# lamp_level_ctrl

File: config.mk
export PLATFORM = sky130hd
export DESIGN_NAME = lamp_level_ctrl
export DESIGN_NICKNAME = d
export VERILOG_FILES = /design/src/rtl/lamp_level_ctrl_pkg.sv /design/src/rtl/lamp_level_ctrl_step_tick_gen.sv /design/src/rtl/lamp_level_ctrl.sv
export SDC_FILE = /design/constraint.sdc
export NUM_CORES = 1
export LEC_CHECK = 0
export CAP_MARGIN = 10
export CORE_ASPECT_RATIO = 1.5
export CORE_MARGIN = 2
export CORE_UTILIZATION = 59
export DETAILED_ROUTE_END_ITERATION = 6
export GPL_ROUTABILITY_DRIVEN = 0
export PLACE_DENSITY = 0.84
export SLEW_MARGIN = 20
export SYNTH_ARGS = -nofsm -noshare
export SYNTH_HDL_FRONTEND = slang
export SYNTH_SLANG_ARGS = --single-unit
File: constraint.sdc
create_clock -name clk -period 3.7 [get_ports clk]
set_clock_uncertainty 0.2 [all_clocks]
set_input_delay 0.74 -clock clk [delete_from_list [all_inputs] [get_ports clk]]
set_output_delay 0.74 -clock clk [all_outputs]
set_load 0.02 [all_outputs]
File: src/rtl/lamp_level_ctrl_pkg.sv
// Shared types and helpers for the lamp level controller: state encoding,
// datapath widths, and the sensor-to-lamp-count mapping.
package lamp_level_ctrl_pkg;

  localparam int LEVEL_W = 8;
  localparam int COUNT_W = 4;

  typedef enum logic [1:0] {
    LL_IDLE = 2'd0,
    LL_UP   = 2'd1,
    LL_DOWN = 2'd2
  } ll_state_e;

  // Absolute difference of two sensor levels, widened so it can never wrap.
  function automatic logic [LEVEL_W:0] level_diff(input logic [LEVEL_W-1:0] a,
                                                  input logic [LEVEL_W-1:0] b);
    if (a >= b) return {1'b0, a} - {1'b0, b};
    else        return {1'b0, b} - {1'b0, a};
  endfunction

  // Darker ambient light asks for more lamps: 0 (bright) .. 15 (dark).
  function automatic logic [COUNT_W-1:0] sensor_target(input logic [LEVEL_W-1:0] level);
    logic [LEVEL_W-1:0] dark;
    dark = 8'd255 - level;
    return COUNT_W'(dark >> 4);
  endfunction

endpackage

File: src/rtl/lamp_level_ctrl_step_tick_gen.sv
// Ramp pacing: one-cycle tick every DIV cycles while run is high; clr restarts
// the count from zero so the next tick lands a full DIV cycles later.
module step_tick_gen #(
  parameter int DIV = 1000
) (
  input  logic clk,
  input  logic rst,
  input  logic clr,
  input  logic run,
  output logic tick
);

  localparam int CW = (DIV > 1) ? $clog2(DIV) : 1;
  localparam logic [CW-1:0] LAST = CW'(DIV - 1);

  logic [CW-1:0] cnt;

  assign tick = run && (cnt == LAST);

  // NOTE: state registers use non-blocking assignments so every flop samples
  // pre-edge values; blocking here would create order-dependent simulation.
  always_ff @(posedge clk) begin
    if (rst || clr) begin
      cnt <= '0;
    end else if (run) begin
      cnt <= tick ? '0 : cnt + CW'(1);
    end
  end

endmodule

File: src/rtl/lamp_level_ctrl.sv
// Ambient-light to lamp-count controller with sample hysteresis and a
// one-lamp-per-step ramp. Optional manual override: LAMP_MANUAL_OVERRIDE_EN.
module lamp_level_ctrl
  import lamp_level_ctrl_pkg::*;
#(
  parameter int STEP_DIV = 1000,
  parameter int HYST     = 8
) (
  input  logic               clk,
  input  logic               rst,
  input  logic               sensor_valid,
  input  logic [LEVEL_W-1:0] sensor_level,
  input  logic               enable,
  output logic [COUNT_W-1:0] active_lights,
  output logic               ramping
`ifdef LAMP_MANUAL_OVERRIDE_EN
  ,
  input  logic               manual_valid,
  input  logic [COUNT_W-1:0] manual_count,
  input  logic               manual_clear
`endif
);

  logic [LEVEL_W-1:0] level_reg;
  logic [COUNT_W-1:0] target;
  ll_state_e          state, state_next;
  logic               tick, tick_clr, step_up, step_dn;

  // Reset value 8'hFF reads as "fully bright", so the lamps start off.
  always_ff @(posedge clk) begin
    if (rst) begin
      level_reg <= 8'hFF;
    end else if (sensor_valid && (level_diff(sensor_level, level_reg) >= (LEVEL_W+1)'(HYST))) begin
      level_reg <= sensor_level;
    end
  end

`ifdef LAMP_MANUAL_OVERRIDE_EN
  logic               override;
  logic [COUNT_W-1:0] man_reg;

  // A new manual request wins over a simultaneous clear.
  always_ff @(posedge clk) begin
    if (rst) begin
      override <= 1'b0;
      man_reg  <= '0;
    end else if (manual_valid) begin
      override <= 1'b1;
      man_reg  <= manual_count;
    end else if (manual_clear) begin
      override <= 1'b0;
    end
  end

  assign target = override ? man_reg : (enable ? sensor_target(level_reg) : '0);
`else
  assign target = enable ? sensor_target(level_reg) : '0;
`endif

  step_tick_gen #(
    .DIV (STEP_DIV)
  ) u_tick (
    .clk  (clk),
    .rst  (rst),
    .clr  (tick_clr),
    .run  (state != LL_IDLE),
    .tick (tick)
  );

  // NOTE: every output of this block gets a default first; a path that left
  // one unassigned would infer a latch.
  always_comb begin
    state_next = state;
    tick_clr   = 1'b0;
    step_up    = 1'b0;
    step_dn    = 1'b0;
    unique case (state)
      LL_IDLE: begin
        if (target > active_lights) begin
          state_next = LL_UP;
          tick_clr   = 1'b1;
        end else if (target < active_lights) begin
          state_next = LL_DOWN;
          tick_clr   = 1'b1;
        end
      end
      LL_UP: begin
        if (target < active_lights) begin
          state_next = LL_DOWN;
          tick_clr   = 1'b1;
        end else if (target == active_lights) begin
          state_next = LL_IDLE;
        end else if (tick) begin
          step_up = 1'b1;
          if (active_lights + COUNT_W'(1) == target) state_next = LL_IDLE;
        end
      end
      LL_DOWN: begin
        if (target > active_lights) begin
          state_next = LL_UP;
          tick_clr   = 1'b1;
        end else if (target == active_lights) begin
          state_next = LL_IDLE;
        end else if (tick) begin
          step_dn = 1'b1;
          if (active_lights - COUNT_W'(1) == target) state_next = LL_IDLE;
        end
      end
      default: state_next = LL_IDLE;
    endcase
  end

  // Steps only fire while strictly short of target, so the count cannot wrap.
  always_ff @(posedge clk) begin
    if (rst) begin
      state         <= LL_IDLE;
      active_lights <= '0;
      ramping       <= 1'b0;
    end else begin
      state   <= state_next;
      ramping <= (state_next != LL_IDLE);
      if (step_up)      active_lights <= active_lights + COUNT_W'(1);
      else if (step_dn) active_lights <= active_lights - COUNT_W'(1);
    end
  end

endmodule

==> run summary <==
impl run done, here's what came out: GRT busiest layer met2, Logic pwr share 0.559, Yosys Instances 299, n_taps around 45, Seq share, synth 0.2138, largest net degree at the start of global routing 24, Clk pwr share 0.148, Max Cap Viol 0, Synth Area per Inst between 7 and 8 um2, Post-synth EDFFs 0, Critical R2R Capture level_reg[7]$_SDFFE_PP1P_, comb area leader simple AND/OR/NAND/NOR gates, Adders+Majority by Area 0.1400, most common cell in the netlist dfxtp_1, HP Start u_tick.cnt[1]$_SDFFE_PP0N_, Clock Sinks 25, CP Class in -> reg, Mapped Area roughly 2300 um2, Die X about 55 um, Hold-fix buffers, CTS 0, cell chain of the critical path clkdlybuf4s50_1 -> inv_1 -> ha_1 -> and2_1 -> o21ai_0 -> nand3b_1 -> mux2_2 -> or3_4 -> a2111oi_2 -> nor3_1, chip area approximately 4500 um2, critical path arrival 3650 ps, CTS Buf Count 3, Data buffer area share 0.1513, outcome complete, no violations, worst hold endpoint u_tick.cnt[1]$_SDFFE_PP0N_, Cell Count Post-Placement between 300 and 400
Figure 1. M1 wires (lamp_level_ctrl).
Scale: 3 px per um. Supply wires on this layer in grey.
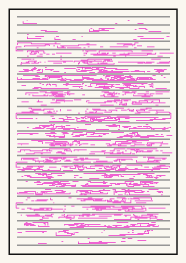
344 nets have wire on it. The longest straight run is 17.9 um.

Figure 2. Routed clock nets over the placement (lamp_level_ctrl).
Scale: 4 px per um.
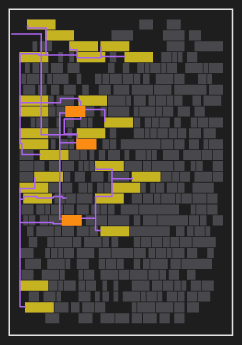
Key: orange = clock drivers [count 3]; yellow = flip-flops [count 25]; purple = clock wires [length 311 um]
There are 4 routed clock nets.


# mem_arbiter

Figure 3. Clock routing (mem_arbiter).
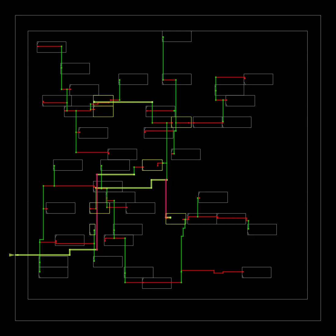
Figure 4. Metal 3 (mem_arbiter).
Scale: 6 px per um. Cells faint in the background.
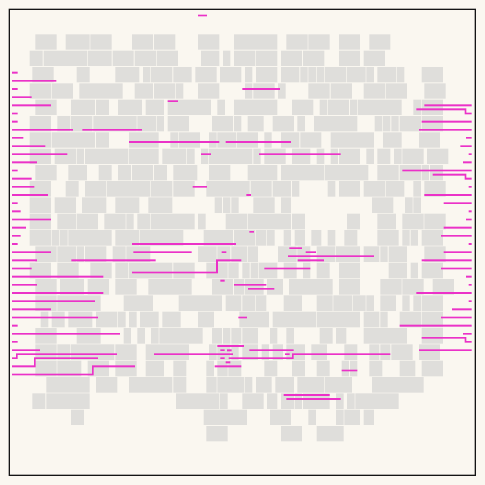
Figure 5. Routed clock nets over the placement (mem_arbiter).
Scale: 4 px per um.
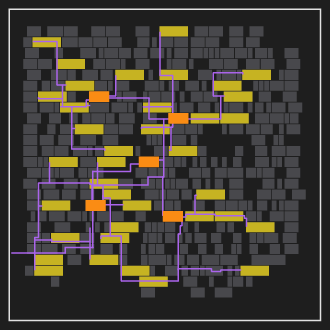
<file path="src/rtl/mem_arb_pkg.sv">
// Shared types and defaults for the memory arbiter and OAM DMA sequencer.
package mem_arb_pkg;

  // Arbiter / DMA sequencer state.
  typedef enum logic [1:0] {
    IDLE      = 2'd0,
    DMA_ALIGN = 2'd1,
    DMA_RD    = 2'd2,
    DMA_WR    = 2'd3
  } arb_state_t;

  // Who issued the read whose data returns on mem_rdata this cycle.
  typedef enum logic [1:0] {
    OWN_NONE = 2'd0,
    OWN_CPU  = 2'd1,
    OWN_PPU  = 2'd2,
    OWN_DMA  = 2'd3
  } rd_owner_t;

  localparam logic [15:0] DMA_TRIG_ADDR_DEF = 16'h4014;
  localparam logic [15:0] OAMDATA_ADDR_DEF  = 16'h2004;
  localparam int          DMA_LEN_DEF       = 256;

  // The DMA byte index is a single byte; it never carries into the page.
  localparam int DMA_IDX_W = 8;

  // True when idx addresses the final byte of a transfer of len bytes.
  function automatic logic is_last_idx(input logic [DMA_IDX_W-1:0] idx, input int len);
    return idx == DMA_IDX_W'(len - 1);
  endfunction

endpackage

</file>
<file path="src/rtl/rr_arb2.sv">
// Two-requester round-robin arbiter. Bit 0 = CPU, bit 1 = PPU.
// The last-grant pointer resets to "PPU last" so the CPU wins the first tie.
module rr_arb2 (
  input  logic       clk,
  input  logic       reset,
  input  logic       i_en,
  input  logic [1:0] i_req,
  output logic [1:0] o_gnt
);

  logic r_last_ppu;

  // Grant selection: a lone requester wins, a tie goes to whoever was not last.
  always_comb begin
    o_gnt = 2'b00;
    if (i_en) begin
      case (i_req)
        2'b01:   o_gnt = 2'b01;
        2'b10:   o_gnt = 2'b10;
        2'b11:   o_gnt = r_last_ppu ? 2'b01 : 2'b10;
        default: o_gnt = 2'b00;
      endcase
    end
  end

  // Remember the most recent winner while the arbiter is in use.
  always_ff @(posedge clk) begin
    if (reset) begin
      r_last_ppu <= 1'b1;
    end else if (i_en && (|o_gnt)) begin
      r_last_ppu <= o_gnt[1];
    end
  end

endmodule

</file>
<file path="src/rtl/mem_arbiter.sv">
// Single-port memory arbiter between CPU and PPU, with the OAM DMA sequencer.
// A CPU write to the trigger address stalls the CPU and streams DMA_LEN bytes
// from page {page, 00} to the OAM data port, one read + one write per byte.
// The PPU keeps priority over DMA reads so rendering is never starved.
module mem_arbiter
  import mem_arb_pkg::*;
#(
  parameter int                    ADDR_WIDTH    = 16,
  parameter int                    DATA_WIDTH    = 8,
  parameter logic [ADDR_WIDTH-1:0] DMA_TRIG_ADDR = ADDR_WIDTH'(DMA_TRIG_ADDR_DEF),
  parameter logic [ADDR_WIDTH-1:0] OAMDATA_ADDR  = ADDR_WIDTH'(OAMDATA_ADDR_DEF),
  parameter int                    DMA_LEN       = DMA_LEN_DEF
) (
  input  logic                  clk,
  input  logic                  reset,
  // CPU port
  input  logic                  cpu_req,
  input  logic                  cpu_we,
  input  logic [ADDR_WIDTH-1:0] cpu_addr,
  input  logic [DATA_WIDTH-1:0] cpu_wdata,
  output logic                  cpu_gnt,
  output logic                  cpu_rvalid,
  output logic [DATA_WIDTH-1:0] cpu_rdata,
  output logic                  cpu_stall,
  // PPU port
  input  logic                  ppu_req,
  input  logic                  ppu_we,
  input  logic [ADDR_WIDTH-1:0] ppu_addr,
  input  logic [DATA_WIDTH-1:0] ppu_wdata,
  output logic                  ppu_gnt,
  output logic                  ppu_rvalid,
  output logic [DATA_WIDTH-1:0] ppu_rdata,
  // Memory port
  output logic                  mem_en,
  output logic                  mem_we,
  output logic [ADDR_WIDTH-1:0] mem_addr,
  output logic [DATA_WIDTH-1:0] mem_wdata,
  input  logic [DATA_WIDTH-1:0] mem_rdata,
  // Status
  output logic                  dma_busy
);

  arb_state_t             r_state;
  rd_owner_t              r_owner;
  logic [DATA_WIDTH-1:0]  r_page;
  logic [DMA_IDX_W-1:0]   r_idx;
  logic [DATA_WIDTH-1:0]  r_cpu_rdata;
  logic [DATA_WIDTH-1:0]  r_ppu_rdata;

  logic                   w_arb_en;
  logic [1:0]             w_arb_gnt;
  logic                   w_cpu_gnt;
  logic                   w_ppu_gnt;
  logic                   w_dma_rd;
  logic                   w_dma_wr;
  logic                   w_dma_trig;
  logic                   w_busy;
  logic [ADDR_WIDTH-1:0]  w_dma_addr;

  // Round-robin only matters in IDLE; elsewhere the DMA sequencer decides.
  assign w_arb_en = (r_state == IDLE) && !reset;

  rr_arb2 u_rr_arb2 (
    .clk   (clk),
    .reset (reset),
    .i_en  (w_arb_en),
    .i_req ({ppu_req, cpu_req}),
    .o_gnt (w_arb_gnt)
  );

  // Source byte address: page in the high byte, index in the low byte, no carry.
  assign w_dma_addr = ADDR_WIDTH'({r_page, r_idx});

  // A DMA only starts from a CPU write; a PPU write to the same address is plain.
  assign w_dma_trig = w_cpu_gnt && cpu_we && (cpu_addr == DMA_TRIG_ADDR);

  assign w_busy    = (r_state != IDLE) && !reset;
  assign cpu_stall = w_busy;
  assign dma_busy  = w_busy;
  assign cpu_gnt   = w_cpu_gnt;
  assign ppu_gnt   = w_ppu_gnt;

  // Per-state grant decision and memory bus steering toward the winner.
  always_comb begin
    w_cpu_gnt = 1'b0;
    w_ppu_gnt = 1'b0;
    w_dma_rd  = 1'b0;
    w_dma_wr  = 1'b0;
    mem_en    = 1'b0;
    mem_we    = 1'b0;
    mem_addr  = '0;
    mem_wdata = '0;

    if (!reset) begin
      case (r_state)
        IDLE: begin
          w_cpu_gnt = w_arb_gnt[0];
          w_ppu_gnt = w_arb_gnt[1];
        end
        DMA_ALIGN: begin
          w_ppu_gnt = ppu_req;
        end
        DMA_RD: begin
          if (ppu_req) begin
            w_ppu_gnt = 1'b1;
          end else begin
            w_dma_rd = 1'b1;
          end
        end
        DMA_WR: begin
          w_dma_wr = 1'b1;
        end
      endcase
    end

    if (w_cpu_gnt) begin
      mem_en    = 1'b1;
      mem_we    = cpu_we;
      mem_addr  = cpu_addr;
      mem_wdata = cpu_wdata;
    end else if (w_ppu_gnt) begin
      mem_en    = 1'b1;
      mem_we    = ppu_we;
      mem_addr  = ppu_addr;
      mem_wdata = ppu_wdata;
    end else if (w_dma_rd) begin
      mem_en    = 1'b1;
      mem_addr  = w_dma_addr;
    end else if (w_dma_wr) begin
      // The byte read in the previous cycle is forwarded straight to OAM.
      mem_en    = 1'b1;
      mem_we    = 1'b1;
      mem_addr  = OAMDATA_ADDR;
      mem_wdata = mem_rdata;
    end
  end

  // DMA sequencer: trigger, one alignment cycle, then read/write pairs.
  always_ff @(posedge clk) begin
    if (reset) begin
      r_state <= IDLE;
      r_page  <= '0;
      r_idx   <= '0;
    end else begin
      case (r_state)
        IDLE: begin
          if (w_dma_trig) begin
            r_page  <= cpu_wdata;
            r_idx   <= '0;
            r_state <= DMA_ALIGN;
          end
        end
        DMA_ALIGN: begin
          r_state <= DMA_RD;
        end
        DMA_RD: begin
          // A PPU access in this slot pushes the DMA read back by one cycle.
          if (w_dma_rd) begin
            r_state <= DMA_WR;
          end
        end
        DMA_WR: begin
          if (is_last_idx(r_idx, DMA_LEN)) begin
            r_idx   <= '0;
            r_state <= IDLE;
          end else begin
            r_idx   <= r_idx + 1'b1;
            r_state <= DMA_RD;
          end
        end
      endcase
    end
  end

  // Track which requester owns the read data returning next cycle, and keep
  // each requester's last returned byte so its rdata holds between reads.
  always_ff @(posedge clk) begin
    if (reset) begin
      r_owner     <= OWN_NONE;
      r_cpu_rdata <= '0;
      r_ppu_rdata <= '0;
    end else begin
      if (w_cpu_gnt && !cpu_we) begin
        r_owner <= OWN_CPU;
      end else if (w_ppu_gnt && !ppu_we) begin
        r_owner <= OWN_PPU;
      end else if (w_dma_rd) begin
        r_owner <= OWN_DMA;
      end else begin
        r_owner <= OWN_NONE;
      end

      if (r_owner == OWN_CPU) begin
        r_cpu_rdata <= mem_rdata;
      end
      if (r_owner == OWN_PPU) begin
        r_ppu_rdata <= mem_rdata;
      end
    end
  end

  // DMA-owned returns are consumed by the write path and never flagged valid.
  assign cpu_rvalid = (r_owner == OWN_CPU);
  assign ppu_rvalid = (r_owner == OWN_PPU);
  assign cpu_rdata  = (r_owner == OWN_CPU) ? mem_rdata : r_cpu_rdata;
  assign ppu_rdata  = (r_owner == OWN_PPU) ? mem_rdata : r_ppu_rdata;

endmodule

</file>
<file path="config.mk">
export PLATFORM = sky130hd
export DESIGN_NAME = mem_arbiter
export DESIGN_NICKNAME = d
export VERILOG_FILES = /design/src/rtl/mem_arb_pkg.sv /design/src/rtl/rr_arb2.sv /design/src/rtl/mem_arbiter.sv
export SDC_FILE = /design/constraint.sdc
export NUM_CORES = 1
export LEC_CHECK = 0
export CAP_MARGIN = 0
export CORE_MARGIN = 3
export CORE_UTILIZATION = 43
export CTS_CLUSTER_DIAMETER = 50
export CTS_CLUSTER_SIZE = 8
export DETAILED_ROUTE_END_ITERATION = 8
export GPL_ROUTABILITY_DRIVEN = 0
export PLACE_DENSITY = 0.85
export SYNTH_ARGS = -nofsm -noshare
export SYNTH_HDL_FRONTEND = slang
export SYNTH_SLANG_ARGS = --single-unit
</file>
<file path="constraint.sdc">
create_clock -name clk -period 8.1 [get_ports clk]
set_input_delay 2.43 -clock clk [delete_from_list [all_inputs] [get_ports clk]]
set_output_delay 2.43 -clock clk [all_outputs]
set_load 0.02 [all_outputs]
</file>
==> run summary <==
impl run done, here's what came out: outcome complete, no violations, post_cts resized 0, Adders+Majority by Area 0.02852, number of post-CTS setup repair buffers 0, met2 global-route usage 0.4292, clk slew on worst S/H paths around 70 ps, pre-CTS setup slack 525.2 ps, main flop type dfxtp_1, Via density around 5.6, CP Class in -> out, Buffers & Inverters on Critical Path 3, largest delay contributor family on the critical path buffers and inverters, peak supply drop 0.1141 mV, YS warnings 0, metal2 WL roughly 3700 um, Net Sw Frac 0.3615, most common cell in the netlist nor2_1, most numerous cell on the critical path clkdlybuf4s50_1, total iterations of the first detailed-routing run 5, Final nets around 440, clk ins delay skew pair between 200 and 300 ps, Yosys chip area ~2200 um2, Worst setup EP type output pin, Commonest cells post-synth nor2_1, dfxtp_1, a221oi_1, and2_1, mux2_2, Detailed Route Iter0 Violations between 200 and 250, crit-path max FO 9, H-Tree Depth 2, n_diodes 0, AND/OR/NAND/NOR Cells, Area Fraction 0.2727, clock-cell share of area 0.02514, vias in the first global route ~2500, Critical R2R Capture r_idx[2]$_SDFFE_PP0P_, Synth Area per Inst between 8 and 9 um2, Seq cells post-synth 37, Critical Path RT about 5700 ps, CTS Buf Count 5
About Figure 3:
clock skew: 5.209 ps
Clock Sinks: 37
# clk buffers: 7
Power Clock: 131 uW

About Figure 4:
The layer holds 8.0% of the routed length. The longest straight run is 17.7 um.

About Figure 5:
Key: yellow = flip-flops [count 37]; purple = clock wires [length 477 um]; orange = clock drivers [count 5]
There are 6 routed clock nets.


# key_event_decoder

Figure 6. M1 wires (key_event_decoder).
Scale: 4 px per um. Supply wires on this layer in grey.
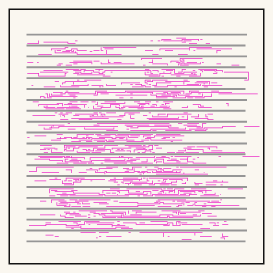
Figure 7. Routed clock nets over the placement (key_event_decoder).
Scale: 6 px per um.
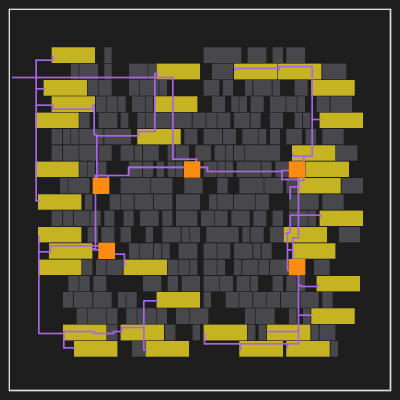
===== src/rtl/key_event_decoder.sv =====
// Key event decoder: turns a debounced key level into one-cycle click,
// double-click, long-press and auto-repeat events for the time-set logic.
module key_event_decoder #(
    parameter int LONG_CYC = 50_000_000,
    parameter int REP_CYC  = 10_000_000,
    parameter int DBL_CYC  = 15_000_000,
    parameter int CNT_W    = 26
) (
    input  logic clk,
    input  logic rst,
    input  logic key_level,
    output logic click,
    output logic dbl_click,
    output logic long_press,
    output logic repeat_evt,
    output logic key_busy
);

    localparam logic [2:0] IDLE     = 3'd0;
    localparam logic [2:0] PRESS1   = 3'd1;
    localparam logic [2:0] GAP      = 3'd2;
    localparam logic [2:0] HOLD     = 3'd3;
    localparam logic [2:0] WAIT_REL = 3'd4;

    localparam logic [CNT_W-1:0] LONG_LAST = CNT_W'(LONG_CYC - 1);
    localparam logic [CNT_W-1:0] REP_LAST  = CNT_W'(REP_CYC - 1);
    localparam logic [CNT_W-1:0] DBL_LAST  = CNT_W'(DBL_CYC - 1);
    localparam logic [CNT_W-1:0] CNT_ONE   = CNT_W'(1);

    logic [2:0]       state;
    logic [2:0]       nextState;
    logic [CNT_W-1:0] cnt;
    logic [CNT_W-1:0] nextCnt;
    logic             clickNext;
    logic             dblNext;
    logic             longNext;
    logic             repNext;

    // Next-state, timer and event decode from the current state and key level
    always_comb begin
        nextState = state;
        nextCnt   = cnt;
        clickNext = 1'b0;
        dblNext   = 1'b0;
        longNext  = 1'b0;
        repNext   = 1'b0;
        case (state)
            IDLE: begin
                if (key_level) nextState = PRESS1;
            end
            PRESS1: begin
                if (!key_level) begin
                    nextState = GAP;
                end else if (cnt == LONG_LAST) begin
                    nextState = HOLD;
                    longNext  = 1'b1;
                end else begin
                    nextCnt = cnt + CNT_ONE;
                end
            end
            GAP: begin
                if (key_level) begin
                    // A second press, even a long one, only ever reports dbl_click
                    nextState = WAIT_REL;
                    dblNext   = 1'b1;
                end else if (cnt == DBL_LAST) begin
                    nextState = IDLE;
                    clickNext = 1'b1;
                end else begin
                    nextCnt = cnt + CNT_ONE;
                end
            end
            HOLD: begin
                if (!key_level) begin
                    nextState = IDLE;
                end else if (cnt == REP_LAST) begin
                    repNext = 1'b1;
                    nextCnt = '0;
                end else begin
                    nextCnt = cnt + CNT_ONE;
                end
            end
            WAIT_REL: begin
                if (!key_level) nextState = IDLE;
            end
            default: begin
                nextState = IDLE;
            end
        endcase
        // Every state change restarts the timer for the new state
        if (nextState != state) nextCnt = '0;
    end

    // State, timer and registered event outputs; reset parks in WAIT_REL so a
    // key held across reset is swallowed until released
    always_ff @(posedge clk) begin
        if (rst) begin
            state      <= WAIT_REL;
            cnt        <= '0;
            click      <= 1'b0;
            dbl_click  <= 1'b0;
            long_press <= 1'b0;
            repeat_evt <= 1'b0;
            key_busy   <= 1'b0;
        end else begin
            state      <= nextState;
            cnt        <= nextCnt;
            click      <= clickNext;
            dbl_click  <= dblNext;
            long_press <= longNext;
            repeat_evt <= repNext;
            key_busy   <= (nextState != IDLE);
        end
    end

endmodule


===== config.mk =====
export PLATFORM = sky130hd
export DESIGN_NAME = key_event_decoder
export DESIGN_NICKNAME = d
export VERILOG_FILES = /design/src/rtl/key_event_decoder.sv
export SDC_FILE = /design/constraint.sdc
export NUM_CORES = 1
export LEC_CHECK = 0
export CAP_MARGIN = 20
export CORE_MARGIN = 4
export CORE_UTILIZATION = 64
export DETAILED_ROUTE_END_ITERATION = 10
export GPL_TIMING_DRIVEN = 0
export PLACE_DENSITY = 0.83
export SLEW_MARGIN = 5
export SYNTH_ARGS = -nofsm -noshare
export SYNTH_HDL_FRONTEND = slang
export SYNTH_SLANG_ARGS = --single-unit

===== constraint.sdc =====
create_clock -name clk -period 5.5 [get_ports clk]
set_input_delay 1.1 -clock clk [delete_from_list [all_inputs] [get_ports clk]]
set_output_delay 1.1 -clock clk [all_outputs]
set_load 0.01 [all_outputs]

==> run summary <==
impl run done, here's what came out: outcome complete, no violations, slew margin rel. 0.4572, Crit path depth 7, Syn Inst Count between 200 and 250, final hold viol count 0, Adders+Majority by Area 0.006398, sequential group power 248 uW, Worst setup EP type register, metal2 WL slightly above 2000 um, comb area leader simple AND/OR/NAND/NOR gates, CP max stage cell clkdlybuf4s50_1, clock-cell share of area 0.02425, total iterations of the first detailed-routing run 6, Seq cells post-synth 34, H-Tree Depth 2, M1 GR Usage 0.3037, Buffers & Inverters on Critical Path 1, post-route antenna net violation count 0, Clock Sinks 34, Synth Area per Inst about 8 um2, main flop type dfxtp_1, Comb power ~24 uW, RSZ-0062 raised after global routing no, Syn Nets 243, detailed-route wire length roughly 4500 um, most frequent logic cell in the layout dfxtp_1, Row Count 19
About Figure 6:
The layer holds 45% of the routed length. 241 nets have wire on it. The wires run mostly horizontal. The layer carries 2020 um of wire. The longest straight run is 17.9 um.

About Figure 7:
Key: yellow = flip-flops [count 34]; purple = clock wires [length 368 um]; orange = clock drivers [count 5]
There are 6 routed clock nets. Position of the flops: all over the die.


# game_sequencer_flat

**config.mk**
```make
export PLATFORM = sky130hd
export DESIGN_NAME = game_sequencer_flat
export DESIGN_NICKNAME = d
export VERILOG_FILES = /design/src/rtl/game_sequencer_if.sv /design/src/rtl/game_sequencer.sv /design/src/flat_wrapper.sv
export SDC_FILE = /design/constraint.sdc
export NUM_CORES = 1
export LEC_CHECK = 0
export ABC_AREA = 1
export CAP_MARGIN = 0
export CORE_MARGIN = 2
export CORE_UTILIZATION = 55
export DETAILED_ROUTE_END_ITERATION = 16
export GPL_TIMING_DRIVEN = 0
export HOLD_SLACK_MARGIN = 0.05
export PLACE_DENSITY_LB_ADDON = 0.15
export SYNTH_ARGS = -nofsm -noshare
export SYNTH_HDL_FRONTEND = slang
export SYNTH_SLANG_ARGS = --single-unit
```
**constraint.sdc**
```tcl
create_clock -name clk -period 4.5 [get_ports clk]
set_clock_uncertainty 0.2 [all_clocks]
set_input_delay 0.9 -clock clk [delete_from_list [all_inputs] [get_ports clk]]
set_output_delay 0.9 -clock clk [all_outputs]
set_load 0.02 [all_outputs]
```
**src/rtl/game_sequencer_if.sv**
```systemverilog
// Control bundle between the snake game sequencer and its surrounding logic.
// The master side drives pulses and buttons; the slave side (the sequencer) drives status.
interface game_sequencer_if;
  logic       frame_pulse;
  logic       start_btn;
  logic       pause_btn;
  logic       self_bite;
  logic       apple_eaten;
  logic       move_ack;
  logic       move_req;
  logic       game_rst;
  logic [1:0] game_state;
  logic [2:0] level;
  logic [7:0] score;
  logic       overrun;

  modport master (
    output frame_pulse, start_btn, pause_btn, self_bite, apple_eaten, move_ack,
    input  move_req, game_rst, game_state, level, score, overrun
  );

  modport slave (
    input  frame_pulse, start_btn, pause_btn, self_bite, apple_eaten, move_ack,
    output move_req, game_rst, game_state, level, score, overrun
  );
endinterface

```
**src/rtl/game_sequencer.sv**
```systemverilog
// Snake game sequencer: game state machine, frame-paced move requests with
// handshake, apple scoring and level-driven speed-up.
module game_sequencer #(
  parameter int BASE_PERIOD      = 16,
  parameter int MIN_PERIOD       = 2,
  parameter int APPLES_PER_LEVEL = 6
) (
  input  logic              clk,
  input  logic              rst,
  game_sequencer_if.slave   bus
);

  localparam int PW = $clog2(BASE_PERIOD) + 1;
  localparam int AW = $clog2(APPLES_PER_LEVEL + 1);
  localparam logic [AW-1:0] APPLE_LAST = AW'(APPLES_PER_LEVEL - 1);

  typedef enum logic [1:0] {
    ST_IDLE  = 2'd0,
    ST_PLAY  = 2'd1,
    ST_PAUSE = 2'd2,
    ST_OVER  = 2'd3
  } state_t;

  state_t          state_r, state_n;
  logic            start_prev_r, pause_prev_r;
  logic [PW-1:0]   frame_cnt_r, frame_cnt_n;
  logic [AW-1:0]   apple_cnt_r, apple_cnt_n;
  logic [2:0]      level_r, level_n;
  logic [7:0]      score_r, score_n;
  logic            move_req_r, move_req_n;
  logic            game_rst_r, game_rst_n;
  logic            overrun_r, overrun_n;

  logic            start_edge_s, pause_edge_s;
  logic [PW-1:0]   period_s;
  logic            slot_due_s;

  assign start_edge_s = bus.start_btn & ~start_prev_r;
  assign pause_edge_s = bus.pause_btn & ~pause_prev_r;
  // Level only advances while period exceeds MIN_PERIOD, so the shift never undershoots it.
  assign period_s     = PW'(BASE_PERIOD) >> level_r;
  assign slot_due_s   = (frame_cnt_r >= (period_s - PW'(1)));

  // Next-state and next-output computation for every register.
  always_comb begin
    state_n     = state_r;
    frame_cnt_n = frame_cnt_r;
    apple_cnt_n = apple_cnt_r;
    level_n     = level_r;
    score_n     = score_r;
    move_req_n  = move_req_r;
    game_rst_n  = 1'b0;
    overrun_n   = overrun_r;

    // Ack retires a pending request in any state; a stray ack is harmless.
    if (move_req_r && bus.move_ack) begin
      move_req_n = 1'b0;
    end else begin
      move_req_n = move_req_r;
    end

    case (state_r)
      ST_IDLE, ST_OVER: begin
        if (start_edge_s) begin
          state_n     = ST_PLAY;
          game_rst_n  = 1'b1;
          frame_cnt_n = '0;
          apple_cnt_n = '0;
          level_n     = 3'd0;
          score_n     = 8'd0;
          overrun_n   = 1'b0;
        end else begin
          state_n = state_r;
        end
      end
      ST_PLAY: begin
        if (pause_edge_s) begin
          state_n = ST_PAUSE;
        end else if (bus.self_bite) begin
          state_n    = ST_OVER;
          move_req_n = 1'b0;
        end else begin
          if (bus.frame_pulse) begin
            if (slot_due_s) begin
              frame_cnt_n = '0;
              if (move_req_r) begin
                overrun_n = 1'b1;
              end else begin
                move_req_n = 1'b1;
              end
            end else begin
              frame_cnt_n = frame_cnt_r + PW'(1);
            end
          end else begin
            frame_cnt_n = frame_cnt_r;
          end
          if (bus.apple_eaten) begin
            score_n = (score_r == 8'd255) ? 8'd255 : score_r + 8'd1;
            if (apple_cnt_r == APPLE_LAST) begin
              apple_cnt_n = '0;
              if (period_s > PW'(MIN_PERIOD)) begin
                level_n = level_r + 3'd1;
              end else begin
                level_n = level_r;
              end
            end else begin
              apple_cnt_n = apple_cnt_r + AW'(1);
            end
          end else begin
            apple_cnt_n = apple_cnt_r;
          end
        end
      end
      ST_PAUSE: begin
        if (pause_edge_s) begin
          state_n = ST_PLAY;
        end else begin
          state_n = ST_PAUSE;
        end
      end
      default: begin
        state_n = ST_IDLE;
      end
    endcase
  end

  // State and output registers; reset primes the button history high so held buttons are ignored.
  always_ff @(posedge clk) begin
    if (!rst) begin
      state_r      <= ST_IDLE;
      start_prev_r <= 1'b1;
      pause_prev_r <= 1'b1;
      frame_cnt_r  <= '0;
      apple_cnt_r  <= '0;
      level_r      <= 3'd0;
      score_r      <= 8'd0;
      move_req_r   <= 1'b0;
      game_rst_r   <= 1'b0;
      overrun_r    <= 1'b0;
    end else begin
      state_r      <= state_n;
      start_prev_r <= bus.start_btn;
      pause_prev_r <= bus.pause_btn;
      frame_cnt_r  <= frame_cnt_n;
      apple_cnt_r  <= apple_cnt_n;
      level_r      <= level_n;
      score_r      <= score_n;
      move_req_r   <= move_req_n;
      game_rst_r   <= game_rst_n;
      overrun_r    <= overrun_n;
    end
  end

  assign bus.move_req   = move_req_r;
  assign bus.game_rst   = game_rst_r;
  assign bus.game_state = state_r;
  assign bus.level      = level_r;
  assign bus.score      = score_r;
  assign bus.overrun    = overrun_r;

endmodule

```
**src/flat_wrapper.sv**
```systemverilog
// flat-port wrapper written by rule: the top's interface ports become plain ports
module game_sequencer_flat 
#(
  parameter int BASE_PERIOD      = 16,
  parameter int MIN_PERIOD       = 2,
  parameter int APPLES_PER_LEVEL = 6
)
  (clk, rst, bus_frame_pulse, bus_start_btn, bus_pause_btn, bus_self_bite, bus_apple_eaten, bus_move_ack, bus_move_req, bus_game_rst, bus_game_state, bus_level, bus_score, bus_overrun);
  game_sequencer_if bus_i ();
  input  logic clk;
  input  logic rst;
  input wire logic [$bits(bus_i.frame_pulse)-1:0] bus_frame_pulse;
  input wire logic [$bits(bus_i.start_btn)-1:0] bus_start_btn;
  input wire logic [$bits(bus_i.pause_btn)-1:0] bus_pause_btn;
  input wire logic [$bits(bus_i.self_bite)-1:0] bus_self_bite;
  input wire logic [$bits(bus_i.apple_eaten)-1:0] bus_apple_eaten;
  input wire logic [$bits(bus_i.move_ack)-1:0] bus_move_ack;
  output wire logic [$bits(bus_i.move_req)-1:0] bus_move_req;
  output wire logic [$bits(bus_i.game_rst)-1:0] bus_game_rst;
  output wire logic [$bits(bus_i.game_state)-1:0] bus_game_state;
  output wire logic [$bits(bus_i.level)-1:0] bus_level;
  output wire logic [$bits(bus_i.score)-1:0] bus_score;
  output wire logic [$bits(bus_i.overrun)-1:0] bus_overrun;
  assign bus_i.frame_pulse = bus_frame_pulse;
  assign bus_i.start_btn = bus_start_btn;
  assign bus_i.pause_btn = bus_pause_btn;
  assign bus_i.self_bite = bus_self_bite;
  assign bus_i.apple_eaten = bus_apple_eaten;
  assign bus_i.move_ack = bus_move_ack;
  assign bus_move_req = bus_i.move_req;
  assign bus_game_rst = bus_i.game_rst;
  assign bus_game_state = bus_i.game_state;
  assign bus_level = bus_i.level;
  assign bus_score = bus_i.score;
  assign bus_overrun = bus_i.overrun;
  game_sequencer #(.BASE_PERIOD(BASE_PERIOD), .MIN_PERIOD(MIN_PERIOD), .APPLES_PER_LEVEL(APPLES_PER_LEVEL)) u_core (.clk(clk), .rst(rst), .bus(bus_i));
endmodule
```
Figure 8. Clock routing (game_sequencer_flat).
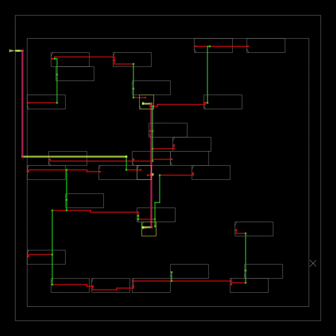
Power Clock: 100 uW
clk ins delay skew pair: 320 ps
CTS Buf Count: 3

Figure 9. Routed clock nets over the placement (game_sequencer_flat).
Scale: 6 px per um.
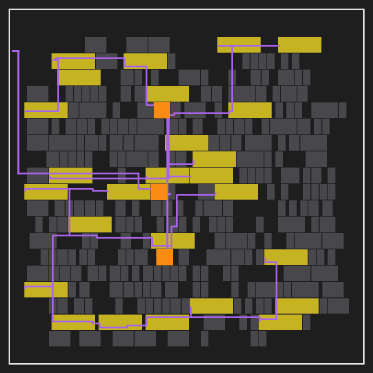
Key: orange = clock drivers [count 3]; yellow = flip-flops [count 26]; purple = clock wires [length 325 um]
Position of the flops: all over the die.

==> run summary <==
impl run done, here's what came out: outcome finished, violations left, failing checks DRC, Buffers & Inverters on Critical Path 1, Clk pwr share 0.105, Setup TNS 0 ps, sequential power share 0.297, Critical Path RT around 4500 ps, metal2 WL 1508 um, Post-Synth AOI/OAI Area 0.1036, Tot GR Track Use 0.2070, initial antenna violation count 0, Syn Nets between 200 and 300, DR WL met3 between 100 and 150 um, Async S/R FF share, synth 0, final hold viol count 0, # DRC 1, most frequent logic cell in the layout nand2_1, # clk buffers 3, Critical R2R Capture u_core.frame_cnt_r[4]$_SDFFE_PN0P_

# udp_rx_demux_flat

[config.mk]
export PLATFORM = sky130hd
export DESIGN_NAME = udp_rx_demux_flat
export DESIGN_NICKNAME = d
export VERILOG_FILES = /design/src/rtl/udp_rx_demux_if.sv /design/src/rtl/udp_rx_demux.sv /design/src/flat_wrapper.sv
export SDC_FILE = /design/constraint.sdc
export NUM_CORES = 1
export LEC_CHECK = 0
export CAP_MARGIN = 20
export CELL_PAD_IN_SITES_DETAIL_PLACEMENT = 0
export CELL_PAD_IN_SITES_GLOBAL_PLACEMENT = 1
export CORE_MARGIN = 3
export CORE_UTILIZATION = 44
export CTS_BUF_LIST = sky130_fd_sc_hd__clkbuf_8 sky130_fd_sc_hd__clkbuf_16
export DETAILED_ROUTE_END_ITERATION = 7
export PLACE_DENSITY = 0.84
export SLEW_MARGIN = 20
export SYNTH_ARGS = -nofsm -noshare
export SYNTH_HDL_FRONTEND = slang
export SYNTH_SLANG_ARGS = --single-unit
[constraint.sdc]
create_clock -name clk -period 6.6 [get_ports clk]
set_input_delay 1.98 -clock clk [delete_from_list [all_inputs] [get_ports clk]]
set_output_delay 1.98 -clock clk [all_outputs]
set_load 0.05 [all_outputs]
[src/rtl/udp_rx_demux_if.sv]
// Byte-stream bundle for udp_rx_demux: IPv4 input stream, demuxed payload stream and header info.
// The design consumes this through the slave modport; the upstream/downstream side uses master.
interface udp_rx_demux_if #(
    parameter int unsigned NUM_CH = 4
);
    logic [7:0]        udp_axis_tdata_in;
    logic              udp_axis_tvalid_in;
    logic              udp_axis_tlast_in;
    logic              udp_axis_tready_out;
    logic [7:0]        udpdata_tdata_out;
    logic [NUM_CH-1:0] udpdata_tvalid_out;
    logic              udpdata_tlast_out;
    logic [NUM_CH-1:0] udpdata_tready_in;
    logic [15:0]       udp_length_out;
    logic [31:0]       src_ip_out;
    logic [15:0]       src_port_out;
    logic [2:0]        ch_out;
    logic              hdr_valid_out;

    modport master (
        output udp_axis_tdata_in, udp_axis_tvalid_in, udp_axis_tlast_in, udpdata_tready_in,
        input  udp_axis_tready_out, udpdata_tdata_out, udpdata_tvalid_out, udpdata_tlast_out,
        input  udp_length_out, src_ip_out, src_port_out, ch_out, hdr_valid_out
    );

    modport slave (
        input  udp_axis_tdata_in, udp_axis_tvalid_in, udp_axis_tlast_in, udpdata_tready_in,
        output udp_axis_tready_out, udpdata_tdata_out, udpdata_tvalid_out, udpdata_tlast_out,
        output udp_length_out, src_ip_out, src_port_out, ch_out, hdr_valid_out
    );
endinterface

[src/rtl/udp_rx_demux.sv]
// Parses IPv4/UDP headers from a byte stream and steers the payload to one of NUM_CH channels
// selected by destination port. Optional packet/drop counters are enabled by UDP_RX_STATS_EN.
module udp_rx_demux #(
    parameter int unsigned NUM_CH    = 4,
    parameter logic [15:0] PORT_BASE = 16'd8000
) (
    input  logic         clk,
    input  logic         reset,
    input  logic [31:0]  local_ip_addr,
    udp_rx_demux_if.slave bus
`ifdef UDP_RX_STATS_EN
    ,
    output logic [15:0]  pkt_cnt_out,
    output logic [15:0]  drop_cnt_out
`endif
);

    typedef enum logic [2:0] {StIdle, StIpHdr, StUdpHdr, StPayload, StDrop} state_e;

    state_e      state_q;
    logic [4:0]  cnt_q;
    logic [15:0] pay_cnt_q;
    logic [7:0]  ver_ihl_q;
    logic [7:0]  proto_q;
    logic [31:0] src_ip_q;
    logic [23:0] dst_ip_q;
    logic [15:0] sport_q;
    logic [15:0] dport_q;
    logic [15:0] len_q;

    logic        fire;
    logic [7:0]  din;
    logic        tlast;
    logic [31:0] dst_ip_full;
    logic        ip_ok;
    logic [15:0] ch_full;
    logic        port_bad;
    logic        len_short;
    logic        last_pay;

    assign din         = bus.udp_axis_tdata_in;
    assign tlast       = bus.udp_axis_tlast_in;
    assign fire        = bus.udp_axis_tvalid_in & bus.udp_axis_tready_out;
    // Destination IP is only complete with the byte currently on the bus.
    assign dst_ip_full = {dst_ip_q, din};
    assign ip_ok       = (ver_ihl_q == 8'h45) && (proto_q == 8'd17) &&
                         ((dst_ip_full == local_ip_addr) || (dst_ip_full == 32'hFFFF_FFFF));
    assign ch_full     = dport_q - PORT_BASE;
    assign port_bad    = (dport_q < PORT_BASE) || (ch_full >= 16'(NUM_CH));
    assign len_short   = len_q < 16'd8;
    assign last_pay    = pay_cnt_q == (bus.udp_length_out - 16'd1);

    assign bus.udpdata_tdata_out = din;

    always_comb begin
        bus.udp_axis_tready_out = 1'b1;
        bus.udpdata_tvalid_out  = '0;
        bus.udpdata_tlast_out   = 1'b0;
        if (state_q == StPayload) begin
            bus.udp_axis_tready_out = 1'b0;
            for (int i = 0; i < int'(NUM_CH); i++) begin
                if (bus.ch_out == 3'(i)) begin
                    bus.udp_axis_tready_out   = bus.udpdata_tready_in[i];
                    bus.udpdata_tvalid_out[i] = bus.udp_axis_tvalid_in;
                end
            end
            bus.udpdata_tlast_out = last_pay | tlast;
        end
    end

    always_ff @(posedge clk) begin
        if (reset) begin
            state_q            <= StIdle;
            cnt_q              <= '0;
            pay_cnt_q          <= '0;
            ver_ihl_q          <= '0;
            proto_q            <= '0;
            src_ip_q           <= '0;
            dst_ip_q           <= '0;
            sport_q            <= '0;
            dport_q            <= '0;
            len_q              <= '0;
            bus.hdr_valid_out  <= 1'b0;
            bus.udp_length_out <= '0;
            bus.src_ip_out     <= '0;
            bus.src_port_out   <= '0;
            bus.ch_out         <= '0;
        end else begin
            bus.hdr_valid_out <= 1'b0;
            if (fire) begin
                unique case (state_q)
                    StIdle: begin
                        ver_ihl_q <= din;
                        cnt_q     <= 5'd1;
                        state_q   <= tlast ? StIdle : StIpHdr;
                    end
                    StIpHdr: begin
                        cnt_q <= cnt_q + 5'd1;
                        if (cnt_q == 5'd9) proto_q <= din;
                        if (cnt_q >= 5'd12 && cnt_q <= 5'd15) src_ip_q <= {src_ip_q[23:0], din};
                        if (cnt_q >= 5'd16) dst_ip_q <= {dst_ip_q[15:0], din};
                        if (tlast) begin
                            state_q <= StIdle;
                        end else if (cnt_q == 5'd19) begin
                            cnt_q   <= '0;
                            state_q <= ip_ok ? StUdpHdr : StDrop;
                        end
                    end
                    StUdpHdr: begin
                        cnt_q <= cnt_q + 5'd1;
                        if (cnt_q <= 5'd1) sport_q <= {sport_q[7:0], din};
                        if (cnt_q == 5'd2 || cnt_q == 5'd3) dport_q <= {dport_q[7:0], din};
                        if (cnt_q == 5'd4 || cnt_q == 5'd5) len_q <= {len_q[7:0], din};
                        if (tlast) begin
                            state_q <= StIdle;
                        end else if (cnt_q == 5'd7) begin
                            cnt_q <= '0;
                            if (port_bad || len_short || len_q == 16'd8) begin
                                state_q <= StDrop;
                            end else begin
                                state_q            <= StPayload;
                                pay_cnt_q          <= '0;
                                bus.hdr_valid_out  <= 1'b1;
                                bus.udp_length_out <= len_q - 16'd8;
                                bus.src_ip_out     <= src_ip_q;
                                bus.src_port_out   <= sport_q;
                                bus.ch_out         <= ch_full[2:0];
                            end
                        end
                    end
                    StPayload: begin
                        pay_cnt_q <= pay_cnt_q + 16'd1;
                        // Payload complete but input continues: the rest is link padding.
                        if (last_pay) state_q <= tlast ? StIdle : StDrop;
                        else if (tlast) state_q <= StIdle;
                    end
                    StDrop: begin
                        if (tlast) state_q <= StIdle;
                    end
                    default: state_q <= StIdle;
                endcase
            end
        end
    end

`ifdef UDP_RX_STATS_EN
    logic pkt_evt;
    logic drop_evt;

    assign pkt_evt  = fire && (state_q == StPayload) && last_pay;
    assign drop_evt = fire && (((state_q == StIdle) && tlast) ||
                               ((state_q == StIpHdr) && (tlast || (cnt_q == 5'd19 && !ip_ok))) ||
                               ((state_q == StUdpHdr) &&
                                (tlast || (cnt_q == 5'd7 && (port_bad || len_short)))) ||
                               ((state_q == StPayload) && tlast && !last_pay));

    always_ff @(posedge clk) begin
        if (reset) begin
            pkt_cnt_out  <= '0;
            drop_cnt_out <= '0;
        end else begin
            if (pkt_evt) pkt_cnt_out <= pkt_cnt_out + 16'd1;
            if (drop_evt) drop_cnt_out <= drop_cnt_out + 16'd1;
        end
    end
`endif

endmodule

[src/flat_wrapper.sv]
// flat-port wrapper written by rule: the top's interface ports become plain ports
module udp_rx_demux_flat 
#(
    parameter int unsigned NUM_CH    = 4,
    parameter logic [15:0] PORT_BASE = 16'd8000
)
  (clk, reset, local_ip_addr, bus_udp_axis_tdata_in, bus_udp_axis_tvalid_in, bus_udp_axis_tlast_in, bus_udpdata_tready_in, bus_udp_axis_tready_out, bus_udpdata_tdata_out, bus_udpdata_tvalid_out, bus_udpdata_tlast_out, bus_udp_length_out, bus_src_ip_out, bus_src_port_out, bus_ch_out, bus_hdr_valid_out);
  udp_rx_demux_if #(.NUM_CH(NUM_CH)) bus_i ();
  input  logic clk;
  input  logic reset;
  input  logic [31:0] local_ip_addr;
  input wire logic [$bits(bus_i.udp_axis_tdata_in)-1:0] bus_udp_axis_tdata_in;
  input wire logic [$bits(bus_i.udp_axis_tvalid_in)-1:0] bus_udp_axis_tvalid_in;
  input wire logic [$bits(bus_i.udp_axis_tlast_in)-1:0] bus_udp_axis_tlast_in;
  input wire logic [$bits(bus_i.udpdata_tready_in)-1:0] bus_udpdata_tready_in;
  output wire logic [$bits(bus_i.udp_axis_tready_out)-1:0] bus_udp_axis_tready_out;
  output wire logic [$bits(bus_i.udpdata_tdata_out)-1:0] bus_udpdata_tdata_out;
  output wire logic [$bits(bus_i.udpdata_tvalid_out)-1:0] bus_udpdata_tvalid_out;
  output wire logic [$bits(bus_i.udpdata_tlast_out)-1:0] bus_udpdata_tlast_out;
  output wire logic [$bits(bus_i.udp_length_out)-1:0] bus_udp_length_out;
  output wire logic [$bits(bus_i.src_ip_out)-1:0] bus_src_ip_out;
  output wire logic [$bits(bus_i.src_port_out)-1:0] bus_src_port_out;
  output wire logic [$bits(bus_i.ch_out)-1:0] bus_ch_out;
  output wire logic [$bits(bus_i.hdr_valid_out)-1:0] bus_hdr_valid_out;
  assign bus_i.udp_axis_tdata_in = bus_udp_axis_tdata_in;
  assign bus_i.udp_axis_tvalid_in = bus_udp_axis_tvalid_in;
  assign bus_i.udp_axis_tlast_in = bus_udp_axis_tlast_in;
  assign bus_i.udpdata_tready_in = bus_udpdata_tready_in;
  assign bus_udp_axis_tready_out = bus_i.udp_axis_tready_out;
  assign bus_udpdata_tdata_out = bus_i.udpdata_tdata_out;
  assign bus_udpdata_tvalid_out = bus_i.udpdata_tvalid_out;
  assign bus_udpdata_tlast_out = bus_i.udpdata_tlast_out;
  assign bus_udp_length_out = bus_i.udp_length_out;
  assign bus_src_ip_out = bus_i.src_ip_out;
  assign bus_src_port_out = bus_i.src_port_out;
  assign bus_ch_out = bus_i.ch_out;
  assign bus_hdr_valid_out = bus_i.hdr_valid_out;
  udp_rx_demux #(.NUM_CH(NUM_CH), .PORT_BASE(PORT_BASE)) u_core (.clk(clk), .reset(reset), .local_ip_addr(local_ip_addr), .bus(bus_i));
endmodule
Figure 10. Routed clock nets over the placement (udp_rx_demux_flat).
Scale: 2 px per um.
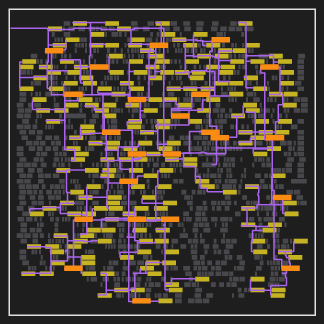
Key: yellow = flip-flops [count 212]; purple = clock wires [length 2630 um]; orange = clock drivers [count 23]
Position of the flops: all over the die. There are 24 routed clock nets.

Figure 11. M1 wires (udp_rx_demux_flat).
Scale: 2 px per um. Supply wires on this layer in grey.
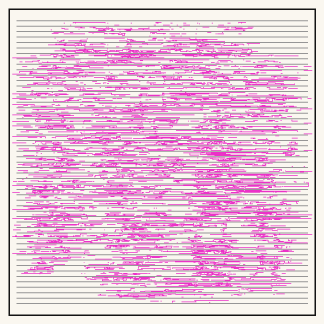
The longest straight run is 57.0 um. The layer carries 12300 um of wire.

Figure 12. Clock routing (udp_rx_demux_flat).
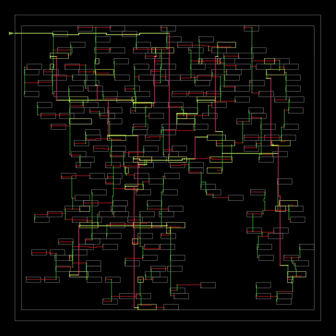
clock skew: 20.57 ps
# clk buffers: 27
Power Clock: 1.30 mW
CTS Buf Count: 23

==> run summary <==
impl run done, here's what came out: outcome complete, no violations, Hold Worst Slack ~450 ps, most frequent logic cell in the layout nand2_1, total iterations of the first detailed-routing run 5, Commonest cells post-synth nand2_1, dfxtp_1, a21oi_1, nor2_1, clkbuf_1, top cells by area dfxtp_1, nand2_1, a21oi_1, Syn Nets between 1000 and 1500, slew margin rel. 0.3247, Clock Sinks roughly 210, M1 GR Usage 0.3127, Syn Inst Count between 1000 and 1500, Reg2Reg Launch Point u_core.cnt_q[1]$_SDFFE_PP0P_, main flop type dfxtp_1, Async S/R FF share, synth 0, metal2 WL ~11000 um, # fillers 1959, # DRC 0, Comb power about 110 uW, WHS Path Cells 2, die height around 150 um, Seq cells post-synth roughly 210, Worst-Margin Slew between 1000 and 1500 ps, RSZ-0062 raised after global routing no, crit-path max FO 9, Adders+Majority by Area 0.01064, M1 WL 12350 um, area occupied by registers roughly 4200 um2, Core ar. a little over 20000 um2, logic share of the area 0.4128, HPWL Detailed ~18000 um, met3 GRT Util 0.03380, buffer levels on the longest clock path 3, minimum clock period between 6000 and 7000 ps, post-placement cell area about 11000 um2, CP max stage cell clkdlybuf4s50_1, Non-Filler Instances 1550

# mips_pipeline_hazard_ctrl

Figure 13. Clock routing (mips_pipeline_hazard_ctrl).
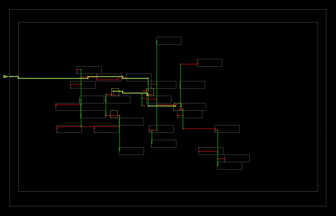
Figure 14. M1 wires (mips_pipeline_hazard_ctrl).
Scale: 3 px per um. Supply wires on this layer in grey.
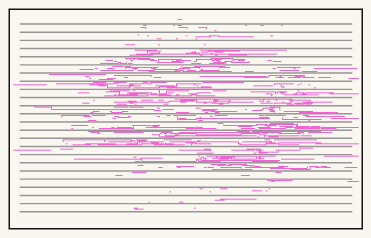
===== config.mk =====
export PLATFORM = sky130hd
export DESIGN_NAME = mips_pipeline_hazard_ctrl
export DESIGN_NICKNAME = d
export VERILOG_FILES = /design/src/rtl/mips_pipeline_hazard_ctrl.sv
export SDC_FILE = /design/constraint.sdc
export NUM_CORES = 1
export LEC_CHECK = 0
export CAP_MARGIN = 25
export CORE_ASPECT_RATIO = 0.6
export CORE_MARGIN = 3
export CORE_UTILIZATION = 24
export CTS_BUF_LIST = sky130_fd_sc_hd__clkbuf_4
export CTS_CLUSTER_SIZE = 16
export DETAILED_ROUTE_END_ITERATION = 12
export PLACE_DENSITY = 0.52
export SLEW_MARGIN = 20
export SYNTH_ARGS = -nofsm -noshare
export SYNTH_HDL_FRONTEND = slang
export SYNTH_SLANG_ARGS = --single-unit

===== constraint.sdc =====
create_clock -name clk -period 4.49 [get_ports clk]
set_input_delay 1.347 -clock clk [delete_from_list [all_inputs] [get_ports clk]]
set_output_delay 1.347 -clock clk [all_outputs]
set_load 0.05 [all_outputs]

===== src/rtl/mips_pipeline_hazard_ctrl.sv =====
// mips_pipeline_hazard_ctrl: load-use stall, redirect flush, hold, EX forwarding and ID bypass for the 5-stage MIPS pipe.
// Define PERF_CNT_EN to build the saturating stall/flush performance counters.
module mips_pipeline_hazard_ctrl #(
    parameter int REG_ADDR_W = 5,
    parameter int CNT_W      = 16
) (
    input  logic                  clk,
    input  logic                  reset,
    input  logic                  hold_i,
    input  logic                  redirect_i,
    input  logic                  id_valid_i,
    input  logic [REG_ADDR_W-1:0] id_rs_i,
    input  logic [REG_ADDR_W-1:0] id_rt_i,
    input  logic                  id_use_rs_i,
    input  logic                  id_use_rt_i,
    input  logic [REG_ADDR_W-1:0] id_dest_i,
    input  logic                  id_regwr_i,
    input  logic                  id_memrd_i,
    input  logic [REG_ADDR_W-1:0] ex_rs_i,
    input  logic [REG_ADDR_W-1:0] ex_rt_i,
    output logic                  pc_we_o,
    output logic                  if_id_we_o,
    output logic                  if_id_flush_o,
    output logic                  id_ex_flush_o,
    output logic                  ex_mem_flush_o,
    output logic [1:0]            fwd_a_o,
    output logic [1:0]            fwd_b_o,
    output logic                  id_byp_a_o,
    output logic                  id_byp_b_o,
    output logic [1:0]            state_o,
    output logic [CNT_W-1:0]      stall_cnt_o,
    output logic [CNT_W-1:0]      flush_cnt_o
);
    typedef enum logic [1:0] {RUN = 2'd0, STALL = 2'd1, FLUSH = 2'd2, HOLD = 2'd3} action_t;
    action_t act, stateQ;
    logic exV, exRegWr, exMemRd, memV, memRegWr, memMemRd, wbV, wbRegWr;
    logic [REG_ADDR_W-1:0] exDest, memDest, wbDest;
    logic loadUse, memFwdOk, wbFwdOk;
    always_comb begin
        loadUse = exV && exMemRd && exDest != '0 && id_valid_i &&
                  ((id_use_rs_i && id_rs_i == exDest) || (id_use_rt_i && id_rt_i == exDest));
        act = !reset ? RUN : hold_i ? HOLD : redirect_i ? FLUSH : loadUse ? STALL : RUN;
    end
    assign pc_we_o        = act == RUN || act == FLUSH;
    assign if_id_we_o     = pc_we_o;
    assign if_id_flush_o  = act == FLUSH;
    assign id_ex_flush_o  = act == FLUSH || act == STALL;
    assign ex_mem_flush_o = act == FLUSH;
    assign state_o        = stateQ;
    // A load sitting in MEM has no data yet, so only ALU results forward from there.
    assign memFwdOk = memV && memRegWr && !memMemRd && memDest != '0;
    assign wbFwdOk  = wbV && wbRegWr && wbDest != '0;
    assign fwd_a_o  = (memFwdOk && memDest == ex_rs_i) ? 2'b10 : (wbFwdOk && wbDest == ex_rs_i) ? 2'b01 : 2'b00;
    assign fwd_b_o  = (memFwdOk && memDest == ex_rt_i) ? 2'b10 : (wbFwdOk && wbDest == ex_rt_i) ? 2'b01 : 2'b00;
    assign id_byp_a_o = wbFwdOk && wbDest == id_rs_i;
    assign id_byp_b_o = wbFwdOk && wbDest == id_rt_i;
    always_ff @(posedge clk or negedge reset) begin
        if (!reset) begin
            stateQ   <= RUN;
            {exV, exRegWr, exMemRd, exDest}     <= '0;
            {memV, memRegWr, memMemRd, memDest} <= '0;
            {wbV, wbRegWr, wbDest}              <= '0;
        end else begin
            stateQ <= act;
            if (act != HOLD) begin
                wbV     <= memV;
                wbRegWr <= memRegWr;
                wbDest  <= memDest;
            end
            if (act == RUN || act == STALL) begin
                memV     <= exV;
                memRegWr <= exRegWr;
                memMemRd <= exMemRd;
                memDest  <= exDest;
            end else if (act == FLUSH) begin
                memV <= 1'b0;
            end
            if (act == RUN) begin
                exV     <= id_valid_i;
                exRegWr <= id_regwr_i;
                exMemRd <= id_memrd_i;
                exDest  <= id_dest_i;
            end else if (act != HOLD) begin
                exV <= 1'b0;
            end
        end
    end
`ifdef PERF_CNT_EN
    logic [CNT_W-1:0] stallCnt, flushCnt;
    always_ff @(posedge clk or negedge reset) begin
        if (!reset) begin
            stallCnt <= '0;
            flushCnt <= '0;
        end else begin
            if (act == STALL && stallCnt != '1) stallCnt <= stallCnt + 1'b1;
            if (act == FLUSH && flushCnt != '1) flushCnt <= flushCnt + 1'b1;
        end
    end
    assign stall_cnt_o = stallCnt;
    assign flush_cnt_o = flushCnt;
`else
    assign stall_cnt_o = '0;
    assign flush_cnt_o = '0;
`endif
endmodule

==> run summary <==
impl run done, here's what came out: R2R Setup Slk between 2000 and 2500 ps, Mapped Area 1779 um2, Crit path depth 9, met3 GRT Util 0.03231, Reg2Reg Launch Point exDest[1]$_DFFE_PN0N_, I/O pin count between 70 and 80, Power Total ~720 uW, Hold Worst Slack ~530 ps, largest delay contributor family on the critical path simple AND/OR/NAND/NOR gates, most frequent logic cell in the layout conb_1, Worst setup EP type output pin, Area Overhead vs Synth 41.63%, Critical R2R Capture exDest[2]$_DFFE_PN0N_, post-route antenna net violation count 0, minimum clock period 4449 ps, Seq share, synth 0.3516, CP max stage delay 370 ps, Commonest cells post-synth buf_4, dfrtp_1, xor2_1, mux2_2, xnor2_1, n_taps ~100, Top power group sequential cells, area occupied by registers ~630 um2, peak supply drop between 0.1 and 0.15 mV, buffer levels on the longest clock path 2, Final Cycle Share 0.9910, most common logic cells in the final layout conb_1, dfrtp_1, clkdlybuf4s50_1, largest net degree at the start of global routing 23, top cells by area dfrtp_1, buf_4, mux2_2, I/O Buffers ~46, initial antenna violation count 1, sequential group power about 320 uW, Internal 433.7 uW, hold crit path type reg -> reg, # fillers 695, outcome complete, no violations, vias post-DR approximately 1300, Achievable Freq roughly 0.22 GHz, Data buffer area share 0.2855, metal2 WL between 1500 and 2000 um, CTS tree yes, logic share of the area 0.3982, inverter count 1
## Picture notes: Figure 13
# clk buffers: 4
Clock Sinks: 25

## Picture notes: Figure 14
The layer holds 51% of the routed length. The wires run mostly horizontal. The layer carries 2340 um of wire. 207 nets have wire on it.


# dmem_responder

`config.mk`:
```
export PLATFORM = sky130hd
export DESIGN_NAME = dmem_responder
export DESIGN_NICKNAME = d
export VERILOG_FILES = /design/src/rtl/dmem_responder.sv
export SDC_FILE = /design/constraint.sdc
export NUM_CORES = 2
export LEC_CHECK = 0
export CORE_ASPECT_RATIO = 0.7
export CORE_MARGIN = 1
export CORE_UTILIZATION = 50
export DETAILED_ROUTE_END_ITERATION = 8
export GPL_TIMING_DRIVEN = 0
export PLACE_DENSITY = 0.66
export SKIP_CTS_REPAIR_TIMING = 1
export SYNTH_ARGS = -nofsm -noshare
export SYNTH_HDL_FRONTEND = slang
export SYNTH_SLANG_ARGS = --single-unit
export TNS_END_PERCENT = 100
```
`constraint.sdc`:
```
create_clock -name clk -period 9.1 [get_ports clk]
set_input_delay 0.91 -clock clk [delete_from_list [all_inputs] [get_ports clk]]
set_output_delay 0.91 -clock clk [all_outputs]
set_load 0.01 [all_outputs]
```
`src/rtl/dmem_responder.sv`:
```
// dmem_responder: data-memory responder for a simple processor bus.
//   Accepts one request at a time from IDLE, optionally waits LATENCY cycles,
//   then presents a one-cycle response (ready/rdata/err) in RESP.
// Ports:
//   clk    - clock, all state updates on the rising edge
//   reset  - asynchronous active-low reset; clears FSM, outputs and memory
//   req    - request strobe, sampled only in IDLE
//   we     - 1 = write, 0 = read
//   size   - 00 byte, 01 halfword, 10 word, 11 illegal
//   addr   - byte address
//   wdata  - right-justified write data
//   ready  - one-cycle response pulse
//   rdata  - containing word for reads (0 for writes/errors), valid with ready
//   err    - error flag, valid with ready
module dmem_responder #(
  parameter int DEPTH   = 64,
  parameter int LATENCY = 2
) (
  input  logic        clk,
  input  logic        reset,
  input  logic        req,
  input  logic        we,
  input  logic [1:0]  size,
  input  logic [31:0] addr,
  input  logic [31:0] wdata,
  output logic        ready,
  output logic [31:0] rdata,
  output logic        err
);

  localparam int          AW       = $clog2(DEPTH);
  localparam logic [31:0] LIMIT    = 32'(DEPTH * 4);
  localparam logic [3:0]  CNT_INIT = (LATENCY > 0) ? 4'(LATENCY - 1) : 4'd0;
  localparam bit          NO_WAIT  = (LATENCY == 0);

  typedef enum logic [1:0] {IDLE, WAIT, RESP} state_t;

  state_t      state;
  logic [3:0]  cnt;
  logic [31:0] mem [DEPTH];

  // request captured on the accepting edge
  logic        we_p0;
  logic [1:0]  size_p0;
  logic [31:0] addr_p0;
  logic [31:0] wdata_p0;

  logic          op_we;
  logic [1:0]    op_size;
  logic [31:0]   op_addr;
  logic [31:0]   op_wdata;
  logic [AW-1:0] op_idx;
  logic [3:0]    op_be;
  logic [31:0]   op_wd;
  logic          op_err;
  logic          commit;

  function automatic logic is_err(input logic [1:0] sz, input logic [31:0] a);
    logic e;
    e = 1'b0;
    if (sz == 2'b11)                         e = 1'b1;
    if (sz == 2'b01 && a[0])                 e = 1'b1;
    if (sz == 2'b10 && a[1:0] != 2'b00)      e = 1'b1;
    if (a >= LIMIT)                          e = 1'b1;
    return e;
  endfunction

  function automatic logic [3:0] lane_en(input logic [1:0] sz, input logic [1:0] a);
    logic [3:0] be;
    case (sz)
      2'b00:   be = 4'b0001 << a;
      2'b01:   be = a[1] ? 4'b1100 : 4'b0011;
      default: be = 4'b1111;
    endcase
    return be;
  endfunction

  // replicate the right-justified data so every lane sees its own bytes
  function automatic logic [31:0] lane_data(input logic [1:0] sz, input logic [31:0] d);
    logic [31:0] r;
    case (sz)
      2'b00:   r = {4{d[7:0]}};
      2'b01:   r = {2{d[15:0]}};
      default: r = d;
    endcase
    return r;
  endfunction

  // In IDLE the live inputs drive the operation (LATENCY=0 and error paths);
  // afterwards the captured request does.
  always_comb begin
    op_we    = (state == IDLE) ? we    : we_p0;
    op_size  = (state == IDLE) ? size  : size_p0;
    op_addr  = (state == IDLE) ? addr  : addr_p0;
    op_wdata = (state == IDLE) ? wdata : wdata_p0;
    op_idx   = op_addr[AW+1:2];
    op_be    = lane_en(op_size, op_addr[1:0]);
    op_wd    = lane_data(op_size, op_wdata);
    op_err   = is_err(op_size, op_addr);
    commit   = 1'b0;
    if (state == IDLE && req && !op_err && NO_WAIT) commit = 1'b1;
    if (state == WAIT && cnt == 4'd0)               commit = 1'b1;
  end

  always_ff @(posedge clk) begin
    if (state == IDLE && req) begin
      we_p0    <= we;
      size_p0  <= size;
      addr_p0  <= addr;
      wdata_p0 <= wdata;
    end
  end

  always_ff @(posedge clk or negedge reset) begin
    if (!reset) begin
      for (int i = 0; i < DEPTH; i++) mem[i] <= '0;
    end else if (commit && op_we) begin
      for (int l = 0; l < 4; l++)
        if (op_be[l]) mem[op_idx][8*l +: 8] <= op_wd[8*l +: 8];
    end
  end

  always_ff @(posedge clk or negedge reset) begin
    if (!reset) begin
      state <= IDLE;
      cnt   <= 4'd0;
      ready <= 1'b0;
      err   <= 1'b0;
      rdata <= '0;
    end else begin
      case (state)
        IDLE: begin
          if (req) begin
            if (op_err) begin
              state <= RESP;
              ready <= 1'b1;
              err   <= 1'b1;
              rdata <= '0;
            end else if (NO_WAIT) begin
              state <= RESP;
              ready <= 1'b1;
              err   <= 1'b0;
              rdata <= op_we ? 32'd0 : mem[op_idx];
            end else begin
              state <= WAIT;
              cnt   <= CNT_INIT;
            end
          end
        end
        WAIT: begin
          if (cnt == 4'd0) begin
            state <= RESP;
            ready <= 1'b1;
            err   <= 1'b0;
            rdata <= op_we ? 32'd0 : mem[op_idx];
          end else begin
            cnt <= cnt - 4'd1;
          end
        end
        RESP: begin
          state <= IDLE;
          ready <= 1'b0;
          err   <= 1'b0;
          rdata <= '0;
        end
        default: state <= IDLE;
      endcase
    end
  end

endmodule

```
Figure 15. Metal 3 (dmem_responder).
Scale: 1 px per um. Cells faint in the background.
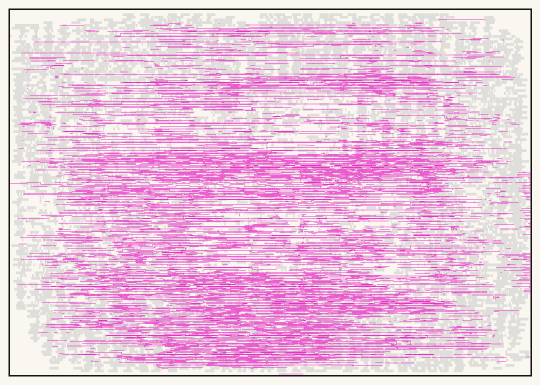
The longest straight run is 323 um. The layer carries 81.4 mm of wire. 1604 nets have wire on it.

Figure 16. Routed clock nets over the placement (dmem_responder).
Scale: 1 px per um.
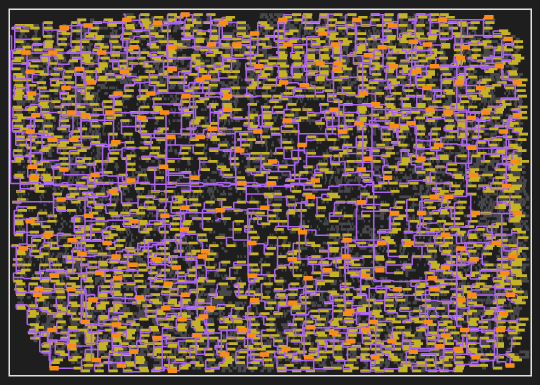
Key: yellow = flip-flops [count 2155]; purple = clock wires [length 28.2 mm]; orange = clock drivers [count 214]
There are 215 routed clock nets.

Figure 17. M1 wires (dmem_responder).
Scale: 1 px per um. Supply wires on this layer in grey.
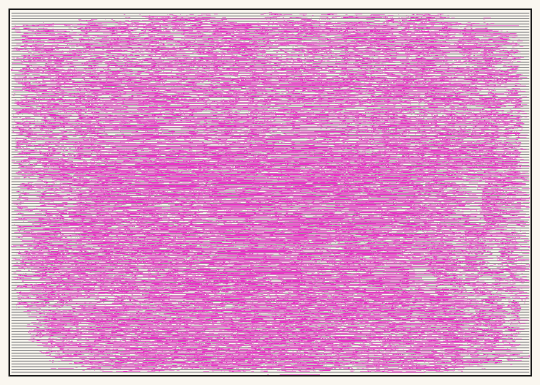
The layer holds 40% of the routed length. The layer carries 180 mm of wire.

==> run summary <==
impl run done, here's what came out: CTS Buf Count between 200 and 250, Detailed Route Iter0 Violations about 13000, first-pass GRT wire length roughly 610000 um, Final Cycle Share 0.7660, clk ins delay skew pair 910 ps, Power Total between 20 and 30 mW, Net Sw Frac 0.4159, Clock Sinks roughly 2200, Core ar. roughly 190000 um2, Critical R2R Capture rdata[20]$_DFFE_PN0P_, clock skew 50.20 ps, Setup TNS 0 ps, crit-path max FO 11, minimum clock period about 7000 ps, total gr overflow 0, met2 global-route usage 0.5894, cell chain of the critical path inv_1 -> ha_1 -> buf_6 -> buf_6 -> nand4b_2 -> and2_1 -> buf_2 -> buf_2 -> clkbuf_1 -> o22ai_1 -> o31ai_2 -> o2111ai_1 -> o31ai_1, Final Core Density 0.5743, HPWL Detailed 333300 um, final hold viol count 0, Tot GR Track Use 0.4734, buffer levels on the longest clock path 4, Max Cap Viol approximately 43, RSZ-0062 raised after global routing no, # fillers 15810, most common cell in the netlist dfrtp_1, pre-CTS setup slack 2519 ps, Comb power a little under 10 mW, comb area leader AND-OR/OR-AND gates, failing checks DRC, capacitance limit, slew limit, top cells by area dfrtp_1, mux2_2, a21oi_1, Seq cells post-synth 2155, # DRC 1, Non-Filler Instances approximately 11000, die height about 360 um, crit path from state[0]$_DFFE_PN0P_, warning total across the stage logs ~83, Final Max Tran Viols ~300, outcome finished, violations left, Top power group combinational logic

# vinsn_dispatch_queue

$ cat src/rtl/vinsn_dispatch_queue.sv
// rtl/vinsn_dispatch_queue.sv - vector instruction dispatch FIFO with in-flight cap and done-order check
//
// Buffers vector instructions from the scalar core and hands them in order to
// rvv_core. It limits the number of instructions issued but not yet done, and
// checks that completions come back in issue order.
//
// Ports:
//   clk_i, rst_i                       clock, synchronous active-high reset
//   valid_i / ready_o                  push handshake from the scalar core
//   insn_i, insn_id_i, vec_context_i   pushed entry (encoding, ID, vl/vtype)
//   flush_i                            drop every queued, not-yet-issued entry
//   issue_valid_o / issue_ready_i      issue handshake toward rvv_core
//   issue_insn_o, issue_id_o,
//   issue_context_o                    head entry, meaningful while issue_valid_o
//   done_i, done_id_i                  completion report from rvv_core
//   inflight_o                         issued and not yet done
//   empty_o                            dispatch FIFO holds nothing
//   order_err_o                        sticky out-of-order / spurious done

module vinsn_dispatch_queue #(
    parameter int Depth       = 4,
    parameter int MaxInflight = 4,
    parameter int IdW         = 8,
    parameter int CtxW        = 16,
    localparam int CntW       = $clog2(MaxInflight + 1)
) (
    input  logic            clk_i,
    input  logic            rst_i,
    input  logic            valid_i,
    output logic            ready_o,
    input  logic [31:0]     insn_i,
    input  logic [IdW-1:0]  insn_id_i,
    input  logic [CtxW-1:0] vec_context_i,
    input  logic            flush_i,
    output logic            issue_valid_o,
    input  logic            issue_ready_i,
    output logic [31:0]     issue_insn_o,
    output logic [IdW-1:0]  issue_id_o,
    output logic [CtxW-1:0] issue_context_o,
    input  logic            done_i,
    input  logic [IdW-1:0]  done_id_i,
    output logic [CntW-1:0] inflight_o,
    output logic            empty_o,
    output logic            order_err_o
);

    localparam int PtrW   = $clog2(Depth);
    localparam int IfPtrW = (MaxInflight > 1) ? $clog2(MaxInflight) : 1;

    logic [31:0]     insn_mem [Depth];
    logic [IdW-1:0]  id_mem   [Depth];
    logic [CtxW-1:0] ctx_mem  [Depth];
    logic [PtrW-1:0] wr_ptr;
    logic [PtrW-1:0] rd_ptr;
    logic [PtrW:0]   count;

    // IDs of issued instructions, oldest at if_rd
    logic [IdW-1:0]    if_mem [MaxInflight];
    logic [IfPtrW-1:0] if_wr;
    logic [IfPtrW-1:0] if_rd;
    logic [CntW-1:0]   inflight;
    logic              order_err;

    logic push;
    logic pop;
    logic done_pop;
    logic done_bad;

    // Explicit wrap so a single-entry in-flight FIFO still indexes in range
    function automatic logic [IfPtrW-1:0] if_next(input logic [IfPtrW-1:0] p);
        return (p == IfPtrW'(MaxInflight - 1)) ? '0 : p + 1'b1;
    endfunction

    // Handshake outputs look only at state and flush_i, never at the other side's valid/ready
    assign empty_o       = (count == '0);
    assign ready_o       = (count < (PtrW + 1)'(Depth)) && !flush_i;
    assign issue_valid_o = !empty_o && (inflight < CntW'(MaxInflight)) && !flush_i;

    assign issue_insn_o    = insn_mem[rd_ptr];
    assign issue_id_o      = id_mem[rd_ptr];
    assign issue_context_o = ctx_mem[rd_ptr];
    assign inflight_o      = inflight;
    assign order_err_o     = order_err;

    assign push     = valid_i && ready_o;
    assign pop      = issue_valid_o && issue_ready_i;
    assign done_pop = done_i && (inflight != '0);
    // A done with nothing outstanding is also an ordering error
    assign done_bad = done_i && ((inflight == '0) || (done_id_i != if_mem[if_rd]));

    always_ff @(posedge clk_i) begin
        if (!rst_i && push) begin
            insn_mem[wr_ptr] <= insn_i;
            id_mem[wr_ptr]   <= insn_id_i;
            ctx_mem[wr_ptr]  <= vec_context_i;
        end
        if (!rst_i && pop) begin
            if_mem[if_wr] <= id_mem[rd_ptr];
        end
    end

    always_ff @(posedge clk_i) begin
        if (rst_i) begin
            wr_ptr    <= '0;
            rd_ptr    <= '0;
            count     <= '0;
            if_wr     <= '0;
            if_rd     <= '0;
            inflight  <= '0;
            order_err <= 1'b0;
        end else begin
            if (flush_i) begin
                wr_ptr <= '0;
                rd_ptr <= '0;
                count  <= '0;
            end else begin
                if (push) wr_ptr <= wr_ptr + 1'b1;
                if (pop)  rd_ptr <= rd_ptr + 1'b1;
                if (push && !pop)      count <= count + 1'b1;
                else if (!push && pop) count <= count - 1'b1;
            end

            // In-flight tracking survives flush: rvv_core still owns those instructions
            if (pop)      if_wr <= if_next(if_wr);
            if (done_pop) if_rd <= if_next(if_rd);
            if (pop && !done_pop)      inflight <= inflight + 1'b1;
            else if (!pop && done_pop) inflight <= inflight - 1'b1;

            if (done_bad) order_err <= 1'b1;
        end
    end

endmodule

$ cat config.mk
export PLATFORM = sky130hd
export DESIGN_NAME = vinsn_dispatch_queue
export DESIGN_NICKNAME = d
export VERILOG_FILES = /design/src/rtl/vinsn_dispatch_queue.sv
export SDC_FILE = /design/constraint.sdc
export NUM_CORES = 1
export LEC_CHECK = 0
export CORE_UTILIZATION = 45
export DETAILED_ROUTE_END_ITERATION = 8
export PLACE_DENSITY = 0.65
export REMOVE_ABC_BUFFERS = 1
export SETUP_SLACK_MARGIN = 0.15
export SKIP_LAST_GASP = 1
export SLEW_MARGIN = 30
export SYNTH_ARGS = -nofsm -noshare
export SYNTH_HDL_FRONTEND = slang
export SYNTH_SLANG_ARGS = --single-unit
$ cat constraint.sdc
create_clock -name clk_i -period 3.4 [get_ports clk_i]
set_input_delay 0.68 -clock clk_i [delete_from_list [all_inputs] [get_ports clk_i]]
set_output_delay 0.68 -clock clk_i [all_outputs]
set_load 0.005 [all_outputs]
==> run summary <==
impl run done, here's what came out: Power Total around 7.8 mW, M1 GR Usage 0.2118, vias post-DR between 4000 and 5000, initial antenna violation count 0, slew margin rel. 0.5134, clk root buf clkbuf_16, hold crit path type reg -> reg, number of post-CTS setup repair buffers 0, Adders+Majority by Area 0.01735, Seq cells post-synth 275, most common logic cells in the final layout edfxtp_1, clkdlybuf4s50_1, mux4_2, HP Start order_err_o$_SDFFE_PP0P_, outcome complete, no violations, Data buffer area share 0.1195, Reg2Reg Depth 10, metal2 WL 9175 um, Core ar. ~22000 um2
Figure 18. M1 wires (vinsn_dispatch_queue).
Scale: 2 px per um. Supply wires on this layer in grey.
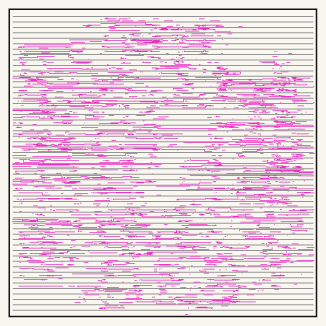
The layer carries 7790 um of wire. The longest straight run is 74.5 um. The layer holds 42% of the routed length.

Figure 19. Local utilization (vinsn_dispatch_queue).
Scale: 2 px per um. The die is cut into 15 by 15 equal tiles; white is low, dark blue is high, 0 to 100% covered.
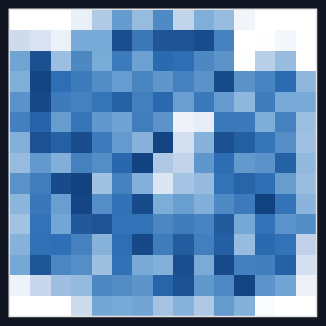
20% of the tiles are over 75% full. 7.1% of the tiles are nearly empty. The mean over all tiles is 55%.


# axi_vfifo_raw_ctrl_mc

Figure 20. Clock routing (axi_vfifo_raw_ctrl_mc).
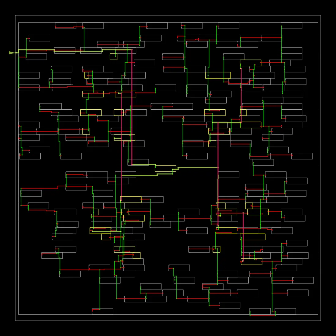
Figure 21. M1 wires (axi_vfifo_raw_ctrl_mc).
Scale: 2 px per um. Supply wires on this layer in grey.
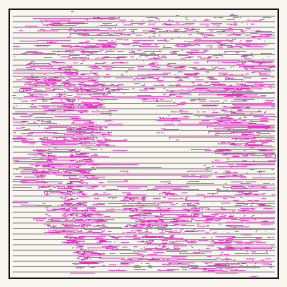
Figure 22. Local utilization (axi_vfifo_raw_ctrl_mc).
Scale: 3 px per um. The die is cut into 13 by 13 equal tiles; white is low, dark blue is high, 0 to 100% covered.
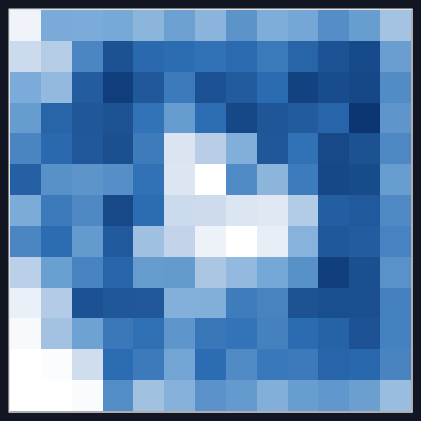
### src/rtl/axi_vfifo_raw_ctrl_mc.sv
// ---------------------------------------------------------------------------
// axi_vfifo_raw_ctrl_mc
//
// Multi-channel control block for an AXI virtual FIFO. Each channel runs its
// own RESET/IDLE/ACTIVE/STOP state machine. It takes configuration from
// cfg_* inputs and hands a frozen, AXI-aligned copy of it to the FIFO
// engines while the channel is ACTIVE. A shared synchronizer turns the
// asynchronous rst_req_int into a clock-aligned release (sync_rst).
//
// Ports
//   clk, rst_req_int           clock; asynchronous active-high reset
//   cfg_reset[CH_CNT]          per-channel synchronous reset request
//   cfg_enable[CH_CNT]         per-channel enable level
//   cfg_fifo_base_addr         CH_CNT x AXI_ADDR_WIDTH, channel n in slice n
//   cfg_fifo_size_mask         CH_CNT x LEN_WIDTH, channel n in slice n
//   sts_write_active/read      per-channel engine busy flags
//   fifo_reset/fifo_enable     per-channel engine controls (registered)
//   fifo_base_addr/size_mask   latched, aligned configuration (registered)
//   sts_flush_timeout          sticky: flush wait gave up on busy engines
//   sts_state                  CH_CNT x 2, RESET=0 IDLE=1 ACTIVE=2 STOP=3
// ---------------------------------------------------------------------------
module axi_vfifo_raw_ctrl_mc #(
    parameter int CH_CNT         = 4,
    parameter int AXI_ADDR_WIDTH = 16,
    parameter int AXI_STRB_WIDTH = 8,
    parameter int LEN_WIDTH      = AXI_ADDR_WIDTH,
    parameter int SYNC_STAGES    = 3,
    parameter int FLUSH_TIMEOUT  = 1024
) (
    input  logic                             clk,
    input  logic                             rst_req_int,
    input  logic [CH_CNT-1:0]                cfg_reset,
    input  logic [CH_CNT-1:0]                cfg_enable,
    input  logic [CH_CNT*AXI_ADDR_WIDTH-1:0] cfg_fifo_base_addr,
    input  logic [CH_CNT*LEN_WIDTH-1:0]      cfg_fifo_size_mask,
    input  logic [CH_CNT-1:0]                sts_write_active,
    input  logic [CH_CNT-1:0]                sts_read_active,
    output logic [CH_CNT-1:0]                fifo_reset,
    output logic [CH_CNT-1:0]                fifo_enable,
    output logic [CH_CNT*AXI_ADDR_WIDTH-1:0] fifo_base_addr,
    output logic [CH_CNT*LEN_WIDTH-1:0]      fifo_size_mask,
    output logic [CH_CNT-1:0]                sts_flush_timeout,
    output logic [CH_CNT*2-1:0]              sts_state
);

    localparam int STRB_SHIFT = $clog2(AXI_STRB_WIDTH);
    localparam logic [AXI_ADDR_WIDTH-1:0] ADDR_MASK = {AXI_ADDR_WIDTH{1'b1}} << STRB_SHIFT;
    // Inverted at address width first, then zero-extended/truncated, so a
    // wider LEN_WIDTH never picks up spurious upper ones.
    localparam logic [AXI_ADDR_WIDTH-1:0] ADDR_LOW = ~ADDR_MASK;
    localparam logic [LEN_WIDTH-1:0] LEN_LOW_MASK = LEN_WIDTH'(ADDR_LOW);

    localparam int TW = (FLUSH_TIMEOUT > 1) ? $clog2(FLUSH_TIMEOUT) : 1;
    localparam logic [TW-1:0] TO_LAST = (FLUSH_TIMEOUT > 0) ? TW'(FLUSH_TIMEOUT - 1) : '0;

    typedef enum logic [1:0] {
        ST_RESET  = 2'd0,
        ST_IDLE   = 2'd1,
        ST_ACTIVE = 2'd2,
        ST_STOP   = 2'd3
    } state_t;

    // Reset-release synchronizer: set asynchronously, drained by zeros.
    logic [SYNC_STAGES-1:0] sync_chain;
    logic                   sync_rst;

    always_ff @(posedge clk or posedge rst_req_int) begin
        if (rst_req_int)
            sync_chain <= '1;
        else
            sync_chain <= {sync_chain[SYNC_STAGES-2:0], 1'b0};
    end

    assign sync_rst = sync_chain[SYNC_STAGES-1];

    for (genvar n = 0; n < CH_CNT; n++) begin : g_ch
        state_t                    state;
        logic                      rst_q;
        logic                      en_q;
        logic [AXI_ADDR_WIDTH-1:0] base_q;
        logic [LEN_WIDTH-1:0]      mask_q;
        logic                      to_q;
        logic [TW-1:0]             timer;
        logic                      busy;

        assign busy = sts_write_active[n] | sts_read_active[n];

        always_ff @(posedge clk or posedge rst_req_int) begin
            if (rst_req_int) begin
                state  <= ST_RESET;
                rst_q  <= 1'b1;
                en_q   <= 1'b0;
                base_q <= '0;
                mask_q <= '0;
                to_q   <= 1'b0;
                timer  <= '0;
            end else if (cfg_reset[n] || sync_rst) begin
                // Any explicit reset request re-arms the flush wait and
                // clears the sticky timeout flag.
                state <= ST_RESET;
                rst_q <= 1'b1;
                en_q  <= 1'b0;
                to_q  <= 1'b0;
                timer <= '0;
            end else begin
                case (state)
                    ST_RESET: begin
                        if (!busy) begin
                            state <= ST_IDLE;
                            rst_q <= 1'b0;
                        end else if (FLUSH_TIMEOUT != 0) begin
                            // Engines still busy: give up after FLUSH_TIMEOUT
                            // busy cycles and record it.
                            if (timer == TO_LAST) begin
                                state <= ST_IDLE;
                                rst_q <= 1'b0;
                                to_q  <= 1'b1;
                            end else begin
                                timer <= timer + 1'b1;
                            end
                        end
                    end
                    ST_IDLE: begin
                        if (cfg_enable[n]) begin
                            state  <= ST_ACTIVE;
                            en_q   <= 1'b1;
                            base_q <= cfg_fifo_base_addr[n*AXI_ADDR_WIDTH +: AXI_ADDR_WIDTH] & ADDR_MASK;
                            mask_q <= cfg_fifo_size_mask[n*LEN_WIDTH +: LEN_WIDTH] | LEN_LOW_MASK;
                        end
                    end
                    ST_ACTIVE: begin
                        if (!cfg_enable[n]) begin
                            state <= ST_STOP;
                            en_q  <= 1'b0;
                        end
                    end
                    default: begin
                        // STOP: wait for the engines to drain; enable is
                        // ignored until IDLE is reached.
                        if (!busy)
                            state <= ST_IDLE;
                    end
                endcase
            end
        end

        assign fifo_reset[n]                                        = rst_q;
        assign fifo_enable[n]                                       = en_q;
        assign fifo_base_addr[n*AXI_ADDR_WIDTH +: AXI_ADDR_WIDTH]   = base_q;
        assign fifo_size_mask[n*LEN_WIDTH +: LEN_WIDTH]             = mask_q;
        assign sts_flush_timeout[n]                                 = to_q;
        assign sts_state[n*2 +: 2]                                  = state;
    end

endmodule

### config.mk
export PLATFORM = sky130hd
export DESIGN_NAME = axi_vfifo_raw_ctrl_mc
export DESIGN_NICKNAME = d
export VERILOG_FILES = /design/src/rtl/axi_vfifo_raw_ctrl_mc.sv
export SDC_FILE = /design/constraint.sdc
export NUM_CORES = 1
export LEC_CHECK = 0
export CAP_MARGIN = 40
export CORE_UTILIZATION = 45
export CTS_CLUSTER_DIAMETER = 40
export DETAILED_ROUTE_END_ITERATION = 12
export PLACE_DENSITY = 0.81
export SLEW_MARGIN = 25
export SYNTH_ARGS = -nofsm -noshare
export SYNTH_HDL_FRONTEND = slang
export SYNTH_SLANG_ARGS = --single-unit
### constraint.sdc
create_clock -name clk -period 5.7 [get_ports clk]
set_input_delay 0.57 -clock clk [delete_from_list [all_inputs] [get_ports clk]]
set_output_delay 0.57 -clock clk [all_outputs]
set_load 0.01 [all_outputs]
==> run summary <==
impl run done, here's what came out: Row Count ~47, Non-Clock Buffer Count roughly 260, inverter count 18, WHS Path Cells 0, M1 WL ~8400 um, CTS tree yes, final hold viol count 0, total iterations of the first detailed-routing run 4, xor/xnor cell area share of the yosys netlist 0.01009, Adders+Majority by Area 0.02563, die height ~130 um, comb area leader multiplexers, Sw Pwr 898.1 uW, Reg2Reg Depth 4, Clock Sinks roughly 170, most common cell in the netlist dfrtp_1, Logic pwr share 0.226, Critical Path RT about 6000 ps, Detailed Route Iter0 Violations ~250, I/O Buffers ~260, outcome complete, no violations, HP Start sync_chain[1]$_DFF_PP1_, Hold Worst Slack around 360 ps, vias post-DR between 5000 and 6000, Synth area leader dfrtp_1, n_taps 220, post_cts resized 0, Pre-Place Util 0.4660, metal2 WL 10450 um, Via density 5.275, # DRC 0, AND/OR/NAND/NOR Cells, Area Fraction 0.1041, most frequent logic cell in the layout clkdlybuf4s50_1, Largest Register g_ch.mask_q, Crit path depth 5, RePlAce Congestion ~0.86, pre-CTS setup slack 2966 ps, Top power group sequential cells, Top Registers g_ch.mask_q x56, g_ch.base_q x52, g_ch.timer x40, DR WL met3 between 1000 and 1500 um, crit-path max FO 24, n_diodes 0, Power Total between 3 and 4 mW, Achievable Freq approximately 0.43 GHz
About Figure 20:
clk ins delay skew pair: 420 ps
Flops: 171
clock skew: 10.27 ps
# clk buffers: 17
Power Clock: 1.18 mW

About Figure 21:
The longest straight run is 66.2 um. The layer holds 42% of the routed length.

About Figure 22:
The fullest tile reaches 98%. 34% of the tiles are over 75% full. 3.6% of the tiles are nearly empty. The mean over all tiles is 60%. The emptiest ninth of the die: centre.


# svc_uart_tx

Figure 23. Local utilization (svc_uart_tx).
Scale: 6 px per um. The die is cut into 11 by 11 equal tiles; white is low, dark blue is high, 0 to 100% covered.
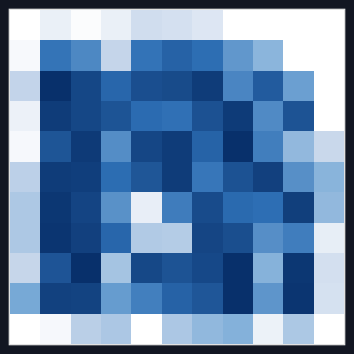
Figure 24. Metal 3 (svc_uart_tx).
Scale: 8 px per um. Cells faint in the background.
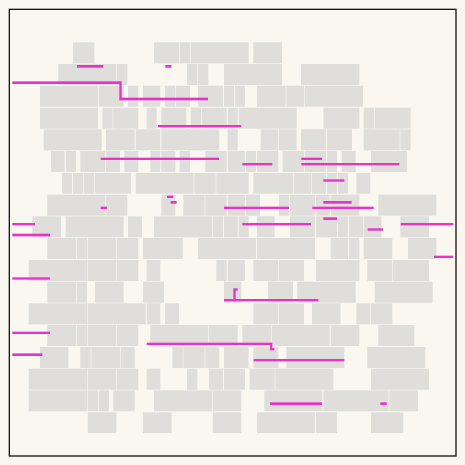
$ cat src/rtl/svc_uart_tx.sv
// svc_uart_tx: 8N1 UART transmitter with a valid/ready byte interface and a
// one-entry holding buffer so back-to-back frames leave no idle gap.
module svc_uart_tx #(
    parameter int CLOCK_FREQ = 100_000_000,
    parameter int BAUD_RATE  = 115_200
) (
    input  logic       clk,
    input  logic       rst,
    input  logic       utx_valid,
    input  logic [7:0] utx_data,
    output logic       utx_ready,
    output logic       txd,
    output logic       busy
);

    localparam int CLKS_PER_BIT = CLOCK_FREQ / BAUD_RATE;
    localparam int CNT_W        = (CLKS_PER_BIT < 2) ? 1 : $clog2(CLKS_PER_BIT);
    localparam logic [CNT_W-1:0] CNT_LAST = CNT_W'(CLKS_PER_BIT - 1);

    if (CLKS_PER_BIT < 2) begin : g_bad_baud
        $error("svc_uart_tx: CLOCK_FREQ/BAUD_RATE must be at least 2");
    end

    typedef enum logic [1:0] {
        IDLE,
        START,
        DATA,
        STOP
    } state_t;

    state_t           state;
    logic [CNT_W-1:0] clk_cnt;
    logic [2:0]       bit_idx;
    logic [7:0]       shifter;
    logic [7:0]       buf_data;
    logic             buf_full;
    logic             handshake;
    logic             bit_done;

    assign utx_ready = !buf_full;
    assign busy      = (state != IDLE) || buf_full;
    assign handshake = utx_valid && utx_ready;
    assign bit_done  = (clk_cnt == CNT_LAST);

    always_ff @(posedge clk) begin
        if (rst) begin
            state    <= IDLE;
            txd      <= 1'b1;
            clk_cnt  <= '0;
            bit_idx  <= '0;
            shifter  <= '0;
            buf_data <= '0;
            buf_full <= 1'b0;
        end else begin
            // Outside IDLE an accepted byte always parks in the holding buffer.
            if (handshake && (state != IDLE)) begin
                buf_data <= utx_data;
                buf_full <= 1'b1;
            end

            case (state)
                IDLE: begin
                    clk_cnt <= '0;
                    bit_idx <= '0;
                    if (handshake) begin
                        shifter <= utx_data;
                        txd     <= 1'b0;
                        state   <= START;
                    end else if (buf_full) begin
                        shifter  <= buf_data;
                        buf_full <= 1'b0;
                        txd      <= 1'b0;
                        state    <= START;
                    end
                end

                START: begin
                    if (bit_done) begin
                        clk_cnt <= '0;
                        bit_idx <= '0;
                        txd     <= shifter[0];
                        state   <= DATA;
                    end else begin
                        clk_cnt <= clk_cnt + 1'b1;
                    end
                end

                DATA: begin
                    if (bit_done) begin
                        clk_cnt <= '0;
                        if (bit_idx == 3'd7) begin
                            txd   <= 1'b1;
                            state <= STOP;
                        end else begin
                            bit_idx <= bit_idx + 3'd1;
                            txd     <= shifter[bit_idx + 3'd1];
                        end
                    end else begin
                        clk_cnt <= clk_cnt + 1'b1;
                    end
                end

                STOP: begin
                    if (bit_done) begin
                        clk_cnt <= '0;
                        // A buffered byte chains straight into the next start bit.
                        if (buf_full) begin
                            shifter  <= buf_data;
                            buf_full <= 1'b0;
                            txd      <= 1'b0;
                            state    <= START;
                        end else begin
                            state <= IDLE;
                        end
                    end else begin
                        clk_cnt <= clk_cnt + 1'b1;
                    end
                end

                default: begin
                    state <= IDLE;
                    txd   <= 1'b1;
                end
            endcase
        end
    end

endmodule
$ cat config.mk
export PLATFORM = sky130hd
export DESIGN_NAME = svc_uart_tx
export DESIGN_NICKNAME = d
export VERILOG_FILES = /design/src/rtl/svc_uart_tx.sv
export SDC_FILE = /design/constraint.sdc
export NUM_CORES = 1
export LEC_CHECK = 0
export CORE_MARGIN = 2
export CORE_UTILIZATION = 60
export DETAILED_ROUTE_END_ITERATION = 8
export MAX_ROUTING_LAYER = met4
export PLACE_DENSITY = 0.82
export REMOVE_ABC_BUFFERS = 1
export SYNTH_ARGS = -nofsm -noshare
export SYNTH_HDL_FRONTEND = slang
export SYNTH_SLANG_ARGS = --single-unit
$ cat constraint.sdc
create_clock -name clk -period 4.2 [get_ports clk]
set_input_delay 1.05 -clock clk [delete_from_list [all_inputs] [get_ports clk]]
set_output_delay 1.05 -clock clk [all_outputs]
set_load 0.05 [all_outputs]
==> run summary <==
impl run done, here's what came out: CTS Buf Count 5, n_diodes 0, WHS Path Cells 1, Adders+Majority by Area 0.05469, I/O pin count 14, most common cell in the netlist dfxtp_1, Internal slightly above 600 uW, Critical Path RT about 3200 ps, post_cts resized 0, buffer levels on the longest clock path 2, number of post-CTS setup repair buffers 0, largest net degree at the start of global routing 26, Top Registers clk_cnt x10, buf_data x8, shifter x8, Syn Inst Count 174, Hold-fix buffers, CTS 0, Clock Sinks 33, hold crit path type reg -> reg, Commonest cells post-synth dfxtp_1, nor2_1, a21oi_1, mux2i_1, nor3b_1, Seq share, synth 0.4125, outcome complete, no violations, sequential share of cell area 0.3651, H-Tree Depth 2, Synth cell types 38, inverter count 6, GRT busiest layer met2
Notes on Figure 23 above:
The emptiest ninth of the die: north-east. The mean over all tiles is 57%. 11% of the tiles are nearly empty. 44% of the tiles are over 75% full.

Notes on Figure 24 above:
The layer holds 5.8% of the routed length. 22 nets have wire on it. The longest straight run is 15.4 um. The layer carries 179 um of wire.


# ghost_mode_scheduler

Figure 25. Local utilization (ghost_mode_scheduler).
Scale: 4 px per um. The die is cut into 8 by 8 equal tiles; white is low, dark blue is high, 0 to 100% covered.
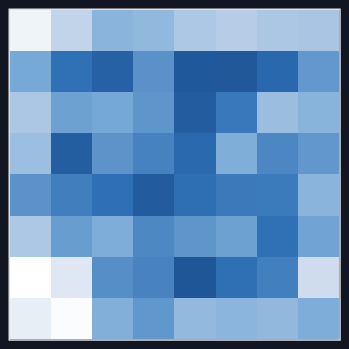
$ cat src/rtl/ghost_mode_scheduler.sv
// ghost_mode_scheduler: global scatter/chase/frightened sequencer shared by the four ghosts.
// Optional `FRIGHT_SCORE_COMBO_EN: ghost-eaten score doubles 200..1600; otherwise a flat 200.
module ghost_mode_scheduler #(
  parameter int FRAMES_PER_SEC  = 60,
  parameter int SCATTER_LONG_S  = 7,
  parameter int SCATTER_SHORT_S = 5,
  parameter int CHASE_S         = 20,
  parameter int FRIGHT_S        = 10,
  parameter int FLASH_S         = 5
) (
  input  logic        Clk,
  input  logic        Reset,
  input  logic        frame_tick,
  input  logic        level_start,
  input  logic        soft_reset,
  input  logic        power_pellet,
  input  logic [3:0]  ghost_eaten_i,
  input  logic [3:0]  ghost_home_i,
  output logic [1:0]  mode_o,
  output logic [1:0]  round_o,
  output logic [3:0]  fright_active_o,
  output logic [3:0]  ghost_dead_o,
  output logic        fright_flash_o,
  output logic        score_valid_o,
  output logic [10:0] score_o
);
  localparam int FW = $clog2(FRAMES_PER_SEC);
  localparam logic [FW-1:0] FRAME_LAST = FW'(FRAMES_PER_SEC - 1);
  localparam logic [6:0] SCAT_LONG  = 7'(SCATTER_LONG_S);
  localparam logic [6:0] SCAT_SHORT = 7'(SCATTER_SHORT_S);
  localparam logic [6:0] CHASE_LEN  = 7'(CHASE_S);
  localparam logic [6:0] FRIGHT_LEN = 7'(FRIGHT_S);
  localparam logic [6:0] FLASH_FROM = 7'(FRIGHT_S - FLASH_S);
  localparam logic [10:0] SCORE_BASE = 11'd200;

  typedef enum logic [1:0] {ST_WAIT, ST_SCATTER, ST_CHASE, ST_FRIGHT} state_t;

  state_t        state, state_nxt;
  logic          resume_chase, resume_nxt;
  logic [FW-1:0] frame_cnt, frame_nxt, fframe, fframe_nxt;
  logic [6:0]    sec_cnt, sec_nxt, fsec, fsec_nxt, sec_up;
  logic [3:0]    pending, pend_nxt, eat_ok, grant, fa_nxt, dead_nxt;
  logic [1:0]    mode_nxt, round_nxt;
  logic          flash_nxt, sv_nxt;
  logic [10:0]   score_nxt;
`ifdef FRIGHT_SCORE_COMBO_EN
  localparam logic [10:0] SCORE_MAX = 11'd1600;
  logic [10:0]   combo, combo_nxt;
`endif

  function automatic logic [6:0] sec_inc(input logic [6:0] s);
    return (s == 7'h7F) ? s : s + 7'd1;
  endfunction

  function automatic logic flash_phase(input logic [FW-1:0] f);
    int fi;
    fi = int'(f);
    return (fi >= 10 && fi <= 19) || (fi >= 30 && fi <= 39) || (fi >= 50 && fi <= 59);
  endfunction

  always_comb begin
    state_nxt  = state;
    resume_nxt = resume_chase;
    round_nxt  = round_o;
    frame_nxt  = frame_cnt;
    sec_nxt    = sec_cnt;
    fframe_nxt = fframe;
    fsec_nxt   = fsec;
    sec_up     = 7'd0;
    eat_ok     = ghost_eaten_i & fright_active_o;
    dead_nxt   = (ghost_dead_o & ~ghost_home_i) | eat_ok;
    fa_nxt     = fright_active_o & ~eat_ok;
    grant      = pending & (~pending + 4'd1);
    pend_nxt   = (pending & ~grant) | eat_ok;
    sv_nxt     = (pending != 4'd0);
    score_nxt  = 11'd0;
`ifdef FRIGHT_SCORE_COMBO_EN
    combo_nxt  = combo;
    if (sv_nxt) begin
      score_nxt = combo;
      combo_nxt = (combo >= SCORE_MAX) ? SCORE_MAX : combo << 1;
    end
`else
    if (sv_nxt) score_nxt = SCORE_BASE;
`endif

    unique case (state)
      ST_WAIT: begin
        if (level_start) begin
          state_nxt = ST_SCATTER;
          frame_nxt = '0;
          sec_nxt   = 7'd0;
          round_nxt = 2'd0;
        end
      end
      ST_SCATTER, ST_CHASE: begin
        if (power_pellet) begin
          state_nxt  = ST_FRIGHT;
          resume_nxt = (state == ST_CHASE);
          fa_nxt     = ~ghost_dead_o & ~eat_ok;
          fframe_nxt = '0;
          fsec_nxt   = 7'd0;
`ifdef FRIGHT_SCORE_COMBO_EN
          combo_nxt  = SCORE_BASE;
`endif
        end else if (frame_tick) begin
          if (frame_cnt == FRAME_LAST) begin
            sec_up    = sec_inc(sec_cnt);
            frame_nxt = '0;
            sec_nxt   = sec_up;
            if (state == ST_SCATTER &&
                sec_up >= (round_o[1] ? SCAT_SHORT : SCAT_LONG)) begin
              state_nxt = ST_CHASE;
              sec_nxt   = 7'd0;
            end else if (state == ST_CHASE && round_o != 2'd3 && sec_up >= CHASE_LEN) begin
              state_nxt = ST_SCATTER;
              round_nxt = round_o + 2'd1;
              sec_nxt   = 7'd0;
            end
          end else begin
            frame_nxt = frame_cnt + 1'b1;
          end
        end
      end
      ST_FRIGHT: begin
        // Base-mode counters stay frozen for the whole fright period.
        if (power_pellet) begin
          fa_nxt     = ~ghost_dead_o & ~eat_ok;
          fframe_nxt = '0;
          fsec_nxt   = 7'd0;
`ifdef FRIGHT_SCORE_COMBO_EN
          combo_nxt  = SCORE_BASE;
`endif
        end else if (frame_tick) begin
          if (fframe == FRAME_LAST) begin
            fframe_nxt = '0;
            fsec_nxt   = sec_inc(fsec);
            if (fsec_nxt >= FRIGHT_LEN) begin
              state_nxt = resume_chase ? ST_CHASE : ST_SCATTER;
              fa_nxt    = 4'd0;
              fsec_nxt  = 7'd0;
            end
          end else begin
            fframe_nxt = fframe + 1'b1;
          end
        end
      end
      default: state_nxt = ST_WAIT;
    endcase

    if (soft_reset) begin
      state_nxt  = ST_WAIT;
      resume_nxt = 1'b0;
      round_nxt  = 2'd0;
      frame_nxt  = '0;
      sec_nxt    = 7'd0;
      fframe_nxt = '0;
      fsec_nxt   = 7'd0;
      fa_nxt     = 4'd0;
      dead_nxt   = 4'd0;
      pend_nxt   = 4'd0;
      sv_nxt     = 1'b0;
      score_nxt  = 11'd0;
`ifdef FRIGHT_SCORE_COMBO_EN
      combo_nxt  = SCORE_BASE;
`endif
    end

    unique case (state_nxt)
      ST_SCATTER: mode_nxt = 2'd1;
      ST_CHASE:   mode_nxt = 2'd2;
      ST_FRIGHT:  mode_nxt = resume_nxt ? 2'd2 : 2'd1;
      default:    mode_nxt = 2'd0;
    endcase
    flash_nxt = (state_nxt == ST_FRIGHT) && (fsec_nxt >= FLASH_FROM) && flash_phase(fframe_nxt);
  end

  always_ff @(posedge Clk or posedge Reset) begin
    if (Reset) begin
      state           <= ST_WAIT;
      resume_chase    <= 1'b0;
      round_o         <= 2'd0;
      mode_o          <= 2'd0;
      frame_cnt       <= '0;
      sec_cnt         <= 7'd0;
      fframe          <= '0;
      fsec            <= 7'd0;
      fright_active_o <= 4'd0;
      ghost_dead_o    <= 4'd0;
      pending         <= 4'd0;
      fright_flash_o  <= 1'b0;
      score_valid_o   <= 1'b0;
      score_o         <= 11'd0;
`ifdef FRIGHT_SCORE_COMBO_EN
      combo           <= SCORE_BASE;
`endif
    end else begin
      state           <= state_nxt;
      resume_chase    <= resume_nxt;
      round_o         <= round_nxt;
      mode_o          <= mode_nxt;
      frame_cnt       <= frame_nxt;
      sec_cnt         <= sec_nxt;
      fframe          <= fframe_nxt;
      fsec            <= fsec_nxt;
      fright_active_o <= fa_nxt;
      ghost_dead_o    <= dead_nxt;
      pending         <= pend_nxt;
      fright_flash_o  <= flash_nxt;
      score_valid_o   <= sv_nxt;
      score_o         <= score_nxt;
`ifdef FRIGHT_SCORE_COMBO_EN
      combo           <= combo_nxt;
`endif
    end
  end
endmodule

$ cat config.mk
export PLATFORM = sky130hd
export DESIGN_NAME = ghost_mode_scheduler
export DESIGN_NICKNAME = d
export VERILOG_FILES = /design/src/rtl/ghost_mode_scheduler.sv
export SDC_FILE = /design/constraint.sdc
export NUM_CORES = 1
export LEC_CHECK = 0
export ABC_AREA = 1
export CORE_UTILIZATION = 50
export DETAILED_ROUTE_END_ITERATION = 12
export GPL_TIMING_DRIVEN = 0
export HOLD_SLACK_MARGIN = 0.15
export PLACE_DENSITY = 0.73
export RECOVER_POWER = 50
export SYNTH_ARGS = -nofsm -noshare
export SYNTH_HDL_FRONTEND = slang
export SYNTH_SLANG_ARGS = --single-unit
$ cat constraint.sdc
create_clock -name Clk -period 3.3 [get_ports Clk]
set_clock_uncertainty 0.1 [all_clocks]
set_input_delay 0.66 -clock Clk [delete_from_list [all_inputs] [get_ports Clk]]
set_output_delay 0.66 -clock Clk [all_outputs]
set_load 0.05 [all_outputs]
==> run summary <==
impl run done, here's what came out: Non-Clock Buffer Count 50, Worst-Margin Slew just under 1000 ps, most frequent logic cell in the layout nand2_1, Comb power roughly 1.7 mW, total iterations of the first detailed-routing run 5, Reg2Reg Launch Point state[0]$_DFF_PP0_, inverter count approximately 69, Detailed Route Iter0 Violations 156, HP Start pending[3]$_DFF_PP0_, logic share of the area 0.4560, Hold Worst Slack between 400 and 500 ps, Cell Count Post-Placement about 560, first-pass GRT wire length approximately 12000 um, Setup TNS 0 ps, cell area after layout between 3000 and 4000 um2, # clk buffers 6, I/O pin count 39, Sw Pwr approximately 1.5 mW, sequential share of cell area 0.3170, H-Tree Depth 2, largest delay contributor family on the critical path buffers and inverters, Synth Area per Inst between 7 and 8 um2, initial antenna violation count 0, n_diodes 0, pre-CTS setup slack 423.4 ps, Yosys Instances ~450, Power Total roughly 2.9 mW, die height between 80 and 90 um, peak supply drop ~0.43 mV, outcome complete, no violations, metal2 WL between 3000 and 4000 um, Seq share, synth 0.3649, main flop type dfrtp_1, met3 GRT Util 0.03956, Final WS setup 598.2 ps, CP Class reg -> reg, Post-synth mux share 0
Notes on Figure 25 above:
1.6% of the tiles are nearly empty. The mean over all tiles is 53%. The densest ninth of the die: centre. The fullest tile reaches 85%. The emptiest ninth of the die: south-west. 14% of the tiles are over 75% full.


# colour_lut_arbiter

Figure 26. Clock routing (colour_lut_arbiter).
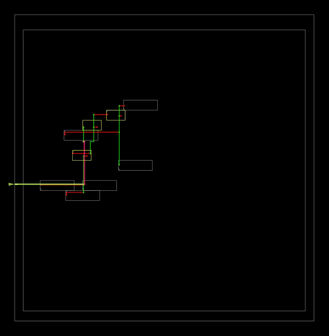
Figure 27. M1 wires (colour_lut_arbiter).
Scale: 3 px per um. Supply wires on this layer in grey.
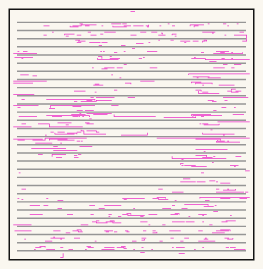
==> config.mk <==
export PLATFORM = sky130hd
export DESIGN_NAME = colour_lut_arbiter
export DESIGN_NICKNAME = d
export VERILOG_FILES = /design/src/rtl/colour_lut_arbiter.sv
export SDC_FILE = /design/constraint.sdc
export NUM_CORES = 1
export LEC_CHECK = 0
export CAP_MARGIN = 20
export CORE_AREA = 2 2 79 81
export CTS_CLUSTER_DIAMETER = 60
export DETAILED_ROUTE_END_ITERATION = 16
export DIE_AREA = 0 0 81 83
export GPL_TIMING_DRIVEN = 0
export HOLD_SLACK_MARGIN = 0.08
export PLACE_DENSITY_LB_ADDON = 0.3
export SYNTH_ARGS = -nofsm -noshare
export SYNTH_HDL_FRONTEND = slang
export SYNTH_SLANG_ARGS = --single-unit
==> constraint.sdc <==
create_clock -name clk -period 5.5 [get_ports clk]
set_clock_uncertainty 0.05 [all_clocks]
set_input_delay 1.1 -clock clk [delete_from_list [all_inputs] [get_ports clk]]
set_output_delay 1.1 -clock clk [all_outputs]
set_load 0.005 [all_outputs]
==> src/rtl/colour_lut_arbiter.sv <==
// Two-master arbiter for the pixel-side port of the 256x32 colour LUT.
// Master A (pixel colouring, read-only) has weighted priority over master B
// (palette engine, read/write). A consecutive-grant counter makes sure B is
// served at least once every MAX_CONSEC+1 contended cycles. Read data from the
// LUT is broadcast to both masters; the registered valid flags select the owner.
module colour_lut_arbiter #(
  parameter int unsigned MAX_CONSEC = 4  // legal range 1..15
) (
  input  logic        clk,
  input  logic        reset_n,
  // master A: pixel colouring pipeline
  input  logic [7:0]  a_address,
  input  logic        a_read,
  output logic        a_waitrequest,
  output logic [31:0] a_readdata,
  output logic        a_readdatavalid,
  // master B: palette update/rotation engine
  input  logic [7:0]  b_address,
  input  logic        b_read,
  input  logic        b_write,
  input  logic [3:0]  b_byteenable,
  input  logic [31:0] b_writedata,
  output logic        b_waitrequest,
  output logic [31:0] b_readdata,
  output logic        b_readdatavalid,
  // LUT port
  output logic [7:0]  lut_address,
  output logic [3:0]  lut_byteenable,
  output logic        lut_chipselect,
  output logic        lut_write,
  output logic [31:0] lut_writedata,
  output logic        lut_clken,
  input  logic [31:0] lut_readdata
);

  localparam logic [3:0] MAX_CNT = 4'(MAX_CONSEC);

  logic       req_a;
  logic       req_b;
  logic       grant_a;
  logic       grant_b;
  logic [3:0] cnt_q;
  logic [3:0] cnt_d;
  logic       rdv_a_q;
  logic       rdv_a_d;
  logic       rdv_b_q;
  logic       rdv_b_d;

  // Request decode and weighted-priority arbitration; no grants while in reset.
  always_comb begin
    req_a   = a_read;
    req_b   = b_read | b_write;
    grant_a = 1'b0;
    grant_b = 1'b0;
    cnt_d   = 4'd0;
    if (reset_n) begin
      if (req_a && req_b) begin
        // >= rather than == so an out-of-range count can never starve B
        if (cnt_q >= MAX_CNT) begin
          grant_b = 1'b1;
        end else begin
          grant_a = 1'b1;
          cnt_d   = cnt_q + 4'd1;
        end
      end else if (req_a) begin
        grant_a = 1'b1;
      end else if (req_b) begin
        grant_b = 1'b1;
      end
    end
    // A read+write from B is treated as a write: no read response is owed
    rdv_a_d = grant_a;
    rdv_b_d = grant_b & b_read & ~b_write;
  end

  // LUT port drive: address/enables follow the granted master, idle defaults otherwise.
  always_comb begin
    lut_address    = a_address;
    lut_byteenable = 4'hF;
    lut_chipselect = 1'b0;
    lut_write      = 1'b0;
    lut_writedata  = b_writedata;
    if (grant_a) begin
      lut_chipselect = 1'b1;
    end else if (grant_b) begin
      lut_address    = b_address;
      lut_byteenable = b_write ? b_byteenable : 4'hF;
      lut_write      = b_write;
      lut_chipselect = 1'b1;
    end
  end

  // Consecutive-grant counter and read-valid flags; reset drops in-flight valids.
  always_ff @(posedge clk or negedge reset_n) begin
    if (!reset_n) begin
      cnt_q   <= 4'd0;
      rdv_a_q <= 1'b0;
      rdv_b_q <= 1'b0;
    end else begin
      cnt_q   <= cnt_d;
      rdv_a_q <= rdv_a_d;
      rdv_b_q <= rdv_b_d;
    end
  end

  // Both masters are held off while reset is asserted.
  assign a_waitrequest   = ~reset_n | (req_a & ~grant_a);
  assign b_waitrequest   = ~reset_n | (req_b & ~grant_b);

  assign a_readdata      = lut_readdata;
  assign b_readdata      = lut_readdata;
  assign a_readdatavalid = rdv_a_q;
  assign b_readdatavalid = rdv_b_q;

  assign lut_clken       = 1'b1;

endmodule

==> run summary <==
impl run done, here's what came out: post-route antenna net violation count 0, WHS Path Cells 1, sequential share of cell area 0.05618, Achievable Freq around 0.24 GHz, met2 global-route usage 0.2141, Area Overhead vs Synth 131.2%, logic share of the area 0.09691, die height between 80 and 90 um, Detailed Route Iter0 Violations 6, crit path launch type input pin, Die X ~81 um, crit path from a_read, Final Cycle Share 0.7723, vias post-DR around 1200, total gr overflow 0, Logic pwr share 0.622, Mapped Area between 1000 and 1500 um2, total iterations of the first detailed-routing run 2, Final Max Tran Viols 0, initial antenna violation count 0, Setup TNS 0 ps, P per Cell Area roughly 110 nW/um2, Syn Inst Count 136, outcome complete, no violations, hold crit path type reg -> reg, Via density roughly 3.5, area occupied by registers between 150 and 200 um2, Worst Setup EP lut_address[1], Clk pwr share 0.221, M1 GR Usage 0.09163
Notes on Figure 26 above:
clk ins delay skew pair: 220 ps
Power Clock: 65.1 uW
CTS Buf Count: 3
Flops: 6

Notes on Figure 27 above:
The wires run mostly horizontal. The layer carries 1100 um of wire. 292 nets have wire on it. The longest straight run is 30.8 um.


# pattern_match_ctrl

Figure 28. Local utilization (pattern_match_ctrl).
Scale: 8 px per um. The die is cut into 10 by 10 equal tiles; white is low, dark blue is high, 0 to 100% covered.
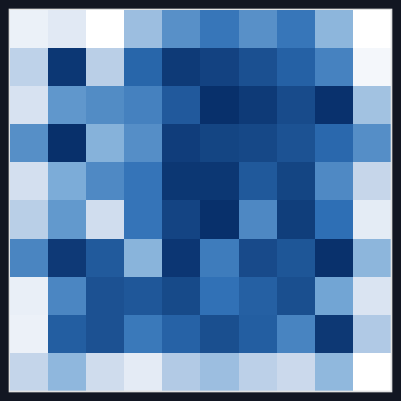
Figure 29. Clock routing (pattern_match_ctrl).
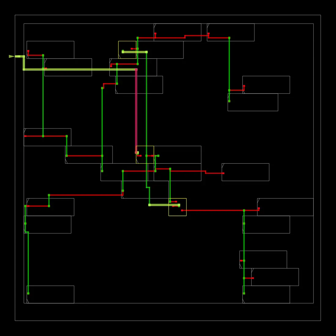
**src/rtl/pattern_match_ctrl_pkg.sv**
```systemverilog
// Shared definitions for the pattern-detector sequencer.
//   - pm_state_e : controller states, encodings kept from the legacy design
//   - PM_W/PM_CW : default pattern width and detect-counter width
//   - cnt_w()    : width of a counter that must hold the value w
package pattern_match_ctrl_pkg;

  localparam int unsigned PM_W  = 4;
  localparam int unsigned PM_CW = 8;

  typedef enum logic [2:0] {
    IDLE  = 3'd0,
    CLEAR = 3'd1,
    LOAD  = 3'd2,
    FILL  = 3'd3,
    RUN   = 3'd4
  } pm_state_e;

  function automatic int unsigned cnt_w(input int unsigned w);
    return $clog2(w + 1);
  endfunction

endpackage

```
**src/rtl/pattern_match_ctrl_serializer.sv**
```systemverilog
// pattern_serializer: holds the accepted pattern and streams it MSB-first
// into the program SIPO while the controller sits in LOAD.
//   clk, clr      : clock, synchronous active-low reset
//   load          : capture pattern into the shadow register
//   restart       : zero the bit index (controller is in CLEAR)
//   active        : controller is in LOAD; shift one bit out per cycle
//   pattern       : parallel pattern, bit W-1 leaves first
//   prgm_out      : serial data to the program SIPO (0 when idle)
//   prgm_shift_en : program SIPO shift enable
//   done          : last bit is being shifted this cycle
module pattern_serializer
  import pattern_match_ctrl_pkg::*;
#(
  parameter int unsigned W = PM_W
) (
  input  logic         clk,
  input  logic         clr,
  input  logic         load,
  input  logic         restart,
  input  logic         active,
  input  logic [W-1:0] pattern,
  output logic         prgm_out,
  output logic         prgm_shift_en,
  output logic         done
);

  localparam int unsigned IW = cnt_w(W);

  logic [W-1:0]  shadow_q;
  logic [IW-1:0] idx_q;

  // The shadow is shifted left as bits go out, so its MSB is always
  // shadow[W-1-k] of the captured pattern for load cycle k.
  always_ff @(posedge clk) begin
    if (!clr) begin
      shadow_q <= '0;
      idx_q    <= '0;
    end else begin
      if (load)
        shadow_q <= pattern;
      else if (active)
        shadow_q <= shadow_q << 1;

      if (restart)
        idx_q <= '0;
      else if (active)
        idx_q <= idx_q + 1'b1;
    end
  end

  assign prgm_shift_en = active;
  assign prgm_out      = active & shadow_q[W-1];
  assign done          = active && (idx_q == IW'(W - 1));

endmodule

```
**src/rtl/pattern_match_ctrl.sv**
```systemverilog
// pattern_match_ctrl: sequencer for the serial pattern detector.
// Accepts a pattern over cfg_valid/cfg_ready, clears the datapath, loads the
// program SIPO, then gates the signal stream into the signal SIPO and turns
// the comparator result into detect pulses and a saturating count.
//   clk, clr                  : clock, synchronous active-low reset
//   cfg_valid/ready/pattern   : pattern handshake
//   sig_valid/bit/ready       : serial signal handshake
//   prgm_out, prgm_shift_en   : program SIPO drive
//   sig_out, sig_shift_en     : signal SIPO drive
//   dp_clr_n                  : active-low clear to both SIPOs
//   eq_in                     : comparator result
//   detect                    : one-cycle match pulse
//   detect_count, count_sat   : saturating detect count and sticky flag
//   busy                      : in CLEAR or LOAD
module pattern_match_ctrl
  import pattern_match_ctrl_pkg::*;
#(
  parameter int unsigned W  = PM_W,
  parameter int unsigned CW = PM_CW
) (
  input  logic          clk,
  input  logic          clr,
  input  logic          cfg_valid,
  output logic          cfg_ready,
  input  logic [W-1:0]  cfg_pattern,
  input  logic          sig_valid,
  input  logic          sig_bit,
  output logic          sig_ready,
  output logic          prgm_out,
  output logic          prgm_shift_en,
  output logic          sig_out,
  output logic          sig_shift_en,
  output logic          dp_clr_n,
  input  logic          eq_in,
  output logic          detect,
  output logic [CW-1:0] detect_count,
  output logic          count_sat,
  output logic          busy
);

  localparam int unsigned FCW = cnt_w(W);

  pm_state_e      state_q, state_d;
  logic [FCW-1:0] fill_cnt_q;
  logic           shifted_q;
  logic           cfg_fire, accept, load_done, detect_d;
  logic [CW-1:0]  count_inc;

  assign cfg_ready = (state_q == IDLE) || (state_q == RUN);
  assign cfg_fire  = cfg_valid && cfg_ready;
  // A pending configuration always wins over a signal bit.
  assign sig_ready = ((state_q == FILL) || (state_q == RUN)) && !cfg_valid;
  assign accept    = sig_valid && sig_ready;

  assign sig_shift_en = accept;
  assign sig_out      = accept & sig_bit;
  assign dp_clr_n     = (state_q != CLEAR);
  assign busy         = (state_q == CLEAR) || (state_q == LOAD);

  pattern_serializer #(
    .W (W)
  ) u_ser (
    .clk           (clk),
    .clr           (clr),
    .load          (cfg_fire),
    .restart       (state_q == CLEAR),
    .active        (state_q == LOAD),
    .pattern       (cfg_pattern),
    .prgm_out      (prgm_out),
    .prgm_shift_en (prgm_shift_en),
    .done          (load_done)
  );

  always_comb begin
    state_d = state_q;
    unique case (state_q)
      IDLE:    if (cfg_fire) state_d = CLEAR;
      CLEAR:   state_d = LOAD;
      LOAD:    if (load_done) state_d = FILL;
      FILL:    if (accept && (fill_cnt_q == FCW'(W - 1))) state_d = RUN;
      RUN:     if (cfg_fire) state_d = CLEAR;
      default: state_d = IDLE;
    endcase
  end

  // A compare left pending by the previous accept is dropped when a new
  // configuration is taken in the same cycle.
  assign detect_d  = shifted_q && eq_in && (state_q == RUN) && !cfg_fire;
  assign count_inc = detect_count + 1'b1;

  always_ff @(posedge clk) begin
    if (!clr) begin
      state_q      <= IDLE;
      fill_cnt_q   <= '0;
      shifted_q    <= 1'b0;
      detect       <= 1'b0;
      detect_count <= '0;
      count_sat    <= 1'b0;
    end else begin
      state_q   <= state_d;
      shifted_q <= accept;
      detect    <= detect_d;
      if (state_q == CLEAR) begin
        fill_cnt_q   <= '0;
        detect_count <= '0;
        count_sat    <= 1'b0;
      end else begin
        if ((state_q == FILL) && accept)
          fill_cnt_q <= fill_cnt_q + 1'b1;
        if (detect_d && !(&detect_count)) begin
          detect_count <= count_inc;
          if (&count_inc)
            count_sat <= 1'b1;
        end
      end
    end
  end

endmodule

```
**config.mk**
```make
export PLATFORM = sky130hd
export DESIGN_NAME = pattern_match_ctrl
export DESIGN_NICKNAME = d
export VERILOG_FILES = /design/src/rtl/pattern_match_ctrl_pkg.sv /design/src/rtl/pattern_match_ctrl_serializer.sv /design/src/rtl/pattern_match_ctrl.sv
export SDC_FILE = /design/constraint.sdc
export NUM_CORES = 1
export LEC_CHECK = 0
export ABC_AREA = 1
export CAP_MARGIN = 20
export CORE_UTILIZATION = 61
export CTS_CLUSTER_DIAMETER = 50
export DETAILED_ROUTE_END_ITERATION = 12
export DONT_BUFFER_PORTS = 1
export PLACE_DENSITY = 0.82
export SYNTH_ARGS = -nofsm -noshare
export SYNTH_HDL_FRONTEND = slang
export SYNTH_SLANG_ARGS = --single-unit
```
**constraint.sdc**
```tcl
create_clock -name clk -period 1.5 [get_ports clk]
set_input_delay 0.15 -clock clk [delete_from_list [all_inputs] [get_ports clk]]
set_output_delay 0.15 -clock clk [all_outputs]
set_load 0.005 [all_outputs]
```
==> run summary <==
impl run done, here's what came out: final setup fails 2, Clk pwr share 0.152, Post-Synth AOI/OAI Area 0.1678, most frequent logic cell in the layout nand2_1, xor/xnor cell area share of the yosys netlist 0.006910, H-Tree Depth 1, AND/OR/NAND/NOR Cells, Area Fraction 0.2833, CP max stage cell dfxtp_2, YS warnings 0, Comb power 680 uW, failing checks setup timing, peak supply drop slightly below 0.8 mV, Via density about 5.2, CTS Buf Count 3, outcome finished, violations left, Non-Filler Instances 215, die height between 40 and 50 um, RePlAce Congestion 0.9351, total gr overflow 0, cell chain of the critical path nor2_4 -> inv_2 -> nor2_1 -> inv_1 -> a21oi_2 -> nand2_2 -> nor2_4, Final nets a little over 200, post-placement cell area about 1300 um2, Final WS setup -98.79 ps, top cells by area dfxtp_1, nand2_1, inv_1, Max Cap Viol 0
## Picture notes: Figure 28
The mean over all tiles is 62%. The fullest tile reaches 100%. The emptiest ninth of the die: north-west. 3.0% of the tiles are nearly empty. 41% of the tiles are over 75% full.

## Picture notes: Figure 29
clock skew: 1.715 ps
Clock Sinks: 24
Power Clock: 267 uW


# display_scan_driver_flat

Figure 30. Routed clock nets over the placement (display_scan_driver_flat).
Scale: 4 px per um.
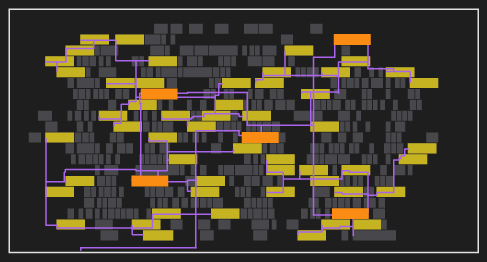
$ cat src/rtl/display_scan_driver_if.sv
// Bus between the display scan driver and its client: load request, captured
// value and mode, and the digit outputs fed to the seven segment controller.
interface display_scan_driver_if;
  logic [7:0] value;
  logic       decimalMode;
  logic       load;
  logic       counter;
  logic [3:0] segment2;
  logic [3:0] segment1;
  logic       busy;
  logic       overflow;

  // Client side: issues loads and watches the display outputs.
  modport master (
    output value, decimalMode, load,
    input  counter, segment2, segment1, busy, overflow
  );

  // Driver side.
  modport slave (
    input  value, decimalMode, load,
    output counter, segment2, segment1, busy, overflow
  );
endinterface

$ cat src/rtl/display_scan_driver.sv
// Display scan driver: captures an 8-bit value on load, optionally converts it to
// BCD (double dabble, one bit per cycle), and presents two digit nibbles plus a
// free-running digit-select toggle for multiplexing the display.
module display_scan_driver #(
  parameter int unsigned REFRESH_DIV = 50000
) (
  input logic                 clock,
  input logic                 reset,
  display_scan_driver_if.slave bus
);

  localparam int unsigned PrescW = $clog2(REFRESH_DIV);

  typedef enum logic [1:0] {StIdle, StConvert, StUpdate} state_e;

  state_e            state_q, state_d;
  logic [PrescW-1:0] presc_q;
  logic              counter_q;
  logic [7:0]        bin_q, bin_d;
  logic [11:0]       bcd_q, bcd_d;
  logic [11:0]       bcd_adj;
  logic [2:0]        iter_q, iter_d;
  logic              dec_q, dec_d;
  logic [3:0]        seg2_q, seg2_d;
  logic [3:0]        seg1_q, seg1_d;
  logic              ovf_q, ovf_d;

  // Refresh prescaler and digit select; free-running, unaffected by the FSM.
  always_ff @(posedge clock) begin
    if (reset) begin
      presc_q   <= '0;
      counter_q <= 1'b0;
    end else if (presc_q == PrescW'(REFRESH_DIV - 1)) begin
      presc_q   <= '0;
      counter_q <= ~counter_q;
    end else begin
      presc_q   <= presc_q + PrescW'(1);
    end
  end

  // FSM state and conversion/output registers.
  always_ff @(posedge clock) begin
    if (reset) begin
      state_q <= StIdle;
      bin_q   <= '0;
      bcd_q   <= '0;
      iter_q  <= '0;
      dec_q   <= 1'b0;
      seg2_q  <= '0;
      seg1_q  <= '0;
      ovf_q   <= 1'b0;
    end else begin
      state_q <= state_d;
      bin_q   <= bin_d;
      bcd_q   <= bcd_d;
      iter_q  <= iter_d;
      dec_q   <= dec_d;
      seg2_q  <= seg2_d;
      seg1_q  <= seg1_d;
      ovf_q   <= ovf_d;
    end
  end

  // Next-state logic: capture in idle, one double-dabble step per convert
  // cycle, publish outputs on the cycle leaving update.
  always_comb begin
    state_d = state_q;
    bin_d   = bin_q;
    bcd_d   = bcd_q;
    iter_d  = iter_q;
    dec_d   = dec_q;
    seg2_d  = seg2_q;
    seg1_d  = seg1_q;
    ovf_d   = ovf_q;

    // Add 3 to every BCD digit >= 5 ahead of the shift.
    bcd_adj = bcd_q;
    for (int i = 0; i < 3; i++) begin
      if (bcd_adj[4*i +: 4] >= 4'd5) begin
        bcd_adj[4*i +: 4] = bcd_adj[4*i +: 4] + 4'd3;
      end
    end

    unique case (state_q)
      StIdle: begin
        if (bus.load) begin
          bin_d   = bus.value;
          dec_d   = bus.decimalMode;
          bcd_d   = '0;
          iter_d  = '0;
          state_d = bus.decimalMode ? StConvert : StUpdate;
        end
      end
      StConvert: begin
        bcd_d  = {bcd_adj[10:0], bin_q[7]};
        bin_d  = {bin_q[6:0], 1'b0};
        iter_d = iter_q + 3'd1;
        if (iter_q == 3'd7) begin
          state_d = StUpdate;
        end
      end
      StUpdate: begin
        if (dec_q) begin
          seg2_d = bcd_q[7:4];
          seg1_d = bcd_q[3:0];
          ovf_d  = (bcd_q[11:8] != 4'd0);
        end else begin
          seg2_d = bin_q[7:4];
          seg1_d = bin_q[3:0];
          ovf_d  = 1'b0;
        end
        state_d = StIdle;
      end
      default: state_d = StIdle;
    endcase
  end

  assign bus.counter  = counter_q;
  assign bus.segment2 = seg2_q;
  assign bus.segment1 = seg1_q;
  assign bus.overflow = ovf_q;
  assign bus.busy     = (state_q != StIdle);

endmodule

$ cat src/flat_wrapper.sv
// flat-port wrapper written by rule: the top's interface ports become plain ports
module display_scan_driver_flat 
#(
  parameter int unsigned REFRESH_DIV = 50000
)
  (clock, reset, bus_value, bus_decimalMode, bus_load, bus_counter, bus_segment2, bus_segment1, bus_busy, bus_overflow);
  display_scan_driver_if bus_i ();
  input logic clock;
  input logic reset;
  input wire logic [$bits(bus_i.value)-1:0] bus_value;
  input wire logic [$bits(bus_i.decimalMode)-1:0] bus_decimalMode;
  input wire logic [$bits(bus_i.load)-1:0] bus_load;
  output wire logic [$bits(bus_i.counter)-1:0] bus_counter;
  output wire logic [$bits(bus_i.segment2)-1:0] bus_segment2;
  output wire logic [$bits(bus_i.segment1)-1:0] bus_segment1;
  output wire logic [$bits(bus_i.busy)-1:0] bus_busy;
  output wire logic [$bits(bus_i.overflow)-1:0] bus_overflow;
  assign bus_i.value = bus_value;
  assign bus_i.decimalMode = bus_decimalMode;
  assign bus_i.load = bus_load;
  assign bus_counter = bus_i.counter;
  assign bus_segment2 = bus_i.segment2;
  assign bus_segment1 = bus_i.segment1;
  assign bus_busy = bus_i.busy;
  assign bus_overflow = bus_i.overflow;
  display_scan_driver #(.REFRESH_DIV(REFRESH_DIV)) u_core (.clock(clock), .reset(reset), .bus(bus_i));
endmodule
$ cat config.mk
export PLATFORM = sky130hd
export DESIGN_NAME = display_scan_driver_flat
export DESIGN_NICKNAME = d
export VERILOG_FILES = /design/src/rtl/display_scan_driver_if.sv /design/src/rtl/display_scan_driver.sv /design/src/flat_wrapper.sv
export SDC_FILE = /design/constraint.sdc
export NUM_CORES = 1
export LEC_CHECK = 0
export ABC_AREA = 1
export CAP_MARGIN = 15
export CORE_ASPECT_RATIO = 0.5
export CORE_MARGIN = 2
export CORE_UTILIZATION = 40
export DETAILED_ROUTE_END_ITERATION = 10
export PLACE_DENSITY = 0.66
export SLEW_MARGIN = 30
export SYNTH_ARGS = -nofsm -noshare
export SYNTH_HDL_FRONTEND = slang
export SYNTH_SLANG_ARGS = --single-unit
export TNS_END_PERCENT = 100
$ cat constraint.sdc
create_clock -name clock -period 1.5 [get_ports clock]
set_input_delay 0.225 -clock clock [delete_from_list [all_inputs] [get_ports clock]]
set_output_delay 0.225 -clock clock [all_outputs]
set_load 0.03 [all_outputs]
==> run summary <==
impl run done, here's what came out: met3 GRT Util 0.03996, share of cells above drive strength 1 0.09068, clk ins delay skew pair approximately 300 ps, CP Class reg -> out, Final Cycle Share 0.9362, area of the multi-input gates 1314 um2, post-route antenna net violation count 0, Power Clock 1.51 mW, Critical Path RT roughly 1300 ps, Seq share, synth 0.4086, Tot GR Track Use 0.1769, Final nets between 400 and 500, CTS tree yes, Hold-fix buffers, CTS 0, hold crit path type reg -> reg, Synth Area per Inst 6.979 um2, buffer levels on the longest clock path 2, Synth area leader dfxtp_1, Data buffer area share 0.1031, clock-cell share of area 0.06217, WL/cell around 12 um, outcome complete, no violations, Sw Pwr ~800 uW, HP Start u_core.iter_q[0]$_SDFFE_PP0P_, post_cts resized 11, Worst-Margin Slew 378.7 ps, largest cell class by area logic gates, HPWL Detailed approximately 4200 um
About Figure 30:
Key: yellow = flip-flops [count 52]; orange = clock drivers [count 5]; purple = clock wires [length 683 um]
Position of the flops: all over the die. There are 6 routed clock nets.


# fetch_unit

Figure 31. Clock routing (fetch_unit).
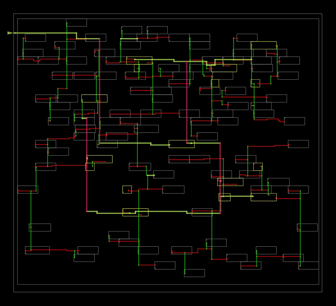
Figure 32. Metal 3 (fetch_unit).
Scale: 4 px per um. Cells faint in the background.
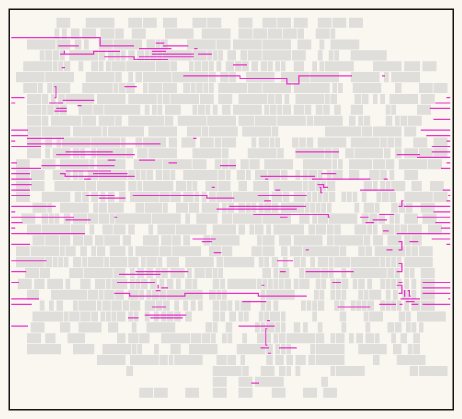
<file path="config.mk">
export PLATFORM = sky130hd
export DESIGN_NAME = fetch_unit
export DESIGN_NICKNAME = d
export VERILOG_FILES = /design/src/rtl/fetch_unit.sv
export SDC_FILE = /design/constraint.sdc
export NUM_CORES = 1
export LEC_CHECK = 0
export ABC_AREA = 1
export CORE_ASPECT_RATIO = 0.9
export CORE_UTILIZATION = 47
export DETAILED_ROUTE_END_ITERATION = 6
export GPL_ROUTABILITY_DRIVEN = 0
export PLACE_DENSITY_LB_ADDON = 0.25
export SYNTH_ARGS = -nofsm -noshare
export SYNTH_HDL_FRONTEND = slang
export SYNTH_SLANG_ARGS = --single-unit
</file>
<file path="constraint.sdc">
create_clock -name clock -period 1.7 [get_ports clock]
set_input_delay 0.17 -clock clock [delete_from_list [all_inputs] [get_ports clock]]
set_output_delay 0.17 -clock clock [all_outputs]
set_load 0.01 [all_outputs]
</file>
<file path="src/rtl/fetch_unit.sv">
// Instruction-fetch stage: owns the PC, issues imem requests under req/ready,
// absorbs hazard stalls with a one-entry hold buffer and drains in-flight accesses on redirect.
module fetch_unit #(
  parameter int unsigned ADDR_WIDTH  = 16,
  parameter int unsigned INSTR_WIDTH = 16,
  parameter int unsigned PC_INCR     = 1,
  parameter int unsigned RESET_PC    = 0
) (
  input  logic                   clock,
  input  logic                   reset,
  input  logic                   ifid_write,
  input  logic                   redirect_valid,
  input  logic [ADDR_WIDTH-1:0]  redirect_pc,
  output logic                   imem_req,
  output logic [ADDR_WIDTH-1:0]  imem_addr,
  input  logic                   imem_ready,
  input  logic [INSTR_WIDTH-1:0] imem_rdata,
  output logic [INSTR_WIDTH-1:0] ifid_instr,
  output logic [ADDR_WIDTH-1:0]  ifid_pc,
  output logic [ADDR_WIDTH-1:0]  ifid_pc_next,
  output logic                   ifid_valid
);

  localparam logic [ADDR_WIDTH-1:0] INC   = ADDR_WIDTH'(PC_INCR);
  localparam logic [ADDR_WIDTH-1:0] PC_RST = ADDR_WIDTH'(RESET_PC);

  typedef enum logic [1:0] {FETCH, HOLD, DRAIN} state_t;

  state_t                   state_q, state_d;
  logic [ADDR_WIDTH-1:0]    pc_q, pc_d;
  logic [ADDR_WIDTH-1:0]    pend_q, pend_d;
  logic [INSTR_WIDTH-1:0]   hold_q, hold_d;
  logic [INSTR_WIDTH-1:0]   instr_q, instr_d;
  logic [ADDR_WIDTH-1:0]    ipc_q, ipc_d;
  logic [ADDR_WIDTH-1:0]    inext_q, inext_d;
  logic                     ivld_q, ivld_d;
  logic [ADDR_WIDTH-1:0]    pc_inc;
  logic                     hit;

  assign pc_inc       = pc_q + INC;
  assign imem_req     = !reset && (state_q != HOLD);
  assign imem_addr    = pc_q;
  assign hit          = imem_req && imem_ready;
  assign ifid_instr   = instr_q;
  assign ifid_pc      = ipc_q;
  assign ifid_pc_next = inext_q;
  assign ifid_valid   = ivld_q;

  always_comb begin
    state_d = state_q;
    pc_d    = pc_q;
    pend_d  = pend_q;
    hold_d  = hold_q;
    instr_d = instr_q;
    ipc_d   = ipc_q;
    inext_d = inext_q;
    ivld_d  = ivld_q;
    case (state_q)
      FETCH: begin
        if (redirect_valid && hit) begin
          pc_d   = redirect_pc;
          ivld_d = 1'b0;
        end else if (redirect_valid) begin
          // access cannot be aborted: park the target until memory answers
          pend_d  = redirect_pc;
          ivld_d  = 1'b0;
          state_d = DRAIN;
        end else if (hit && ifid_write) begin
          instr_d = imem_rdata;
          ipc_d   = pc_q;
          inext_d = pc_inc;
          ivld_d  = 1'b1;
          pc_d    = pc_inc;
        end else if (hit) begin
          hold_d  = imem_rdata;
          state_d = HOLD;
        end else if (ifid_write) begin
          ivld_d = 1'b0;
        end
      end
      HOLD: begin
        if (redirect_valid) begin
          pc_d    = redirect_pc;
          ivld_d  = 1'b0;
          state_d = FETCH;
        end else if (ifid_write) begin
          instr_d = hold_q;
          ipc_d   = pc_q;
          inext_d = pc_inc;
          ivld_d  = 1'b1;
          pc_d    = pc_inc;
          state_d = FETCH;
        end
      end
      DRAIN: begin
        ivld_d = 1'b0;
        if (redirect_valid) pend_d = redirect_pc;
        if (hit) begin
          pc_d    = redirect_valid ? redirect_pc : pend_q;
          state_d = FETCH;
        end
      end
      default: state_d = FETCH;
    endcase
  end

  always_ff @(posedge clock) begin
    if (reset) begin
      state_q <= FETCH;
      pc_q    <= PC_RST;
      pend_q  <= '0;
      hold_q  <= '0;
      instr_q <= '0;
      ipc_q   <= '0;
      inext_q <= '0;
      ivld_q  <= 1'b0;
    end else begin
      state_q <= state_d;
      pc_q    <= pc_d;
      pend_q  <= pend_d;
      hold_q  <= hold_d;
      instr_q <= instr_d;
      ipc_q   <= ipc_d;
      inext_q <= inext_d;
      ivld_q  <= ivld_d;
    end
  end

endmodule

</file>
==> run summary <==
impl run done, here's what came out: final setup fails 4, most common logic cells in the final layout nand2_1, clkdlybuf4s50_1, dfxtp_1, outcome finished, violations left, total iterations of the first detailed-routing run 5, first-pass GRT wire length 23870 um, Final Max Tran Viols 0, Data buffer area share 0.2467, Worst-Margin Slew between 400 and 500 ps, Final WS setup -7.388 ps, most frequent logic cell in the layout nand2_1, Post-Synth AOI/OAI Area 0.2199, Yosys Instances ~730, failing checks setup timing, clock-cell share of area 0.03900, leak pwr around 3.0 nW, most common cell in the netlist nand2_1, met3 GRT Util 0.05728, Worst setup EP type register, initial antenna violation count 0, clk ins delay skew pair between 300 and 400 ps, Top power group sequential cells
About Figure 31:
# clk buffers: 9
CTS Buf Count: 9

About Figure 32:
The wires run mostly horizontal. The layer carries 980 um of wire. The longest straight run is 33.1 um.


# truth_table_sequencer

Figure 33. Local utilization (truth_table_sequencer).
Scale: 4 px per um. The die is cut into 10 by 10 equal tiles; white is low, dark blue is high, 0 to 100% covered.
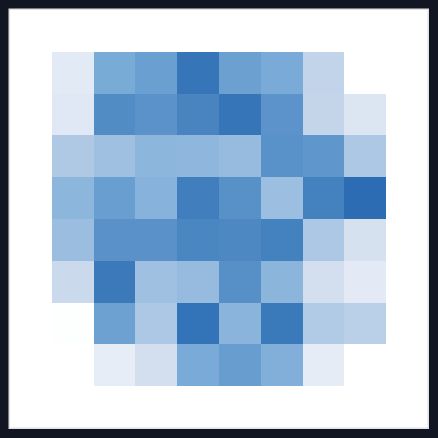
--- src/rtl/truth_table_pkg.sv ---
// Shared types for the truth-table sweeper: FSM state encoding and row-count helper.
package truth_table_pkg;

  typedef enum logic [1:0] {
    IDLE   = 2'd0,
    APPLY  = 2'd1,
    SAMPLE = 2'd2,
    DONE   = 2'd3
  } state_t;

  function automatic int rows(input int nv);
    return 1 << nv;
  endfunction

endpackage

--- src/rtl/truth_table_sequencer.sv ---
// Sweeps an evaluator through all 2^NV rows, SETTLE+1 cycles per row, capturing SoP/PoS truth tables.
// Flags rows where SoP and PoS disagree; start is only honoured in IDLE and never queued.
module truth_table_sequencer
  import truth_table_pkg::*;
#(
  parameter int NV     = 3,
  parameter int NF     = 2,
  parameter int SETTLE = 1
) (
  input  logic                   clk,
  input  logic                   reset,
  input  logic                   start,
  input  logic [NF-1:0]          sop_in,
  input  logic [NF-1:0]          pos_in,
  output logic [NV-1:0]          vars,
  output logic                   busy,
  output logic                   done,
  output logic [NF*(1<<NV)-1:0]  table_sop,
  output logic [NF*(1<<NV)-1:0]  table_pos,
  output logic [NF-1:0]          mismatch,
  output logic [NF*(NV+1)-1:0]   mismatch_cnt
);

  localparam int ROWS = rows(NV);
  localparam int CW   = NV + 1;
  localparam int WW   = $clog2(SETTLE + 2);
  localparam logic [WW-1:0] WLAST = WW'(SETTLE > 0 ? SETTLE - 1 : 0);
  localparam state_t ROW_ENTRY = (SETTLE == 0) ? SAMPLE : APPLY;

  state_t              state, state_nxt;
  logic [CW-1:0]       row, row_nxt;
  logic [WW-1:0]       wait_cnt, wait_nxt;
  logic [NF*ROWS-1:0]  tsop_nxt, tpos_nxt;
  logic [NF-1:0]       mm_nxt;
  logic [NF*CW-1:0]    cnt_nxt;

  always_ff @(posedge clk) begin
    if (reset) begin
      state        <= IDLE;
      row          <= '0;
      wait_cnt     <= '0;
      table_sop    <= '0;
      table_pos    <= '0;
      mismatch     <= '0;
      mismatch_cnt <= '0;
    end else begin
      state        <= state_nxt;
      row          <= row_nxt;
      wait_cnt     <= wait_nxt;
      table_sop    <= tsop_nxt;
      table_pos    <= tpos_nxt;
      mismatch     <= mm_nxt;
      mismatch_cnt <= cnt_nxt;
    end
  end

  always_comb begin
    state_nxt = state;
    row_nxt   = row;
    wait_nxt  = wait_cnt;
    tsop_nxt  = table_sop;
    tpos_nxt  = table_pos;
    mm_nxt    = mismatch;
    cnt_nxt   = mismatch_cnt;
    case (state)
      IDLE: begin
        if (start) begin
          tsop_nxt  = '0;
          tpos_nxt  = '0;
          mm_nxt    = '0;
          cnt_nxt   = '0;
          row_nxt   = '0;
          wait_nxt  = '0;
          state_nxt = ROW_ENTRY;
        end
      end
      APPLY: begin
        wait_nxt = wait_cnt + 1'b1;
        if (wait_cnt == WLAST) state_nxt = SAMPLE;
      end
      SAMPLE: begin
        for (int f = 0; f < NF; f++) begin
          for (int r = 0; r < ROWS; r++) begin
            if (row[NV-1:0] == NV'(r)) begin
              tsop_nxt[f*ROWS + r] = sop_in[f];
              tpos_nxt[f*ROWS + r] = pos_in[f];
            end
          end
          // Count saturates at ROWS so an all-rows disagreement still reads correctly.
          if (sop_in[f] != pos_in[f]) begin
            mm_nxt[f] = 1'b1;
            if (mismatch_cnt[f*CW +: CW] != CW'(ROWS))
              cnt_nxt[f*CW +: CW] = mismatch_cnt[f*CW +: CW] + 1'b1;
          end
        end
        if (row == CW'(ROWS - 1)) begin
          state_nxt = DONE;
        end else begin
          row_nxt   = row + 1'b1;
          wait_nxt  = '0;
          state_nxt = ROW_ENTRY;
        end
      end
      DONE: state_nxt = IDLE;
      default: state_nxt = IDLE;
    endcase
  end

  always_comb begin
    vars = '0;
    busy = 1'b0;
    done = 1'b0;
    if (state == APPLY || state == SAMPLE) begin
      vars = row[NV-1:0];
      busy = 1'b1;
    end
    if (state == DONE) done = 1'b1;
  end

endmodule

--- config.mk ---
export PLATFORM = sky130hd
export DESIGN_NAME = truth_table_sequencer
export DESIGN_NICKNAME = d
export VERILOG_FILES = /design/src/rtl/truth_table_pkg.sv /design/src/rtl/truth_table_sequencer.sv
export SDC_FILE = /design/constraint.sdc
export NUM_CORES = 1
export LEC_CHECK = 0
export ABC_AREA = 1
export CAP_MARGIN = 15
export CORE_MARGIN = 10
export CORE_UTILIZATION = 33
export CTS_CLUSTER_DIAMETER = 40
export DETAILED_ROUTE_END_ITERATION = 16
export SLEW_MARGIN = 10
export SYNTH_ARGS = -nofsm -noshare
export SYNTH_HDL_FRONTEND = slang
export SYNTH_SLANG_ARGS = --single-unit
--- constraint.sdc ---
create_clock -name clk -period 2.5 [get_ports clk]
set_input_delay 0.625 -clock clk [delete_from_list [all_inputs] [get_ports clk]]
set_output_delay 0.625 -clock clk [all_outputs]
set_load 0.01 [all_outputs]
==> run summary <==
impl run done, here's what came out: M1 WL about 2900 um, met2 global-route usage 0.1719, Internal 2.103 mW, Synth area leader dfxtp_1, critical path arrival 1740 ps, number of post-CTS setup repair buffers 0, CP Class reg -> out, Async S/R FF share, synth 0, total iterations of the first detailed-routing run 4, Seq share, synth 0.4260, R2R Setup Slk 530 ps, metal2 WL around 2700 um, Top Registers table_pos x16, table_sop x16, mismatch_cnt x8, share of cells above drive strength 1 0.07945, WL/cell 12.94 um, post-route antenna net violation count 0, buffer levels on the longest clock path 2, outcome complete, no violations, M1 GR Usage 0.1341, Tot GR Track Use 0.1096
About Figure 33:
The mean over all tiles is 28%. 40% of the tiles are nearly empty. 1.0% of the tiles are over 75% full.


# aux_perf_counter_bank

$ cat src/rtl/aux_perf_counter_bank.sv
// Purpose : bank of NumCh event counters with run control, atomic snapshot and a registered read port.
// Latency : events land in the live counters at the accepting edge; the read port adds one register stage.
// Backpressure: none; every control input is level-sampled each cycle and events are never stalled.
//
// Ports:
//   clk, rst_n         board clock, asynchronous active-low reset
//   evt[NumCh]         single-cycle event strobes, one per channel
//   clear              synchronous clear of live counters, overflow flags and snap_valid
//   freeze             drops events and holds live counters while high
//   snap               copies every live counter into the shadow bank (pre-update values)
//   rd_sel, rd_src     read channel select; rd_src picks shadow (1) or live (0)
//   rd_data, rd_ovf    registered read data and sticky overflow of the selected channel
//   ovf[NumCh]         sticky overflow flags, all channels
//   snap_valid         a snapshot has been taken since the last reset or clear
module aux_perf_counter_bank #(
    parameter int NumCh    = 4,
    parameter int CntBit   = 32,
    parameter int Saturate = 0,
    parameter int SelBit   = 4
) (
    input  logic              clk,
    input  logic              rst_n,
    input  logic [NumCh-1:0]  evt,
    input  logic              clear,
    input  logic              freeze,
    input  logic              snap,
    input  logic [SelBit-1:0] rd_sel,
    input  logic              rd_src,
    output logic [CntBit-1:0] rd_data,
    output logic              rd_ovf,
    output logic [NumCh-1:0]  ovf,
    output logic              snap_valid
);

    localparam logic [CntBit-1:0] CntMax = '1;

    logic [CntBit-1:0] live_q   [NumCh];
    logic [CntBit-1:0] shadow_q [NumCh];

    // Next-state of each live counter and its overflow flag.
    logic [CntBit-1:0] live_nxt [NumCh];
    logic [NumCh-1:0]  ovf_nxt;

    always_comb begin
        ovf_nxt = ovf;
        for (int i = 0; i < NumCh; i++) begin
            live_nxt[i] = live_q[i];
            if (clear) begin
                // Clear outranks freeze and events; the event of this cycle is lost.
                live_nxt[i] = '0;
                ovf_nxt[i]  = 1'b0;
            end else if (!freeze && evt[i]) begin
                if (live_q[i] == CntMax) begin
                    ovf_nxt[i]  = 1'b1;
                    live_nxt[i] = (Saturate != 0) ? CntMax : '0;
                end else begin
                    live_nxt[i] = live_q[i] + CntBit'(1);
                end
            end
        end
    end

    // Counter, shadow and flag state. The shadow copy uses live_q (pre-update),
    // so a snap coincident with clear or an event captures the old value.
    always_ff @(posedge clk or negedge rst_n) begin
        if (!rst_n) begin
            for (int i = 0; i < NumCh; i++) begin
                live_q[i]   <= '0;
                shadow_q[i] <= '0;
            end
            ovf        <= '0;
            snap_valid <= 1'b0;
        end else begin
            for (int i = 0; i < NumCh; i++) begin
                live_q[i] <= live_nxt[i];
                if (snap) begin
                    shadow_q[i] <= live_q[i];
                end
            end
            ovf <= ovf_nxt;
            // snap wins over clear so a snap+clear cycle leaves a valid snapshot.
            if (snap) begin
                snap_valid <= 1'b1;
            end else if (clear) begin
                snap_valid <= 1'b0;
            end
        end
    end

    // Read mux: an out-of-range select matches no channel and reads as zero.
    logic [CntBit-1:0] rd_data_nxt;
    logic              rd_ovf_nxt;

    always_comb begin
        rd_data_nxt = '0;
        rd_ovf_nxt  = 1'b0;
        for (int i = 0; i < NumCh; i++) begin
            if (rd_sel == SelBit'(i)) begin
                rd_data_nxt = rd_src ? shadow_q[i] : live_q[i];
                rd_ovf_nxt  = ovf[i];
            end
        end
    end

    always_ff @(posedge clk or negedge rst_n) begin
        if (!rst_n) begin
            rd_data <= '0;
            rd_ovf  <= 1'b0;
        end else begin
            rd_data <= rd_data_nxt;
            rd_ovf  <= rd_ovf_nxt;
        end
    end

endmodule

$ cat config.mk
export PLATFORM = sky130hd
export DESIGN_NAME = aux_perf_counter_bank
export DESIGN_NICKNAME = d
export VERILOG_FILES = /design/src/rtl/aux_perf_counter_bank.sv
export SDC_FILE = /design/constraint.sdc
export NUM_CORES = 1
export LEC_CHECK = 0
export CAP_MARGIN = 10
export CORE_ASPECT_RATIO = 2
export CORE_UTILIZATION = 50
export CTS_BUF_LIST = sky130_fd_sc_hd__clkbuf_4
export DETAILED_ROUTE_END_ITERATION = 16
export PLACE_DENSITY_LB_ADDON = 0.2
export SYNTH_ARGS = -nofsm -noshare
export SYNTH_HDL_FRONTEND = slang
export SYNTH_SLANG_ARGS = --single-unit
$ cat constraint.sdc
create_clock -name clk -period 3 [get_ports clk]
set_input_delay 0.6 -clock clk [delete_from_list [all_inputs] [get_ports clk]]
set_output_delay 0.6 -clock clk [all_outputs]
set_load 0.02 [all_outputs]
Figure 34. Local utilization (aux_perf_counter_bank).
Scale: 2 px per um. The die is cut into 12 by 24 equal tiles; white is low, dark blue is high, 0 to 100% covered.
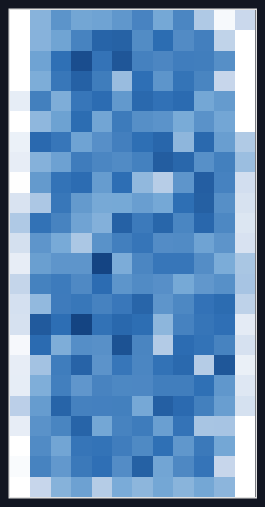
The mean over all tiles is 54%. The fullest tile reaches 92%. 5.9% of the tiles are nearly empty.

Figure 35. Metal 3 (aux_perf_counter_bank).
Scale: 2 px per um. Cells faint in the background.
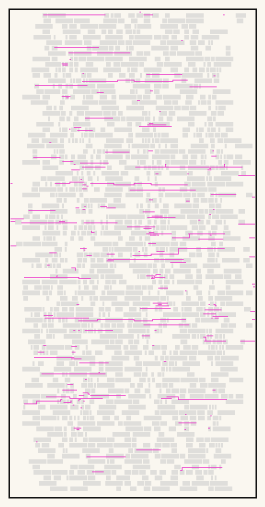
The longest straight run is 53.4 um. The layer carries 1390 um of wire.

==> run summary <==
impl run done, here's what came out: largest delay contributor family on the critical path simple AND/OR/NAND/NOR gates, Comb power about 490 uW, Reg2Reg Depth 5, Via density ~6, Detailed Route Iter0 Violations between 400 and 500, most numerous cell on the critical path or4_1, Top power group sequential cells, H-Tree Depth 3, CTS Buf Count 70, Yosys chip area 14580 um2, Worst Setup EP live_q[125]$_DFFE_PN0P_, Final Cycle Share 0.8157, Seq share, synth 0.5048, outcome complete, no violations, Async S/R FF share, synth 1.000, Commonest cells post-synth dfrtp_1, nor2_1, mux2_2, xnor2_1, mux2i_1, vias in the first global route around 11000, Non-Clock Buffer Count approximately 100, Adders+Majority by Area 0.003434, Yosys Instances roughly 1300, Power Total around 7.9 mW, first-pass GRT wire length between 60000 and 70000 um, final setup fails 0, I/O Buffers between 50 and 60, cell area after layout approximately 17000 um2, Pre-Place Util 0.5072, Post-synth mux share 0.1944, crit-path max FO 6, Worst setup EP type register, most frequent logic cell in the layout dfrtp_1, Max Cap Viol 0, Synth Area per Inst between 10 and 15 um2

# rex_frame_scheduler

`config.mk`:
```
export PLATFORM = sky130hd
export DESIGN_NAME = rex_frame_scheduler
export DESIGN_NICKNAME = d
export VERILOG_FILES = /design/src/rtl/rex_pkg.sv /design/src/rtl/rex_frame_timer.sv /design/src/rtl/rex_frame_scheduler.sv
export SDC_FILE = /design/constraint.sdc
export NUM_CORES = 1
export LEC_CHECK = 0
export CORE_MARGIN = 1
export CORE_UTILIZATION = 55
export DETAILED_ROUTE_END_ITERATION = 8
export PLACE_DENSITY = 0.71
export SYNTH_ARGS = -nofsm -noshare
export SYNTH_HDL_FRONTEND = slang
export SYNTH_SLANG_ARGS = --single-unit
```
`constraint.sdc`:
```
create_clock -name clk120kHz -period 5.9 [get_ports clk120kHz]
set_clock_uncertainty 0.2 [all_clocks]
set_input_delay 1.77 -clock clk120kHz [delete_from_list [all_inputs] [get_ports clk120kHz]]
set_output_delay 1.77 -clock clk120kHz [all_outputs]
set_load 0.02 [all_outputs]
```
`src/rtl/rex_pkg.sv`:
```
`default_nettype none
// ============================================================================
// rex_pkg : shared encodings and period helper for the Rex frame scheduler
// Rev 1.0
// ============================================================================
package rex_pkg;

    localparam int LEVEL_W = 3;

    typedef enum logic [1:0] {
        GS_IDLE  = 2'd0,
        GS_RUN   = 2'd1,
        GS_PAUSE = 2'd2,
        GS_OVER  = 2'd3
    } game_state_e;

    typedef enum logic [2:0] {
        S_IDLE   = 3'd0,
        S_PHYS   = 3'd1,
        S_SCROLL = 3'd2,
        S_SCORE  = 3'd3,
        S_RENDER = 3'd4
    } seq_state_e;

    function automatic logic [15:0] frame_period(input int div, input int step,
                                                 input logic [LEVEL_W-1:0] lvl);
        return 16'(div - step * int'(lvl));
    endfunction

endpackage
`default_nettype wire

```
`src/rtl/rex_frame_timer.sv`:
```
`default_nettype none
// ============================================================================
// rex_frame_timer : programmable-period counter, period latched at each wrap
// Rev 1.0
// ============================================================================
module rex_frame_timer (
    input  logic        clk,
    input  logic        rst_n,
    input  logic        en_i,
    input  logic        clr_i,
    input  logic [15:0] period_i,
    output logic        tick_o
);

    logic [15:0] count_q;
    logic [15:0] count_d;
    logic [15:0] period_q;
    logic [15:0] period_d;

    assign tick_o = en_i && (count_q == period_q - 16'd1);

    always_comb begin
        count_d  = count_q;
        period_d = period_q;
        if (clr_i || tick_o) begin
            count_d  = 16'd0;
            period_d = period_i;
        end else if (en_i) begin
            count_d = count_q + 16'd1;
        end
    end

    always_ff @(posedge clk or negedge rst_n) begin
        if (!rst_n) begin
            count_q  <= 16'd0;
            period_q <= 16'd0;
        end else begin
            count_q  <= count_d;
            period_q <= period_d;
        end
    end

endmodule
`default_nettype wire

```
`src/rtl/rex_frame_scheduler.sv`:
```
`default_nettype none
// ============================================================================
// rex_frame_scheduler : game run state, speed level and per-frame strobe sequencer
// Optional macro REX_SCHED_STEP_EN adds step_btn (single-frame step in PAUSE).
// Rev 1.0
// ============================================================================
module rex_frame_scheduler
    import rex_pkg::*;
#(
    parameter int FRAME_DIV    = 5000,
    parameter int SPEED_STEP   = 250,
    parameter int LEVEL_FRAMES = 256,
    parameter int LEVEL_MAX    = 7
) (
    input  logic               clk120kHz,
    input  logic               rstn,
    input  logic               start_btn,
    input  logic               pause_btn,
    input  logic               collide,
    input  logic               render_ack,
`ifdef REX_SCHED_STEP_EN
    input  logic               step_btn,
`endif
    output logic               phys_stb,
    output logic               scroll_stb,
    output logic               score_stb,
    output logic               render_req,
    output logic [1:0]         game_state,
    output logic [LEVEL_W-1:0] level,
    output logic               overrun
);

    localparam int LFC_W = (LEVEL_FRAMES > 1) ? $clog2(LEVEL_FRAMES) : 1;

    game_state_e        gs_q, gs_d;
    seq_state_e         seq_q, seq_d;
    logic [LEVEL_W-1:0] level_q, level_d;
    logic [LFC_W-1:0]   lfc_q, lfc_d;
    logic               overrun_q, overrun_d;
    logic               restart;
    logic               run_en;
    logic               tick;
    logic               step_go;
    logic [15:0]        period;

    always_comb begin
        gs_d    = gs_q;
        restart = 1'b0;
        case (gs_q)
            GS_IDLE, GS_OVER: begin
                if (start_btn) begin
                    gs_d    = GS_RUN;
                    restart = 1'b1;
                end
            end
            GS_RUN: begin
                if (collide)        gs_d = GS_OVER;
                else if (pause_btn) gs_d = GS_PAUSE;
            end
            GS_PAUSE: begin
                if (pause_btn) gs_d = GS_RUN;
            end
            default: gs_d = GS_IDLE;
        endcase
    end

    // Counting stops on the very cycle RUN is left, so a collide or pause
    // coinciding with a wrap discards that tick and freezes the count.
    assign run_en = (gs_q == GS_RUN) && (gs_d == GS_RUN);
    assign period = frame_period(FRAME_DIV, SPEED_STEP, level_d);

`ifdef REX_SCHED_STEP_EN
    assign step_go = (gs_q == GS_PAUSE) && (seq_q == S_IDLE) && step_btn;
`else
    assign step_go = 1'b0;
`endif

    rex_frame_timer u_timer (
        .clk      (clk120kHz),
        .rst_n    (rstn),
        .en_i     (run_en),
        .clr_i    (restart),
        .period_i (period),
        .tick_o   (tick)
    );

    always_comb begin
        seq_d     = seq_q;
        overrun_d = overrun_q;
        case (seq_q)
            S_IDLE:   if (tick || step_go) seq_d = S_PHYS;
            S_PHYS:   seq_d = S_SCROLL;
            S_SCROLL: seq_d = S_SCORE;
            S_SCORE:  seq_d = S_RENDER;
            S_RENDER: if (render_ack) seq_d = S_IDLE;
            default:  seq_d = S_IDLE;
        endcase
        if (tick && (seq_q != S_IDLE)) overrun_d = 1'b1;
        if (restart)                   overrun_d = 1'b0;
    end

    always_comb begin
        level_d = level_q;
        lfc_d   = lfc_q;
        if (restart) begin
            level_d = '0;
            lfc_d   = '0;
        end else if ((seq_q == S_RENDER) && render_ack) begin
            if (lfc_q == LFC_W'(LEVEL_FRAMES - 1)) begin
                lfc_d = '0;
                if (level_q != LEVEL_W'(LEVEL_MAX)) level_d = level_q + 1'b1;
            end else begin
                lfc_d = lfc_q + 1'b1;
            end
        end
    end

    always_ff @(posedge clk120kHz or negedge rstn) begin
        if (!rstn) begin
            gs_q      <= GS_IDLE;
            seq_q     <= S_IDLE;
            level_q   <= '0;
            lfc_q     <= '0;
            overrun_q <= 1'b0;
        end else begin
            gs_q      <= gs_d;
            seq_q     <= seq_d;
            level_q   <= level_d;
            lfc_q     <= lfc_d;
            overrun_q <= overrun_d;
        end
    end

    assign phys_stb   = (seq_q == S_PHYS);
    assign scroll_stb = (seq_q == S_SCROLL);
    assign score_stb  = (seq_q == S_SCORE);
    assign render_req = (seq_q == S_RENDER);
    assign game_state = gs_q;
    assign level      = level_q;
    assign overrun    = overrun_q;

endmodule
`default_nettype wire

```
Figure 36. Local utilization (rex_frame_scheduler).
Scale: 4 px per um. The die is cut into 7 by 7 equal tiles; white is low, dark blue is high, 0 to 100% covered.
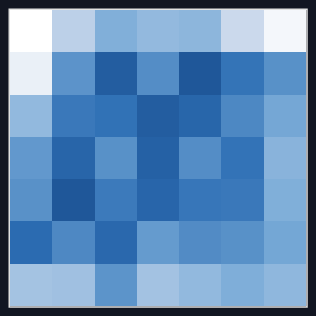
2.0% of the tiles are nearly empty. The mean over all tiles is 56%. 20% of the tiles are over 75% full. The fullest tile reaches 84%. The densest ninth of the die: centre.

Figure 37. Metal 3 (rex_frame_scheduler).
Scale: 6 px per um. Cells faint in the background.
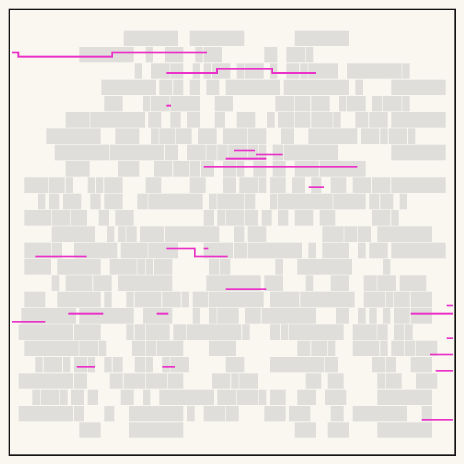
The layer holds 3.0% of the routed length. The longest straight run is 25.3 um. The layer carries 164 um of wire.

==> run summary <==
impl run done, here's what came out: Data buffer area share 0.05968, hold crit path type reg -> reg, Final Cycle Share 0.9519, most frequent logic cell in the layout dfrtp_1, Worst-Margin Slew about 950 ps, Core ar. roughly 4800 um2, Die X 74.08 um, Syn Inst Count ~300, outcome complete, no violations, largest net degree at the start of global routing approximately 44, most common cell in the netlist dfrtp_1, I/O Buffers 15, Cell Count Post-Placement approximately 380, initial antenna violation count 0, minimum clock period 5617 ps, slew margin rel. 0.3691, Pre-Place Util 0.5894, Setup TNS 0 ps, Post-synth mux share 0.05298, top cells by area dfrtp_1, xor2_1, ha_1, Via density ~5.6, Flops about 43, n_diodes 0, Crit path depth 16, area of the multi-input gates 1667 um2
Figure 38. M1 wires (rex_frame_scheduler).
Scale: 4 px per um. Supply wires on this layer in grey.
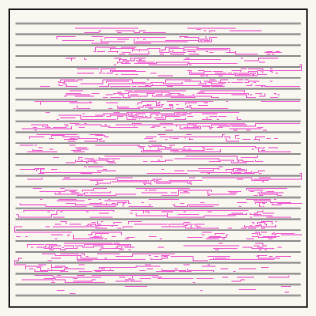
The layer carries 2750 um of wire. The longest straight run is 29.4 um.


# msi_dir_controller

Figure 39. Metal 3 (msi_dir_controller).
Scale: 4 px per um. Cells faint in the background.
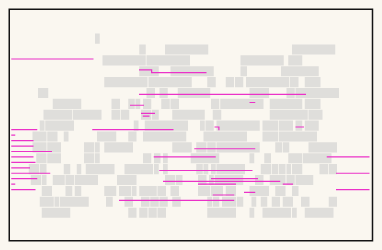
Figure 40. Routed clock nets over the placement (msi_dir_controller).
Scale: 4 px per um.
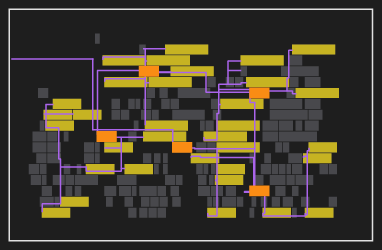
Figure 41. M1 wires (msi_dir_controller).
Scale: 3 px per um. Supply wires on this layer in grey.
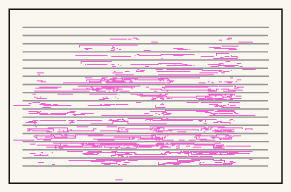
--- src/rtl/msi_pkg.sv ---
// ============================================================================
// Module      : msi_pkg
// Description : Shared encodings for the two-cache MSI directory controller:
//               line/directory states, request and forward op codes,
//               requester ids and the controller FSM state type.
// Revision    : 1.0 - initial release
// ============================================================================
`default_nettype none

package msi_pkg;

  // Cache / directory line states
  localparam logic [2:0] c_ST_I = 3'b001;
  localparam logic [2:0] c_ST_S = 3'b010;
  localparam logic [2:0] c_ST_M = 3'b011;

  // Request op codes from a cache controller
  localparam logic [1:0] c_OP_READ_MISS  = 2'b00;
  localparam logic [1:0] c_OP_WRITE_MISS = 2'b01;
  localparam logic [1:0] c_OP_UPGRADE    = 2'b10;
  localparam logic [1:0] c_OP_RESERVED   = 2'b11;

  // Forward op codes sent to the non-requesting cache
  localparam logic [1:0] c_FWD_NONE      = 2'b00;
  localparam logic [1:0] c_FWD_INV       = 2'b01;
  localparam logic [1:0] c_FWD_FETCH     = 2'b10;
  localparam logic [1:0] c_FWD_FETCH_INV = 2'b11;

  // Requester ids
  localparam logic c_REQ_CACHE1 = 1'b0;
  localparam logic c_REQ_CACHE2 = 1'b1;

  typedef enum logic [2:0] {
    FSM_IDLE   = 3'd0,
    FSM_LOOKUP = 3'd1,
    FSM_FWD    = 3'd2,
    FSM_WB     = 3'd3,
    FSM_RESP   = 3'd4
  } fsm_state_t;

  // Requester id -> sharers bit mask
  function automatic logic [1:0] id_onehot(input logic id);
    return (id == c_REQ_CACHE2) ? 2'b10 : 2'b01;
  endfunction

endpackage

`default_nettype wire

--- src/rtl/msi_rr_arbiter.sv ---
// ============================================================================
// Module      : msi_rr_arbiter
// Description : Two-input round-robin arbiter with a registered priority
//               pointer and a one-hot combinational grant.
// Ports       : clk       - system clock, rising edge
//               rst_n     - synchronous active-low reset (pointer -> Cache1)
//               i_req     - request vector, bit0 Cache1, bit1 Cache2
//               i_accept  - grant taken on this edge
//               o_grant   - one-hot grant
// Revision    : 1.0 - initial release
// ============================================================================
`default_nettype none

module msi_rr_arbiter
  import msi_pkg::*;
(
  input  logic       clk,
  input  logic       rst_n,
  input  logic [1:0] i_req,
  input  logic       i_accept,
  output logic [1:0] o_grant
);

  // Requester that wins the next contended round
  logic r_ptr;

  always_comb begin
    o_grant = 2'b00;
    case (i_req)
      2'b01:   o_grant = 2'b01;
      2'b10:   o_grant = 2'b10;
      2'b11:   o_grant = (r_ptr == c_REQ_CACHE2) ? 2'b10 : 2'b01;
      default: o_grant = 2'b00;
    endcase
  end

  // Priority only moves when both requesters actually contended.
  always_ff @(posedge clk) begin
    if (!rst_n) begin
      r_ptr <= c_REQ_CACHE1;
    end else if (i_accept && (i_req == 2'b11)) begin
      r_ptr <= ~r_ptr;
    end
  end

endmodule

`default_nettype wire

--- src/rtl/msi_dir_controller.sv ---
// ============================================================================
// Module      : msi_dir_controller
// Description : Directory controller for a two-cache MSI system. Arbitrates
//               Cache1/Cache2 requests, serializes one transaction at a time
//               against the directory, issues forwards to the other cache,
//               sequences writebacks and returns the granted line state.
// Ports       : Clock, Reset_n (sync, active-low)
//               req_valid/req_op0/req_op1/req_addr0/req_addr1 -> requests
//               req_ready  - one-hot grant (IDLE only)
//               fwd_*      - forward message and its acknowledge
//               wb_valid/wb_addr   - one-cycle writeback pulse
//               rsp_valid/rsp_dst/rsp_state - transaction completion
//               stat_txn/stat_inv/stat_wb  - only with MSI_DIR_STATS_EN
// Options     : MSI_DIR_STATS_EN - adds 16-bit saturating statistics
// Revision    : 1.0 - initial release
// ============================================================================
`default_nettype none

module msi_dir_controller
  import msi_pkg::*;
#(
  parameter int NUM_LINES = 4,
  parameter int ADDR_W    = 2
) (
  input  logic              Clock,
  input  logic              Reset_n,
  input  logic [1:0]        req_valid,
  input  logic [1:0]        req_op0,
  input  logic [1:0]        req_op1,
  input  logic [ADDR_W-1:0] req_addr0,
  input  logic [ADDR_W-1:0] req_addr1,
  output logic [1:0]        req_ready,
  output logic              fwd_valid,
  output logic [1:0]        fwd_op,
  output logic              fwd_dst,
  output logic [ADDR_W-1:0] fwd_addr,
  input  logic              fwd_ack,
  output logic              wb_valid,
  output logic [ADDR_W-1:0] wb_addr,
  output logic              rsp_valid,
  output logic              rsp_dst,
  output logic [2:0]        rsp_state
`ifdef MSI_DIR_STATS_EN
  ,
  output logic [15:0]       stat_txn,
  output logic [15:0]       stat_inv,
  output logic [15:0]       stat_wb
`endif
);

  fsm_state_t r_state;
  fsm_state_t w_state_nxt;

  // Directory table
  logic [2:0]        r_dir_state [NUM_LINES];
  logic [1:0]        r_dir_sh    [NUM_LINES];

  // Open transaction
  logic              r_req_id;
  logic [1:0]        r_op;
  logic [ADDR_W-1:0] r_addr;
  logic [1:0]        r_fwd_op;
  logic [2:0]        r_new_state;
  logic [1:0]        r_new_sh;

  logic [1:0]        w_req_eff;
  logic [1:0]        w_grant;
  logic              w_accept;

  logic [2:0]        w_cur_state;
  logic [1:0]        w_cur_sh;
  logic [1:0]        w_r;
  logic [1:0]        w_o;
  logic [1:0]        w_act_fwd;
  logic              w_act_wb;
  logic [2:0]        w_act_state;
  logic [1:0]        w_act_sh;

  // Reserved op is treated as no request at all.
  assign w_req_eff[0] = req_valid[0] && (req_op0 != c_OP_RESERVED);
  assign w_req_eff[1] = req_valid[1] && (req_op1 != c_OP_RESERVED);

  // Grants are withheld while reset is asserted so req_ready reads 00.
  assign w_accept = (r_state == FSM_IDLE) && Reset_n && (w_grant != 2'b00);

  msi_rr_arbiter u_arb (
    .clk      (Clock),
    .rst_n    (Reset_n),
    .i_req    (w_req_eff),
    .i_accept (w_accept),
    .o_grant  (w_grant)
  );

  // Action decode for the latched request against the current entry.
  always_comb begin
    w_cur_state = r_dir_state[r_addr];
    w_cur_sh    = r_dir_sh[r_addr];
    w_r         = id_onehot(r_req_id);
    w_o         = id_onehot(~r_req_id);
    w_act_fwd   = c_FWD_NONE;
    w_act_wb    = 1'b0;
    w_act_state = c_ST_M;
    w_act_sh    = w_r;
    if (r_op == c_OP_READ_MISS) begin
      w_act_state = c_ST_S;
      case (w_cur_state)
        c_ST_S: w_act_sh = w_cur_sh | w_r;
        c_ST_M: begin
          // Dirty line: always written back; fetched first if the other
          // cache owns it, which then keeps a shared copy.
          w_act_wb = 1'b1;
          if ((w_cur_sh & w_r) == 2'b00) begin
            w_act_fwd = c_FWD_FETCH;
            w_act_sh  = w_r | w_o;
          end
        end
        default: w_act_sh = w_r;
      endcase
    end else begin
      // WriteMiss and Upgrade share one path; the requester ends as owner.
      case (w_cur_state)
        c_ST_S: begin
          if ((w_cur_sh & w_o) != 2'b00) begin
            w_act_fwd = c_FWD_INV;
          end
        end
        c_ST_M: begin
          w_act_wb = 1'b1;
          if ((w_cur_sh & w_r) == 2'b00) begin
            w_act_fwd = c_FWD_FETCH_INV;
          end
        end
        default: ;
      endcase
    end
  end

  always_ff @(posedge Clock) begin
    if (!Reset_n) begin
      r_state <= FSM_IDLE;
    end else begin
      r_state <= w_state_nxt;
    end
  end

  always_comb begin
    w_state_nxt = r_state;
    case (r_state)
      FSM_IDLE: begin
        if (w_accept) w_state_nxt = FSM_LOOKUP;
      end
      FSM_LOOKUP: begin
        if (w_act_fwd != c_FWD_NONE) w_state_nxt = FSM_FWD;
        else if (w_act_wb)           w_state_nxt = FSM_WB;
        else                         w_state_nxt = FSM_RESP;
      end
      FSM_FWD: begin
        if (fwd_ack) begin
          w_state_nxt = (r_fwd_op == c_FWD_INV) ? FSM_RESP : FSM_WB;
        end
      end
      FSM_WB:   w_state_nxt = FSM_RESP;
      FSM_RESP: w_state_nxt = FSM_IDLE;
      default:  w_state_nxt = FSM_IDLE;
    endcase
  end

  always_ff @(posedge Clock) begin
    if (!Reset_n) begin
      r_req_id    <= c_REQ_CACHE1;
      r_op        <= c_OP_READ_MISS;
      r_addr      <= '0;
      r_fwd_op    <= c_FWD_NONE;
      r_new_state <= c_ST_I;
      r_new_sh    <= 2'b00;
    end else begin
      if (w_accept) begin
        r_req_id <= w_grant[1] ? c_REQ_CACHE2 : c_REQ_CACHE1;
        r_op     <= w_grant[1] ? req_op1 : req_op0;
        r_addr   <= w_grant[1] ? req_addr1 : req_addr0;
      end
      if (r_state == FSM_LOOKUP) begin
        r_fwd_op    <= w_act_fwd;
        r_new_state <= w_act_state;
        r_new_sh    <= w_act_sh;
      end
    end
  end

  // Entry is committed only on the RESP edge, so an abandoned
  // transaction leaves the table untouched (reset clears it anyway).
  always_ff @(posedge Clock) begin
    if (!Reset_n) begin
      for (int i = 0; i < NUM_LINES; i++) begin
        r_dir_state[i] <= c_ST_I;
        r_dir_sh[i]    <= 2'b00;
      end
    end else if (r_state == FSM_RESP) begin
      r_dir_state[r_addr] <= r_new_state;
      r_dir_sh[r_addr]    <= r_new_sh;
    end
  end

  always_comb begin
    req_ready = 2'b00;
    fwd_valid = 1'b0;
    fwd_op    = c_FWD_NONE;
    fwd_dst   = 1'b0;
    fwd_addr  = '0;
    wb_valid  = 1'b0;
    wb_addr   = '0;
    rsp_valid = 1'b0;
    rsp_dst   = 1'b0;
    rsp_state = 3'b000;
    if (w_accept) req_ready = w_grant;
    case (r_state)
      FSM_FWD: begin
        fwd_valid = 1'b1;
        fwd_op    = r_fwd_op;
        fwd_dst   = ~r_req_id;
        fwd_addr  = r_addr;
      end
      FSM_WB: begin
        wb_valid = 1'b1;
        wb_addr  = r_addr;
      end
      FSM_RESP: begin
        rsp_valid = 1'b1;
        rsp_dst   = r_req_id;
        rsp_state = r_new_state;
      end
      default: ;
    endcase
  end

`ifdef MSI_DIR_STATS_EN
  logic [15:0] r_stat_txn;
  logic [15:0] r_stat_inv;
  logic [15:0] r_stat_wb;

  always_ff @(posedge Clock) begin
    if (!Reset_n) begin
      r_stat_txn <= 16'd0;
      r_stat_inv <= 16'd0;
      r_stat_wb  <= 16'd0;
    end else begin
      if ((r_state == FSM_RESP) && (r_stat_txn != 16'hFFFF)) begin
        r_stat_txn <= r_stat_txn + 16'd1;
      end
      // A forward is counted once, when it completes.
      if ((r_state == FSM_FWD) && fwd_ack &&
          ((r_fwd_op == c_FWD_INV) || (r_fwd_op == c_FWD_FETCH_INV)) &&
          (r_stat_inv != 16'hFFFF)) begin
        r_stat_inv <= r_stat_inv + 16'd1;
      end
      if ((r_state == FSM_WB) && (r_stat_wb != 16'hFFFF)) begin
        r_stat_wb <= r_stat_wb + 16'd1;
      end
    end
  end

  assign stat_txn = r_stat_txn;
  assign stat_inv = r_stat_inv;
  assign stat_wb  = r_stat_wb;
`endif

endmodule

`default_nettype wire

--- config.mk ---
export PLATFORM = sky130hd
export DESIGN_NAME = msi_dir_controller
export DESIGN_NICKNAME = d
export VERILOG_FILES = /design/src/rtl/msi_pkg.sv /design/src/rtl/msi_rr_arbiter.sv /design/src/rtl/msi_dir_controller.sv
export SDC_FILE = /design/constraint.sdc
export NUM_CORES = 1
export LEC_CHECK = 0
export CORE_ASPECT_RATIO = 0.6
export CORE_MARGIN = 4
export CORE_UTILIZATION = 45
export CTS_CLUSTER_SIZE = 10
export DETAILED_ROUTE_END_ITERATION = 8
export DONT_BUFFER_PORTS = 1
export MAX_ROUTING_LAYER = met4
export PLACE_DENSITY = 0.69
export SLEW_MARGIN = 20
export SYNTH_ARGS = -nofsm -noshare
export SYNTH_HDL_FRONTEND = slang
export SYNTH_SLANG_ARGS = --single-unit
--- constraint.sdc ---
create_clock -name Clock -period 4.3 [get_ports Clock]
set_input_delay 0.86 -clock Clock [delete_from_list [all_inputs] [get_ports Clock]]
set_output_delay 0.86 -clock Clock [all_outputs]
set_load 0.03 [all_outputs]
==> run summary <==
impl run done, here's what came out: outcome complete, no violations, n_taps around 47, Detailed Route Iter0 Violations ~95, HP Start r_fwd_op[0]$_SDFFE_PN0P_, slew margin rel. 0.3564, initial antenna violation count 0, Critical Path RT between 3000 and 4000 ps, share of cells above drive strength 1 0.1529, clock skew 7.886 ps, Mapped Area around 1800 um2, Seq share, synth 0.4472, Clock Sinks 33, leak pwr 0.7075 nW, Top Registers r_dir_sh x8, r_dir_state x8, r_state x3, area of the multi-input gates around 950 um2, detailed-route wire length ~4000 um, Final Cycle Share 0.7470, Final Max Tran Viols 0, post-route antenna net violation count 0, warning total across the stage logs 26, Cell Count Post-Placement approximately 210, met2 global-route usage 0.2282, Setup TNS 0 ps, Net Sw Frac 0.3072, area occupied by registers just over 800 um2, Achievable Freq about 0.31 GHz, Row Count 17, WHS Path Cells 2, CP Class reg -> out, logic share of the area 0.4922, clk ins delay skew pair 290 ps, Hold-fix buffers, CTS 0, largest net degree at the start of global routing 15, Area leader share 0.2618, largest cell class by area logic gates, M1 WL just under 2000 um, clk slew on worst S/H paths 70 ps, total iterations of the first detailed-routing run 4, most common logic cells in the final layout and2_1, dfxtp_1, edfxtp_1, HPWL Detailed 3140 um, Logic pwr share 0.192, sequential group power 400 uW, buffer levels on the longest clock path 2, post-placement cell area 1842 um2
About Figure 39:
The wires run mostly horizontal. 30 nets have wire on it.

About Figure 40:
Key: yellow = flip-flops [count 33]; orange = clock drivers [count 5]; purple = clock wires [length 461 um]
Position of the flops: all over the die. There are 6 routed clock nets.

About Figure 41:
The layer holds 48% of the routed length. The layer carries 1940 um of wire.


# adc_event_packer

Figure 42. Routed clock nets over the placement (adc_event_packer).
Scale: 2 px per um.
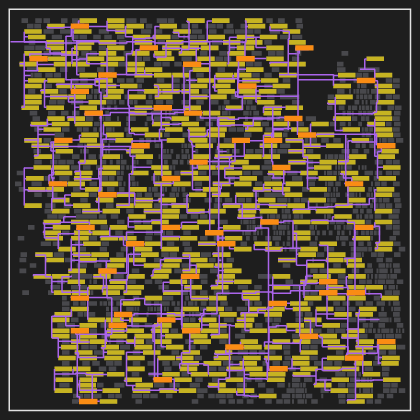
Figure 43. Metal 3 (adc_event_packer).
Scale: 2 px per um. Cells faint in the background.
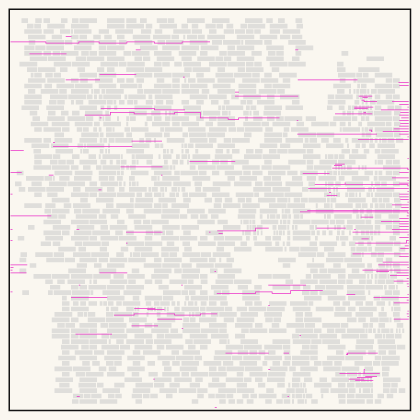
Figure 44. Local utilization (adc_event_packer).
Scale: 2 px per um. The die is cut into 20 by 20 equal tiles; white is low, dark blue is high, 0 to 100% covered.
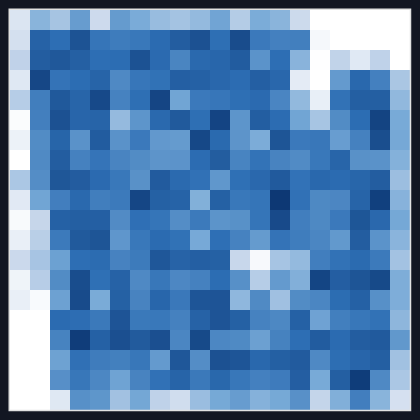
<file path="src/rtl/adc_event_packer.sv">
// Timestamps valid ADC samples and, on a threshold crossing, writes a pre/post-trigger window
// of {timestamp, sample} words into the preprocessing FIFO.
module adc_event_packer #(
  parameter int unsigned PRE_SAMPLES     = 4,
  parameter int unsigned POST_SAMPLES    = 12,
  parameter int unsigned HOLDOFF_SAMPLES = 8
) (
  input  logic        clk210_p,
  input  logic        reset_p,
  input  logic [15:0] adc_data_p,
  input  logic        adc_valid_p,
  input  logic [15:0] threshold_p,
  input  logic        enable_p,
  input  logic        fifo_adc_full_p,
  output logic        fifo_adc_wr_en_p,
  output logic [79:0] fifo_adc_din_p,
  output logic        busy_p,
  output logic        overflow_p,
  output logic [15:0] drop_count_p,
  output logic [15:0] event_count_p
);

  localparam int unsigned CntW   = 11;
  localparam int unsigned WinLen = PRE_SAMPLES + POST_SAMPLES;

  typedef enum logic [1:0] {StArmed, StCapture, StHoldoff} state_e;

  state_e            state_q;
  logic [CntW-1:0]   win_cnt_q;
  logic [CntW-1:0]   hold_cnt_q;
  logic [63:0]       ts_q;
  logic [63:0]       dl_ts_q   [PRE_SAMPLES];
  logic [15:0]       dl_data_q [PRE_SAMPLES];
  logic              dl_tag_q  [PRE_SAMPLES];

  logic trigger;
  logic produce;

  assign trigger = adc_valid_p && enable_p && (state_q == StArmed) && (adc_data_p > threshold_p);
  // The oldest delay-line entry is the word leaving the line on this valid edge.
  assign produce = adc_valid_p && (trigger || (state_q == StCapture))
                   && dl_tag_q[PRE_SAMPLES-1];
  assign busy_p  = (state_q != StArmed);

  always_ff @(posedge clk210_p or posedge reset_p) begin
    if (reset_p) begin
      ts_q <= '0;
    end else begin
      ts_q <= ts_q + 64'd1;
    end
  end

  always_ff @(posedge clk210_p or posedge reset_p) begin
    if (reset_p) begin
      for (int i = 0; i < int'(PRE_SAMPLES); i++) begin
        dl_ts_q[i]   <= '0;
        dl_data_q[i] <= '0;
        dl_tag_q[i]  <= 1'b0;
      end
    end else if (adc_valid_p) begin
      dl_ts_q[0]   <= ts_q;
      dl_data_q[0] <= adc_data_p;
      dl_tag_q[0]  <= 1'b1;
      for (int i = 1; i < int'(PRE_SAMPLES); i++) begin
        dl_ts_q[i]   <= dl_ts_q[i-1];
        dl_data_q[i] <= dl_data_q[i-1];
        dl_tag_q[i]  <= dl_tag_q[i-1];
      end
    end
  end

  always_ff @(posedge clk210_p or posedge reset_p) begin
    if (reset_p) begin
      state_q          <= StArmed;
      win_cnt_q        <= '0;
      hold_cnt_q       <= '0;
      event_count_p    <= '0;
      drop_count_p     <= '0;
      overflow_p       <= 1'b0;
      fifo_adc_wr_en_p <= 1'b0;
      fifo_adc_din_p   <= '0;
    end else begin
      fifo_adc_wr_en_p <= 1'b0;
      if (produce) begin
        if (fifo_adc_full_p) begin
          overflow_p <= 1'b1;
          if (drop_count_p != 16'hFFFF) begin
            drop_count_p <= drop_count_p + 16'd1;
          end
        end else begin
          fifo_adc_wr_en_p <= 1'b1;
          fifo_adc_din_p   <= {dl_ts_q[PRE_SAMPLES-1], dl_data_q[PRE_SAMPLES-1]};
        end
      end

      case (state_q)
        StArmed: begin
          if (trigger) begin
            event_count_p <= event_count_p + 16'd1;
            // The trigger edge itself consumes the first window slot.
            win_cnt_q     <= CntW'(WinLen - 1);
            state_q       <= StCapture;
          end
        end
        StCapture: begin
          if (adc_valid_p) begin
            win_cnt_q <= win_cnt_q - 1'b1;
            if (win_cnt_q == CntW'(1)) begin
              if (HOLDOFF_SAMPLES == 0) begin
                state_q <= StArmed;
              end else begin
                hold_cnt_q <= CntW'(HOLDOFF_SAMPLES);
                state_q    <= StHoldoff;
              end
            end
          end
        end
        StHoldoff: begin
          if (adc_valid_p) begin
            hold_cnt_q <= hold_cnt_q - 1'b1;
            if (hold_cnt_q == CntW'(1)) begin
              state_q <= StArmed;
            end
          end
        end
        default: state_q <= StArmed;
      endcase
    end
  end

endmodule
</file>
<file path="config.mk">
export PLATFORM = sky130hd
export DESIGN_NAME = adc_event_packer
export DESIGN_NICKNAME = d
export VERILOG_FILES = /design/src/rtl/adc_event_packer.sv
export SDC_FILE = /design/constraint.sdc
export NUM_CORES = 1
export LEC_CHECK = 0
export CAP_MARGIN = 20
export CORE_MARGIN = 2
export CORE_UTILIZATION = 55
export DETAILED_ROUTE_END_ITERATION = 7
export PLACE_DENSITY = 0.75
export SYNTH_ARGS = -nofsm -noshare
export SYNTH_HDL_FRONTEND = slang
export SYNTH_SLANG_ARGS = --single-unit
</file>
<file path="constraint.sdc">
create_clock -name clk210_p -period 39.6 [get_ports clk210_p]
set_input_delay 5.94 -clock clk210_p [delete_from_list [all_inputs] [get_ports clk210_p]]
set_output_delay 5.94 -clock clk210_p [all_outputs]
set_load 0.02 [all_outputs]
</file>
==> run summary <==
impl run done, here's what came out: outcome complete, no violations, Worst-Margin Slew approximately 1100 ps, comb area leader multiplexers, Core ar. approximately 38000 um2, critical path arrival 10070 ps, Synth Area per Inst 14.82 um2, largest cell class by area flip-flops and latches, Max Cap Viol 0, cell chain of the critical path clkdlybuf4s50_1 -> inv_1 -> ha_1 -> nand4_2 -> nor4_1 -> a211o_1 -> o21ai_4 -> nor3b_2 -> buf_4 -> buf_4 -> mux2_2, post-route antenna net violation count 0, Power Clock 486 uW, logic share of the area 0.3039, top cells by area dfrtp_1, mux2_2, mux2_4, CP max stage delay between 700 and 800 ps, most numerous cell on the critical path buf_4, leak pwr 11.94 nW, Sw Pwr between 300 and 400 uW, Internal roughly 940 uW, Logic Gate Count ~810, Reg2Reg Launch Point state_q[1]$_DFFE_PP0P_, Final Cycle Share 0.2425, Final nets between 1500 and 2000, xor/xnor cell area share of the yosys netlist 0.04485, I/O pin count between 150 and 200, warning total across the stage logs 32, Commonest cells post-synth dfrtp_1, mux2_2, mux2_4, xnor2_1, nand2_1, n_taps 511, detailed-route wire length roughly 36000 um, slew margin rel. 0.2449, # clk buffers just under 80, # DRC 0, post-placement cell area approximately 23000 um2, WHS Path Cells 1, Tot GR Track Use 0.1858, final hold viol count 0, largest delay contributor family on the critical path buffers and inverters, HP Start ts_q[63]$_DFF_PP0_, sequential group power 600 uW, Pre-Place Util 0.5586, Data buffer area share 0.06706, H-Tree Depth 2, Yosys chip area approximately 21000 um2, final setup fails 0, Comb power roughly 160 uW
Notes on Figure 42 above:
Key: orange = clock drivers [count 52]; purple = clock wires [length 5870 um]; yellow = flip-flops [count 526]
There are 53 routed clock nets.

Notes on Figure 43 above:
The longest straight run is 53.8 um. The layer holds 4.7% of the routed length.

Notes on Figure 44 above:
The mean over all tiles is 61%. 5.8% of the tiles are nearly empty. 34% of the tiles are over 75% full. The emptiest ninth of the die: north-east. The fullest tile reaches 97%.


# inject_sched

File: config.mk
export PLATFORM = sky130hd
export DESIGN_NAME = inject_sched
export DESIGN_NICKNAME = d
export VERILOG_FILES = /design/src/rtl/noc_inject_pkg.sv /design/src/rtl/inject_node_tracker.sv /design/src/rtl/inject_sched.sv
export SDC_FILE = /design/constraint.sdc
export NUM_CORES = 1
export LEC_CHECK = 0
export ABC_CLOCK_PERIOD_IN_PS = 7700
export CAP_MARGIN = 20
export CORE_ASPECT_RATIO = 0.5
export CORE_MARGIN = 2
export CORE_UTILIZATION = 50
export DETAILED_ROUTE_END_ITERATION = 12
export PLACE_DENSITY = 0.69
export SLEW_MARGIN = 40
export SYNTH_ARGS = -nofsm -noshare
export SYNTH_HDL_FRONTEND = slang
export SYNTH_SLANG_ARGS = --single-unit
File: constraint.sdc
create_clock -name clk -period 7.7 [get_ports clk]
set_input_delay 0.77 -clock clk [delete_from_list [all_inputs] [get_ports clk]]
set_output_delay 0.77 -clock clk [all_outputs]
set_load 0.02 [all_outputs]
File: src/rtl/noc_inject_pkg.sv
// Shared types and sizing for the injection scheduler and its per-node trackers.
// Latency: n/a (declarations only).
// Backpressure: n/a.
package noc_inject_pkg;

  localparam int N_NODES   = 16;
  localparam int BURST_LEN = 30;

  localparam int NODE_W = (N_NODES > 1) ? $clog2(N_NODES) : 1;
  localparam int CNT_W  = $clog2(BURST_LEN + 1);
  localparam int TOT_W  = $clog2(N_NODES * BURST_LEN + 1);

  localparam logic MODE_SEQ  = 1'b0;
  localparam logic MODE_CONC = 1'b1;

  typedef enum logic [1:0] {
    ST_IDLE,
    ST_RUN,
    ST_GAP,
    ST_DONE
  } state_t;

endpackage

File: src/rtl/inject_node_tracker.sv
// Per-node word counter, idle timeout and spurious-valid detection for one buffer.
// Latency: counts register on the edge after buf_valid; complete_nxt is the look-ahead view.
// Backpressure: idle timer only advances while this node's enable is high.
module inject_node_tracker
  import noc_inject_pkg::*;
#(
  parameter int TIMEOUT = 64
) (
  input  logic clk,
  input  logic rst,
  input  logic clear,
  input  logic run,
  input  logic legal,
  input  logic en,
  input  logic valid,
  output logic counted,
  output logic spurious,
  output logic timeout,
  output logic complete_nxt
);

  localparam int IDLE_W = $clog2(TIMEOUT + 1);

  logic [CNT_W-1:0]  cnt;
  logic [IDLE_W-1:0] idle_cnt;
  logic              forced;
  logic              complete;

  assign complete = (cnt == CNT_W'(BURST_LEN)) || forced;
  assign counted  = run && valid && legal && !complete;
  assign spurious = run && valid && !(legal && !complete);
  // A valid arriving in the expiry cycle wins over the timeout.
  assign timeout  = run && en && !valid && !complete && (idle_cnt == IDLE_W'(TIMEOUT - 1));
  assign complete_nxt = complete || timeout || (counted && (cnt == CNT_W'(BURST_LEN - 1)));

  always_ff @(posedge clk) begin
    if (rst || clear) begin
      cnt      <= '0;
      idle_cnt <= '0;
      forced   <= 1'b0;
    end else begin
      if (counted) cnt <= cnt + CNT_W'(1);
      if (valid) idle_cnt <= '0;
      else if (en && !complete) idle_cnt <= idle_cnt + IDLE_W'(1);
      if (timeout) forced <= 1'b1;
    end
  end

endmodule

File: src/rtl/inject_sched.sv
// Injection scheduler: enables per-node pattern buffers sequentially or concurrently and counts words.
// Latency: start -> busy after 1 edge, first enable after 2; net_ready -> buf_en 1 cycle.
// Backpressure: buf_en[k] follows net_ready[k] through one register; in-flight words still count.
module inject_sched
  import noc_inject_pkg::*;
#(
  parameter int GAP_CYC = 4,
  parameter int TIMEOUT = 64
) (
  input  logic               clk,
  input  logic               rst,
  input  logic               start,
  input  logic               mode,
  input  logic [N_NODES-1:0] net_ready,
  input  logic [N_NODES-1:0] buf_valid,
  output logic [N_NODES-1:0] buf_en,
  output logic               busy,
  output logic               done,
  output logic               err,
  output logic [NODE_W-1:0]  cur_node,
  output logic [TOT_W-1:0]   total_cnt
);

  localparam int GAP_W = (GAP_CYC > 0) ? $clog2(GAP_CYC + 1) : 1;

  state_t             state, state_nxt;
  logic               mode_q;
  logic [GAP_W-1:0]   gap_cnt;
  logic [N_NODES-1:0] legal, counted, spurious, tmo, complete_nxt, en_d;
  logic               clear, run, gap_last, cur_done, all_done;
  logic [TOT_W-1:0]   add;

  assign clear    = (state == ST_IDLE) && start;
  assign run      = (state != ST_IDLE);
  assign busy     = (state == ST_RUN) || (state == ST_GAP);
  assign done     = (state == ST_DONE);
  assign gap_last = (int'(gap_cnt) + 1 >= GAP_CYC);
  assign cur_done = complete_nxt[cur_node];
  assign all_done = &complete_nxt;

  always_comb begin
    legal = '0;
    en_d  = '0;
    add   = '0;
    for (int k = 0; k < N_NODES; k++) begin
      legal[k] = (mode_q == MODE_CONC) || (NODE_W'(k) == cur_node);
      // Look-ahead completion drops the enable the cycle after the last word is counted.
      en_d[k]  = (state == ST_RUN) && legal[k] && net_ready[k] && !complete_nxt[k];
      add      = add + TOT_W'(counted[k]);
    end
  end

  for (genvar k = 0; k < N_NODES; k++) begin : g_trk
    inject_node_tracker #(.TIMEOUT(TIMEOUT)) u_trk (
      .clk          (clk),
      .rst          (rst),
      .clear        (clear),
      .run          (run),
      .legal        (legal[k]),
      .en           (buf_en[k]),
      .valid        (buf_valid[k]),
      .counted      (counted[k]),
      .spurious     (spurious[k]),
      .timeout      (tmo[k]),
      .complete_nxt (complete_nxt[k])
    );
  end

  always_ff @(posedge clk) begin
    if (rst) state <= ST_IDLE;
    else     state <= state_nxt;
  end

  always_comb begin
    state_nxt = state;
    case (state)
      ST_IDLE: if (start) state_nxt = ST_RUN;
      ST_RUN: begin
        if (mode_q == MODE_CONC) begin
          if (all_done) state_nxt = ST_DONE;
        end else if (cur_done) begin
          state_nxt = (cur_node == NODE_W'(N_NODES - 1)) ? ST_DONE : ST_GAP;
        end
      end
      ST_GAP:  if (gap_last) state_nxt = ST_RUN;
      ST_DONE: state_nxt = ST_DONE;
      default: state_nxt = ST_IDLE;
    endcase
  end

  always_ff @(posedge clk) begin
    if (rst) begin
      mode_q    <= MODE_SEQ;
      cur_node  <= '0;
      gap_cnt   <= '0;
      buf_en    <= '0;
      err       <= 1'b0;
      total_cnt <= '0;
    end else begin
      buf_en <= en_d;
      err    <= err | (|(spurious | tmo));
      if (clear) begin
        mode_q    <= mode;
        cur_node  <= '0;
        gap_cnt   <= '0;
        total_cnt <= '0;
      end else begin
        total_cnt <= total_cnt + add;
      end
      if (state == ST_RUN) begin
        gap_cnt <= '0;
      end else if (state == ST_GAP) begin
        if (gap_last) cur_node <= cur_node + NODE_W'(1);
        else          gap_cnt  <= gap_cnt + GAP_W'(1);
      end
    end
  end

endmodule
Figure 45. Metal 3 (inject_sched).
Scale: 3 px per um. Cells faint in the background.
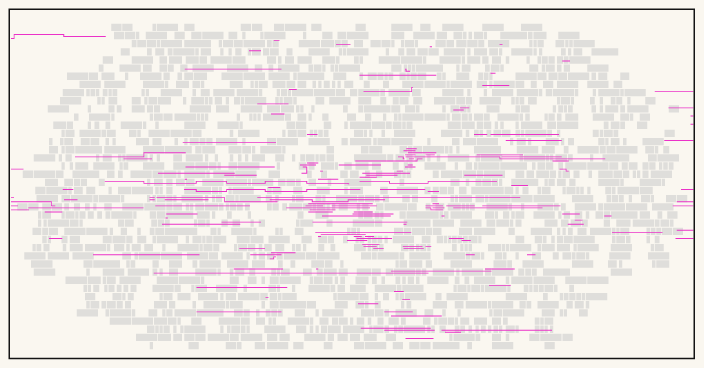
The layer carries 2010 um of wire. The layer holds 6.5% of the routed length. The wires run mostly horizontal. 111 nets have wire on it.

Figure 46. M1 wires (inject_sched).
Scale: 1.5 px per um. Supply wires on this layer in grey.
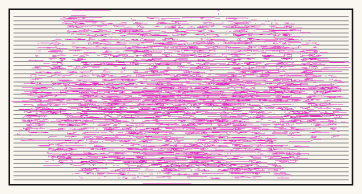
1512 nets have wire on it. The layer holds 48% of the routed length.

==> run summary <==
impl run done, here's what came out: outcome complete, no violations, RSZ-0062 raised after global routing no, minimum clock period between 6000 and 7000 ps, post-route antenna net violation count 0, # clk buffers 33, Logic Gate Count 1067, post-placement cell area about 13000 um2, Pre-Place Util 0.5151, Final nets roughly 1600, crit-path max FO 20, Internal 2.214 mW, Yosys chip area around 13000 um2, Critical R2R Capture total_cnt[8]$_SDFF_PP0_, Clock Sinks approximately 240, DR WL met3 2008 um, HPWL Detailed approximately 23000 um, Cell Count Post-Placement around 1800, I/O pin count around 68, Top Registers g_trk.u_trk.idle_cnt x112, g_trk.u_trk.cnt x80, worst hold endpoint g_trk[6].u_trk.forced$_SDFFE_PP0P_, Non-Clock Buffer Count 74, total gr overflow 0, Synth area leader dfxtp_1, clk root buf clkbuf_16, area occupied by registers approximately 4900 um2, share of cells above drive strength 1 0.04727, Syn Inst Count about 1400, sequential power share 0.423, final hold viol count 0, CTS tree yes, Adders+Majority by Area 0.1011, Syn Nets ~1600, Tot GR Track Use 0.2377, cell chain of the critical path inv_1 -> ha_1 -> a31oi_1 -> nor4b_2 -> inv_1 -> fa_1 -> inv_1 -> fa_1 -> inv_1 -> fa_1 -> fa_1 -> fa_1 -> inv_1 -> fa_1 -> a21o_1 -> a21oi_1 -> nor2b_1 -> o21a_1 -> nand3_1 -> xor2_1 -> nor2_1, Area leader share 0.3899, vias in the first global route about 9800, Final WS setup between 1000 and 1500 ps, P per Cell Area approximately 220 nW/um2, Hold-fix buffers, CTS 0, vias post-DR ~10000, Synth Area per Inst approximately 8.6 um2, Detailed Route Iter0 Violations between 700 and 800, Yosys Instances between 1000 and 1500, Flops around 240, crit path from cur_node[0]$_SDFF_PP0_

# mem_access_ctrl_flat

Figure 47. Routed clock nets over the placement (mem_access_ctrl_flat).
Scale: 2 px per um.
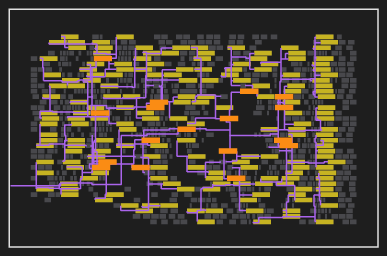
Figure 48. Clock routing (mem_access_ctrl_flat).
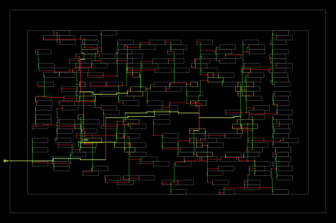
$ cat config.mk
export PLATFORM = sky130hd
export DESIGN_NAME = mem_access_ctrl_flat
export DESIGN_NICKNAME = d
export VERILOG_FILES = /design/src/rtl/mem_access_ctrl_if.sv /design/src/rtl/mem_access_ctrl.sv /design/src/flat_wrapper.sv
export SDC_FILE = /design/constraint.sdc
export NUM_CORES = 1
export LEC_CHECK = 0
export CAP_MARGIN = 20
export CORE_ASPECT_RATIO = 0.6
export CORE_MARGIN = 10
export CORE_UTILIZATION = 42
export DETAILED_ROUTE_END_ITERATION = 16
export GPL_TIMING_DRIVEN = 0
export PLACE_DENSITY = 0.76
export RECOVER_POWER = 50
export SLEW_MARGIN = 40
export SYNTH_ARGS = -nofsm -noshare
export SYNTH_HDL_FRONTEND = slang
export SYNTH_SLANG_ARGS = --single-unit
$ cat constraint.sdc
create_clock -name clk -period 2.21 [get_ports clk]
set_input_delay 0.3315 -clock clk [delete_from_list [all_inputs] [get_ports clk]]
set_output_delay 0.3315 -clock clk [all_outputs]
set_load 0.05 [all_outputs]
$ cat src/rtl/mem_access_ctrl_if.sv
// Request/memory bus bundle for mem_access_ctrl.
// The master side is the requester plus memory model; the slave side is the controller.
interface mem_access_ctrl_if;
   logic        req;
   logic [2:0]  op;
   logic [31:0] addr;
   logic [31:0] store_data;
   logic [31:0] mem_rdata;
   logic [31:0] mem_addr;
   logic        mem_wr;
   logic [31:0] mem_wdata;
   logic [1:0]  LoadSize_Ctrl;
   logic        MDR_Load;
   logic [31:0] load_data;
   logic        busy;
   logic        done;
   logic        addr_err;

   modport slave (
      input  req, op, addr, store_data, mem_rdata,
      output mem_addr, mem_wr, mem_wdata, LoadSize_Ctrl, MDR_Load,
             load_data, busy, done, addr_err
   );

   modport master (
      output req, op, addr, store_data, mem_rdata,
      input  mem_addr, mem_wr, mem_wdata, LoadSize_Ctrl, MDR_Load,
             load_data, busy, done, addr_err
   );
endinterface

$ cat src/rtl/mem_access_ctrl.sv
// Load/store memory access controller.
// Every access does a read (RD_WAIT + CAPTURE); stores then merge the read word
// with the store source and write it back (WR). All outputs are registered and
// are computed from the next state so they line up with the state they describe.
module mem_access_ctrl #(
   parameter int unsigned MEM_LAT = 1
) (
   input logic              clk,
   input logic              reset,
   mem_access_ctrl_if.slave bus
);

   typedef enum logic [2:0] {
      S_IDLE    = 3'd0,
      S_RD_WAIT = 3'd1,
      S_CAPTURE = 3'd2,
      S_WR      = 3'd3,
      S_DONE    = 3'd4,
      S_ERR     = 3'd5
   } state_t;

   localparam logic [2:0] LAT = 3'(MEM_LAT);

   // op[1:0]: 00 word, 01 halfword, 10 byte, 11 invalid; op[2] selects store.
   function automatic logic f_op_valid(input logic [1:0] sz);
      return (sz != 2'b11);
   endfunction

   function automatic logic f_aligned(input logic [1:0] sz, input logic [1:0] a);
      case (sz)
         2'b00:   return (a == 2'b00);
         2'b01:   return (a[0] == 1'b0);
         default: return 1'b1;
      endcase
   endfunction

   function automatic logic [1:0] f_lsz(input logic [1:0] sz);
      case (sz)
         2'b01:   return 2'b01;
         2'b10:   return 2'b00;
         default: return 2'b10;
      endcase
   endfunction

   function automatic logic [31:0] f_load(input logic [1:0] sz, input logic [31:0] rd);
      case (sz)
         2'b01:   return {16'd0, rd[15:0]};
         2'b10:   return {24'd0, rd[7:0]};
         default: return rd;
      endcase
   endfunction

   function automatic logic [31:0] f_merge(input logic [1:0] sz, input logic [31:0] sd,
                                           input logic [31:0] rd);
      case (sz)
         2'b01:   return {rd[31:16], sd[15:0]};
         2'b10:   return {rd[31:8], sd[7:0]};
         default: return sd;
      endcase
   endfunction

   state_t      r_state, w_state_nx;
   logic [2:0]  r_cnt, w_cnt_nx;
   logic [2:0]  r_op, w_op_nx;
   logic [31:0] r_addr, w_addr_nx;
   logic [31:0] r_sd, w_sd_nx;
   logic [31:0] r_load_data, w_load_data_nx;
   logic [31:0] w_mem_wdata_nx;
   logic [31:0] w_mem_addr_nx;
   logic [1:0]  w_lsz_nx;

   logic [31:0] r_mem_addr;
   logic        r_mem_wr;
   logic [31:0] r_mem_wdata;
   logic [1:0]  r_lsz;
   logic        r_mdr;
   logic        r_busy;
   logic        r_done;
   logic        r_err;

   // Next-state, latched-request and next-output computation.
   always_comb begin
      w_state_nx     = r_state;
      w_cnt_nx       = r_cnt;
      w_op_nx        = r_op;
      w_addr_nx      = r_addr;
      w_sd_nx        = r_sd;
      w_load_data_nx = r_load_data;
      w_mem_wdata_nx = 32'd0;
      case (r_state)
         S_IDLE: begin
            if (bus.req) begin
               if (f_op_valid(bus.op[1:0]) && f_aligned(bus.op[1:0], bus.addr[1:0])) begin
                  w_state_nx = S_RD_WAIT;
                  w_cnt_nx   = LAT;
                  w_op_nx    = bus.op;
                  w_addr_nx  = bus.addr;
                  w_sd_nx    = bus.store_data;
               end else begin
                  w_state_nx = S_ERR;
               end
            end else begin
               w_state_nx = S_IDLE;
            end
         end
         S_RD_WAIT: begin
            if (r_cnt <= 3'd1) begin
               w_state_nx = S_CAPTURE;
               w_cnt_nx   = 3'd0;
            end else begin
               w_cnt_nx   = r_cnt - 3'd1;
            end
         end
         S_CAPTURE: begin
            if (r_op[2]) begin
               w_state_nx     = S_WR;
               w_mem_wdata_nx = f_merge(r_op[1:0], r_sd, bus.mem_rdata);
            end else begin
               w_state_nx     = S_DONE;
               w_load_data_nx = f_load(r_op[1:0], bus.mem_rdata);
            end
         end
         S_WR:    w_state_nx = S_DONE;
         S_DONE:  w_state_nx = S_IDLE;
         S_ERR:   w_state_nx = S_IDLE;
         default: w_state_nx = S_IDLE;
      endcase

      if ((w_state_nx == S_RD_WAIT) || (w_state_nx == S_CAPTURE) || (w_state_nx == S_WR)) begin
         w_mem_addr_nx = w_addr_nx;
      end else begin
         w_mem_addr_nx = 32'd0;
      end

      if ((w_state_nx == S_IDLE) || (w_state_nx == S_ERR)) begin
         w_lsz_nx = 2'b10;
      end else begin
         w_lsz_nx = f_lsz(w_op_nx[1:0]);
      end
   end

   // State, request latches and registered outputs; reset aborts any access.
   always_ff @(posedge clk or negedge reset) begin
      if (!reset) begin
         r_state     <= S_IDLE;
         r_cnt       <= 3'd0;
         r_op        <= 3'd0;
         r_addr      <= 32'd0;
         r_sd        <= 32'd0;
         r_load_data <= 32'd0;
         r_mem_addr  <= 32'd0;
         r_mem_wr    <= 1'b0;
         r_mem_wdata <= 32'd0;
         r_lsz       <= 2'b10;
         r_mdr       <= 1'b0;
         r_busy      <= 1'b0;
         r_done      <= 1'b0;
         r_err       <= 1'b0;
      end else begin
         r_state     <= w_state_nx;
         r_cnt       <= w_cnt_nx;
         r_op        <= w_op_nx;
         r_addr      <= w_addr_nx;
         r_sd        <= w_sd_nx;
         r_load_data <= w_load_data_nx;
         r_mem_addr  <= w_mem_addr_nx;
         r_mem_wr    <= (w_state_nx == S_WR);
         r_mem_wdata <= w_mem_wdata_nx;
         r_lsz       <= w_lsz_nx;
         r_mdr       <= (w_state_nx == S_CAPTURE) && !w_op_nx[2];
         r_busy      <= (w_state_nx != S_IDLE);
         r_done      <= (w_state_nx == S_DONE) || (w_state_nx == S_ERR);
         r_err       <= (w_state_nx == S_ERR);
      end
   end

   assign bus.mem_addr      = r_mem_addr;
   assign bus.mem_wr        = r_mem_wr;
   assign bus.mem_wdata     = r_mem_wdata;
   assign bus.LoadSize_Ctrl = r_lsz;
   assign bus.MDR_Load      = r_mdr;
   assign bus.load_data     = r_load_data;
   assign bus.busy          = r_busy;
   assign bus.done          = r_done;
   assign bus.addr_err      = r_err;

endmodule

$ cat src/flat_wrapper.sv
// flat-port wrapper written by rule: the top's interface ports become plain ports
module mem_access_ctrl_flat 
#(
   parameter int unsigned MEM_LAT = 1
)
  (clk, reset, bus_req, bus_op, bus_addr, bus_store_data, bus_mem_rdata, bus_mem_addr, bus_mem_wr, bus_mem_wdata, bus_LoadSize_Ctrl, bus_MDR_Load, bus_load_data, bus_busy, bus_done, bus_addr_err);
  mem_access_ctrl_if bus_i ();
  input logic clk;
  input logic reset;
  input wire logic [$bits(bus_i.req)-1:0] bus_req;
  input wire logic [$bits(bus_i.op)-1:0] bus_op;
  input wire logic [$bits(bus_i.addr)-1:0] bus_addr;
  input wire logic [$bits(bus_i.store_data)-1:0] bus_store_data;
  input wire logic [$bits(bus_i.mem_rdata)-1:0] bus_mem_rdata;
  output wire logic [$bits(bus_i.mem_addr)-1:0] bus_mem_addr;
  output wire logic [$bits(bus_i.mem_wr)-1:0] bus_mem_wr;
  output wire logic [$bits(bus_i.mem_wdata)-1:0] bus_mem_wdata;
  output wire logic [$bits(bus_i.LoadSize_Ctrl)-1:0] bus_LoadSize_Ctrl;
  output wire logic [$bits(bus_i.MDR_Load)-1:0] bus_MDR_Load;
  output wire logic [$bits(bus_i.load_data)-1:0] bus_load_data;
  output wire logic [$bits(bus_i.busy)-1:0] bus_busy;
  output wire logic [$bits(bus_i.done)-1:0] bus_done;
  output wire logic [$bits(bus_i.addr_err)-1:0] bus_addr_err;
  assign bus_i.req = bus_req;
  assign bus_i.op = bus_op;
  assign bus_i.addr = bus_addr;
  assign bus_i.store_data = bus_store_data;
  assign bus_i.mem_rdata = bus_mem_rdata;
  assign bus_mem_addr = bus_i.mem_addr;
  assign bus_mem_wr = bus_i.mem_wr;
  assign bus_mem_wdata = bus_i.mem_wdata;
  assign bus_LoadSize_Ctrl = bus_i.LoadSize_Ctrl;
  assign bus_MDR_Load = bus_i.MDR_Load;
  assign bus_load_data = bus_i.load_data;
  assign bus_busy = bus_i.busy;
  assign bus_done = bus_i.done;
  assign bus_addr_err = bus_i.addr_err;
  mem_access_ctrl #(.MEM_LAT(MEM_LAT)) u_core (.clk(clk), .reset(reset), .bus(bus_i));
endmodule
==> run summary <==
impl run done, here's what came out: outcome complete, no violations, Commonest cells post-synth dfrtp_1, nand2_1, o21ai_0, nand3_1, a211oi_1, crit-path max FO 10, area occupied by registers 4407 um2, buffer levels on the longest clock path 2, Mapped Area a little under 7000 um2, critical path arrival 2500 ps, M1 GR Usage 0.2409, post-route antenna net violation count 0, Area Overhead vs Synth 44.50%, I/O Buffers a little over 200, most common logic cells in the final layout clkdlybuf4s50_1, dfrtp_1, nand2_1, Die X 183.6 um, Yosys Instances between 500 and 600, Max Cap Viol 0, chip area 21690 um2, Yosys chip area between 6000 and 7000 um2, Setup TNS 0 ps, sequential share of cell area 0.4523, Worst Setup EP u_core.bus.LoadSize_Ctrl[1]$_DFF_PN1_, leak pwr about 4.3 nW, comb area leader AND-OR/OR-AND gates, Hold-fix buffers, CTS 1, Tot GR Track Use 0.1855, worst hold endpoint u_core.r_op[1]$_DFF_PN0_, Post-synth EDFFs 0, n_diodes 0, Synth cell types 35, # DRC 0, crit path from u_core.r_state[2]$_DFF_PN0_, AND/OR/NAND/NOR Cells, Area Fraction 0.1147, Flops approximately 180, total iterations of the first detailed-routing run 7, Power Clock around 3 mW, Hold Worst Slack around 370 ps, Adders+Majority by Area 0.009278, largest net degree at the start of global routing between 80 and 90, CTS tree yes, Final Max Tran Viols 0, share of cells above drive strength 1 0.1122, n_taps roughly 200, CP Class reg -> reg, HP Start bus_op[1]
Notes on Figure 47 above:
Key: yellow = flip-flops [count 176]; purple = clock wires [length 1990 um]; orange = clock drivers [count 17]
There are 18 routed clock nets.

Notes on Figure 48 above:
clock skew: 14.04 ps
Clock Sinks: 176
CTS Buf Count: 17


# serial_byte_rx_flat

**src/rtl/serial_byte_rx_if.sv**
```systemverilog
// serial_byte_rx_if
// Valid/ready channel that carries received words from the serial receiver
// to the downstream consumer.
//   data_out   : received word, meaningful while data_valid = 1
//   data_valid : producer holds a word
//   data_ready : consumer takes the word on a cycle where both are high
// Modports: master = the receiver (producer), slave = the consumer.
interface serial_byte_rx_if #(
    parameter int DATA_BITS = 8
);
    logic [DATA_BITS-1:0] data_out;
    logic                 data_valid;
    logic                 data_ready;

    modport master (
        output data_out,
        output data_valid,
        input  data_ready
    );

    modport slave (
        input  data_out,
        input  data_valid,
        output data_ready
    );
endinterface

```
**src/rtl/serial_byte_rx.sv**
```systemverilog
// serial_byte_rx
// Receives an idle-high asynchronous serial line (start bit, LSB-first data
// bits, one stop bit) and hands each word downstream through a one-entry
// holding register on a valid/ready channel.
// Ports:
//   clock          : sole clock, rising edge
//   reset          : synchronous, active-high
//   serial_in      : asynchronous serial line, idle high
//   rxBus          : master side of serial_byte_rx_if (data_out/data_valid/data_ready)
//   framing_error  : one-cycle pulse, stop bit sampled low
//   overrun        : one-cycle pulse, word dropped because the holding register was full
//   busy           : receiver FSM is not idle
module serial_byte_rx #(
    parameter int CLKS_PER_BIT = 16,
    parameter int DATA_BITS    = 8
) (
    input  logic             clock,
    input  logic             reset,
    input  logic             serial_in,
    serial_byte_rx_if.master rxBus,
    output logic             framing_error,
    output logic             overrun,
    output logic             busy
);

    localparam int CNT_W = $clog2(CLKS_PER_BIT);
    localparam int IDX_W = $clog2(DATA_BITS + 1);

    localparam logic [CNT_W-1:0] HALF_LAST = CNT_W'(CLKS_PER_BIT / 2 - 1);
    localparam logic [CNT_W-1:0] BIT_LAST  = CNT_W'(CLKS_PER_BIT - 1);
    localparam logic [IDX_W-1:0] IDX_LAST  = IDX_W'(DATA_BITS - 1);

    typedef enum logic [2:0] {
        S_IDLE,
        S_START,
        S_DATA,
        S_STOP,
        S_BREAK
    } state_e;

    state_e               state_q, state_d;
    logic [CNT_W-1:0]     bitCnt_q, bitCnt_d;
    logic [IDX_W-1:0]     dataIdx_q, dataIdx_d;
    logic [DATA_BITS-1:0] shiftReg_q, shiftReg_d;
    logic [DATA_BITS-1:0] dataOut_q, dataOut_d;
    logic                 dataValid_q, dataValid_d;
    logic                 framingError_q, framingError_d;
    logic                 overrun_q, overrun_d;
    logic                 rxMeta_q, rxSync_q;
    logic                 deliver;

    // Two-flop synchronizer for the asynchronous line. Both flops reset to the
    // idle level so a reset never looks like a start bit.
    always_ff @(posedge clock) begin
        if (reset) begin
            rxMeta_q <= 1'b1;
            rxSync_q <= 1'b1;
        end else begin
            rxMeta_q <= serial_in;
            rxSync_q <= rxMeta_q;
        end
    end

    // State, counters, shift register and the registered outputs.
    always_ff @(posedge clock) begin
        if (reset) begin
            state_q        <= S_IDLE;
            bitCnt_q       <= '0;
            dataIdx_q      <= '0;
            shiftReg_q     <= '0;
            dataOut_q      <= '0;
            dataValid_q    <= 1'b0;
            framingError_q <= 1'b0;
            overrun_q      <= 1'b0;
        end else begin
            state_q        <= state_d;
            bitCnt_q       <= bitCnt_d;
            dataIdx_q      <= dataIdx_d;
            shiftReg_q     <= shiftReg_d;
            dataOut_q      <= dataOut_d;
            dataValid_q    <= dataValid_d;
            framingError_q <= framingError_d;
            overrun_q      <= overrun_d;
        end
    end

    // Frame FSM. Counters restart at zero on every state change so each state
    // measures its own interval. Returning to idle at mid-stop leaves half a
    // bit of slack before the next start edge.
    always_comb begin
        state_d        = state_q;
        bitCnt_d       = bitCnt_q + 1'b1;
        dataIdx_d      = dataIdx_q;
        shiftReg_d     = shiftReg_q;
        framingError_d = 1'b0;
        deliver        = 1'b0;

        case (state_q)
            S_IDLE: begin
                bitCnt_d  = '0;
                dataIdx_d = '0;
                if (!rxSync_q) begin
                    state_d = S_START;
                end
            end

            S_START: begin
                if (bitCnt_q == HALF_LAST) begin
                    bitCnt_d = '0;
                    state_d  = rxSync_q ? S_IDLE : S_DATA;
                end
            end

            S_DATA: begin
                if (bitCnt_q == BIT_LAST) begin
                    bitCnt_d   = '0;
                    // New bits enter at the top and move down, so the first
                    // sample ends up in bit 0 once the word is complete.
                    shiftReg_d = shiftReg_q >> 1;
                    shiftReg_d[DATA_BITS-1] = rxSync_q;
                    if (dataIdx_q == IDX_LAST) begin
                        dataIdx_d = '0;
                        state_d   = S_STOP;
                    end else begin
                        dataIdx_d = dataIdx_q + 1'b1;
                    end
                end
            end

            S_STOP: begin
                if (bitCnt_q == BIT_LAST) begin
                    bitCnt_d = '0;
                    if (rxSync_q) begin
                        deliver = 1'b1;
                        state_d = S_IDLE;
                    end else begin
                        framingError_d = 1'b1;
                        state_d        = S_BREAK;
                    end
                end
            end

            S_BREAK: begin
                bitCnt_d = '0;
                if (rxSync_q) begin
                    state_d = S_IDLE;
                end
            end

            default: begin
                bitCnt_d  = '0;
                dataIdx_d = '0;
                state_d   = S_IDLE;
            end
        endcase
    end

    // Holding register. A word that arrives while the register is being
    // drained in the same cycle replaces it without an overrun; only a full,
    // stalled register drops the incoming word.
    always_comb begin
        dataOut_d   = dataOut_q;
        dataValid_d = dataValid_q;
        overrun_d   = 1'b0;

        if (dataValid_q && rxBus.data_ready) begin
            dataValid_d = 1'b0;
        end

        if (deliver) begin
            if (!dataValid_q || rxBus.data_ready) begin
                dataOut_d   = shiftReg_q;
                dataValid_d = 1'b1;
            end else begin
                overrun_d = 1'b1;
            end
        end
    end

    assign rxBus.data_out   = dataOut_q;
    assign rxBus.data_valid = dataValid_q;
    assign framing_error    = framingError_q;
    assign overrun          = overrun_q;
    assign busy             = (state_q != S_IDLE);

endmodule

```
**src/flat_wrapper.sv**
```systemverilog
// flat-port wrapper written by rule: the top's interface ports become plain ports
module serial_byte_rx_flat 
#(
    parameter int CLKS_PER_BIT = 16,
    parameter int DATA_BITS    = 8
)
  (clock, reset, serial_in, framing_error, overrun, busy, rxBus_data_out, rxBus_data_valid, rxBus_data_ready);
  serial_byte_rx_if #(.DATA_BITS(DATA_BITS)) rxBus_i ();
  input  logic clock;
  input  logic reset;
  input  logic serial_in;
  output logic framing_error;
  output logic overrun;
  output logic busy;
  output wire logic [$bits(rxBus_i.data_out)-1:0] rxBus_data_out;
  output wire logic [$bits(rxBus_i.data_valid)-1:0] rxBus_data_valid;
  input wire logic [$bits(rxBus_i.data_ready)-1:0] rxBus_data_ready;
  assign rxBus_data_out = rxBus_i.data_out;
  assign rxBus_data_valid = rxBus_i.data_valid;
  assign rxBus_i.data_ready = rxBus_data_ready;
  serial_byte_rx #(.CLKS_PER_BIT(CLKS_PER_BIT), .DATA_BITS(DATA_BITS)) u_core (.clock(clock), .reset(reset), .serial_in(serial_in), .rxBus(rxBus_i), .framing_error(framing_error), .overrun(overrun), .busy(busy));
endmodule
```
**config.mk**
```make
export PLATFORM = sky130hd
export DESIGN_NAME = serial_byte_rx_flat
export DESIGN_NICKNAME = d
export VERILOG_FILES = /design/src/rtl/serial_byte_rx_if.sv /design/src/rtl/serial_byte_rx.sv /design/src/flat_wrapper.sv
export SDC_FILE = /design/constraint.sdc
export NUM_CORES = 1
export LEC_CHECK = 0
export CAP_MARGIN = 30
export CORE_UTILIZATION = 33
export CTS_CLUSTER_SIZE = 8
export DETAILED_ROUTE_END_ITERATION = 6
export PLACE_DENSITY = 0.62
export SYNTH_ARGS = -nofsm -noshare
export SYNTH_HDL_FRONTEND = slang
export SYNTH_SLANG_ARGS = --single-unit
```
**constraint.sdc**
```tcl
create_clock -name clock -period 3.75 [get_ports clock]
set_clock_uncertainty 0.1 [all_clocks]
set_input_delay 0.75 -clock clock [delete_from_list [all_inputs] [get_ports clock]]
set_output_delay 0.75 -clock clock [all_outputs]
set_load 0.05 [all_outputs]
```
Figure 49. M1 wires (serial_byte_rx_flat).
Scale: 4 px per um. Supply wires on this layer in grey.
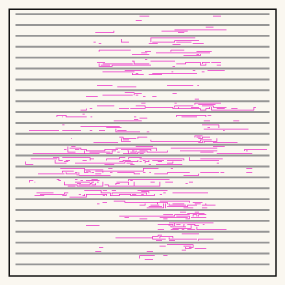
The wires run mostly horizontal. The layer carries 1130 um of wire. 139 nets have wire on it.

==> run summary <==
impl run done, here's what came out: # fillers around 400, Post-Synth AOI/OAI Area 0.09074, cell area after layout around 1600 um2, initial antenna violation count 0, post_cts resized 0, most common logic cells in the final layout dfxtp_1, nor2_1, mux2i_1, Commonest cells post-synth dfxtp_1, nor2_1, mux2i_1, a21oi_1, nand2_1, chip area 4398 um2, Hold Worst Slack approximately 300 ps, leak pwr approximately 0.6 nW, Async S/R FF share, synth 0, vias post-DR between 900 and 1000, Yosys chip area around 1400 um2, Final WS setup 1105 ps, WL/cell 11.87 um, total gr overflow 0, Pre-Place Util 0.3437, Via density 4.891, pre-CTS setup slack 1207 ps, top cells by area dfxtp_1, mux2i_1, nor2_1, Sw Pwr around 140 uW, warning total across the stage logs 26, Die X roughly 66 um, Final Cycle Share 0.7054, CP Class reg -> out, Detailed Route Iter0 Violations 25, outcome complete, no violations, Crit path depth 2, crit path launch type register, Syn Inst Count about 140, Non-Clock Buffer Count 16, Synth area leader dfxtp_1, largest cell class by area logic gates, Post-synth mux share 0.1173

# alu_nibble_seq

Figure 50. Clock routing (alu_nibble_seq).
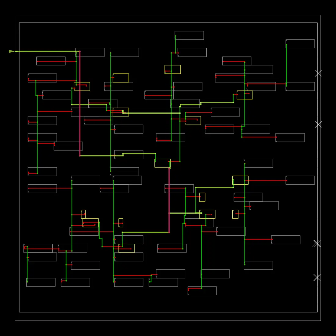
Figure 51. M1 wires (alu_nibble_seq).
Scale: 3 px per um. Supply wires on this layer in grey.
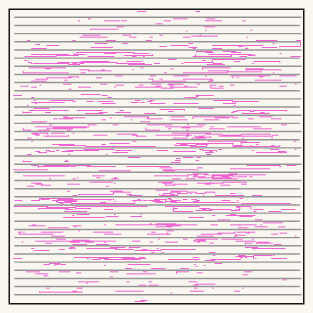
--- config.mk ---
export PLATFORM = sky130hd
export DESIGN_NAME = alu_nibble_seq
export DESIGN_NICKNAME = d
export VERILOG_FILES = /design/src/rtl/alu_nibble_seq_pkg.sv /design/src/rtl/alu_nibble_seq.sv
export SDC_FILE = /design/constraint.sdc
export NUM_CORES = 1
export LEC_CHECK = 0
export CAP_MARGIN = 30
export CELL_PAD_IN_SITES_DETAIL_PLACEMENT = 2
export CELL_PAD_IN_SITES_GLOBAL_PLACEMENT = 2
export CORE_UTILIZATION = 30
export DETAILED_ROUTE_END_ITERATION = 10
export PLACE_DENSITY_LB_ADDON = 0.1
export SYNTH_ARGS = -nofsm -noshare
export SYNTH_HDL_FRONTEND = slang
export SYNTH_SLANG_ARGS = --single-unit
export TNS_END_PERCENT = 20
--- constraint.sdc ---
create_clock -name clk -period 6.6 [get_ports clk]
set_clock_uncertainty 0.1 [all_clocks]
set_input_delay 0.66 -clock clk [delete_from_list [all_inputs] [get_ports clk]]
set_output_delay 0.66 -clock clk [all_outputs]
set_load 0.05 [all_outputs]
--- src/rtl/alu_nibble_seq_pkg.sv ---
// Shared types and constants for the nibble-serial ALU sequencer.
// Select constants match the active-high 74181 function table.
package alu_nibble_seq_pkg;

  localparam int NIBBLE_W = 4;

  typedef enum logic [1:0] {
    IDLE = 2'd0,
    RUN  = 2'd1,
    DONE = 2'd2
  } seq_state_e;

  localparam logic [3:0] SEL_ADD = 4'b1001;
  localparam logic       M_ADD   = 1'b0;
  localparam logic [3:0] SEL_SUB = 4'b0110;
  localparam logic       M_SUB   = 1'b0;
  localparam logic [3:0] SEL_XOR = 4'b0110;
  localparam logic       M_XOR   = 1'b1;

endpackage

--- src/rtl/alu_nibble_seq.sv ---
// Nibble-serial sequencer: feeds a 4-bit ALU slice LSB nibble first,
// chains the carry and assembles a W-bit result.
module alu_nibble_seq
  import alu_nibble_seq_pkg::*;
#(
  parameter int NIBBLES = 4,
  localparam int W = NIBBLE_W * NIBBLES
) (
  input  logic         clk,
  input  logic         rst_n,
  input  logic         in_valid,
  output logic         in_ready,
  input  logic [W-1:0] op_a,
  input  logic [W-1:0] op_b,
  input  logic [3:0]   op_s,
  input  logic         op_m,
  input  logic         op_cin,
  output logic [3:0]   alu_a,
  output logic [3:0]   alu_b,
  output logic [3:0]   alu_s,
  output logic         alu_m,
  output logic         alu_cin,
  input  logic [3:0]   alu_f,
  input  logic         alu_cout,
  input  logic         alu_eqv,
  output logic         out_valid,
  input  logic         out_ready,
  output logic [W-1:0] res,
  output logic         res_cout,
  output logic         res_eqv
);

  localparam int CW = 3;
  localparam logic [CW-1:0] LAST = CW'(NIBBLES - 1);

  seq_state_e    state_q, state_d;
  logic [W-1:0]  a_q, b_q, res_q;
  logic [3:0]    s_q;
  logic          m_q;
  logic [CW-1:0] cnt_q;
  logic          carry_q;
  logic          eqv_q;
  logic          accept;
  logic          last;

  assign accept = in_valid & in_ready;
  assign last   = (cnt_q == LAST);

  always_ff @(posedge clk or negedge rst_n) begin
    if (!rst_n) begin
      state_q <= IDLE;
    end else begin
      state_q <= state_d;
    end
  end

  always_comb begin
    state_d = state_q;
    unique case (state_q)
      IDLE: if (accept) state_d = RUN;
      RUN:  if (last) state_d = DONE;
      DONE: if (out_ready) state_d = IDLE;
      default: state_d = IDLE;
    endcase
  end

  always_comb begin
    in_ready  = 1'b0;
    out_valid = 1'b0;
    alu_a     = '0;
    alu_b     = '0;
    alu_cin   = 1'b0;
    res_cout  = 1'b0;
    res_eqv   = 1'b0;
    unique case (state_q)
      IDLE: in_ready = 1'b1;
      RUN: begin
        alu_a   = a_q[4*cnt_q +: 4];
        alu_b   = b_q[4*cnt_q +: 4];
        alu_cin = carry_q;
      end
      DONE: begin
        out_valid = 1'b1;
        res_cout  = carry_q;
        res_eqv   = eqv_q;
      end
      default: in_ready = 1'b0;
    endcase
  end

  assign alu_s = s_q;
  assign alu_m = m_q;
  assign res   = res_q;

  // Operands are only sampled on accept; op_* is ignored while busy.
  always_ff @(posedge clk or negedge rst_n) begin
    if (!rst_n) begin
      a_q     <= '0;
      b_q     <= '0;
      s_q     <= '0;
      m_q     <= 1'b0;
      cnt_q   <= '0;
      carry_q <= 1'b0;
      eqv_q   <= 1'b0;
      res_q   <= '0;
    end else begin
      unique case (state_q)
        IDLE: begin
          if (accept) begin
            a_q     <= op_a;
            b_q     <= op_b;
            s_q     <= op_s;
            m_q     <= op_m;
            cnt_q   <= '0;
            carry_q <= op_cin;
            eqv_q   <= 1'b1;
          end
        end
        RUN: begin
          res_q[4*cnt_q +: 4] <= alu_f;
          carry_q             <= alu_cout;
          eqv_q               <= eqv_q & alu_eqv;
          if (!last) cnt_q <= cnt_q + 1'b1;
        end
        default: begin
        end
      endcase
    end
  end

endmodule

==> run summary <==
impl run done, here's what came out: outcome finished, violations left, failing checks DRC, Via density roughly 4.8, Async S/R FF share, synth 1.000, Final WS setup about 3200 ps, Non-Clock Buffer Count 82, cell area after layout ~3800 um2, AND/OR/NAND/NOR Cells, Area Fraction 0.08436, n_diodes 0, most common logic cells in the final layout clkdlybuf4s50_1, dfrtp_1, mux2_2, # DRC 8, pre-CTS setup slack 3525 ps, Mapped Area approximately 2700 um2, CP max stage cell clkdlybuf4s50_1, Logic Gate Count about 120, chip area about 9500 um2, Hold-fix buffers, CTS 0, Critical Path RT between 5000 and 6000 ps, clk root buf clkbuf_8, M1 WL about 2800 um, largest net degree at the start of global routing roughly 61, number of post-CTS setup repair buffers 0, CP Class reg -> out, Seq share, synth 0.5472, CP max stage delay 830 ps
Notes on Figure 50 above:
Power Clock: 290 uW
# clk buffers: 13

Notes on Figure 51 above:
The longest straight run is 27.1 um. The layer holds 42% of the routed length.


# pps_generator

Figure 52. Metal 3 (pps_generator).
Scale: 1.5 px per um. Cells faint in the background.
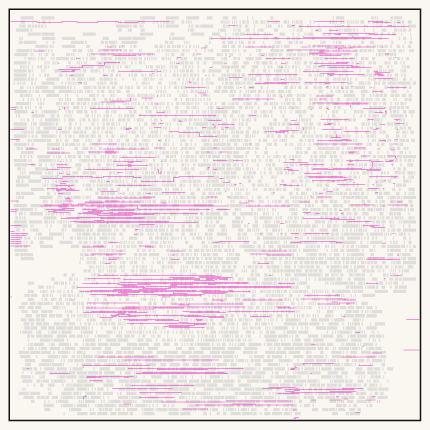
Figure 53. Local utilization (pps_generator).
Scale: 1.5 px per um. The die is cut into 27 by 27 equal tiles; white is low, dark blue is high, 0 to 100% covered.
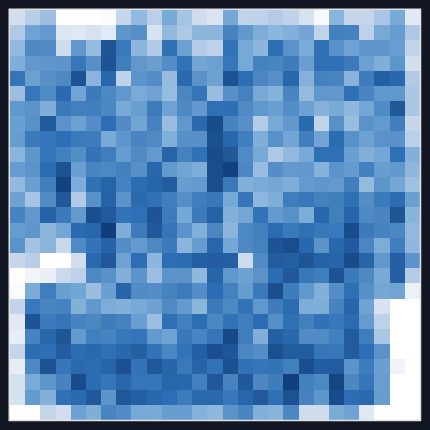
### src/rtl/pps_pkg.sv
// Shared widths, FSM state type and the fraction-to-cycles phase conversion
// used by the PPS generator.
package pps_pkg;

  localparam int unsigned SEC_W  = 40;
  localparam int unsigned FRAC_W = 32;

  typedef enum logic {
    UNSYNCED = 1'b0,
    SYNCED   = 1'b1
  } pps_state_e;

  // Scale a binary fraction of a second (frac / 2^FRAC_W) into whole clock
  // cycles. The product is formed at 64 bits and the fraction is truncated.
  function automatic logic [63:0] frac_to_cycles(input logic [FRAC_W-1:0] frac,
                                                 input logic [63:0]       clk_freq);
    return (64'(frac) * clk_freq) >> FRAC_W;
  endfunction

endpackage

### src/rtl/pps_pulse_stretcher.sv
// Stretches a single-cycle start strobe into a pulse exactly PULSE_WIDTH
// cycles wide. A start while a pulse is already high restarts the width.
module pps_pulse_stretcher
  import pps_pkg::*;
#(
  parameter int unsigned PULSE_WIDTH = 10
) (
  input  logic clk,
  input  logic rst_n,
  input  logic i_start,
  output logic o_pulse
);

  localparam int unsigned WC_W = (PULSE_WIDTH > 1) ? $clog2(PULSE_WIDTH) : 1;

  logic [WC_W-1:0] r_width;
  logic            r_pulse;

  // Raise the pulse on start, then count the remaining high cycles down to zero
  // NOTE: state registers use non-blocking assignments so every flop samples
  // the pre-edge values regardless of statement order.
  always_ff @(posedge clk or negedge rst_n) begin
    if (!rst_n) begin
      r_pulse <= 1'b0;
      r_width <= '0;
    end else if (i_start) begin
      r_pulse <= 1'b1;
      r_width <= WC_W'(PULSE_WIDTH - 1);
    end else if (r_pulse) begin
      if (r_width == '0) begin
        r_pulse <= 1'b0;
      end else begin
        r_width <= r_width - WC_W'(1);
      end
    end
  end

  assign o_pulse = r_pulse;

endmodule

### src/rtl/pps_generator.sv
// One-pulse-per-second generator phase-locked to decoded timestamps. A
// sub-second cycle counter is re-phased on every accepted timestamp; each
// natural wrap of that counter emits a fixed-width pulse and bumps the pulse
// count. Inconsistent or out-of-range timestamps raise pps_error.
module pps_generator
  import pps_pkg::*;
#(
  parameter int unsigned CLK_FREQ     = 100_000_000,
  parameter int unsigned PULSE_WIDTH  = 10_000_000,
  parameter int unsigned LATENCY_COMP = 2,
  parameter int unsigned ERR_THRESH   = 100
) (
  input  logic              clk,
  input  logic              rst_n,
  input  logic              timestamp_valid,
  input  logic [SEC_W-1:0]  seconds_since_2000,
  input  logic [FRAC_W-1:0] subseconds,
  input  logic              timestamp_ready,
  output logic              pps_pulse,
  output logic [31:0]       pps_counter,
  output logic              pps_error
);

  localparam int unsigned     PH_W   = (CLK_FREQ > 1) ? $clog2(CLK_FREQ) : 1;
  localparam logic [PH_W-1:0] PH_MAX = PH_W'(CLK_FREQ - 1);

  pps_state_e       r_state;
  pps_state_e       w_state_next;
  logic [PH_W-1:0]  r_phase;
  logic [SEC_W-1:0] r_exp_sec;
  logic [31:0]      r_pps_count;
  logic             r_err;

  logic             w_accept;
  logic             w_wrap;
  logic             w_start;
  logic [63:0]      w_raw_phase;
  logic [PH_W-1:0]  w_phase_load;
  logic [PH_W-1:0]  w_phase_next;
  logic [SEC_W-1:0] w_load_sec;
  logic [SEC_W-1:0] w_sec_now;
  logic [SEC_W-1:0] w_sec_diff;
  logic [31:0]      w_ph_diff;
  logic [31:0]      w_ph_circ;
  logic             w_range_bad;
  logic             w_sec_bad;
  logic             w_ph_bad;
  logic             w_err_next;

  assign w_accept     = timestamp_valid && timestamp_ready;
  assign w_wrap       = (r_phase == PH_MAX);
  assign w_phase_next = w_wrap ? '0 : r_phase + PH_W'(1);
  // A load on the wrap edge re-phases the counter and suppresses that pulse.
  assign w_start      = (r_state == SYNCED) && !w_accept && w_wrap;

  // Convert the timestamp fraction into a cycle phase; compensation that
  // pushes past the end of the second carries into the next second.
  // NOTE: every combinational output gets a default before any condition so
  // no path leaves it unassigned and no latch is inferred.
  always_comb begin
    w_raw_phase  = frac_to_cycles(subseconds, 64'(CLK_FREQ)) + 64'(LATENCY_COMP);
    w_phase_load = PH_W'(w_raw_phase);
    w_load_sec   = seconds_since_2000;
    if (w_raw_phase >= 64'(CLK_FREQ)) begin
      w_phase_load = PH_W'(w_raw_phase - 64'(CLK_FREQ));
      w_load_sec   = seconds_since_2000 + SEC_W'(1);
    end
  end

  // Compare the incoming timestamp against where the free-running counter
  // would land on this edge (second and circular phase).
  always_comb begin
    w_sec_now   = w_wrap ? r_exp_sec : r_exp_sec - SEC_W'(1);
    w_sec_diff  = (w_load_sec >= w_sec_now) ? w_load_sec - w_sec_now
                                            : w_sec_now - w_load_sec;
    w_ph_diff   = (w_phase_load >= w_phase_next) ? 32'(w_phase_load - w_phase_next)
                                                 : 32'(w_phase_next - w_phase_load);
    w_ph_circ   = (w_ph_diff > CLK_FREQ / 2) ? CLK_FREQ - w_ph_diff : w_ph_diff;
    w_range_bad = |seconds_since_2000[SEC_W-1:32];
    w_sec_bad   = (w_sec_diff > SEC_W'(1));
    w_ph_bad    = (w_ph_circ > ERR_THRESH);
    w_err_next  = w_range_bad || ((r_state == SYNCED) && (w_sec_bad || w_ph_bad));
  end

  // Sync state register
  always_ff @(posedge clk or negedge rst_n) begin
    if (!rst_n) begin
      r_state <= UNSYNCED;
    end else begin
      r_state <= w_state_next;
    end
  end

  // Any accepted timestamp leaves the generator synced
  always_comb begin
    w_state_next = r_state;
    if (w_accept) begin
      w_state_next = SYNCED;
    end
  end

  // Phase counter, expected second, pulse count and fault flag
  always_ff @(posedge clk or negedge rst_n) begin
    if (!rst_n) begin
      r_phase     <= '0;
      r_exp_sec   <= '0;
      r_pps_count <= '0;
      r_err       <= 1'b0;
    end else if (w_accept) begin
      r_phase   <= w_phase_load;
      r_exp_sec <= w_load_sec + SEC_W'(1);
      r_err     <= w_err_next;
    end else if (r_state == SYNCED) begin
      r_phase <= w_phase_next;
      if (w_wrap) begin
        r_pps_count <= r_pps_count + 32'd1;
        r_exp_sec   <= r_exp_sec + SEC_W'(1);
      end
    end
  end

  pps_pulse_stretcher #(
    .PULSE_WIDTH(PULSE_WIDTH)
  ) u_stretcher (
    .clk    (clk),
    .rst_n  (rst_n),
    .i_start(w_start),
    .o_pulse(pps_pulse)
  );

  assign pps_counter = r_pps_count;
  assign pps_error   = r_err;

endmodule

### config.mk
export PLATFORM = sky130hd
export DESIGN_NAME = pps_generator
export DESIGN_NICKNAME = d
export VERILOG_FILES = /design/src/rtl/pps_pkg.sv /design/src/rtl/pps_pulse_stretcher.sv /design/src/rtl/pps_generator.sv
export SDC_FILE = /design/constraint.sdc
export NUM_CORES = 2
export LEC_CHECK = 0
export ABC_AREA = 1
export CAP_MARGIN = 20
export CORE_MARGIN = 2
export CORE_UTILIZATION = 45
export DETAILED_ROUTE_END_ITERATION = 7
export DONT_BUFFER_PORTS = 1
export HOLD_SLACK_MARGIN = 0.1
export PLACE_DENSITY_LB_ADDON = 0.15
export SYNTH_ARGS = -nofsm -noshare
export SYNTH_HDL_FRONTEND = slang
export SYNTH_SLANG_ARGS = --single-unit
### constraint.sdc
create_clock -name clk -period 7.8 [get_ports clk]
set_input_delay 1.56 -clock clk [delete_from_list [all_inputs] [get_ports clk]]
set_output_delay 1.56 -clock clk [all_outputs]
set_load 0.01 [all_outputs]
==> run summary <==
impl run done, here's what came out: outcome finished, violations left, failing checks setup timing, Tot GR Track Use 0.3233, most common cell in the netlist inv_1, Final WS setup -4983 ps, Synth cell types 69, Largest Register r_exp_sec, crit path launch type input pin, final setup fails about 60, largest net degree at the start of global routing about 130, Yosys Instances 4956, met2 global-route usage 0.5304, Non-Clock Buffer Count between 1000 and 1500, Synth Area per Inst about 6.6 um2, comb area leader adder cells, DR WL met3 7403 um, max reg flops 40, Area Overhead vs Synth 37.30%, Worst Setup EP pps_error$_DFFE_PN0P_, Critical Path RT between 8000 and 9000 ps
## Picture notes: Figure 52
The longest straight run is 118 um. The layer holds 6.2% of the routed length. The layer carries 7400 um of wire. 431 nets have wire on it.

## Picture notes: Figure 53
The fullest tile reaches 95%. The mean over all tiles is 58%. 20% of the tiles are over 75% full. 3.3% of the tiles are nearly empty.


# axilite_master_arbiter

### src/rtl/axilite_master_arbiter.sv
// rtl/axilite_master_arbiter.sv - two-requester round-robin arbiter driving one AXI4-Lite master port
module axilite_master_arbiter #(
    parameter int C_S_AXI_DATA_WIDTH = 32,
    parameter int C_S_AXI_ADDR_WIDTH = 12
) (
    input  logic                              S_AXI_ACLK,
    input  logic                              S_AXI_ARESETN,
    input  logic [1:0]                        REQ,
    input  logic [1:0]                        REQ_WE,
    input  logic [2*C_S_AXI_ADDR_WIDTH-1:0]   REQ_ADDR,
    input  logic [2*C_S_AXI_DATA_WIDTH-1:0]   REQ_WDATA,
    output logic [1:0]                        ACK,
    output logic [C_S_AXI_DATA_WIDTH-1:0]     RDATA,
    output logic [1:0]                        RESP,
    output logic [C_S_AXI_ADDR_WIDTH-1:0]     M_AXI_AWADDR,
    output logic                              M_AXI_AWVALID,
    input  logic                              M_AXI_AWREADY,
    output logic [C_S_AXI_DATA_WIDTH-1:0]     M_AXI_WDATA,
    output logic [C_S_AXI_DATA_WIDTH/8-1:0]   M_AXI_WSTRB,
    output logic                              M_AXI_WVALID,
    input  logic                              M_AXI_WREADY,
    input  logic [1:0]                        M_AXI_BRESP,
    input  logic                              M_AXI_BVALID,
    output logic                              M_AXI_BREADY,
    output logic [C_S_AXI_ADDR_WIDTH-1:0]     M_AXI_ARADDR,
    output logic                              M_AXI_ARVALID,
    input  logic                              M_AXI_ARREADY,
    input  logic [C_S_AXI_DATA_WIDTH-1:0]     M_AXI_RDATA,
    input  logic [1:0]                        M_AXI_RRESP,
    input  logic                              M_AXI_RVALID,
    output logic                              M_AXI_RREADY
);
    localparam int AW = C_S_AXI_ADDR_WIDTH;
    localparam int DW = C_S_AXI_DATA_WIDTH;

    typedef enum logic [2:0] {IDLE, WR, WAIT_B, RD_A, RD_D, DONE} state_t;

    state_t          state_q, state_d;
    logic            grant_q;
    logic            last_grant_q;
    logic [AW-1:0]   addr_q;
    logic [DW-1:0]   wdata_q;
    logic            aw_done_q;
    logic            w_done_q;
    logic [DW-1:0]   rdata_q;
    logic [1:0]      resp_q;
    logic            pick;

    // With both requesting, the one not served last wins; otherwise the lone requester wins.
    assign pick = (REQ == 2'b11) ? ~last_grant_q : REQ[1];

    assign M_AXI_AWADDR = addr_q;
    assign M_AXI_ARADDR = addr_q;
    assign M_AXI_WDATA  = wdata_q;
    assign M_AXI_WSTRB  = '1;
    assign RDATA        = rdata_q;
    assign RESP         = resp_q;

    // State register plus grant latch, handshake tracking and response capture.
    always_ff @(posedge S_AXI_ACLK) begin
        if (!S_AXI_ARESETN) begin
            state_q      <= IDLE;
            grant_q      <= 1'b0;
            last_grant_q <= 1'b1;
            addr_q       <= '0;
            wdata_q      <= '0;
            aw_done_q    <= 1'b0;
            w_done_q     <= 1'b0;
            rdata_q      <= '0;
            resp_q       <= 2'b00;
        end else begin
            state_q <= state_d;
            if (state_q == IDLE && REQ != 2'b00) begin
                grant_q      <= pick;
                last_grant_q <= pick;
                addr_q       <= pick ? REQ_ADDR[2*AW-1:AW] : REQ_ADDR[AW-1:0];
                wdata_q      <= pick ? REQ_WDATA[2*DW-1:DW] : REQ_WDATA[DW-1:0];
                aw_done_q    <= 1'b0;
                w_done_q     <= 1'b0;
            end
            if (state_q == WR) begin
                if (M_AXI_AWREADY) aw_done_q <= 1'b1;
                if (M_AXI_WREADY)  w_done_q  <= 1'b1;
            end
            if (state_q == WAIT_B && M_AXI_BVALID) begin
                resp_q <= M_AXI_BRESP;
            end
            if (state_q == RD_D && M_AXI_RVALID) begin
                rdata_q <= M_AXI_RDATA;
                resp_q  <= M_AXI_RRESP;
            end
        end
    end

    // Next-state decode and per-state channel handshake outputs.
    always_comb begin
        state_d       = state_q;
        M_AXI_AWVALID = 1'b0;
        M_AXI_WVALID  = 1'b0;
        M_AXI_BREADY  = 1'b0;
        M_AXI_ARVALID = 1'b0;
        M_AXI_RREADY  = 1'b0;
        ACK           = 2'b00;
        case (state_q)
            IDLE: begin
                if (REQ != 2'b00) state_d = REQ_WE[pick] ? WR : RD_A;
            end
            WR: begin
                M_AXI_AWVALID = ~aw_done_q;
                M_AXI_WVALID  = ~w_done_q;
                // A channel counts as done if it finished earlier or handshakes this cycle.
                if ((aw_done_q || M_AXI_AWREADY) && (w_done_q || M_AXI_WREADY)) state_d = WAIT_B;
            end
            WAIT_B: begin
                M_AXI_BREADY = 1'b1;
                if (M_AXI_BVALID) state_d = DONE;
            end
            RD_A: begin
                M_AXI_ARVALID = 1'b1;
                if (M_AXI_ARREADY) state_d = RD_D;
            end
            RD_D: begin
                M_AXI_RREADY = 1'b1;
                if (M_AXI_RVALID) state_d = DONE;
            end
            DONE: begin
                ACK     = grant_q ? 2'b10 : 2'b01;
                state_d = IDLE;
            end
            default: state_d = IDLE;
        endcase
    end
endmodule

### config.mk
export PLATFORM = sky130hd
export DESIGN_NAME = axilite_master_arbiter
export DESIGN_NICKNAME = d
export VERILOG_FILES = /design/src/rtl/axilite_master_arbiter.sv
export SDC_FILE = /design/constraint.sdc
export NUM_CORES = 1
export LEC_CHECK = 0
export CAP_MARGIN = 20
export CORE_UTILIZATION = 36
export CTS_CLUSTER_DIAMETER = 120
export DETAILED_ROUTE_END_ITERATION = 12
export PLACE_DENSITY = 0.88
export SLEW_MARGIN = 20
export SYNTH_ARGS = -nofsm -noshare
export SYNTH_HDL_FRONTEND = slang
export SYNTH_SLANG_ARGS = --single-unit
export TNS_END_PERCENT = 20
### constraint.sdc
create_clock -name S_AXI_ACLK -period 1.5 [get_ports S_AXI_ACLK]
set_input_delay 0.15 -clock S_AXI_ACLK [delete_from_list [all_inputs] [get_ports S_AXI_ACLK]]
set_output_delay 0.15 -clock S_AXI_ACLK [all_outputs]
set_load 0.02 [all_outputs]
Figure 54. Local utilization (axilite_master_arbiter).
Scale: 3 px per um. The die is cut into 11 by 11 equal tiles; white is low, dark blue is high, 0 to 100% covered.
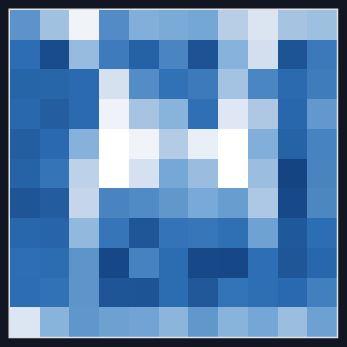
The fullest tile reaches 92%. The mean over all tiles is 58%. 33% of the tiles are over 75% full. 3.3% of the tiles are nearly empty. The emptiest ninth of the die: centre.

Figure 55. Routed clock nets over the placement (axilite_master_arbiter).
Scale: 3 px per um.
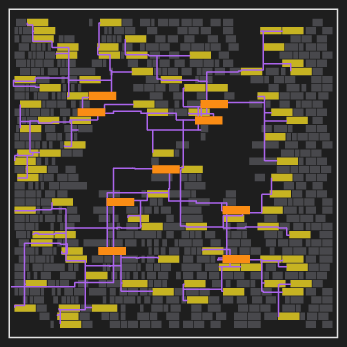
Key: orange = clock drivers [count 9]; purple = clock wires [length 1150 um]; yellow = flip-flops [count 85]
There are 10 routed clock nets. Position of the flops: all over the die.

==> run summary <==
impl run done, here's what came out: outcome finished, violations left, failing checks setup timing, Row Count 38, buffer levels on the longest clock path 2, Critical R2R Capture M_AXI_ARADDR[6]$_SDFFE_PN0P_, final hold viol count 0, CP max stage cell or3_4, clock-cell share of area 0.03799, critical path arrival about 1700 ps, area of the multi-input gates 2097 um2, crit-path max FO 15, final setup fails 17, # fillers roughly 830, clk root buf clkbuf_16, vias in the first global route around 4200, Buffers & Inverters on Critical Path 2, Achievable Freq 0.6461 GHz, DR WL met3 about 1100 um, die height roughly 110 um, Mapped Area 4113 um2, Non-Clock Buffer Count 266, Synth Area per Inst ~9.5 um2, CTS tree yes, Final nets a little under 800, Final Cycle Share 1.032, Flops 85, most frequent logic cell in the layout clkdlybuf4s50_1, Comb power between 5 and 6 mW, number of post-CTS setup repair buffers 2, Final WS setup -47.77 ps, AND/OR/NAND/NOR Cells, Area Fraction 0.1168, Clk pwr share 0.186, Worst-Margin Slew just over 500 ps, clock skew around 7.7 ps, share of cells above drive strength 1 0.1828, Cell Count Post-Placement about 780, Clock Sinks 85

# lifo_arbiter_flat

Figure 56. Clock routing (lifo_arbiter_flat).
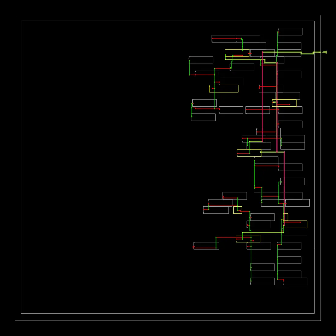
Figure 57. Metal 3 (lifo_arbiter_flat).
Scale: 4 px per um. Cells faint in the background.
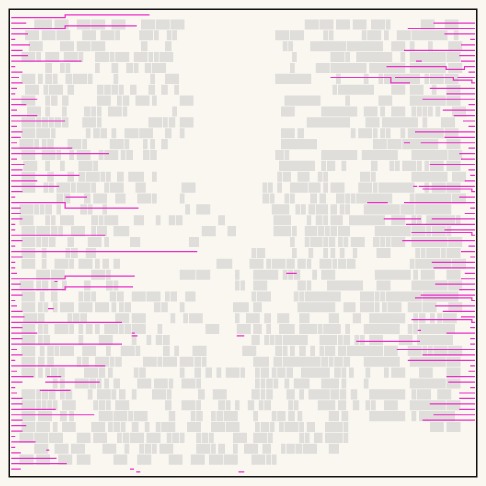
[config.mk]
export PLATFORM = sky130hd
export DESIGN_NAME = lifo_arbiter_flat
export DESIGN_NICKNAME = d
export VERILOG_FILES = /design/src/rtl/lifo_pkg.sv /design/src/rtl/lifo_arbiter_if.sv /design/src/rtl/lifo_arbiter_rr.sv /design/src/rtl/lifo_arbiter.sv /design/src/flat_wrapper.sv
export SDC_FILE = /design/constraint.sdc
export NUM_CORES = 1
export LEC_CHECK = 0
export ABC_AREA = 1
export ABC_CLOCK_PERIOD_IN_PS = 4100
export CAP_MARGIN = 20
export CORE_MARGIN = 2
export CORE_UTILIZATION = 30
export DETAILED_ROUTE_END_ITERATION = 7
export GPL_TIMING_DRIVEN = 0
export HOLD_SLACK_MARGIN = 0.02
export MAX_ROUTING_LAYER = met4
export PLACE_DENSITY = 0.7
export SLEW_MARGIN = 20
export SYNTH_ARGS = -nofsm -noshare
export SYNTH_HDL_FRONTEND = slang
export SYNTH_SLANG_ARGS = --single-unit
[constraint.sdc]
create_clock -name clk -period 4.1 [get_ports clk]
set_input_delay 0.41 -clock clk [delete_from_list [all_inputs] [get_ports clk]]
set_output_delay 0.41 -clock clk [all_outputs]
set_load 0.01 [all_outputs]
[src/rtl/lifo_pkg.sv]
// Shared definitions for the lifo arbiter: FSM state encoding, request opcodes
// and a small width helper used for requester-index buses.
package lifo_pkg;

   localparam logic [0:0] ST_IDLE  = 1'b0;
   localparam logic [0:0] ST_FLUSH = 1'b1;

   localparam logic OP_PUSH = 1'b0;
   localparam logic OP_POP  = 1'b1;

   // Width of an index able to address n requesters (at least one bit).
   function automatic int idx_w(input int n);
      return (n > 1) ? $clog2(n) : 1;
   endfunction

endpackage

[src/rtl/lifo_arbiter_if.sv]
// Requester-side bundle of the lifo arbiter: request/grant handshake plus the
// registered response channel.
interface lifo_arbiter_if #(
   parameter int NREQ  = 4,
   parameter int WIDTH = 32
);

   logic [NREQ-1:0]       req;
   logic [NREQ-1:0]       req_pop;
   logic [NREQ*WIDTH-1:0] req_wdata;
   logic [NREQ-1:0]       gnt;
   logic                  rsp_valid;
   logic [NREQ-1:0]       rsp_id;
   logic                  rsp_err;
   logic [WIDTH-1:0]      rsp_rdata;

   modport master (
      output req, req_pop, req_wdata,
      input  gnt, rsp_valid, rsp_id, rsp_err, rsp_rdata
   );

   modport slave (
      input  req, req_pop, req_wdata,
      output gnt, rsp_valid, rsp_id, rsp_err, rsp_rdata
   );

endinterface

[src/rtl/lifo_arbiter_rr.sv]
// Round-robin picker: scans requesters starting at i_ptr and returns the first
// asserted one as a one-hot grant plus its encoded index.
module rr_arbiter
   import lifo_pkg::*;
#(
   parameter  int NREQ = 4,
   localparam int IDXW = idx_w(NREQ)
) (
   input  logic [NREQ-1:0] i_req,
   input  logic [IDXW-1:0] i_ptr,
   output logic [NREQ-1:0] o_gnt,
   output logic [IDXW-1:0] o_idx,
   output logic            o_valid
);

   localparam int SW = IDXW + 1;
   localparam logic [SW-1:0] NREQ_C = SW'(NREQ);

   logic [SW-1:0]   w_sum;
   logic [IDXW-1:0] w_j;

   always_comb begin
      // NOTE: every output and temporary gets a default first, so no path through the scan infers a latch.
      o_gnt   = '0;
      o_idx   = '0;
      o_valid = 1'b0;
      w_sum   = '0;
      w_j     = '0;
      for (int k = 0; k < NREQ; k++) begin
         w_sum = {1'b0, i_ptr} + SW'(k);
         if (w_sum >= NREQ_C) begin
            w_sum = w_sum - NREQ_C;
         end
         w_j = w_sum[IDXW-1:0];
         if (!o_valid && i_req[w_j]) begin
            o_valid    = 1'b1;
            o_gnt[w_j] = 1'b1;
            o_idx      = w_j;
         end
      end
   end

endmodule

[src/rtl/lifo_arbiter.sv]
// Shares one external lifo between NREQ requesters: round-robin push/pop grants,
// overflow/underflow rejection, registered responses and a sequenced flush.
module lifo_arbiter
   import lifo_pkg::*;
#(
   parameter int NREQ  = 4,
   parameter int DEPTH = 32,
   parameter int WIDTH = 32,
   parameter int CNTW  = 6
) (
   input  logic             clk,
   input  logic             reset,
   lifo_arbiter_if.slave    bus,
   input  logic             flush,
   output logic             busy,
   output logic [CNTW-1:0]  count,
   output logic             full,
   output logic             lifo_push,
   output logic [WIDTH-1:0] lifo_push_data,
   output logic             lifo_pop,
   input  logic [WIDTH-1:0] lifo_tos,
   input  logic             lifo_empty_n
);

   localparam int IDXW = idx_w(NREQ);
   localparam logic [CNTW-1:0] DEPTH_C  = CNTW'(DEPTH);
   localparam logic [CNTW-1:0] ONE_C    = CNTW'(1);
   localparam logic [IDXW-1:0] LAST_IDX = IDXW'(NREQ - 1);

   logic [0:0]       r_state;
   logic [CNTW-1:0]  r_count;
   logic [IDXW-1:0]  r_ptr;
   logic             r_rsp_valid;
   logic [NREQ-1:0]  r_rsp_id;
   logic             r_rsp_err;
   logic [WIDTH-1:0] r_rsp_rdata;

   logic [NREQ-1:0]  w_arb_gnt;
   logic [IDXW-1:0]  w_arb_idx;
   logic             w_arb_valid;
   logic             w_idle;
   logic             w_grant;
   logic [NREQ-1:0]  w_gnt;
   logic             w_is_pop;
   logic             w_push_ok;
   logic             w_pop_ok;
   logic             w_err;
   logic             w_flush_pop;
   logic [0:0]       w_state_nxt;

   rr_arbiter #(.NREQ(NREQ)) u_rr (
      .i_req   (bus.req),
      .i_ptr   (r_ptr),
      .o_gnt   (w_arb_gnt),
      .o_idx   (w_arb_idx),
      .o_valid (w_arb_valid)
   );

   // A flush request outranks any requester; the loser keeps req high and is served after the drain.
   assign w_idle      = (r_state == ST_IDLE);
   assign w_grant     = w_idle && !flush && w_arb_valid;
   assign w_gnt       = w_grant ? w_arb_gnt : '0;
   assign w_is_pop    = (bus.req_pop[w_arb_idx] == OP_POP);
   assign w_push_ok   = w_grant && !w_is_pop && (r_count != DEPTH_C);
   assign w_pop_ok    = w_grant &&  w_is_pop && (r_count != '0);
   assign w_err       = w_grant && !w_push_ok && !w_pop_ok;
   assign w_flush_pop = !w_idle && (r_count != '0);

   assign bus.gnt        = w_gnt;
   assign lifo_push      = w_push_ok;
   assign lifo_push_data = w_push_ok ? bus.req_wdata[w_arb_idx*WIDTH +: WIDTH] : '0;
   assign lifo_pop       = w_pop_ok || w_flush_pop;

   assign busy  = !w_idle;
   assign count = r_count;
   assign full  = (r_count == DEPTH_C);

   assign bus.rsp_valid = r_rsp_valid;
   assign bus.rsp_id    = r_rsp_id;
   assign bus.rsp_err   = r_rsp_err;
   assign bus.rsp_rdata = r_rsp_rdata;

   // FLUSH leaves in the cycle whose pop empties the stack (or at once if already empty).
   always_comb begin
      w_state_nxt = r_state;
      case (r_state)
         ST_IDLE:  if (flush) w_state_nxt = ST_FLUSH;
         ST_FLUSH: if (r_count <= ONE_C) w_state_nxt = ST_IDLE;
         default:  w_state_nxt = ST_IDLE;
      endcase
   end

   // NOTE: sequential state uses non-blocking assignments so every flop sees pre-edge values.
   always_ff @(posedge clk or posedge reset) begin
      if (reset) begin
         r_state     <= ST_IDLE;
         r_count     <= '0;
         r_ptr       <= '0;
         r_rsp_valid <= 1'b0;
         r_rsp_id    <= '0;
         r_rsp_err   <= 1'b0;
         r_rsp_rdata <= '0;
      end else begin
         r_state <= w_state_nxt;
         if (lifo_push) begin
            r_count <= r_count + 1'b1;
         end else if (lifo_pop) begin
            r_count <= r_count - 1'b1;
         end
         if (w_grant) begin
            r_ptr <= (w_arb_idx == LAST_IDX) ? '0 : w_arb_idx + 1'b1;
         end
         r_rsp_valid <= w_grant;
         r_rsp_id    <= w_gnt;
         r_rsp_err   <= w_err;
         r_rsp_rdata <= w_pop_ok ? lifo_tos : '0;
      end
   end

   // The lifo keeps its own fill level; it must always agree with our count.
   a_empty_track: assert property (@(posedge clk) disable iff (reset)
      (r_count != '0) == lifo_empty_n);

   a_strobe_excl: assert property (@(posedge clk) disable iff (reset)
      !(lifo_push && lifo_pop));

endmodule
[src/flat_wrapper.sv]
// flat-port wrapper written by rule: the top's interface ports become plain ports
module lifo_arbiter_flat import lifo_pkg::*;
#(
   parameter int NREQ  = 4,
   parameter int DEPTH = 32,
   parameter int WIDTH = 32,
   parameter int CNTW  = 6
)
  (clk, reset, flush, busy, count, full, lifo_push, lifo_push_data, lifo_pop, lifo_tos, lifo_empty_n, bus_req, bus_req_pop, bus_req_wdata, bus_gnt, bus_rsp_valid, bus_rsp_id, bus_rsp_err, bus_rsp_rdata);
  lifo_arbiter_if #(.NREQ(NREQ), .WIDTH(WIDTH)) bus_i ();
  input  logic clk;
  input  logic reset;
  input  logic flush;
  output logic busy;
  output logic [CNTW-1:0] count;
  output logic full;
  output logic lifo_push;
  output logic [WIDTH-1:0] lifo_push_data;
  output logic lifo_pop;
  input  logic [WIDTH-1:0] lifo_tos;
  input  logic lifo_empty_n;
  input wire logic [$bits(bus_i.req)-1:0] bus_req;
  input wire logic [$bits(bus_i.req_pop)-1:0] bus_req_pop;
  input wire logic [$bits(bus_i.req_wdata)-1:0] bus_req_wdata;
  output wire logic [$bits(bus_i.gnt)-1:0] bus_gnt;
  output wire logic [$bits(bus_i.rsp_valid)-1:0] bus_rsp_valid;
  output wire logic [$bits(bus_i.rsp_id)-1:0] bus_rsp_id;
  output wire logic [$bits(bus_i.rsp_err)-1:0] bus_rsp_err;
  output wire logic [$bits(bus_i.rsp_rdata)-1:0] bus_rsp_rdata;
  assign bus_i.req = bus_req;
  assign bus_i.req_pop = bus_req_pop;
  assign bus_i.req_wdata = bus_req_wdata;
  assign bus_gnt = bus_i.gnt;
  assign bus_rsp_valid = bus_i.rsp_valid;
  assign bus_rsp_id = bus_i.rsp_id;
  assign bus_rsp_err = bus_i.rsp_err;
  assign bus_rsp_rdata = bus_i.rsp_rdata;
  lifo_arbiter #(.NREQ(NREQ), .DEPTH(DEPTH), .WIDTH(WIDTH), .CNTW(CNTW)) u_core (.clk(clk), .reset(reset), .bus(bus_i), .flush(flush), .busy(busy), .count(count), .full(full), .lifo_push(lifo_push), .lifo_push_data(lifo_push_data), .lifo_pop(lifo_pop), .lifo_tos(lifo_tos), .lifo_empty_n(lifo_empty_n));
endmodule
==> run summary <==
impl run done, here's what came out: Reg2Reg Launch Point u_core.r_ptr[0]$_DFFE_PP0P_, cell chain of the critical path inv_4 -> ha_2 -> inv_1 -> nand2_1 -> nand2_2 -> o21ai_1 -> nand2_1 -> nand3_2 -> buf_6 -> nand2_2 -> nand2_1 -> nand2_2 -> nand3_4 -> buf_4 -> nor2_1 -> clkdlybuf4s50_1, Area Overhead vs Synth 78.77%, pre-CTS setup slack around 320 ps, Max Cap Viol 0, Final Cycle Share 0.9410, outcome complete, no violations, clk root buf clkbuf_16, logic share of the area 0.3051, sequential group power 638 uW, detailed-route wire length ~14000 um, YS warnings 0, initial antenna violation count 0, R2R Setup Slk 1440 ps, Final nets 1040, leak pwr 3.276 nW, cell area after layout slightly below 7000 um2, Reg2Reg Depth 14, final setup fails 0, largest delay contributor family on the critical path buffers and inverters, die height 116.5 um, Setup TNS 0 ps, Hold Worst Slack 425.7 ps, hold crit path type in -> async, most common logic cells in the final layout clkdlybuf4s50_1, nand2_1, inv_1, met3 GRT Util 0.05241, Die X 116.5 um, critical path arrival approximately 3500 ps, chip area 13570 um2
About Figure 56:
Power Clock: 459 uW
Clock Sinks: 47
clock skew: 4.411 ps
clk ins delay skew pair: 290 ps
CTS Buf Count: 5

About Figure 57:
169 nets have wire on it. The longest straight run is 46.2 um. The wires run mostly horizontal.


# generador_pixel

Figure 58. Local utilization (generador_pixel).
Scale: 4 px per um. The die is cut into 10 by 10 equal tiles; white is low, dark blue is high, 0 to 100% covered.
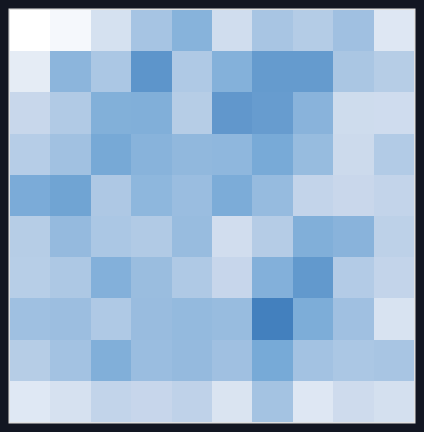
Figure 59. Clock routing (generador_pixel).
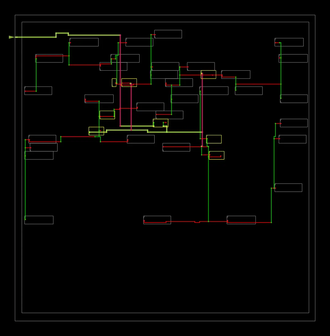
$ cat src/rtl/generador_pixel.sv
// Pixel/colour generator that sits behind the VGA sync generator.
// Draws a 1-pixel screen border and a square box that bounces around the
// visible area. The box position advances once per frame, on the falling
// edge of vsync. rgb, hsync and vsync all leave through the same two
// register stages, so they stay aligned with each other.
module generador_pixel #(
    parameter int          H_ACTIVE     = 640,
    parameter int          V_ACTIVE     = 480,
    parameter int          BOX_SIZE     = 32,
    parameter int          STEP         = 2,
    parameter int          X0           = 304,
    parameter int          Y0           = 224,
    parameter logic [11:0] BG_COLOR     = 12'h00F,
    parameter logic [11:0] BOX_COLOR    = 12'hFF0,
    parameter logic [11:0] BORDER_COLOR = 12'hFFF
) (
    input  logic        clk,
    input  logic        rst,
    input  logic        en_mov,
    input  logic        hsync_in,
    input  logic        vsync_in,
    input  logic        vidon_in,
    input  logic [9:0]  px,
    input  logic [9:0]  py,
    output logic        hsync,
    output logic        vsync,
    output logic [11:0] rgb,
    output logic        frame_tick
);

    typedef enum logic { RIGHT, LEFT } dir_x_t;
    typedef enum logic { DOWN, UP } dir_y_t;

    // Everything is compared at 11 bits so that box + size never wraps.
    localparam logic [10:0] H_LAST = 11'(H_ACTIVE - 1);
    localparam logic [10:0] V_LAST = 11'(V_ACTIVE - 1);
    localparam logic [10:0] X_MAX  = 11'(H_ACTIVE - BOX_SIZE);
    localparam logic [10:0] Y_MAX  = 11'(V_ACTIVE - BOX_SIZE);
    localparam logic [10:0] SIZE_W = 11'(BOX_SIZE);
    localparam logic [10:0] STEP_W = 11'(STEP);
    localparam logic [10:0] X0_W   = 11'(X0);
    localparam logic [10:0] Y0_W   = 11'(Y0);

    logic [10:0] px_w, py_w;
    logic        tick_now;

    logic        vidon_s1_d, vidon_s1_q;
    logic        hs_s1_d, hs_s1_q, vs_s1_d, vs_s1_q;
    logic        in_box_d, in_box_q, in_border_d, in_border_q;
    logic        hs_s2_d, hs_s2_q, vs_s2_d, vs_s2_q;
    logic [11:0] rgb_d, rgb_q;
    logic        vsync_d, vsync_q;
    logic        frame_tick_d, frame_tick_q;
    logic [10:0] box_x_d, box_x_q, box_y_d, box_y_q;
    dir_x_t      dir_x_d, dir_x_q;
    dir_y_t      dir_y_d, dir_y_q;

    assign px_w = {1'b0, px};
    assign py_w = {1'b0, py};

    // Stage 1: sample syncs and vidon, and classify the current pixel.
    always_comb begin
        vidon_s1_d  = vidon_in;
        hs_s1_d     = hsync_in;
        vs_s1_d     = vsync_in;
        in_box_d    = (px_w >= box_x_q) && (px_w < box_x_q + SIZE_W) &&
                      (py_w >= box_y_q) && (py_w < box_y_q + SIZE_W);
        in_border_d = (px_w == 11'd0) || (px_w == H_LAST) ||
                      (py_w == 11'd0) || (py_w == V_LAST);
    end

    // Stage 2: pick the colour (blanking first, then box over border).
    always_comb begin
        hs_s2_d = hs_s1_q;
        vs_s2_d = vs_s1_q;
        rgb_d   = BG_COLOR;
        if (!vidon_s1_q) begin
            rgb_d = 12'h000;
        end else if (in_box_q) begin
            rgb_d = BOX_COLOR;
        end else if (in_border_q) begin
            rgb_d = BORDER_COLOR;
        end
    end

    // Falling edge of vsync marks the start of vertical blanking.
    always_comb begin
        vsync_d      = vsync_in;
        tick_now     = vsync_q && !vsync_in;
        frame_tick_d = tick_now;
    end

    // Horizontal direction FSM: clamp and reverse in the same update.
    always_comb begin
        box_x_d = box_x_q;
        dir_x_d = dir_x_q;
        if (tick_now && en_mov) begin
            case (dir_x_q)
                RIGHT: begin
                    if (box_x_q + STEP_W > X_MAX) begin
                        box_x_d = X_MAX;
                        dir_x_d = LEFT;
                    end else begin
                        box_x_d = box_x_q + STEP_W;
                    end
                end
                LEFT: begin
                    if (box_x_q < STEP_W) begin
                        box_x_d = 11'd0;
                        dir_x_d = RIGHT;
                    end else begin
                        box_x_d = box_x_q - STEP_W;
                    end
                end
                default: begin
                    dir_x_d = RIGHT;
                end
            endcase
        end
    end

    // Vertical direction FSM, mirror of the horizontal one.
    always_comb begin
        box_y_d = box_y_q;
        dir_y_d = dir_y_q;
        if (tick_now && en_mov) begin
            case (dir_y_q)
                DOWN: begin
                    if (box_y_q + STEP_W > Y_MAX) begin
                        box_y_d = Y_MAX;
                        dir_y_d = UP;
                    end else begin
                        box_y_d = box_y_q + STEP_W;
                    end
                end
                UP: begin
                    if (box_y_q < STEP_W) begin
                        box_y_d = 11'd0;
                        dir_y_d = DOWN;
                    end else begin
                        box_y_d = box_y_q - STEP_W;
                    end
                end
                default: begin
                    dir_y_d = DOWN;
                end
            endcase
        end
    end

    // Pixel pipeline registers; sync stages reset to the idle-high level.
    always_ff @(posedge clk or negedge rst) begin
        if (!rst) begin
            vidon_s1_q  <= 1'b0;
            hs_s1_q     <= 1'b1;
            vs_s1_q     <= 1'b1;
            in_box_q    <= 1'b0;
            in_border_q <= 1'b0;
            hs_s2_q     <= 1'b1;
            vs_s2_q     <= 1'b1;
            rgb_q       <= 12'h000;
        end else begin
            vidon_s1_q  <= vidon_s1_d;
            hs_s1_q     <= hs_s1_d;
            vs_s1_q     <= vs_s1_d;
            in_box_q    <= in_box_d;
            in_border_q <= in_border_d;
            hs_s2_q     <= hs_s2_d;
            vs_s2_q     <= vs_s2_d;
            rgb_q       <= rgb_d;
        end
    end

    // Frame edge detector and box position/direction state.
    always_ff @(posedge clk or negedge rst) begin
        if (!rst) begin
            vsync_q      <= 1'b1;
            frame_tick_q <= 1'b0;
            box_x_q      <= X0_W;
            box_y_q      <= Y0_W;
            dir_x_q      <= RIGHT;
            dir_y_q      <= DOWN;
        end else begin
            vsync_q      <= vsync_d;
            frame_tick_q <= frame_tick_d;
            box_x_q      <= box_x_d;
            box_y_q      <= box_y_d;
            dir_x_q      <= dir_x_d;
            dir_y_q      <= dir_y_d;
        end
    end

    assign hsync      = hs_s2_q;
    assign vsync      = vs_s2_q;
    assign rgb        = rgb_q;
    assign frame_tick = frame_tick_q;

endmodule

$ cat config.mk
export PLATFORM = sky130hd
export DESIGN_NAME = generador_pixel
export DESIGN_NICKNAME = d
export VERILOG_FILES = /design/src/rtl/generador_pixel.sv
export SDC_FILE = /design/constraint.sdc
export NUM_CORES = 1
export LEC_CHECK = 0
export ABC_AREA = 0
export CELL_PAD_IN_SITES_DETAIL_PLACEMENT = 2
export CELL_PAD_IN_SITES_GLOBAL_PLACEMENT = 2
export CORE_AREA = 2 2 99 101
export DETAILED_ROUTE_END_ITERATION = 10
export DIE_AREA = 0 0 101 103
export GPL_TIMING_DRIVEN = 0
export PLACE_DENSITY_LB_ADDON = 0.05
export SETUP_SLACK_MARGIN = 0.4
export SLEW_MARGIN = 5
export SYNTH_ARGS = -nofsm -noshare
export SYNTH_HDL_FRONTEND = slang
export SYNTH_SLANG_ARGS = --single-unit
$ cat constraint.sdc
create_clock -name clk -period 3.2 [get_ports clk]
set_input_delay 0.64 -clock clk [delete_from_list [all_inputs] [get_ports clk]]
set_output_delay 0.64 -clock clk [all_outputs]
set_load 0.01 [all_outputs]
==> run summary <==
impl run done, here's what came out: outcome complete, no violations, Non-Clock Buffer Count 73, area occupied by registers 813.3 um2, worst hold endpoint hsync$_DFF_PN1_, Synth Area per Inst 8.259 um2, Sw Pwr 1.297 mW, Final Core Density 0.4049, YS warnings 0, largest cell class by area logic gates, Final Max Tran Viols 0, top cells by area dfrtp_1, ha_1, dfstp_2, metal2 WL approximately 5600 um, most frequent logic cell in the layout clkdlybuf4s50_1, Worst setup EP type register, Cell Count Post-Placement 530, n_diodes 0, clk root buf clkbuf_8, Max Used Layer met4, peak supply drop just over 0.3 mV, share of cells above drive strength 1 0.1475, Synth area leader dfrtp_1, largest delay contributor family on the critical path AND-OR/OR-AND gates, CP Class reg -> reg, DR WL met3 just under 200 um, most common cell in the netlist ha_1, Critical R2R Capture in_box_q$_DFF_PN0_, detailed-route wire length 10460 um, Post-synth EDFFs 0
## Picture notes: Figure 58
The emptiest ninth of the die: north-west. The densest ninth of the die: north. 1.0% of the tiles are nearly empty. The mean over all tiles is 35%.

## Picture notes: Figure 59
Clock Sinks: 32
CTS Buf Count: 5
# clk buffers: 8
Power Clock: 365 uW
clock skew: 13.92 ps



==> screenshots <==
Routed clock nets over the placement.
Plate I
Scale: 8 px per um.
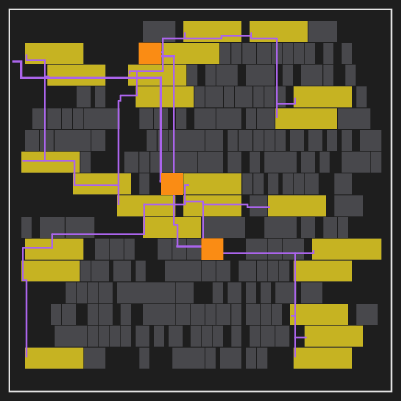
Plate II
Scale: 4 px per um.
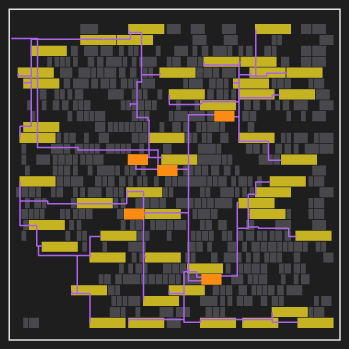
Plate III
Scale: 4 px per um.
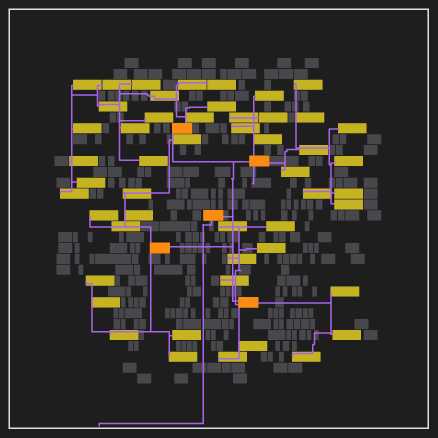
Plate IV
Scale: 2 px per um.
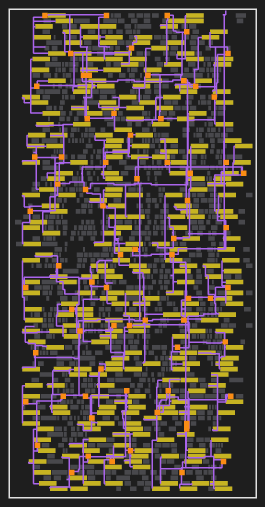
Plate V
Scale: 2 px per um.
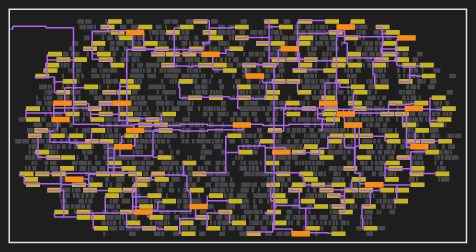
Plate VI
Scale: 4 px per um.
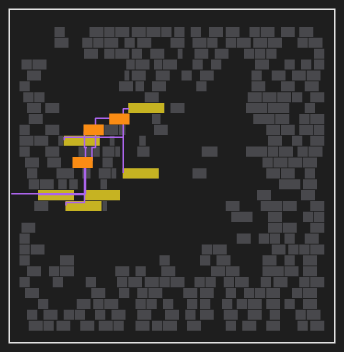
truth_table_sequencer is Plate III.
inject_sched is Plate V.
colour_lut_arbiter is Plate VI.
ghost_mode_scheduler is Plate II.
aux_perf_counter_bank is Plate IV.
pattern_match_ctrl is Plate I.
- smallest die: Plate I


## Gallery

M1 wires.
picture 1
Scale: 2 px per um. Supply wires on this layer in grey.
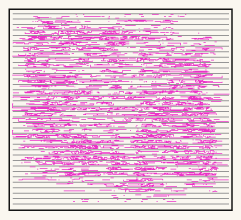
picture 2
Scale: 6 px per um. Supply wires on this layer in grey.
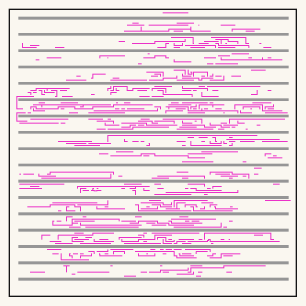
picture 3
Scale: 3 px per um. Supply wires on this layer in grey.
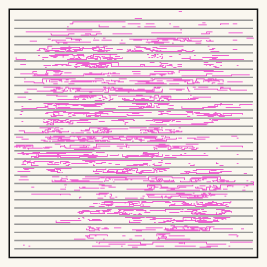
picture 4
Scale: 2 px per um. Supply wires on this layer in grey.
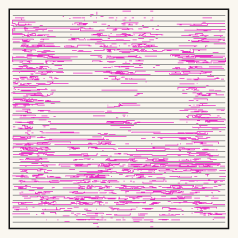
picture 5
Scale: 2 px per um. Supply wires on this layer in grey.
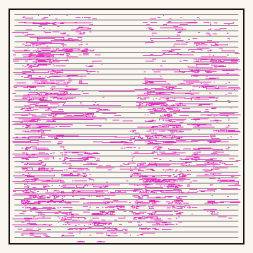
picture 6
Scale: 1.5 px per um. Supply wires on this layer in grey.
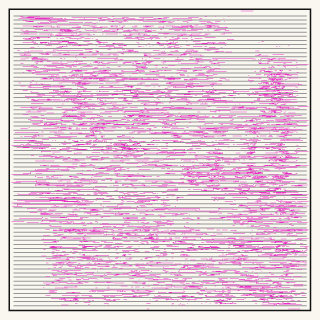
The one with the smallest die is picture 2.
picture 2: pattern_match_ctrl
picture 1: fetch_unit
picture 3: ghost_mode_scheduler
picture 5: lifo_arbiter_flat
picture 6: adc_event_packer
picture 4: axilite_master_arbiter

Power and IR drop assume default switching activity.
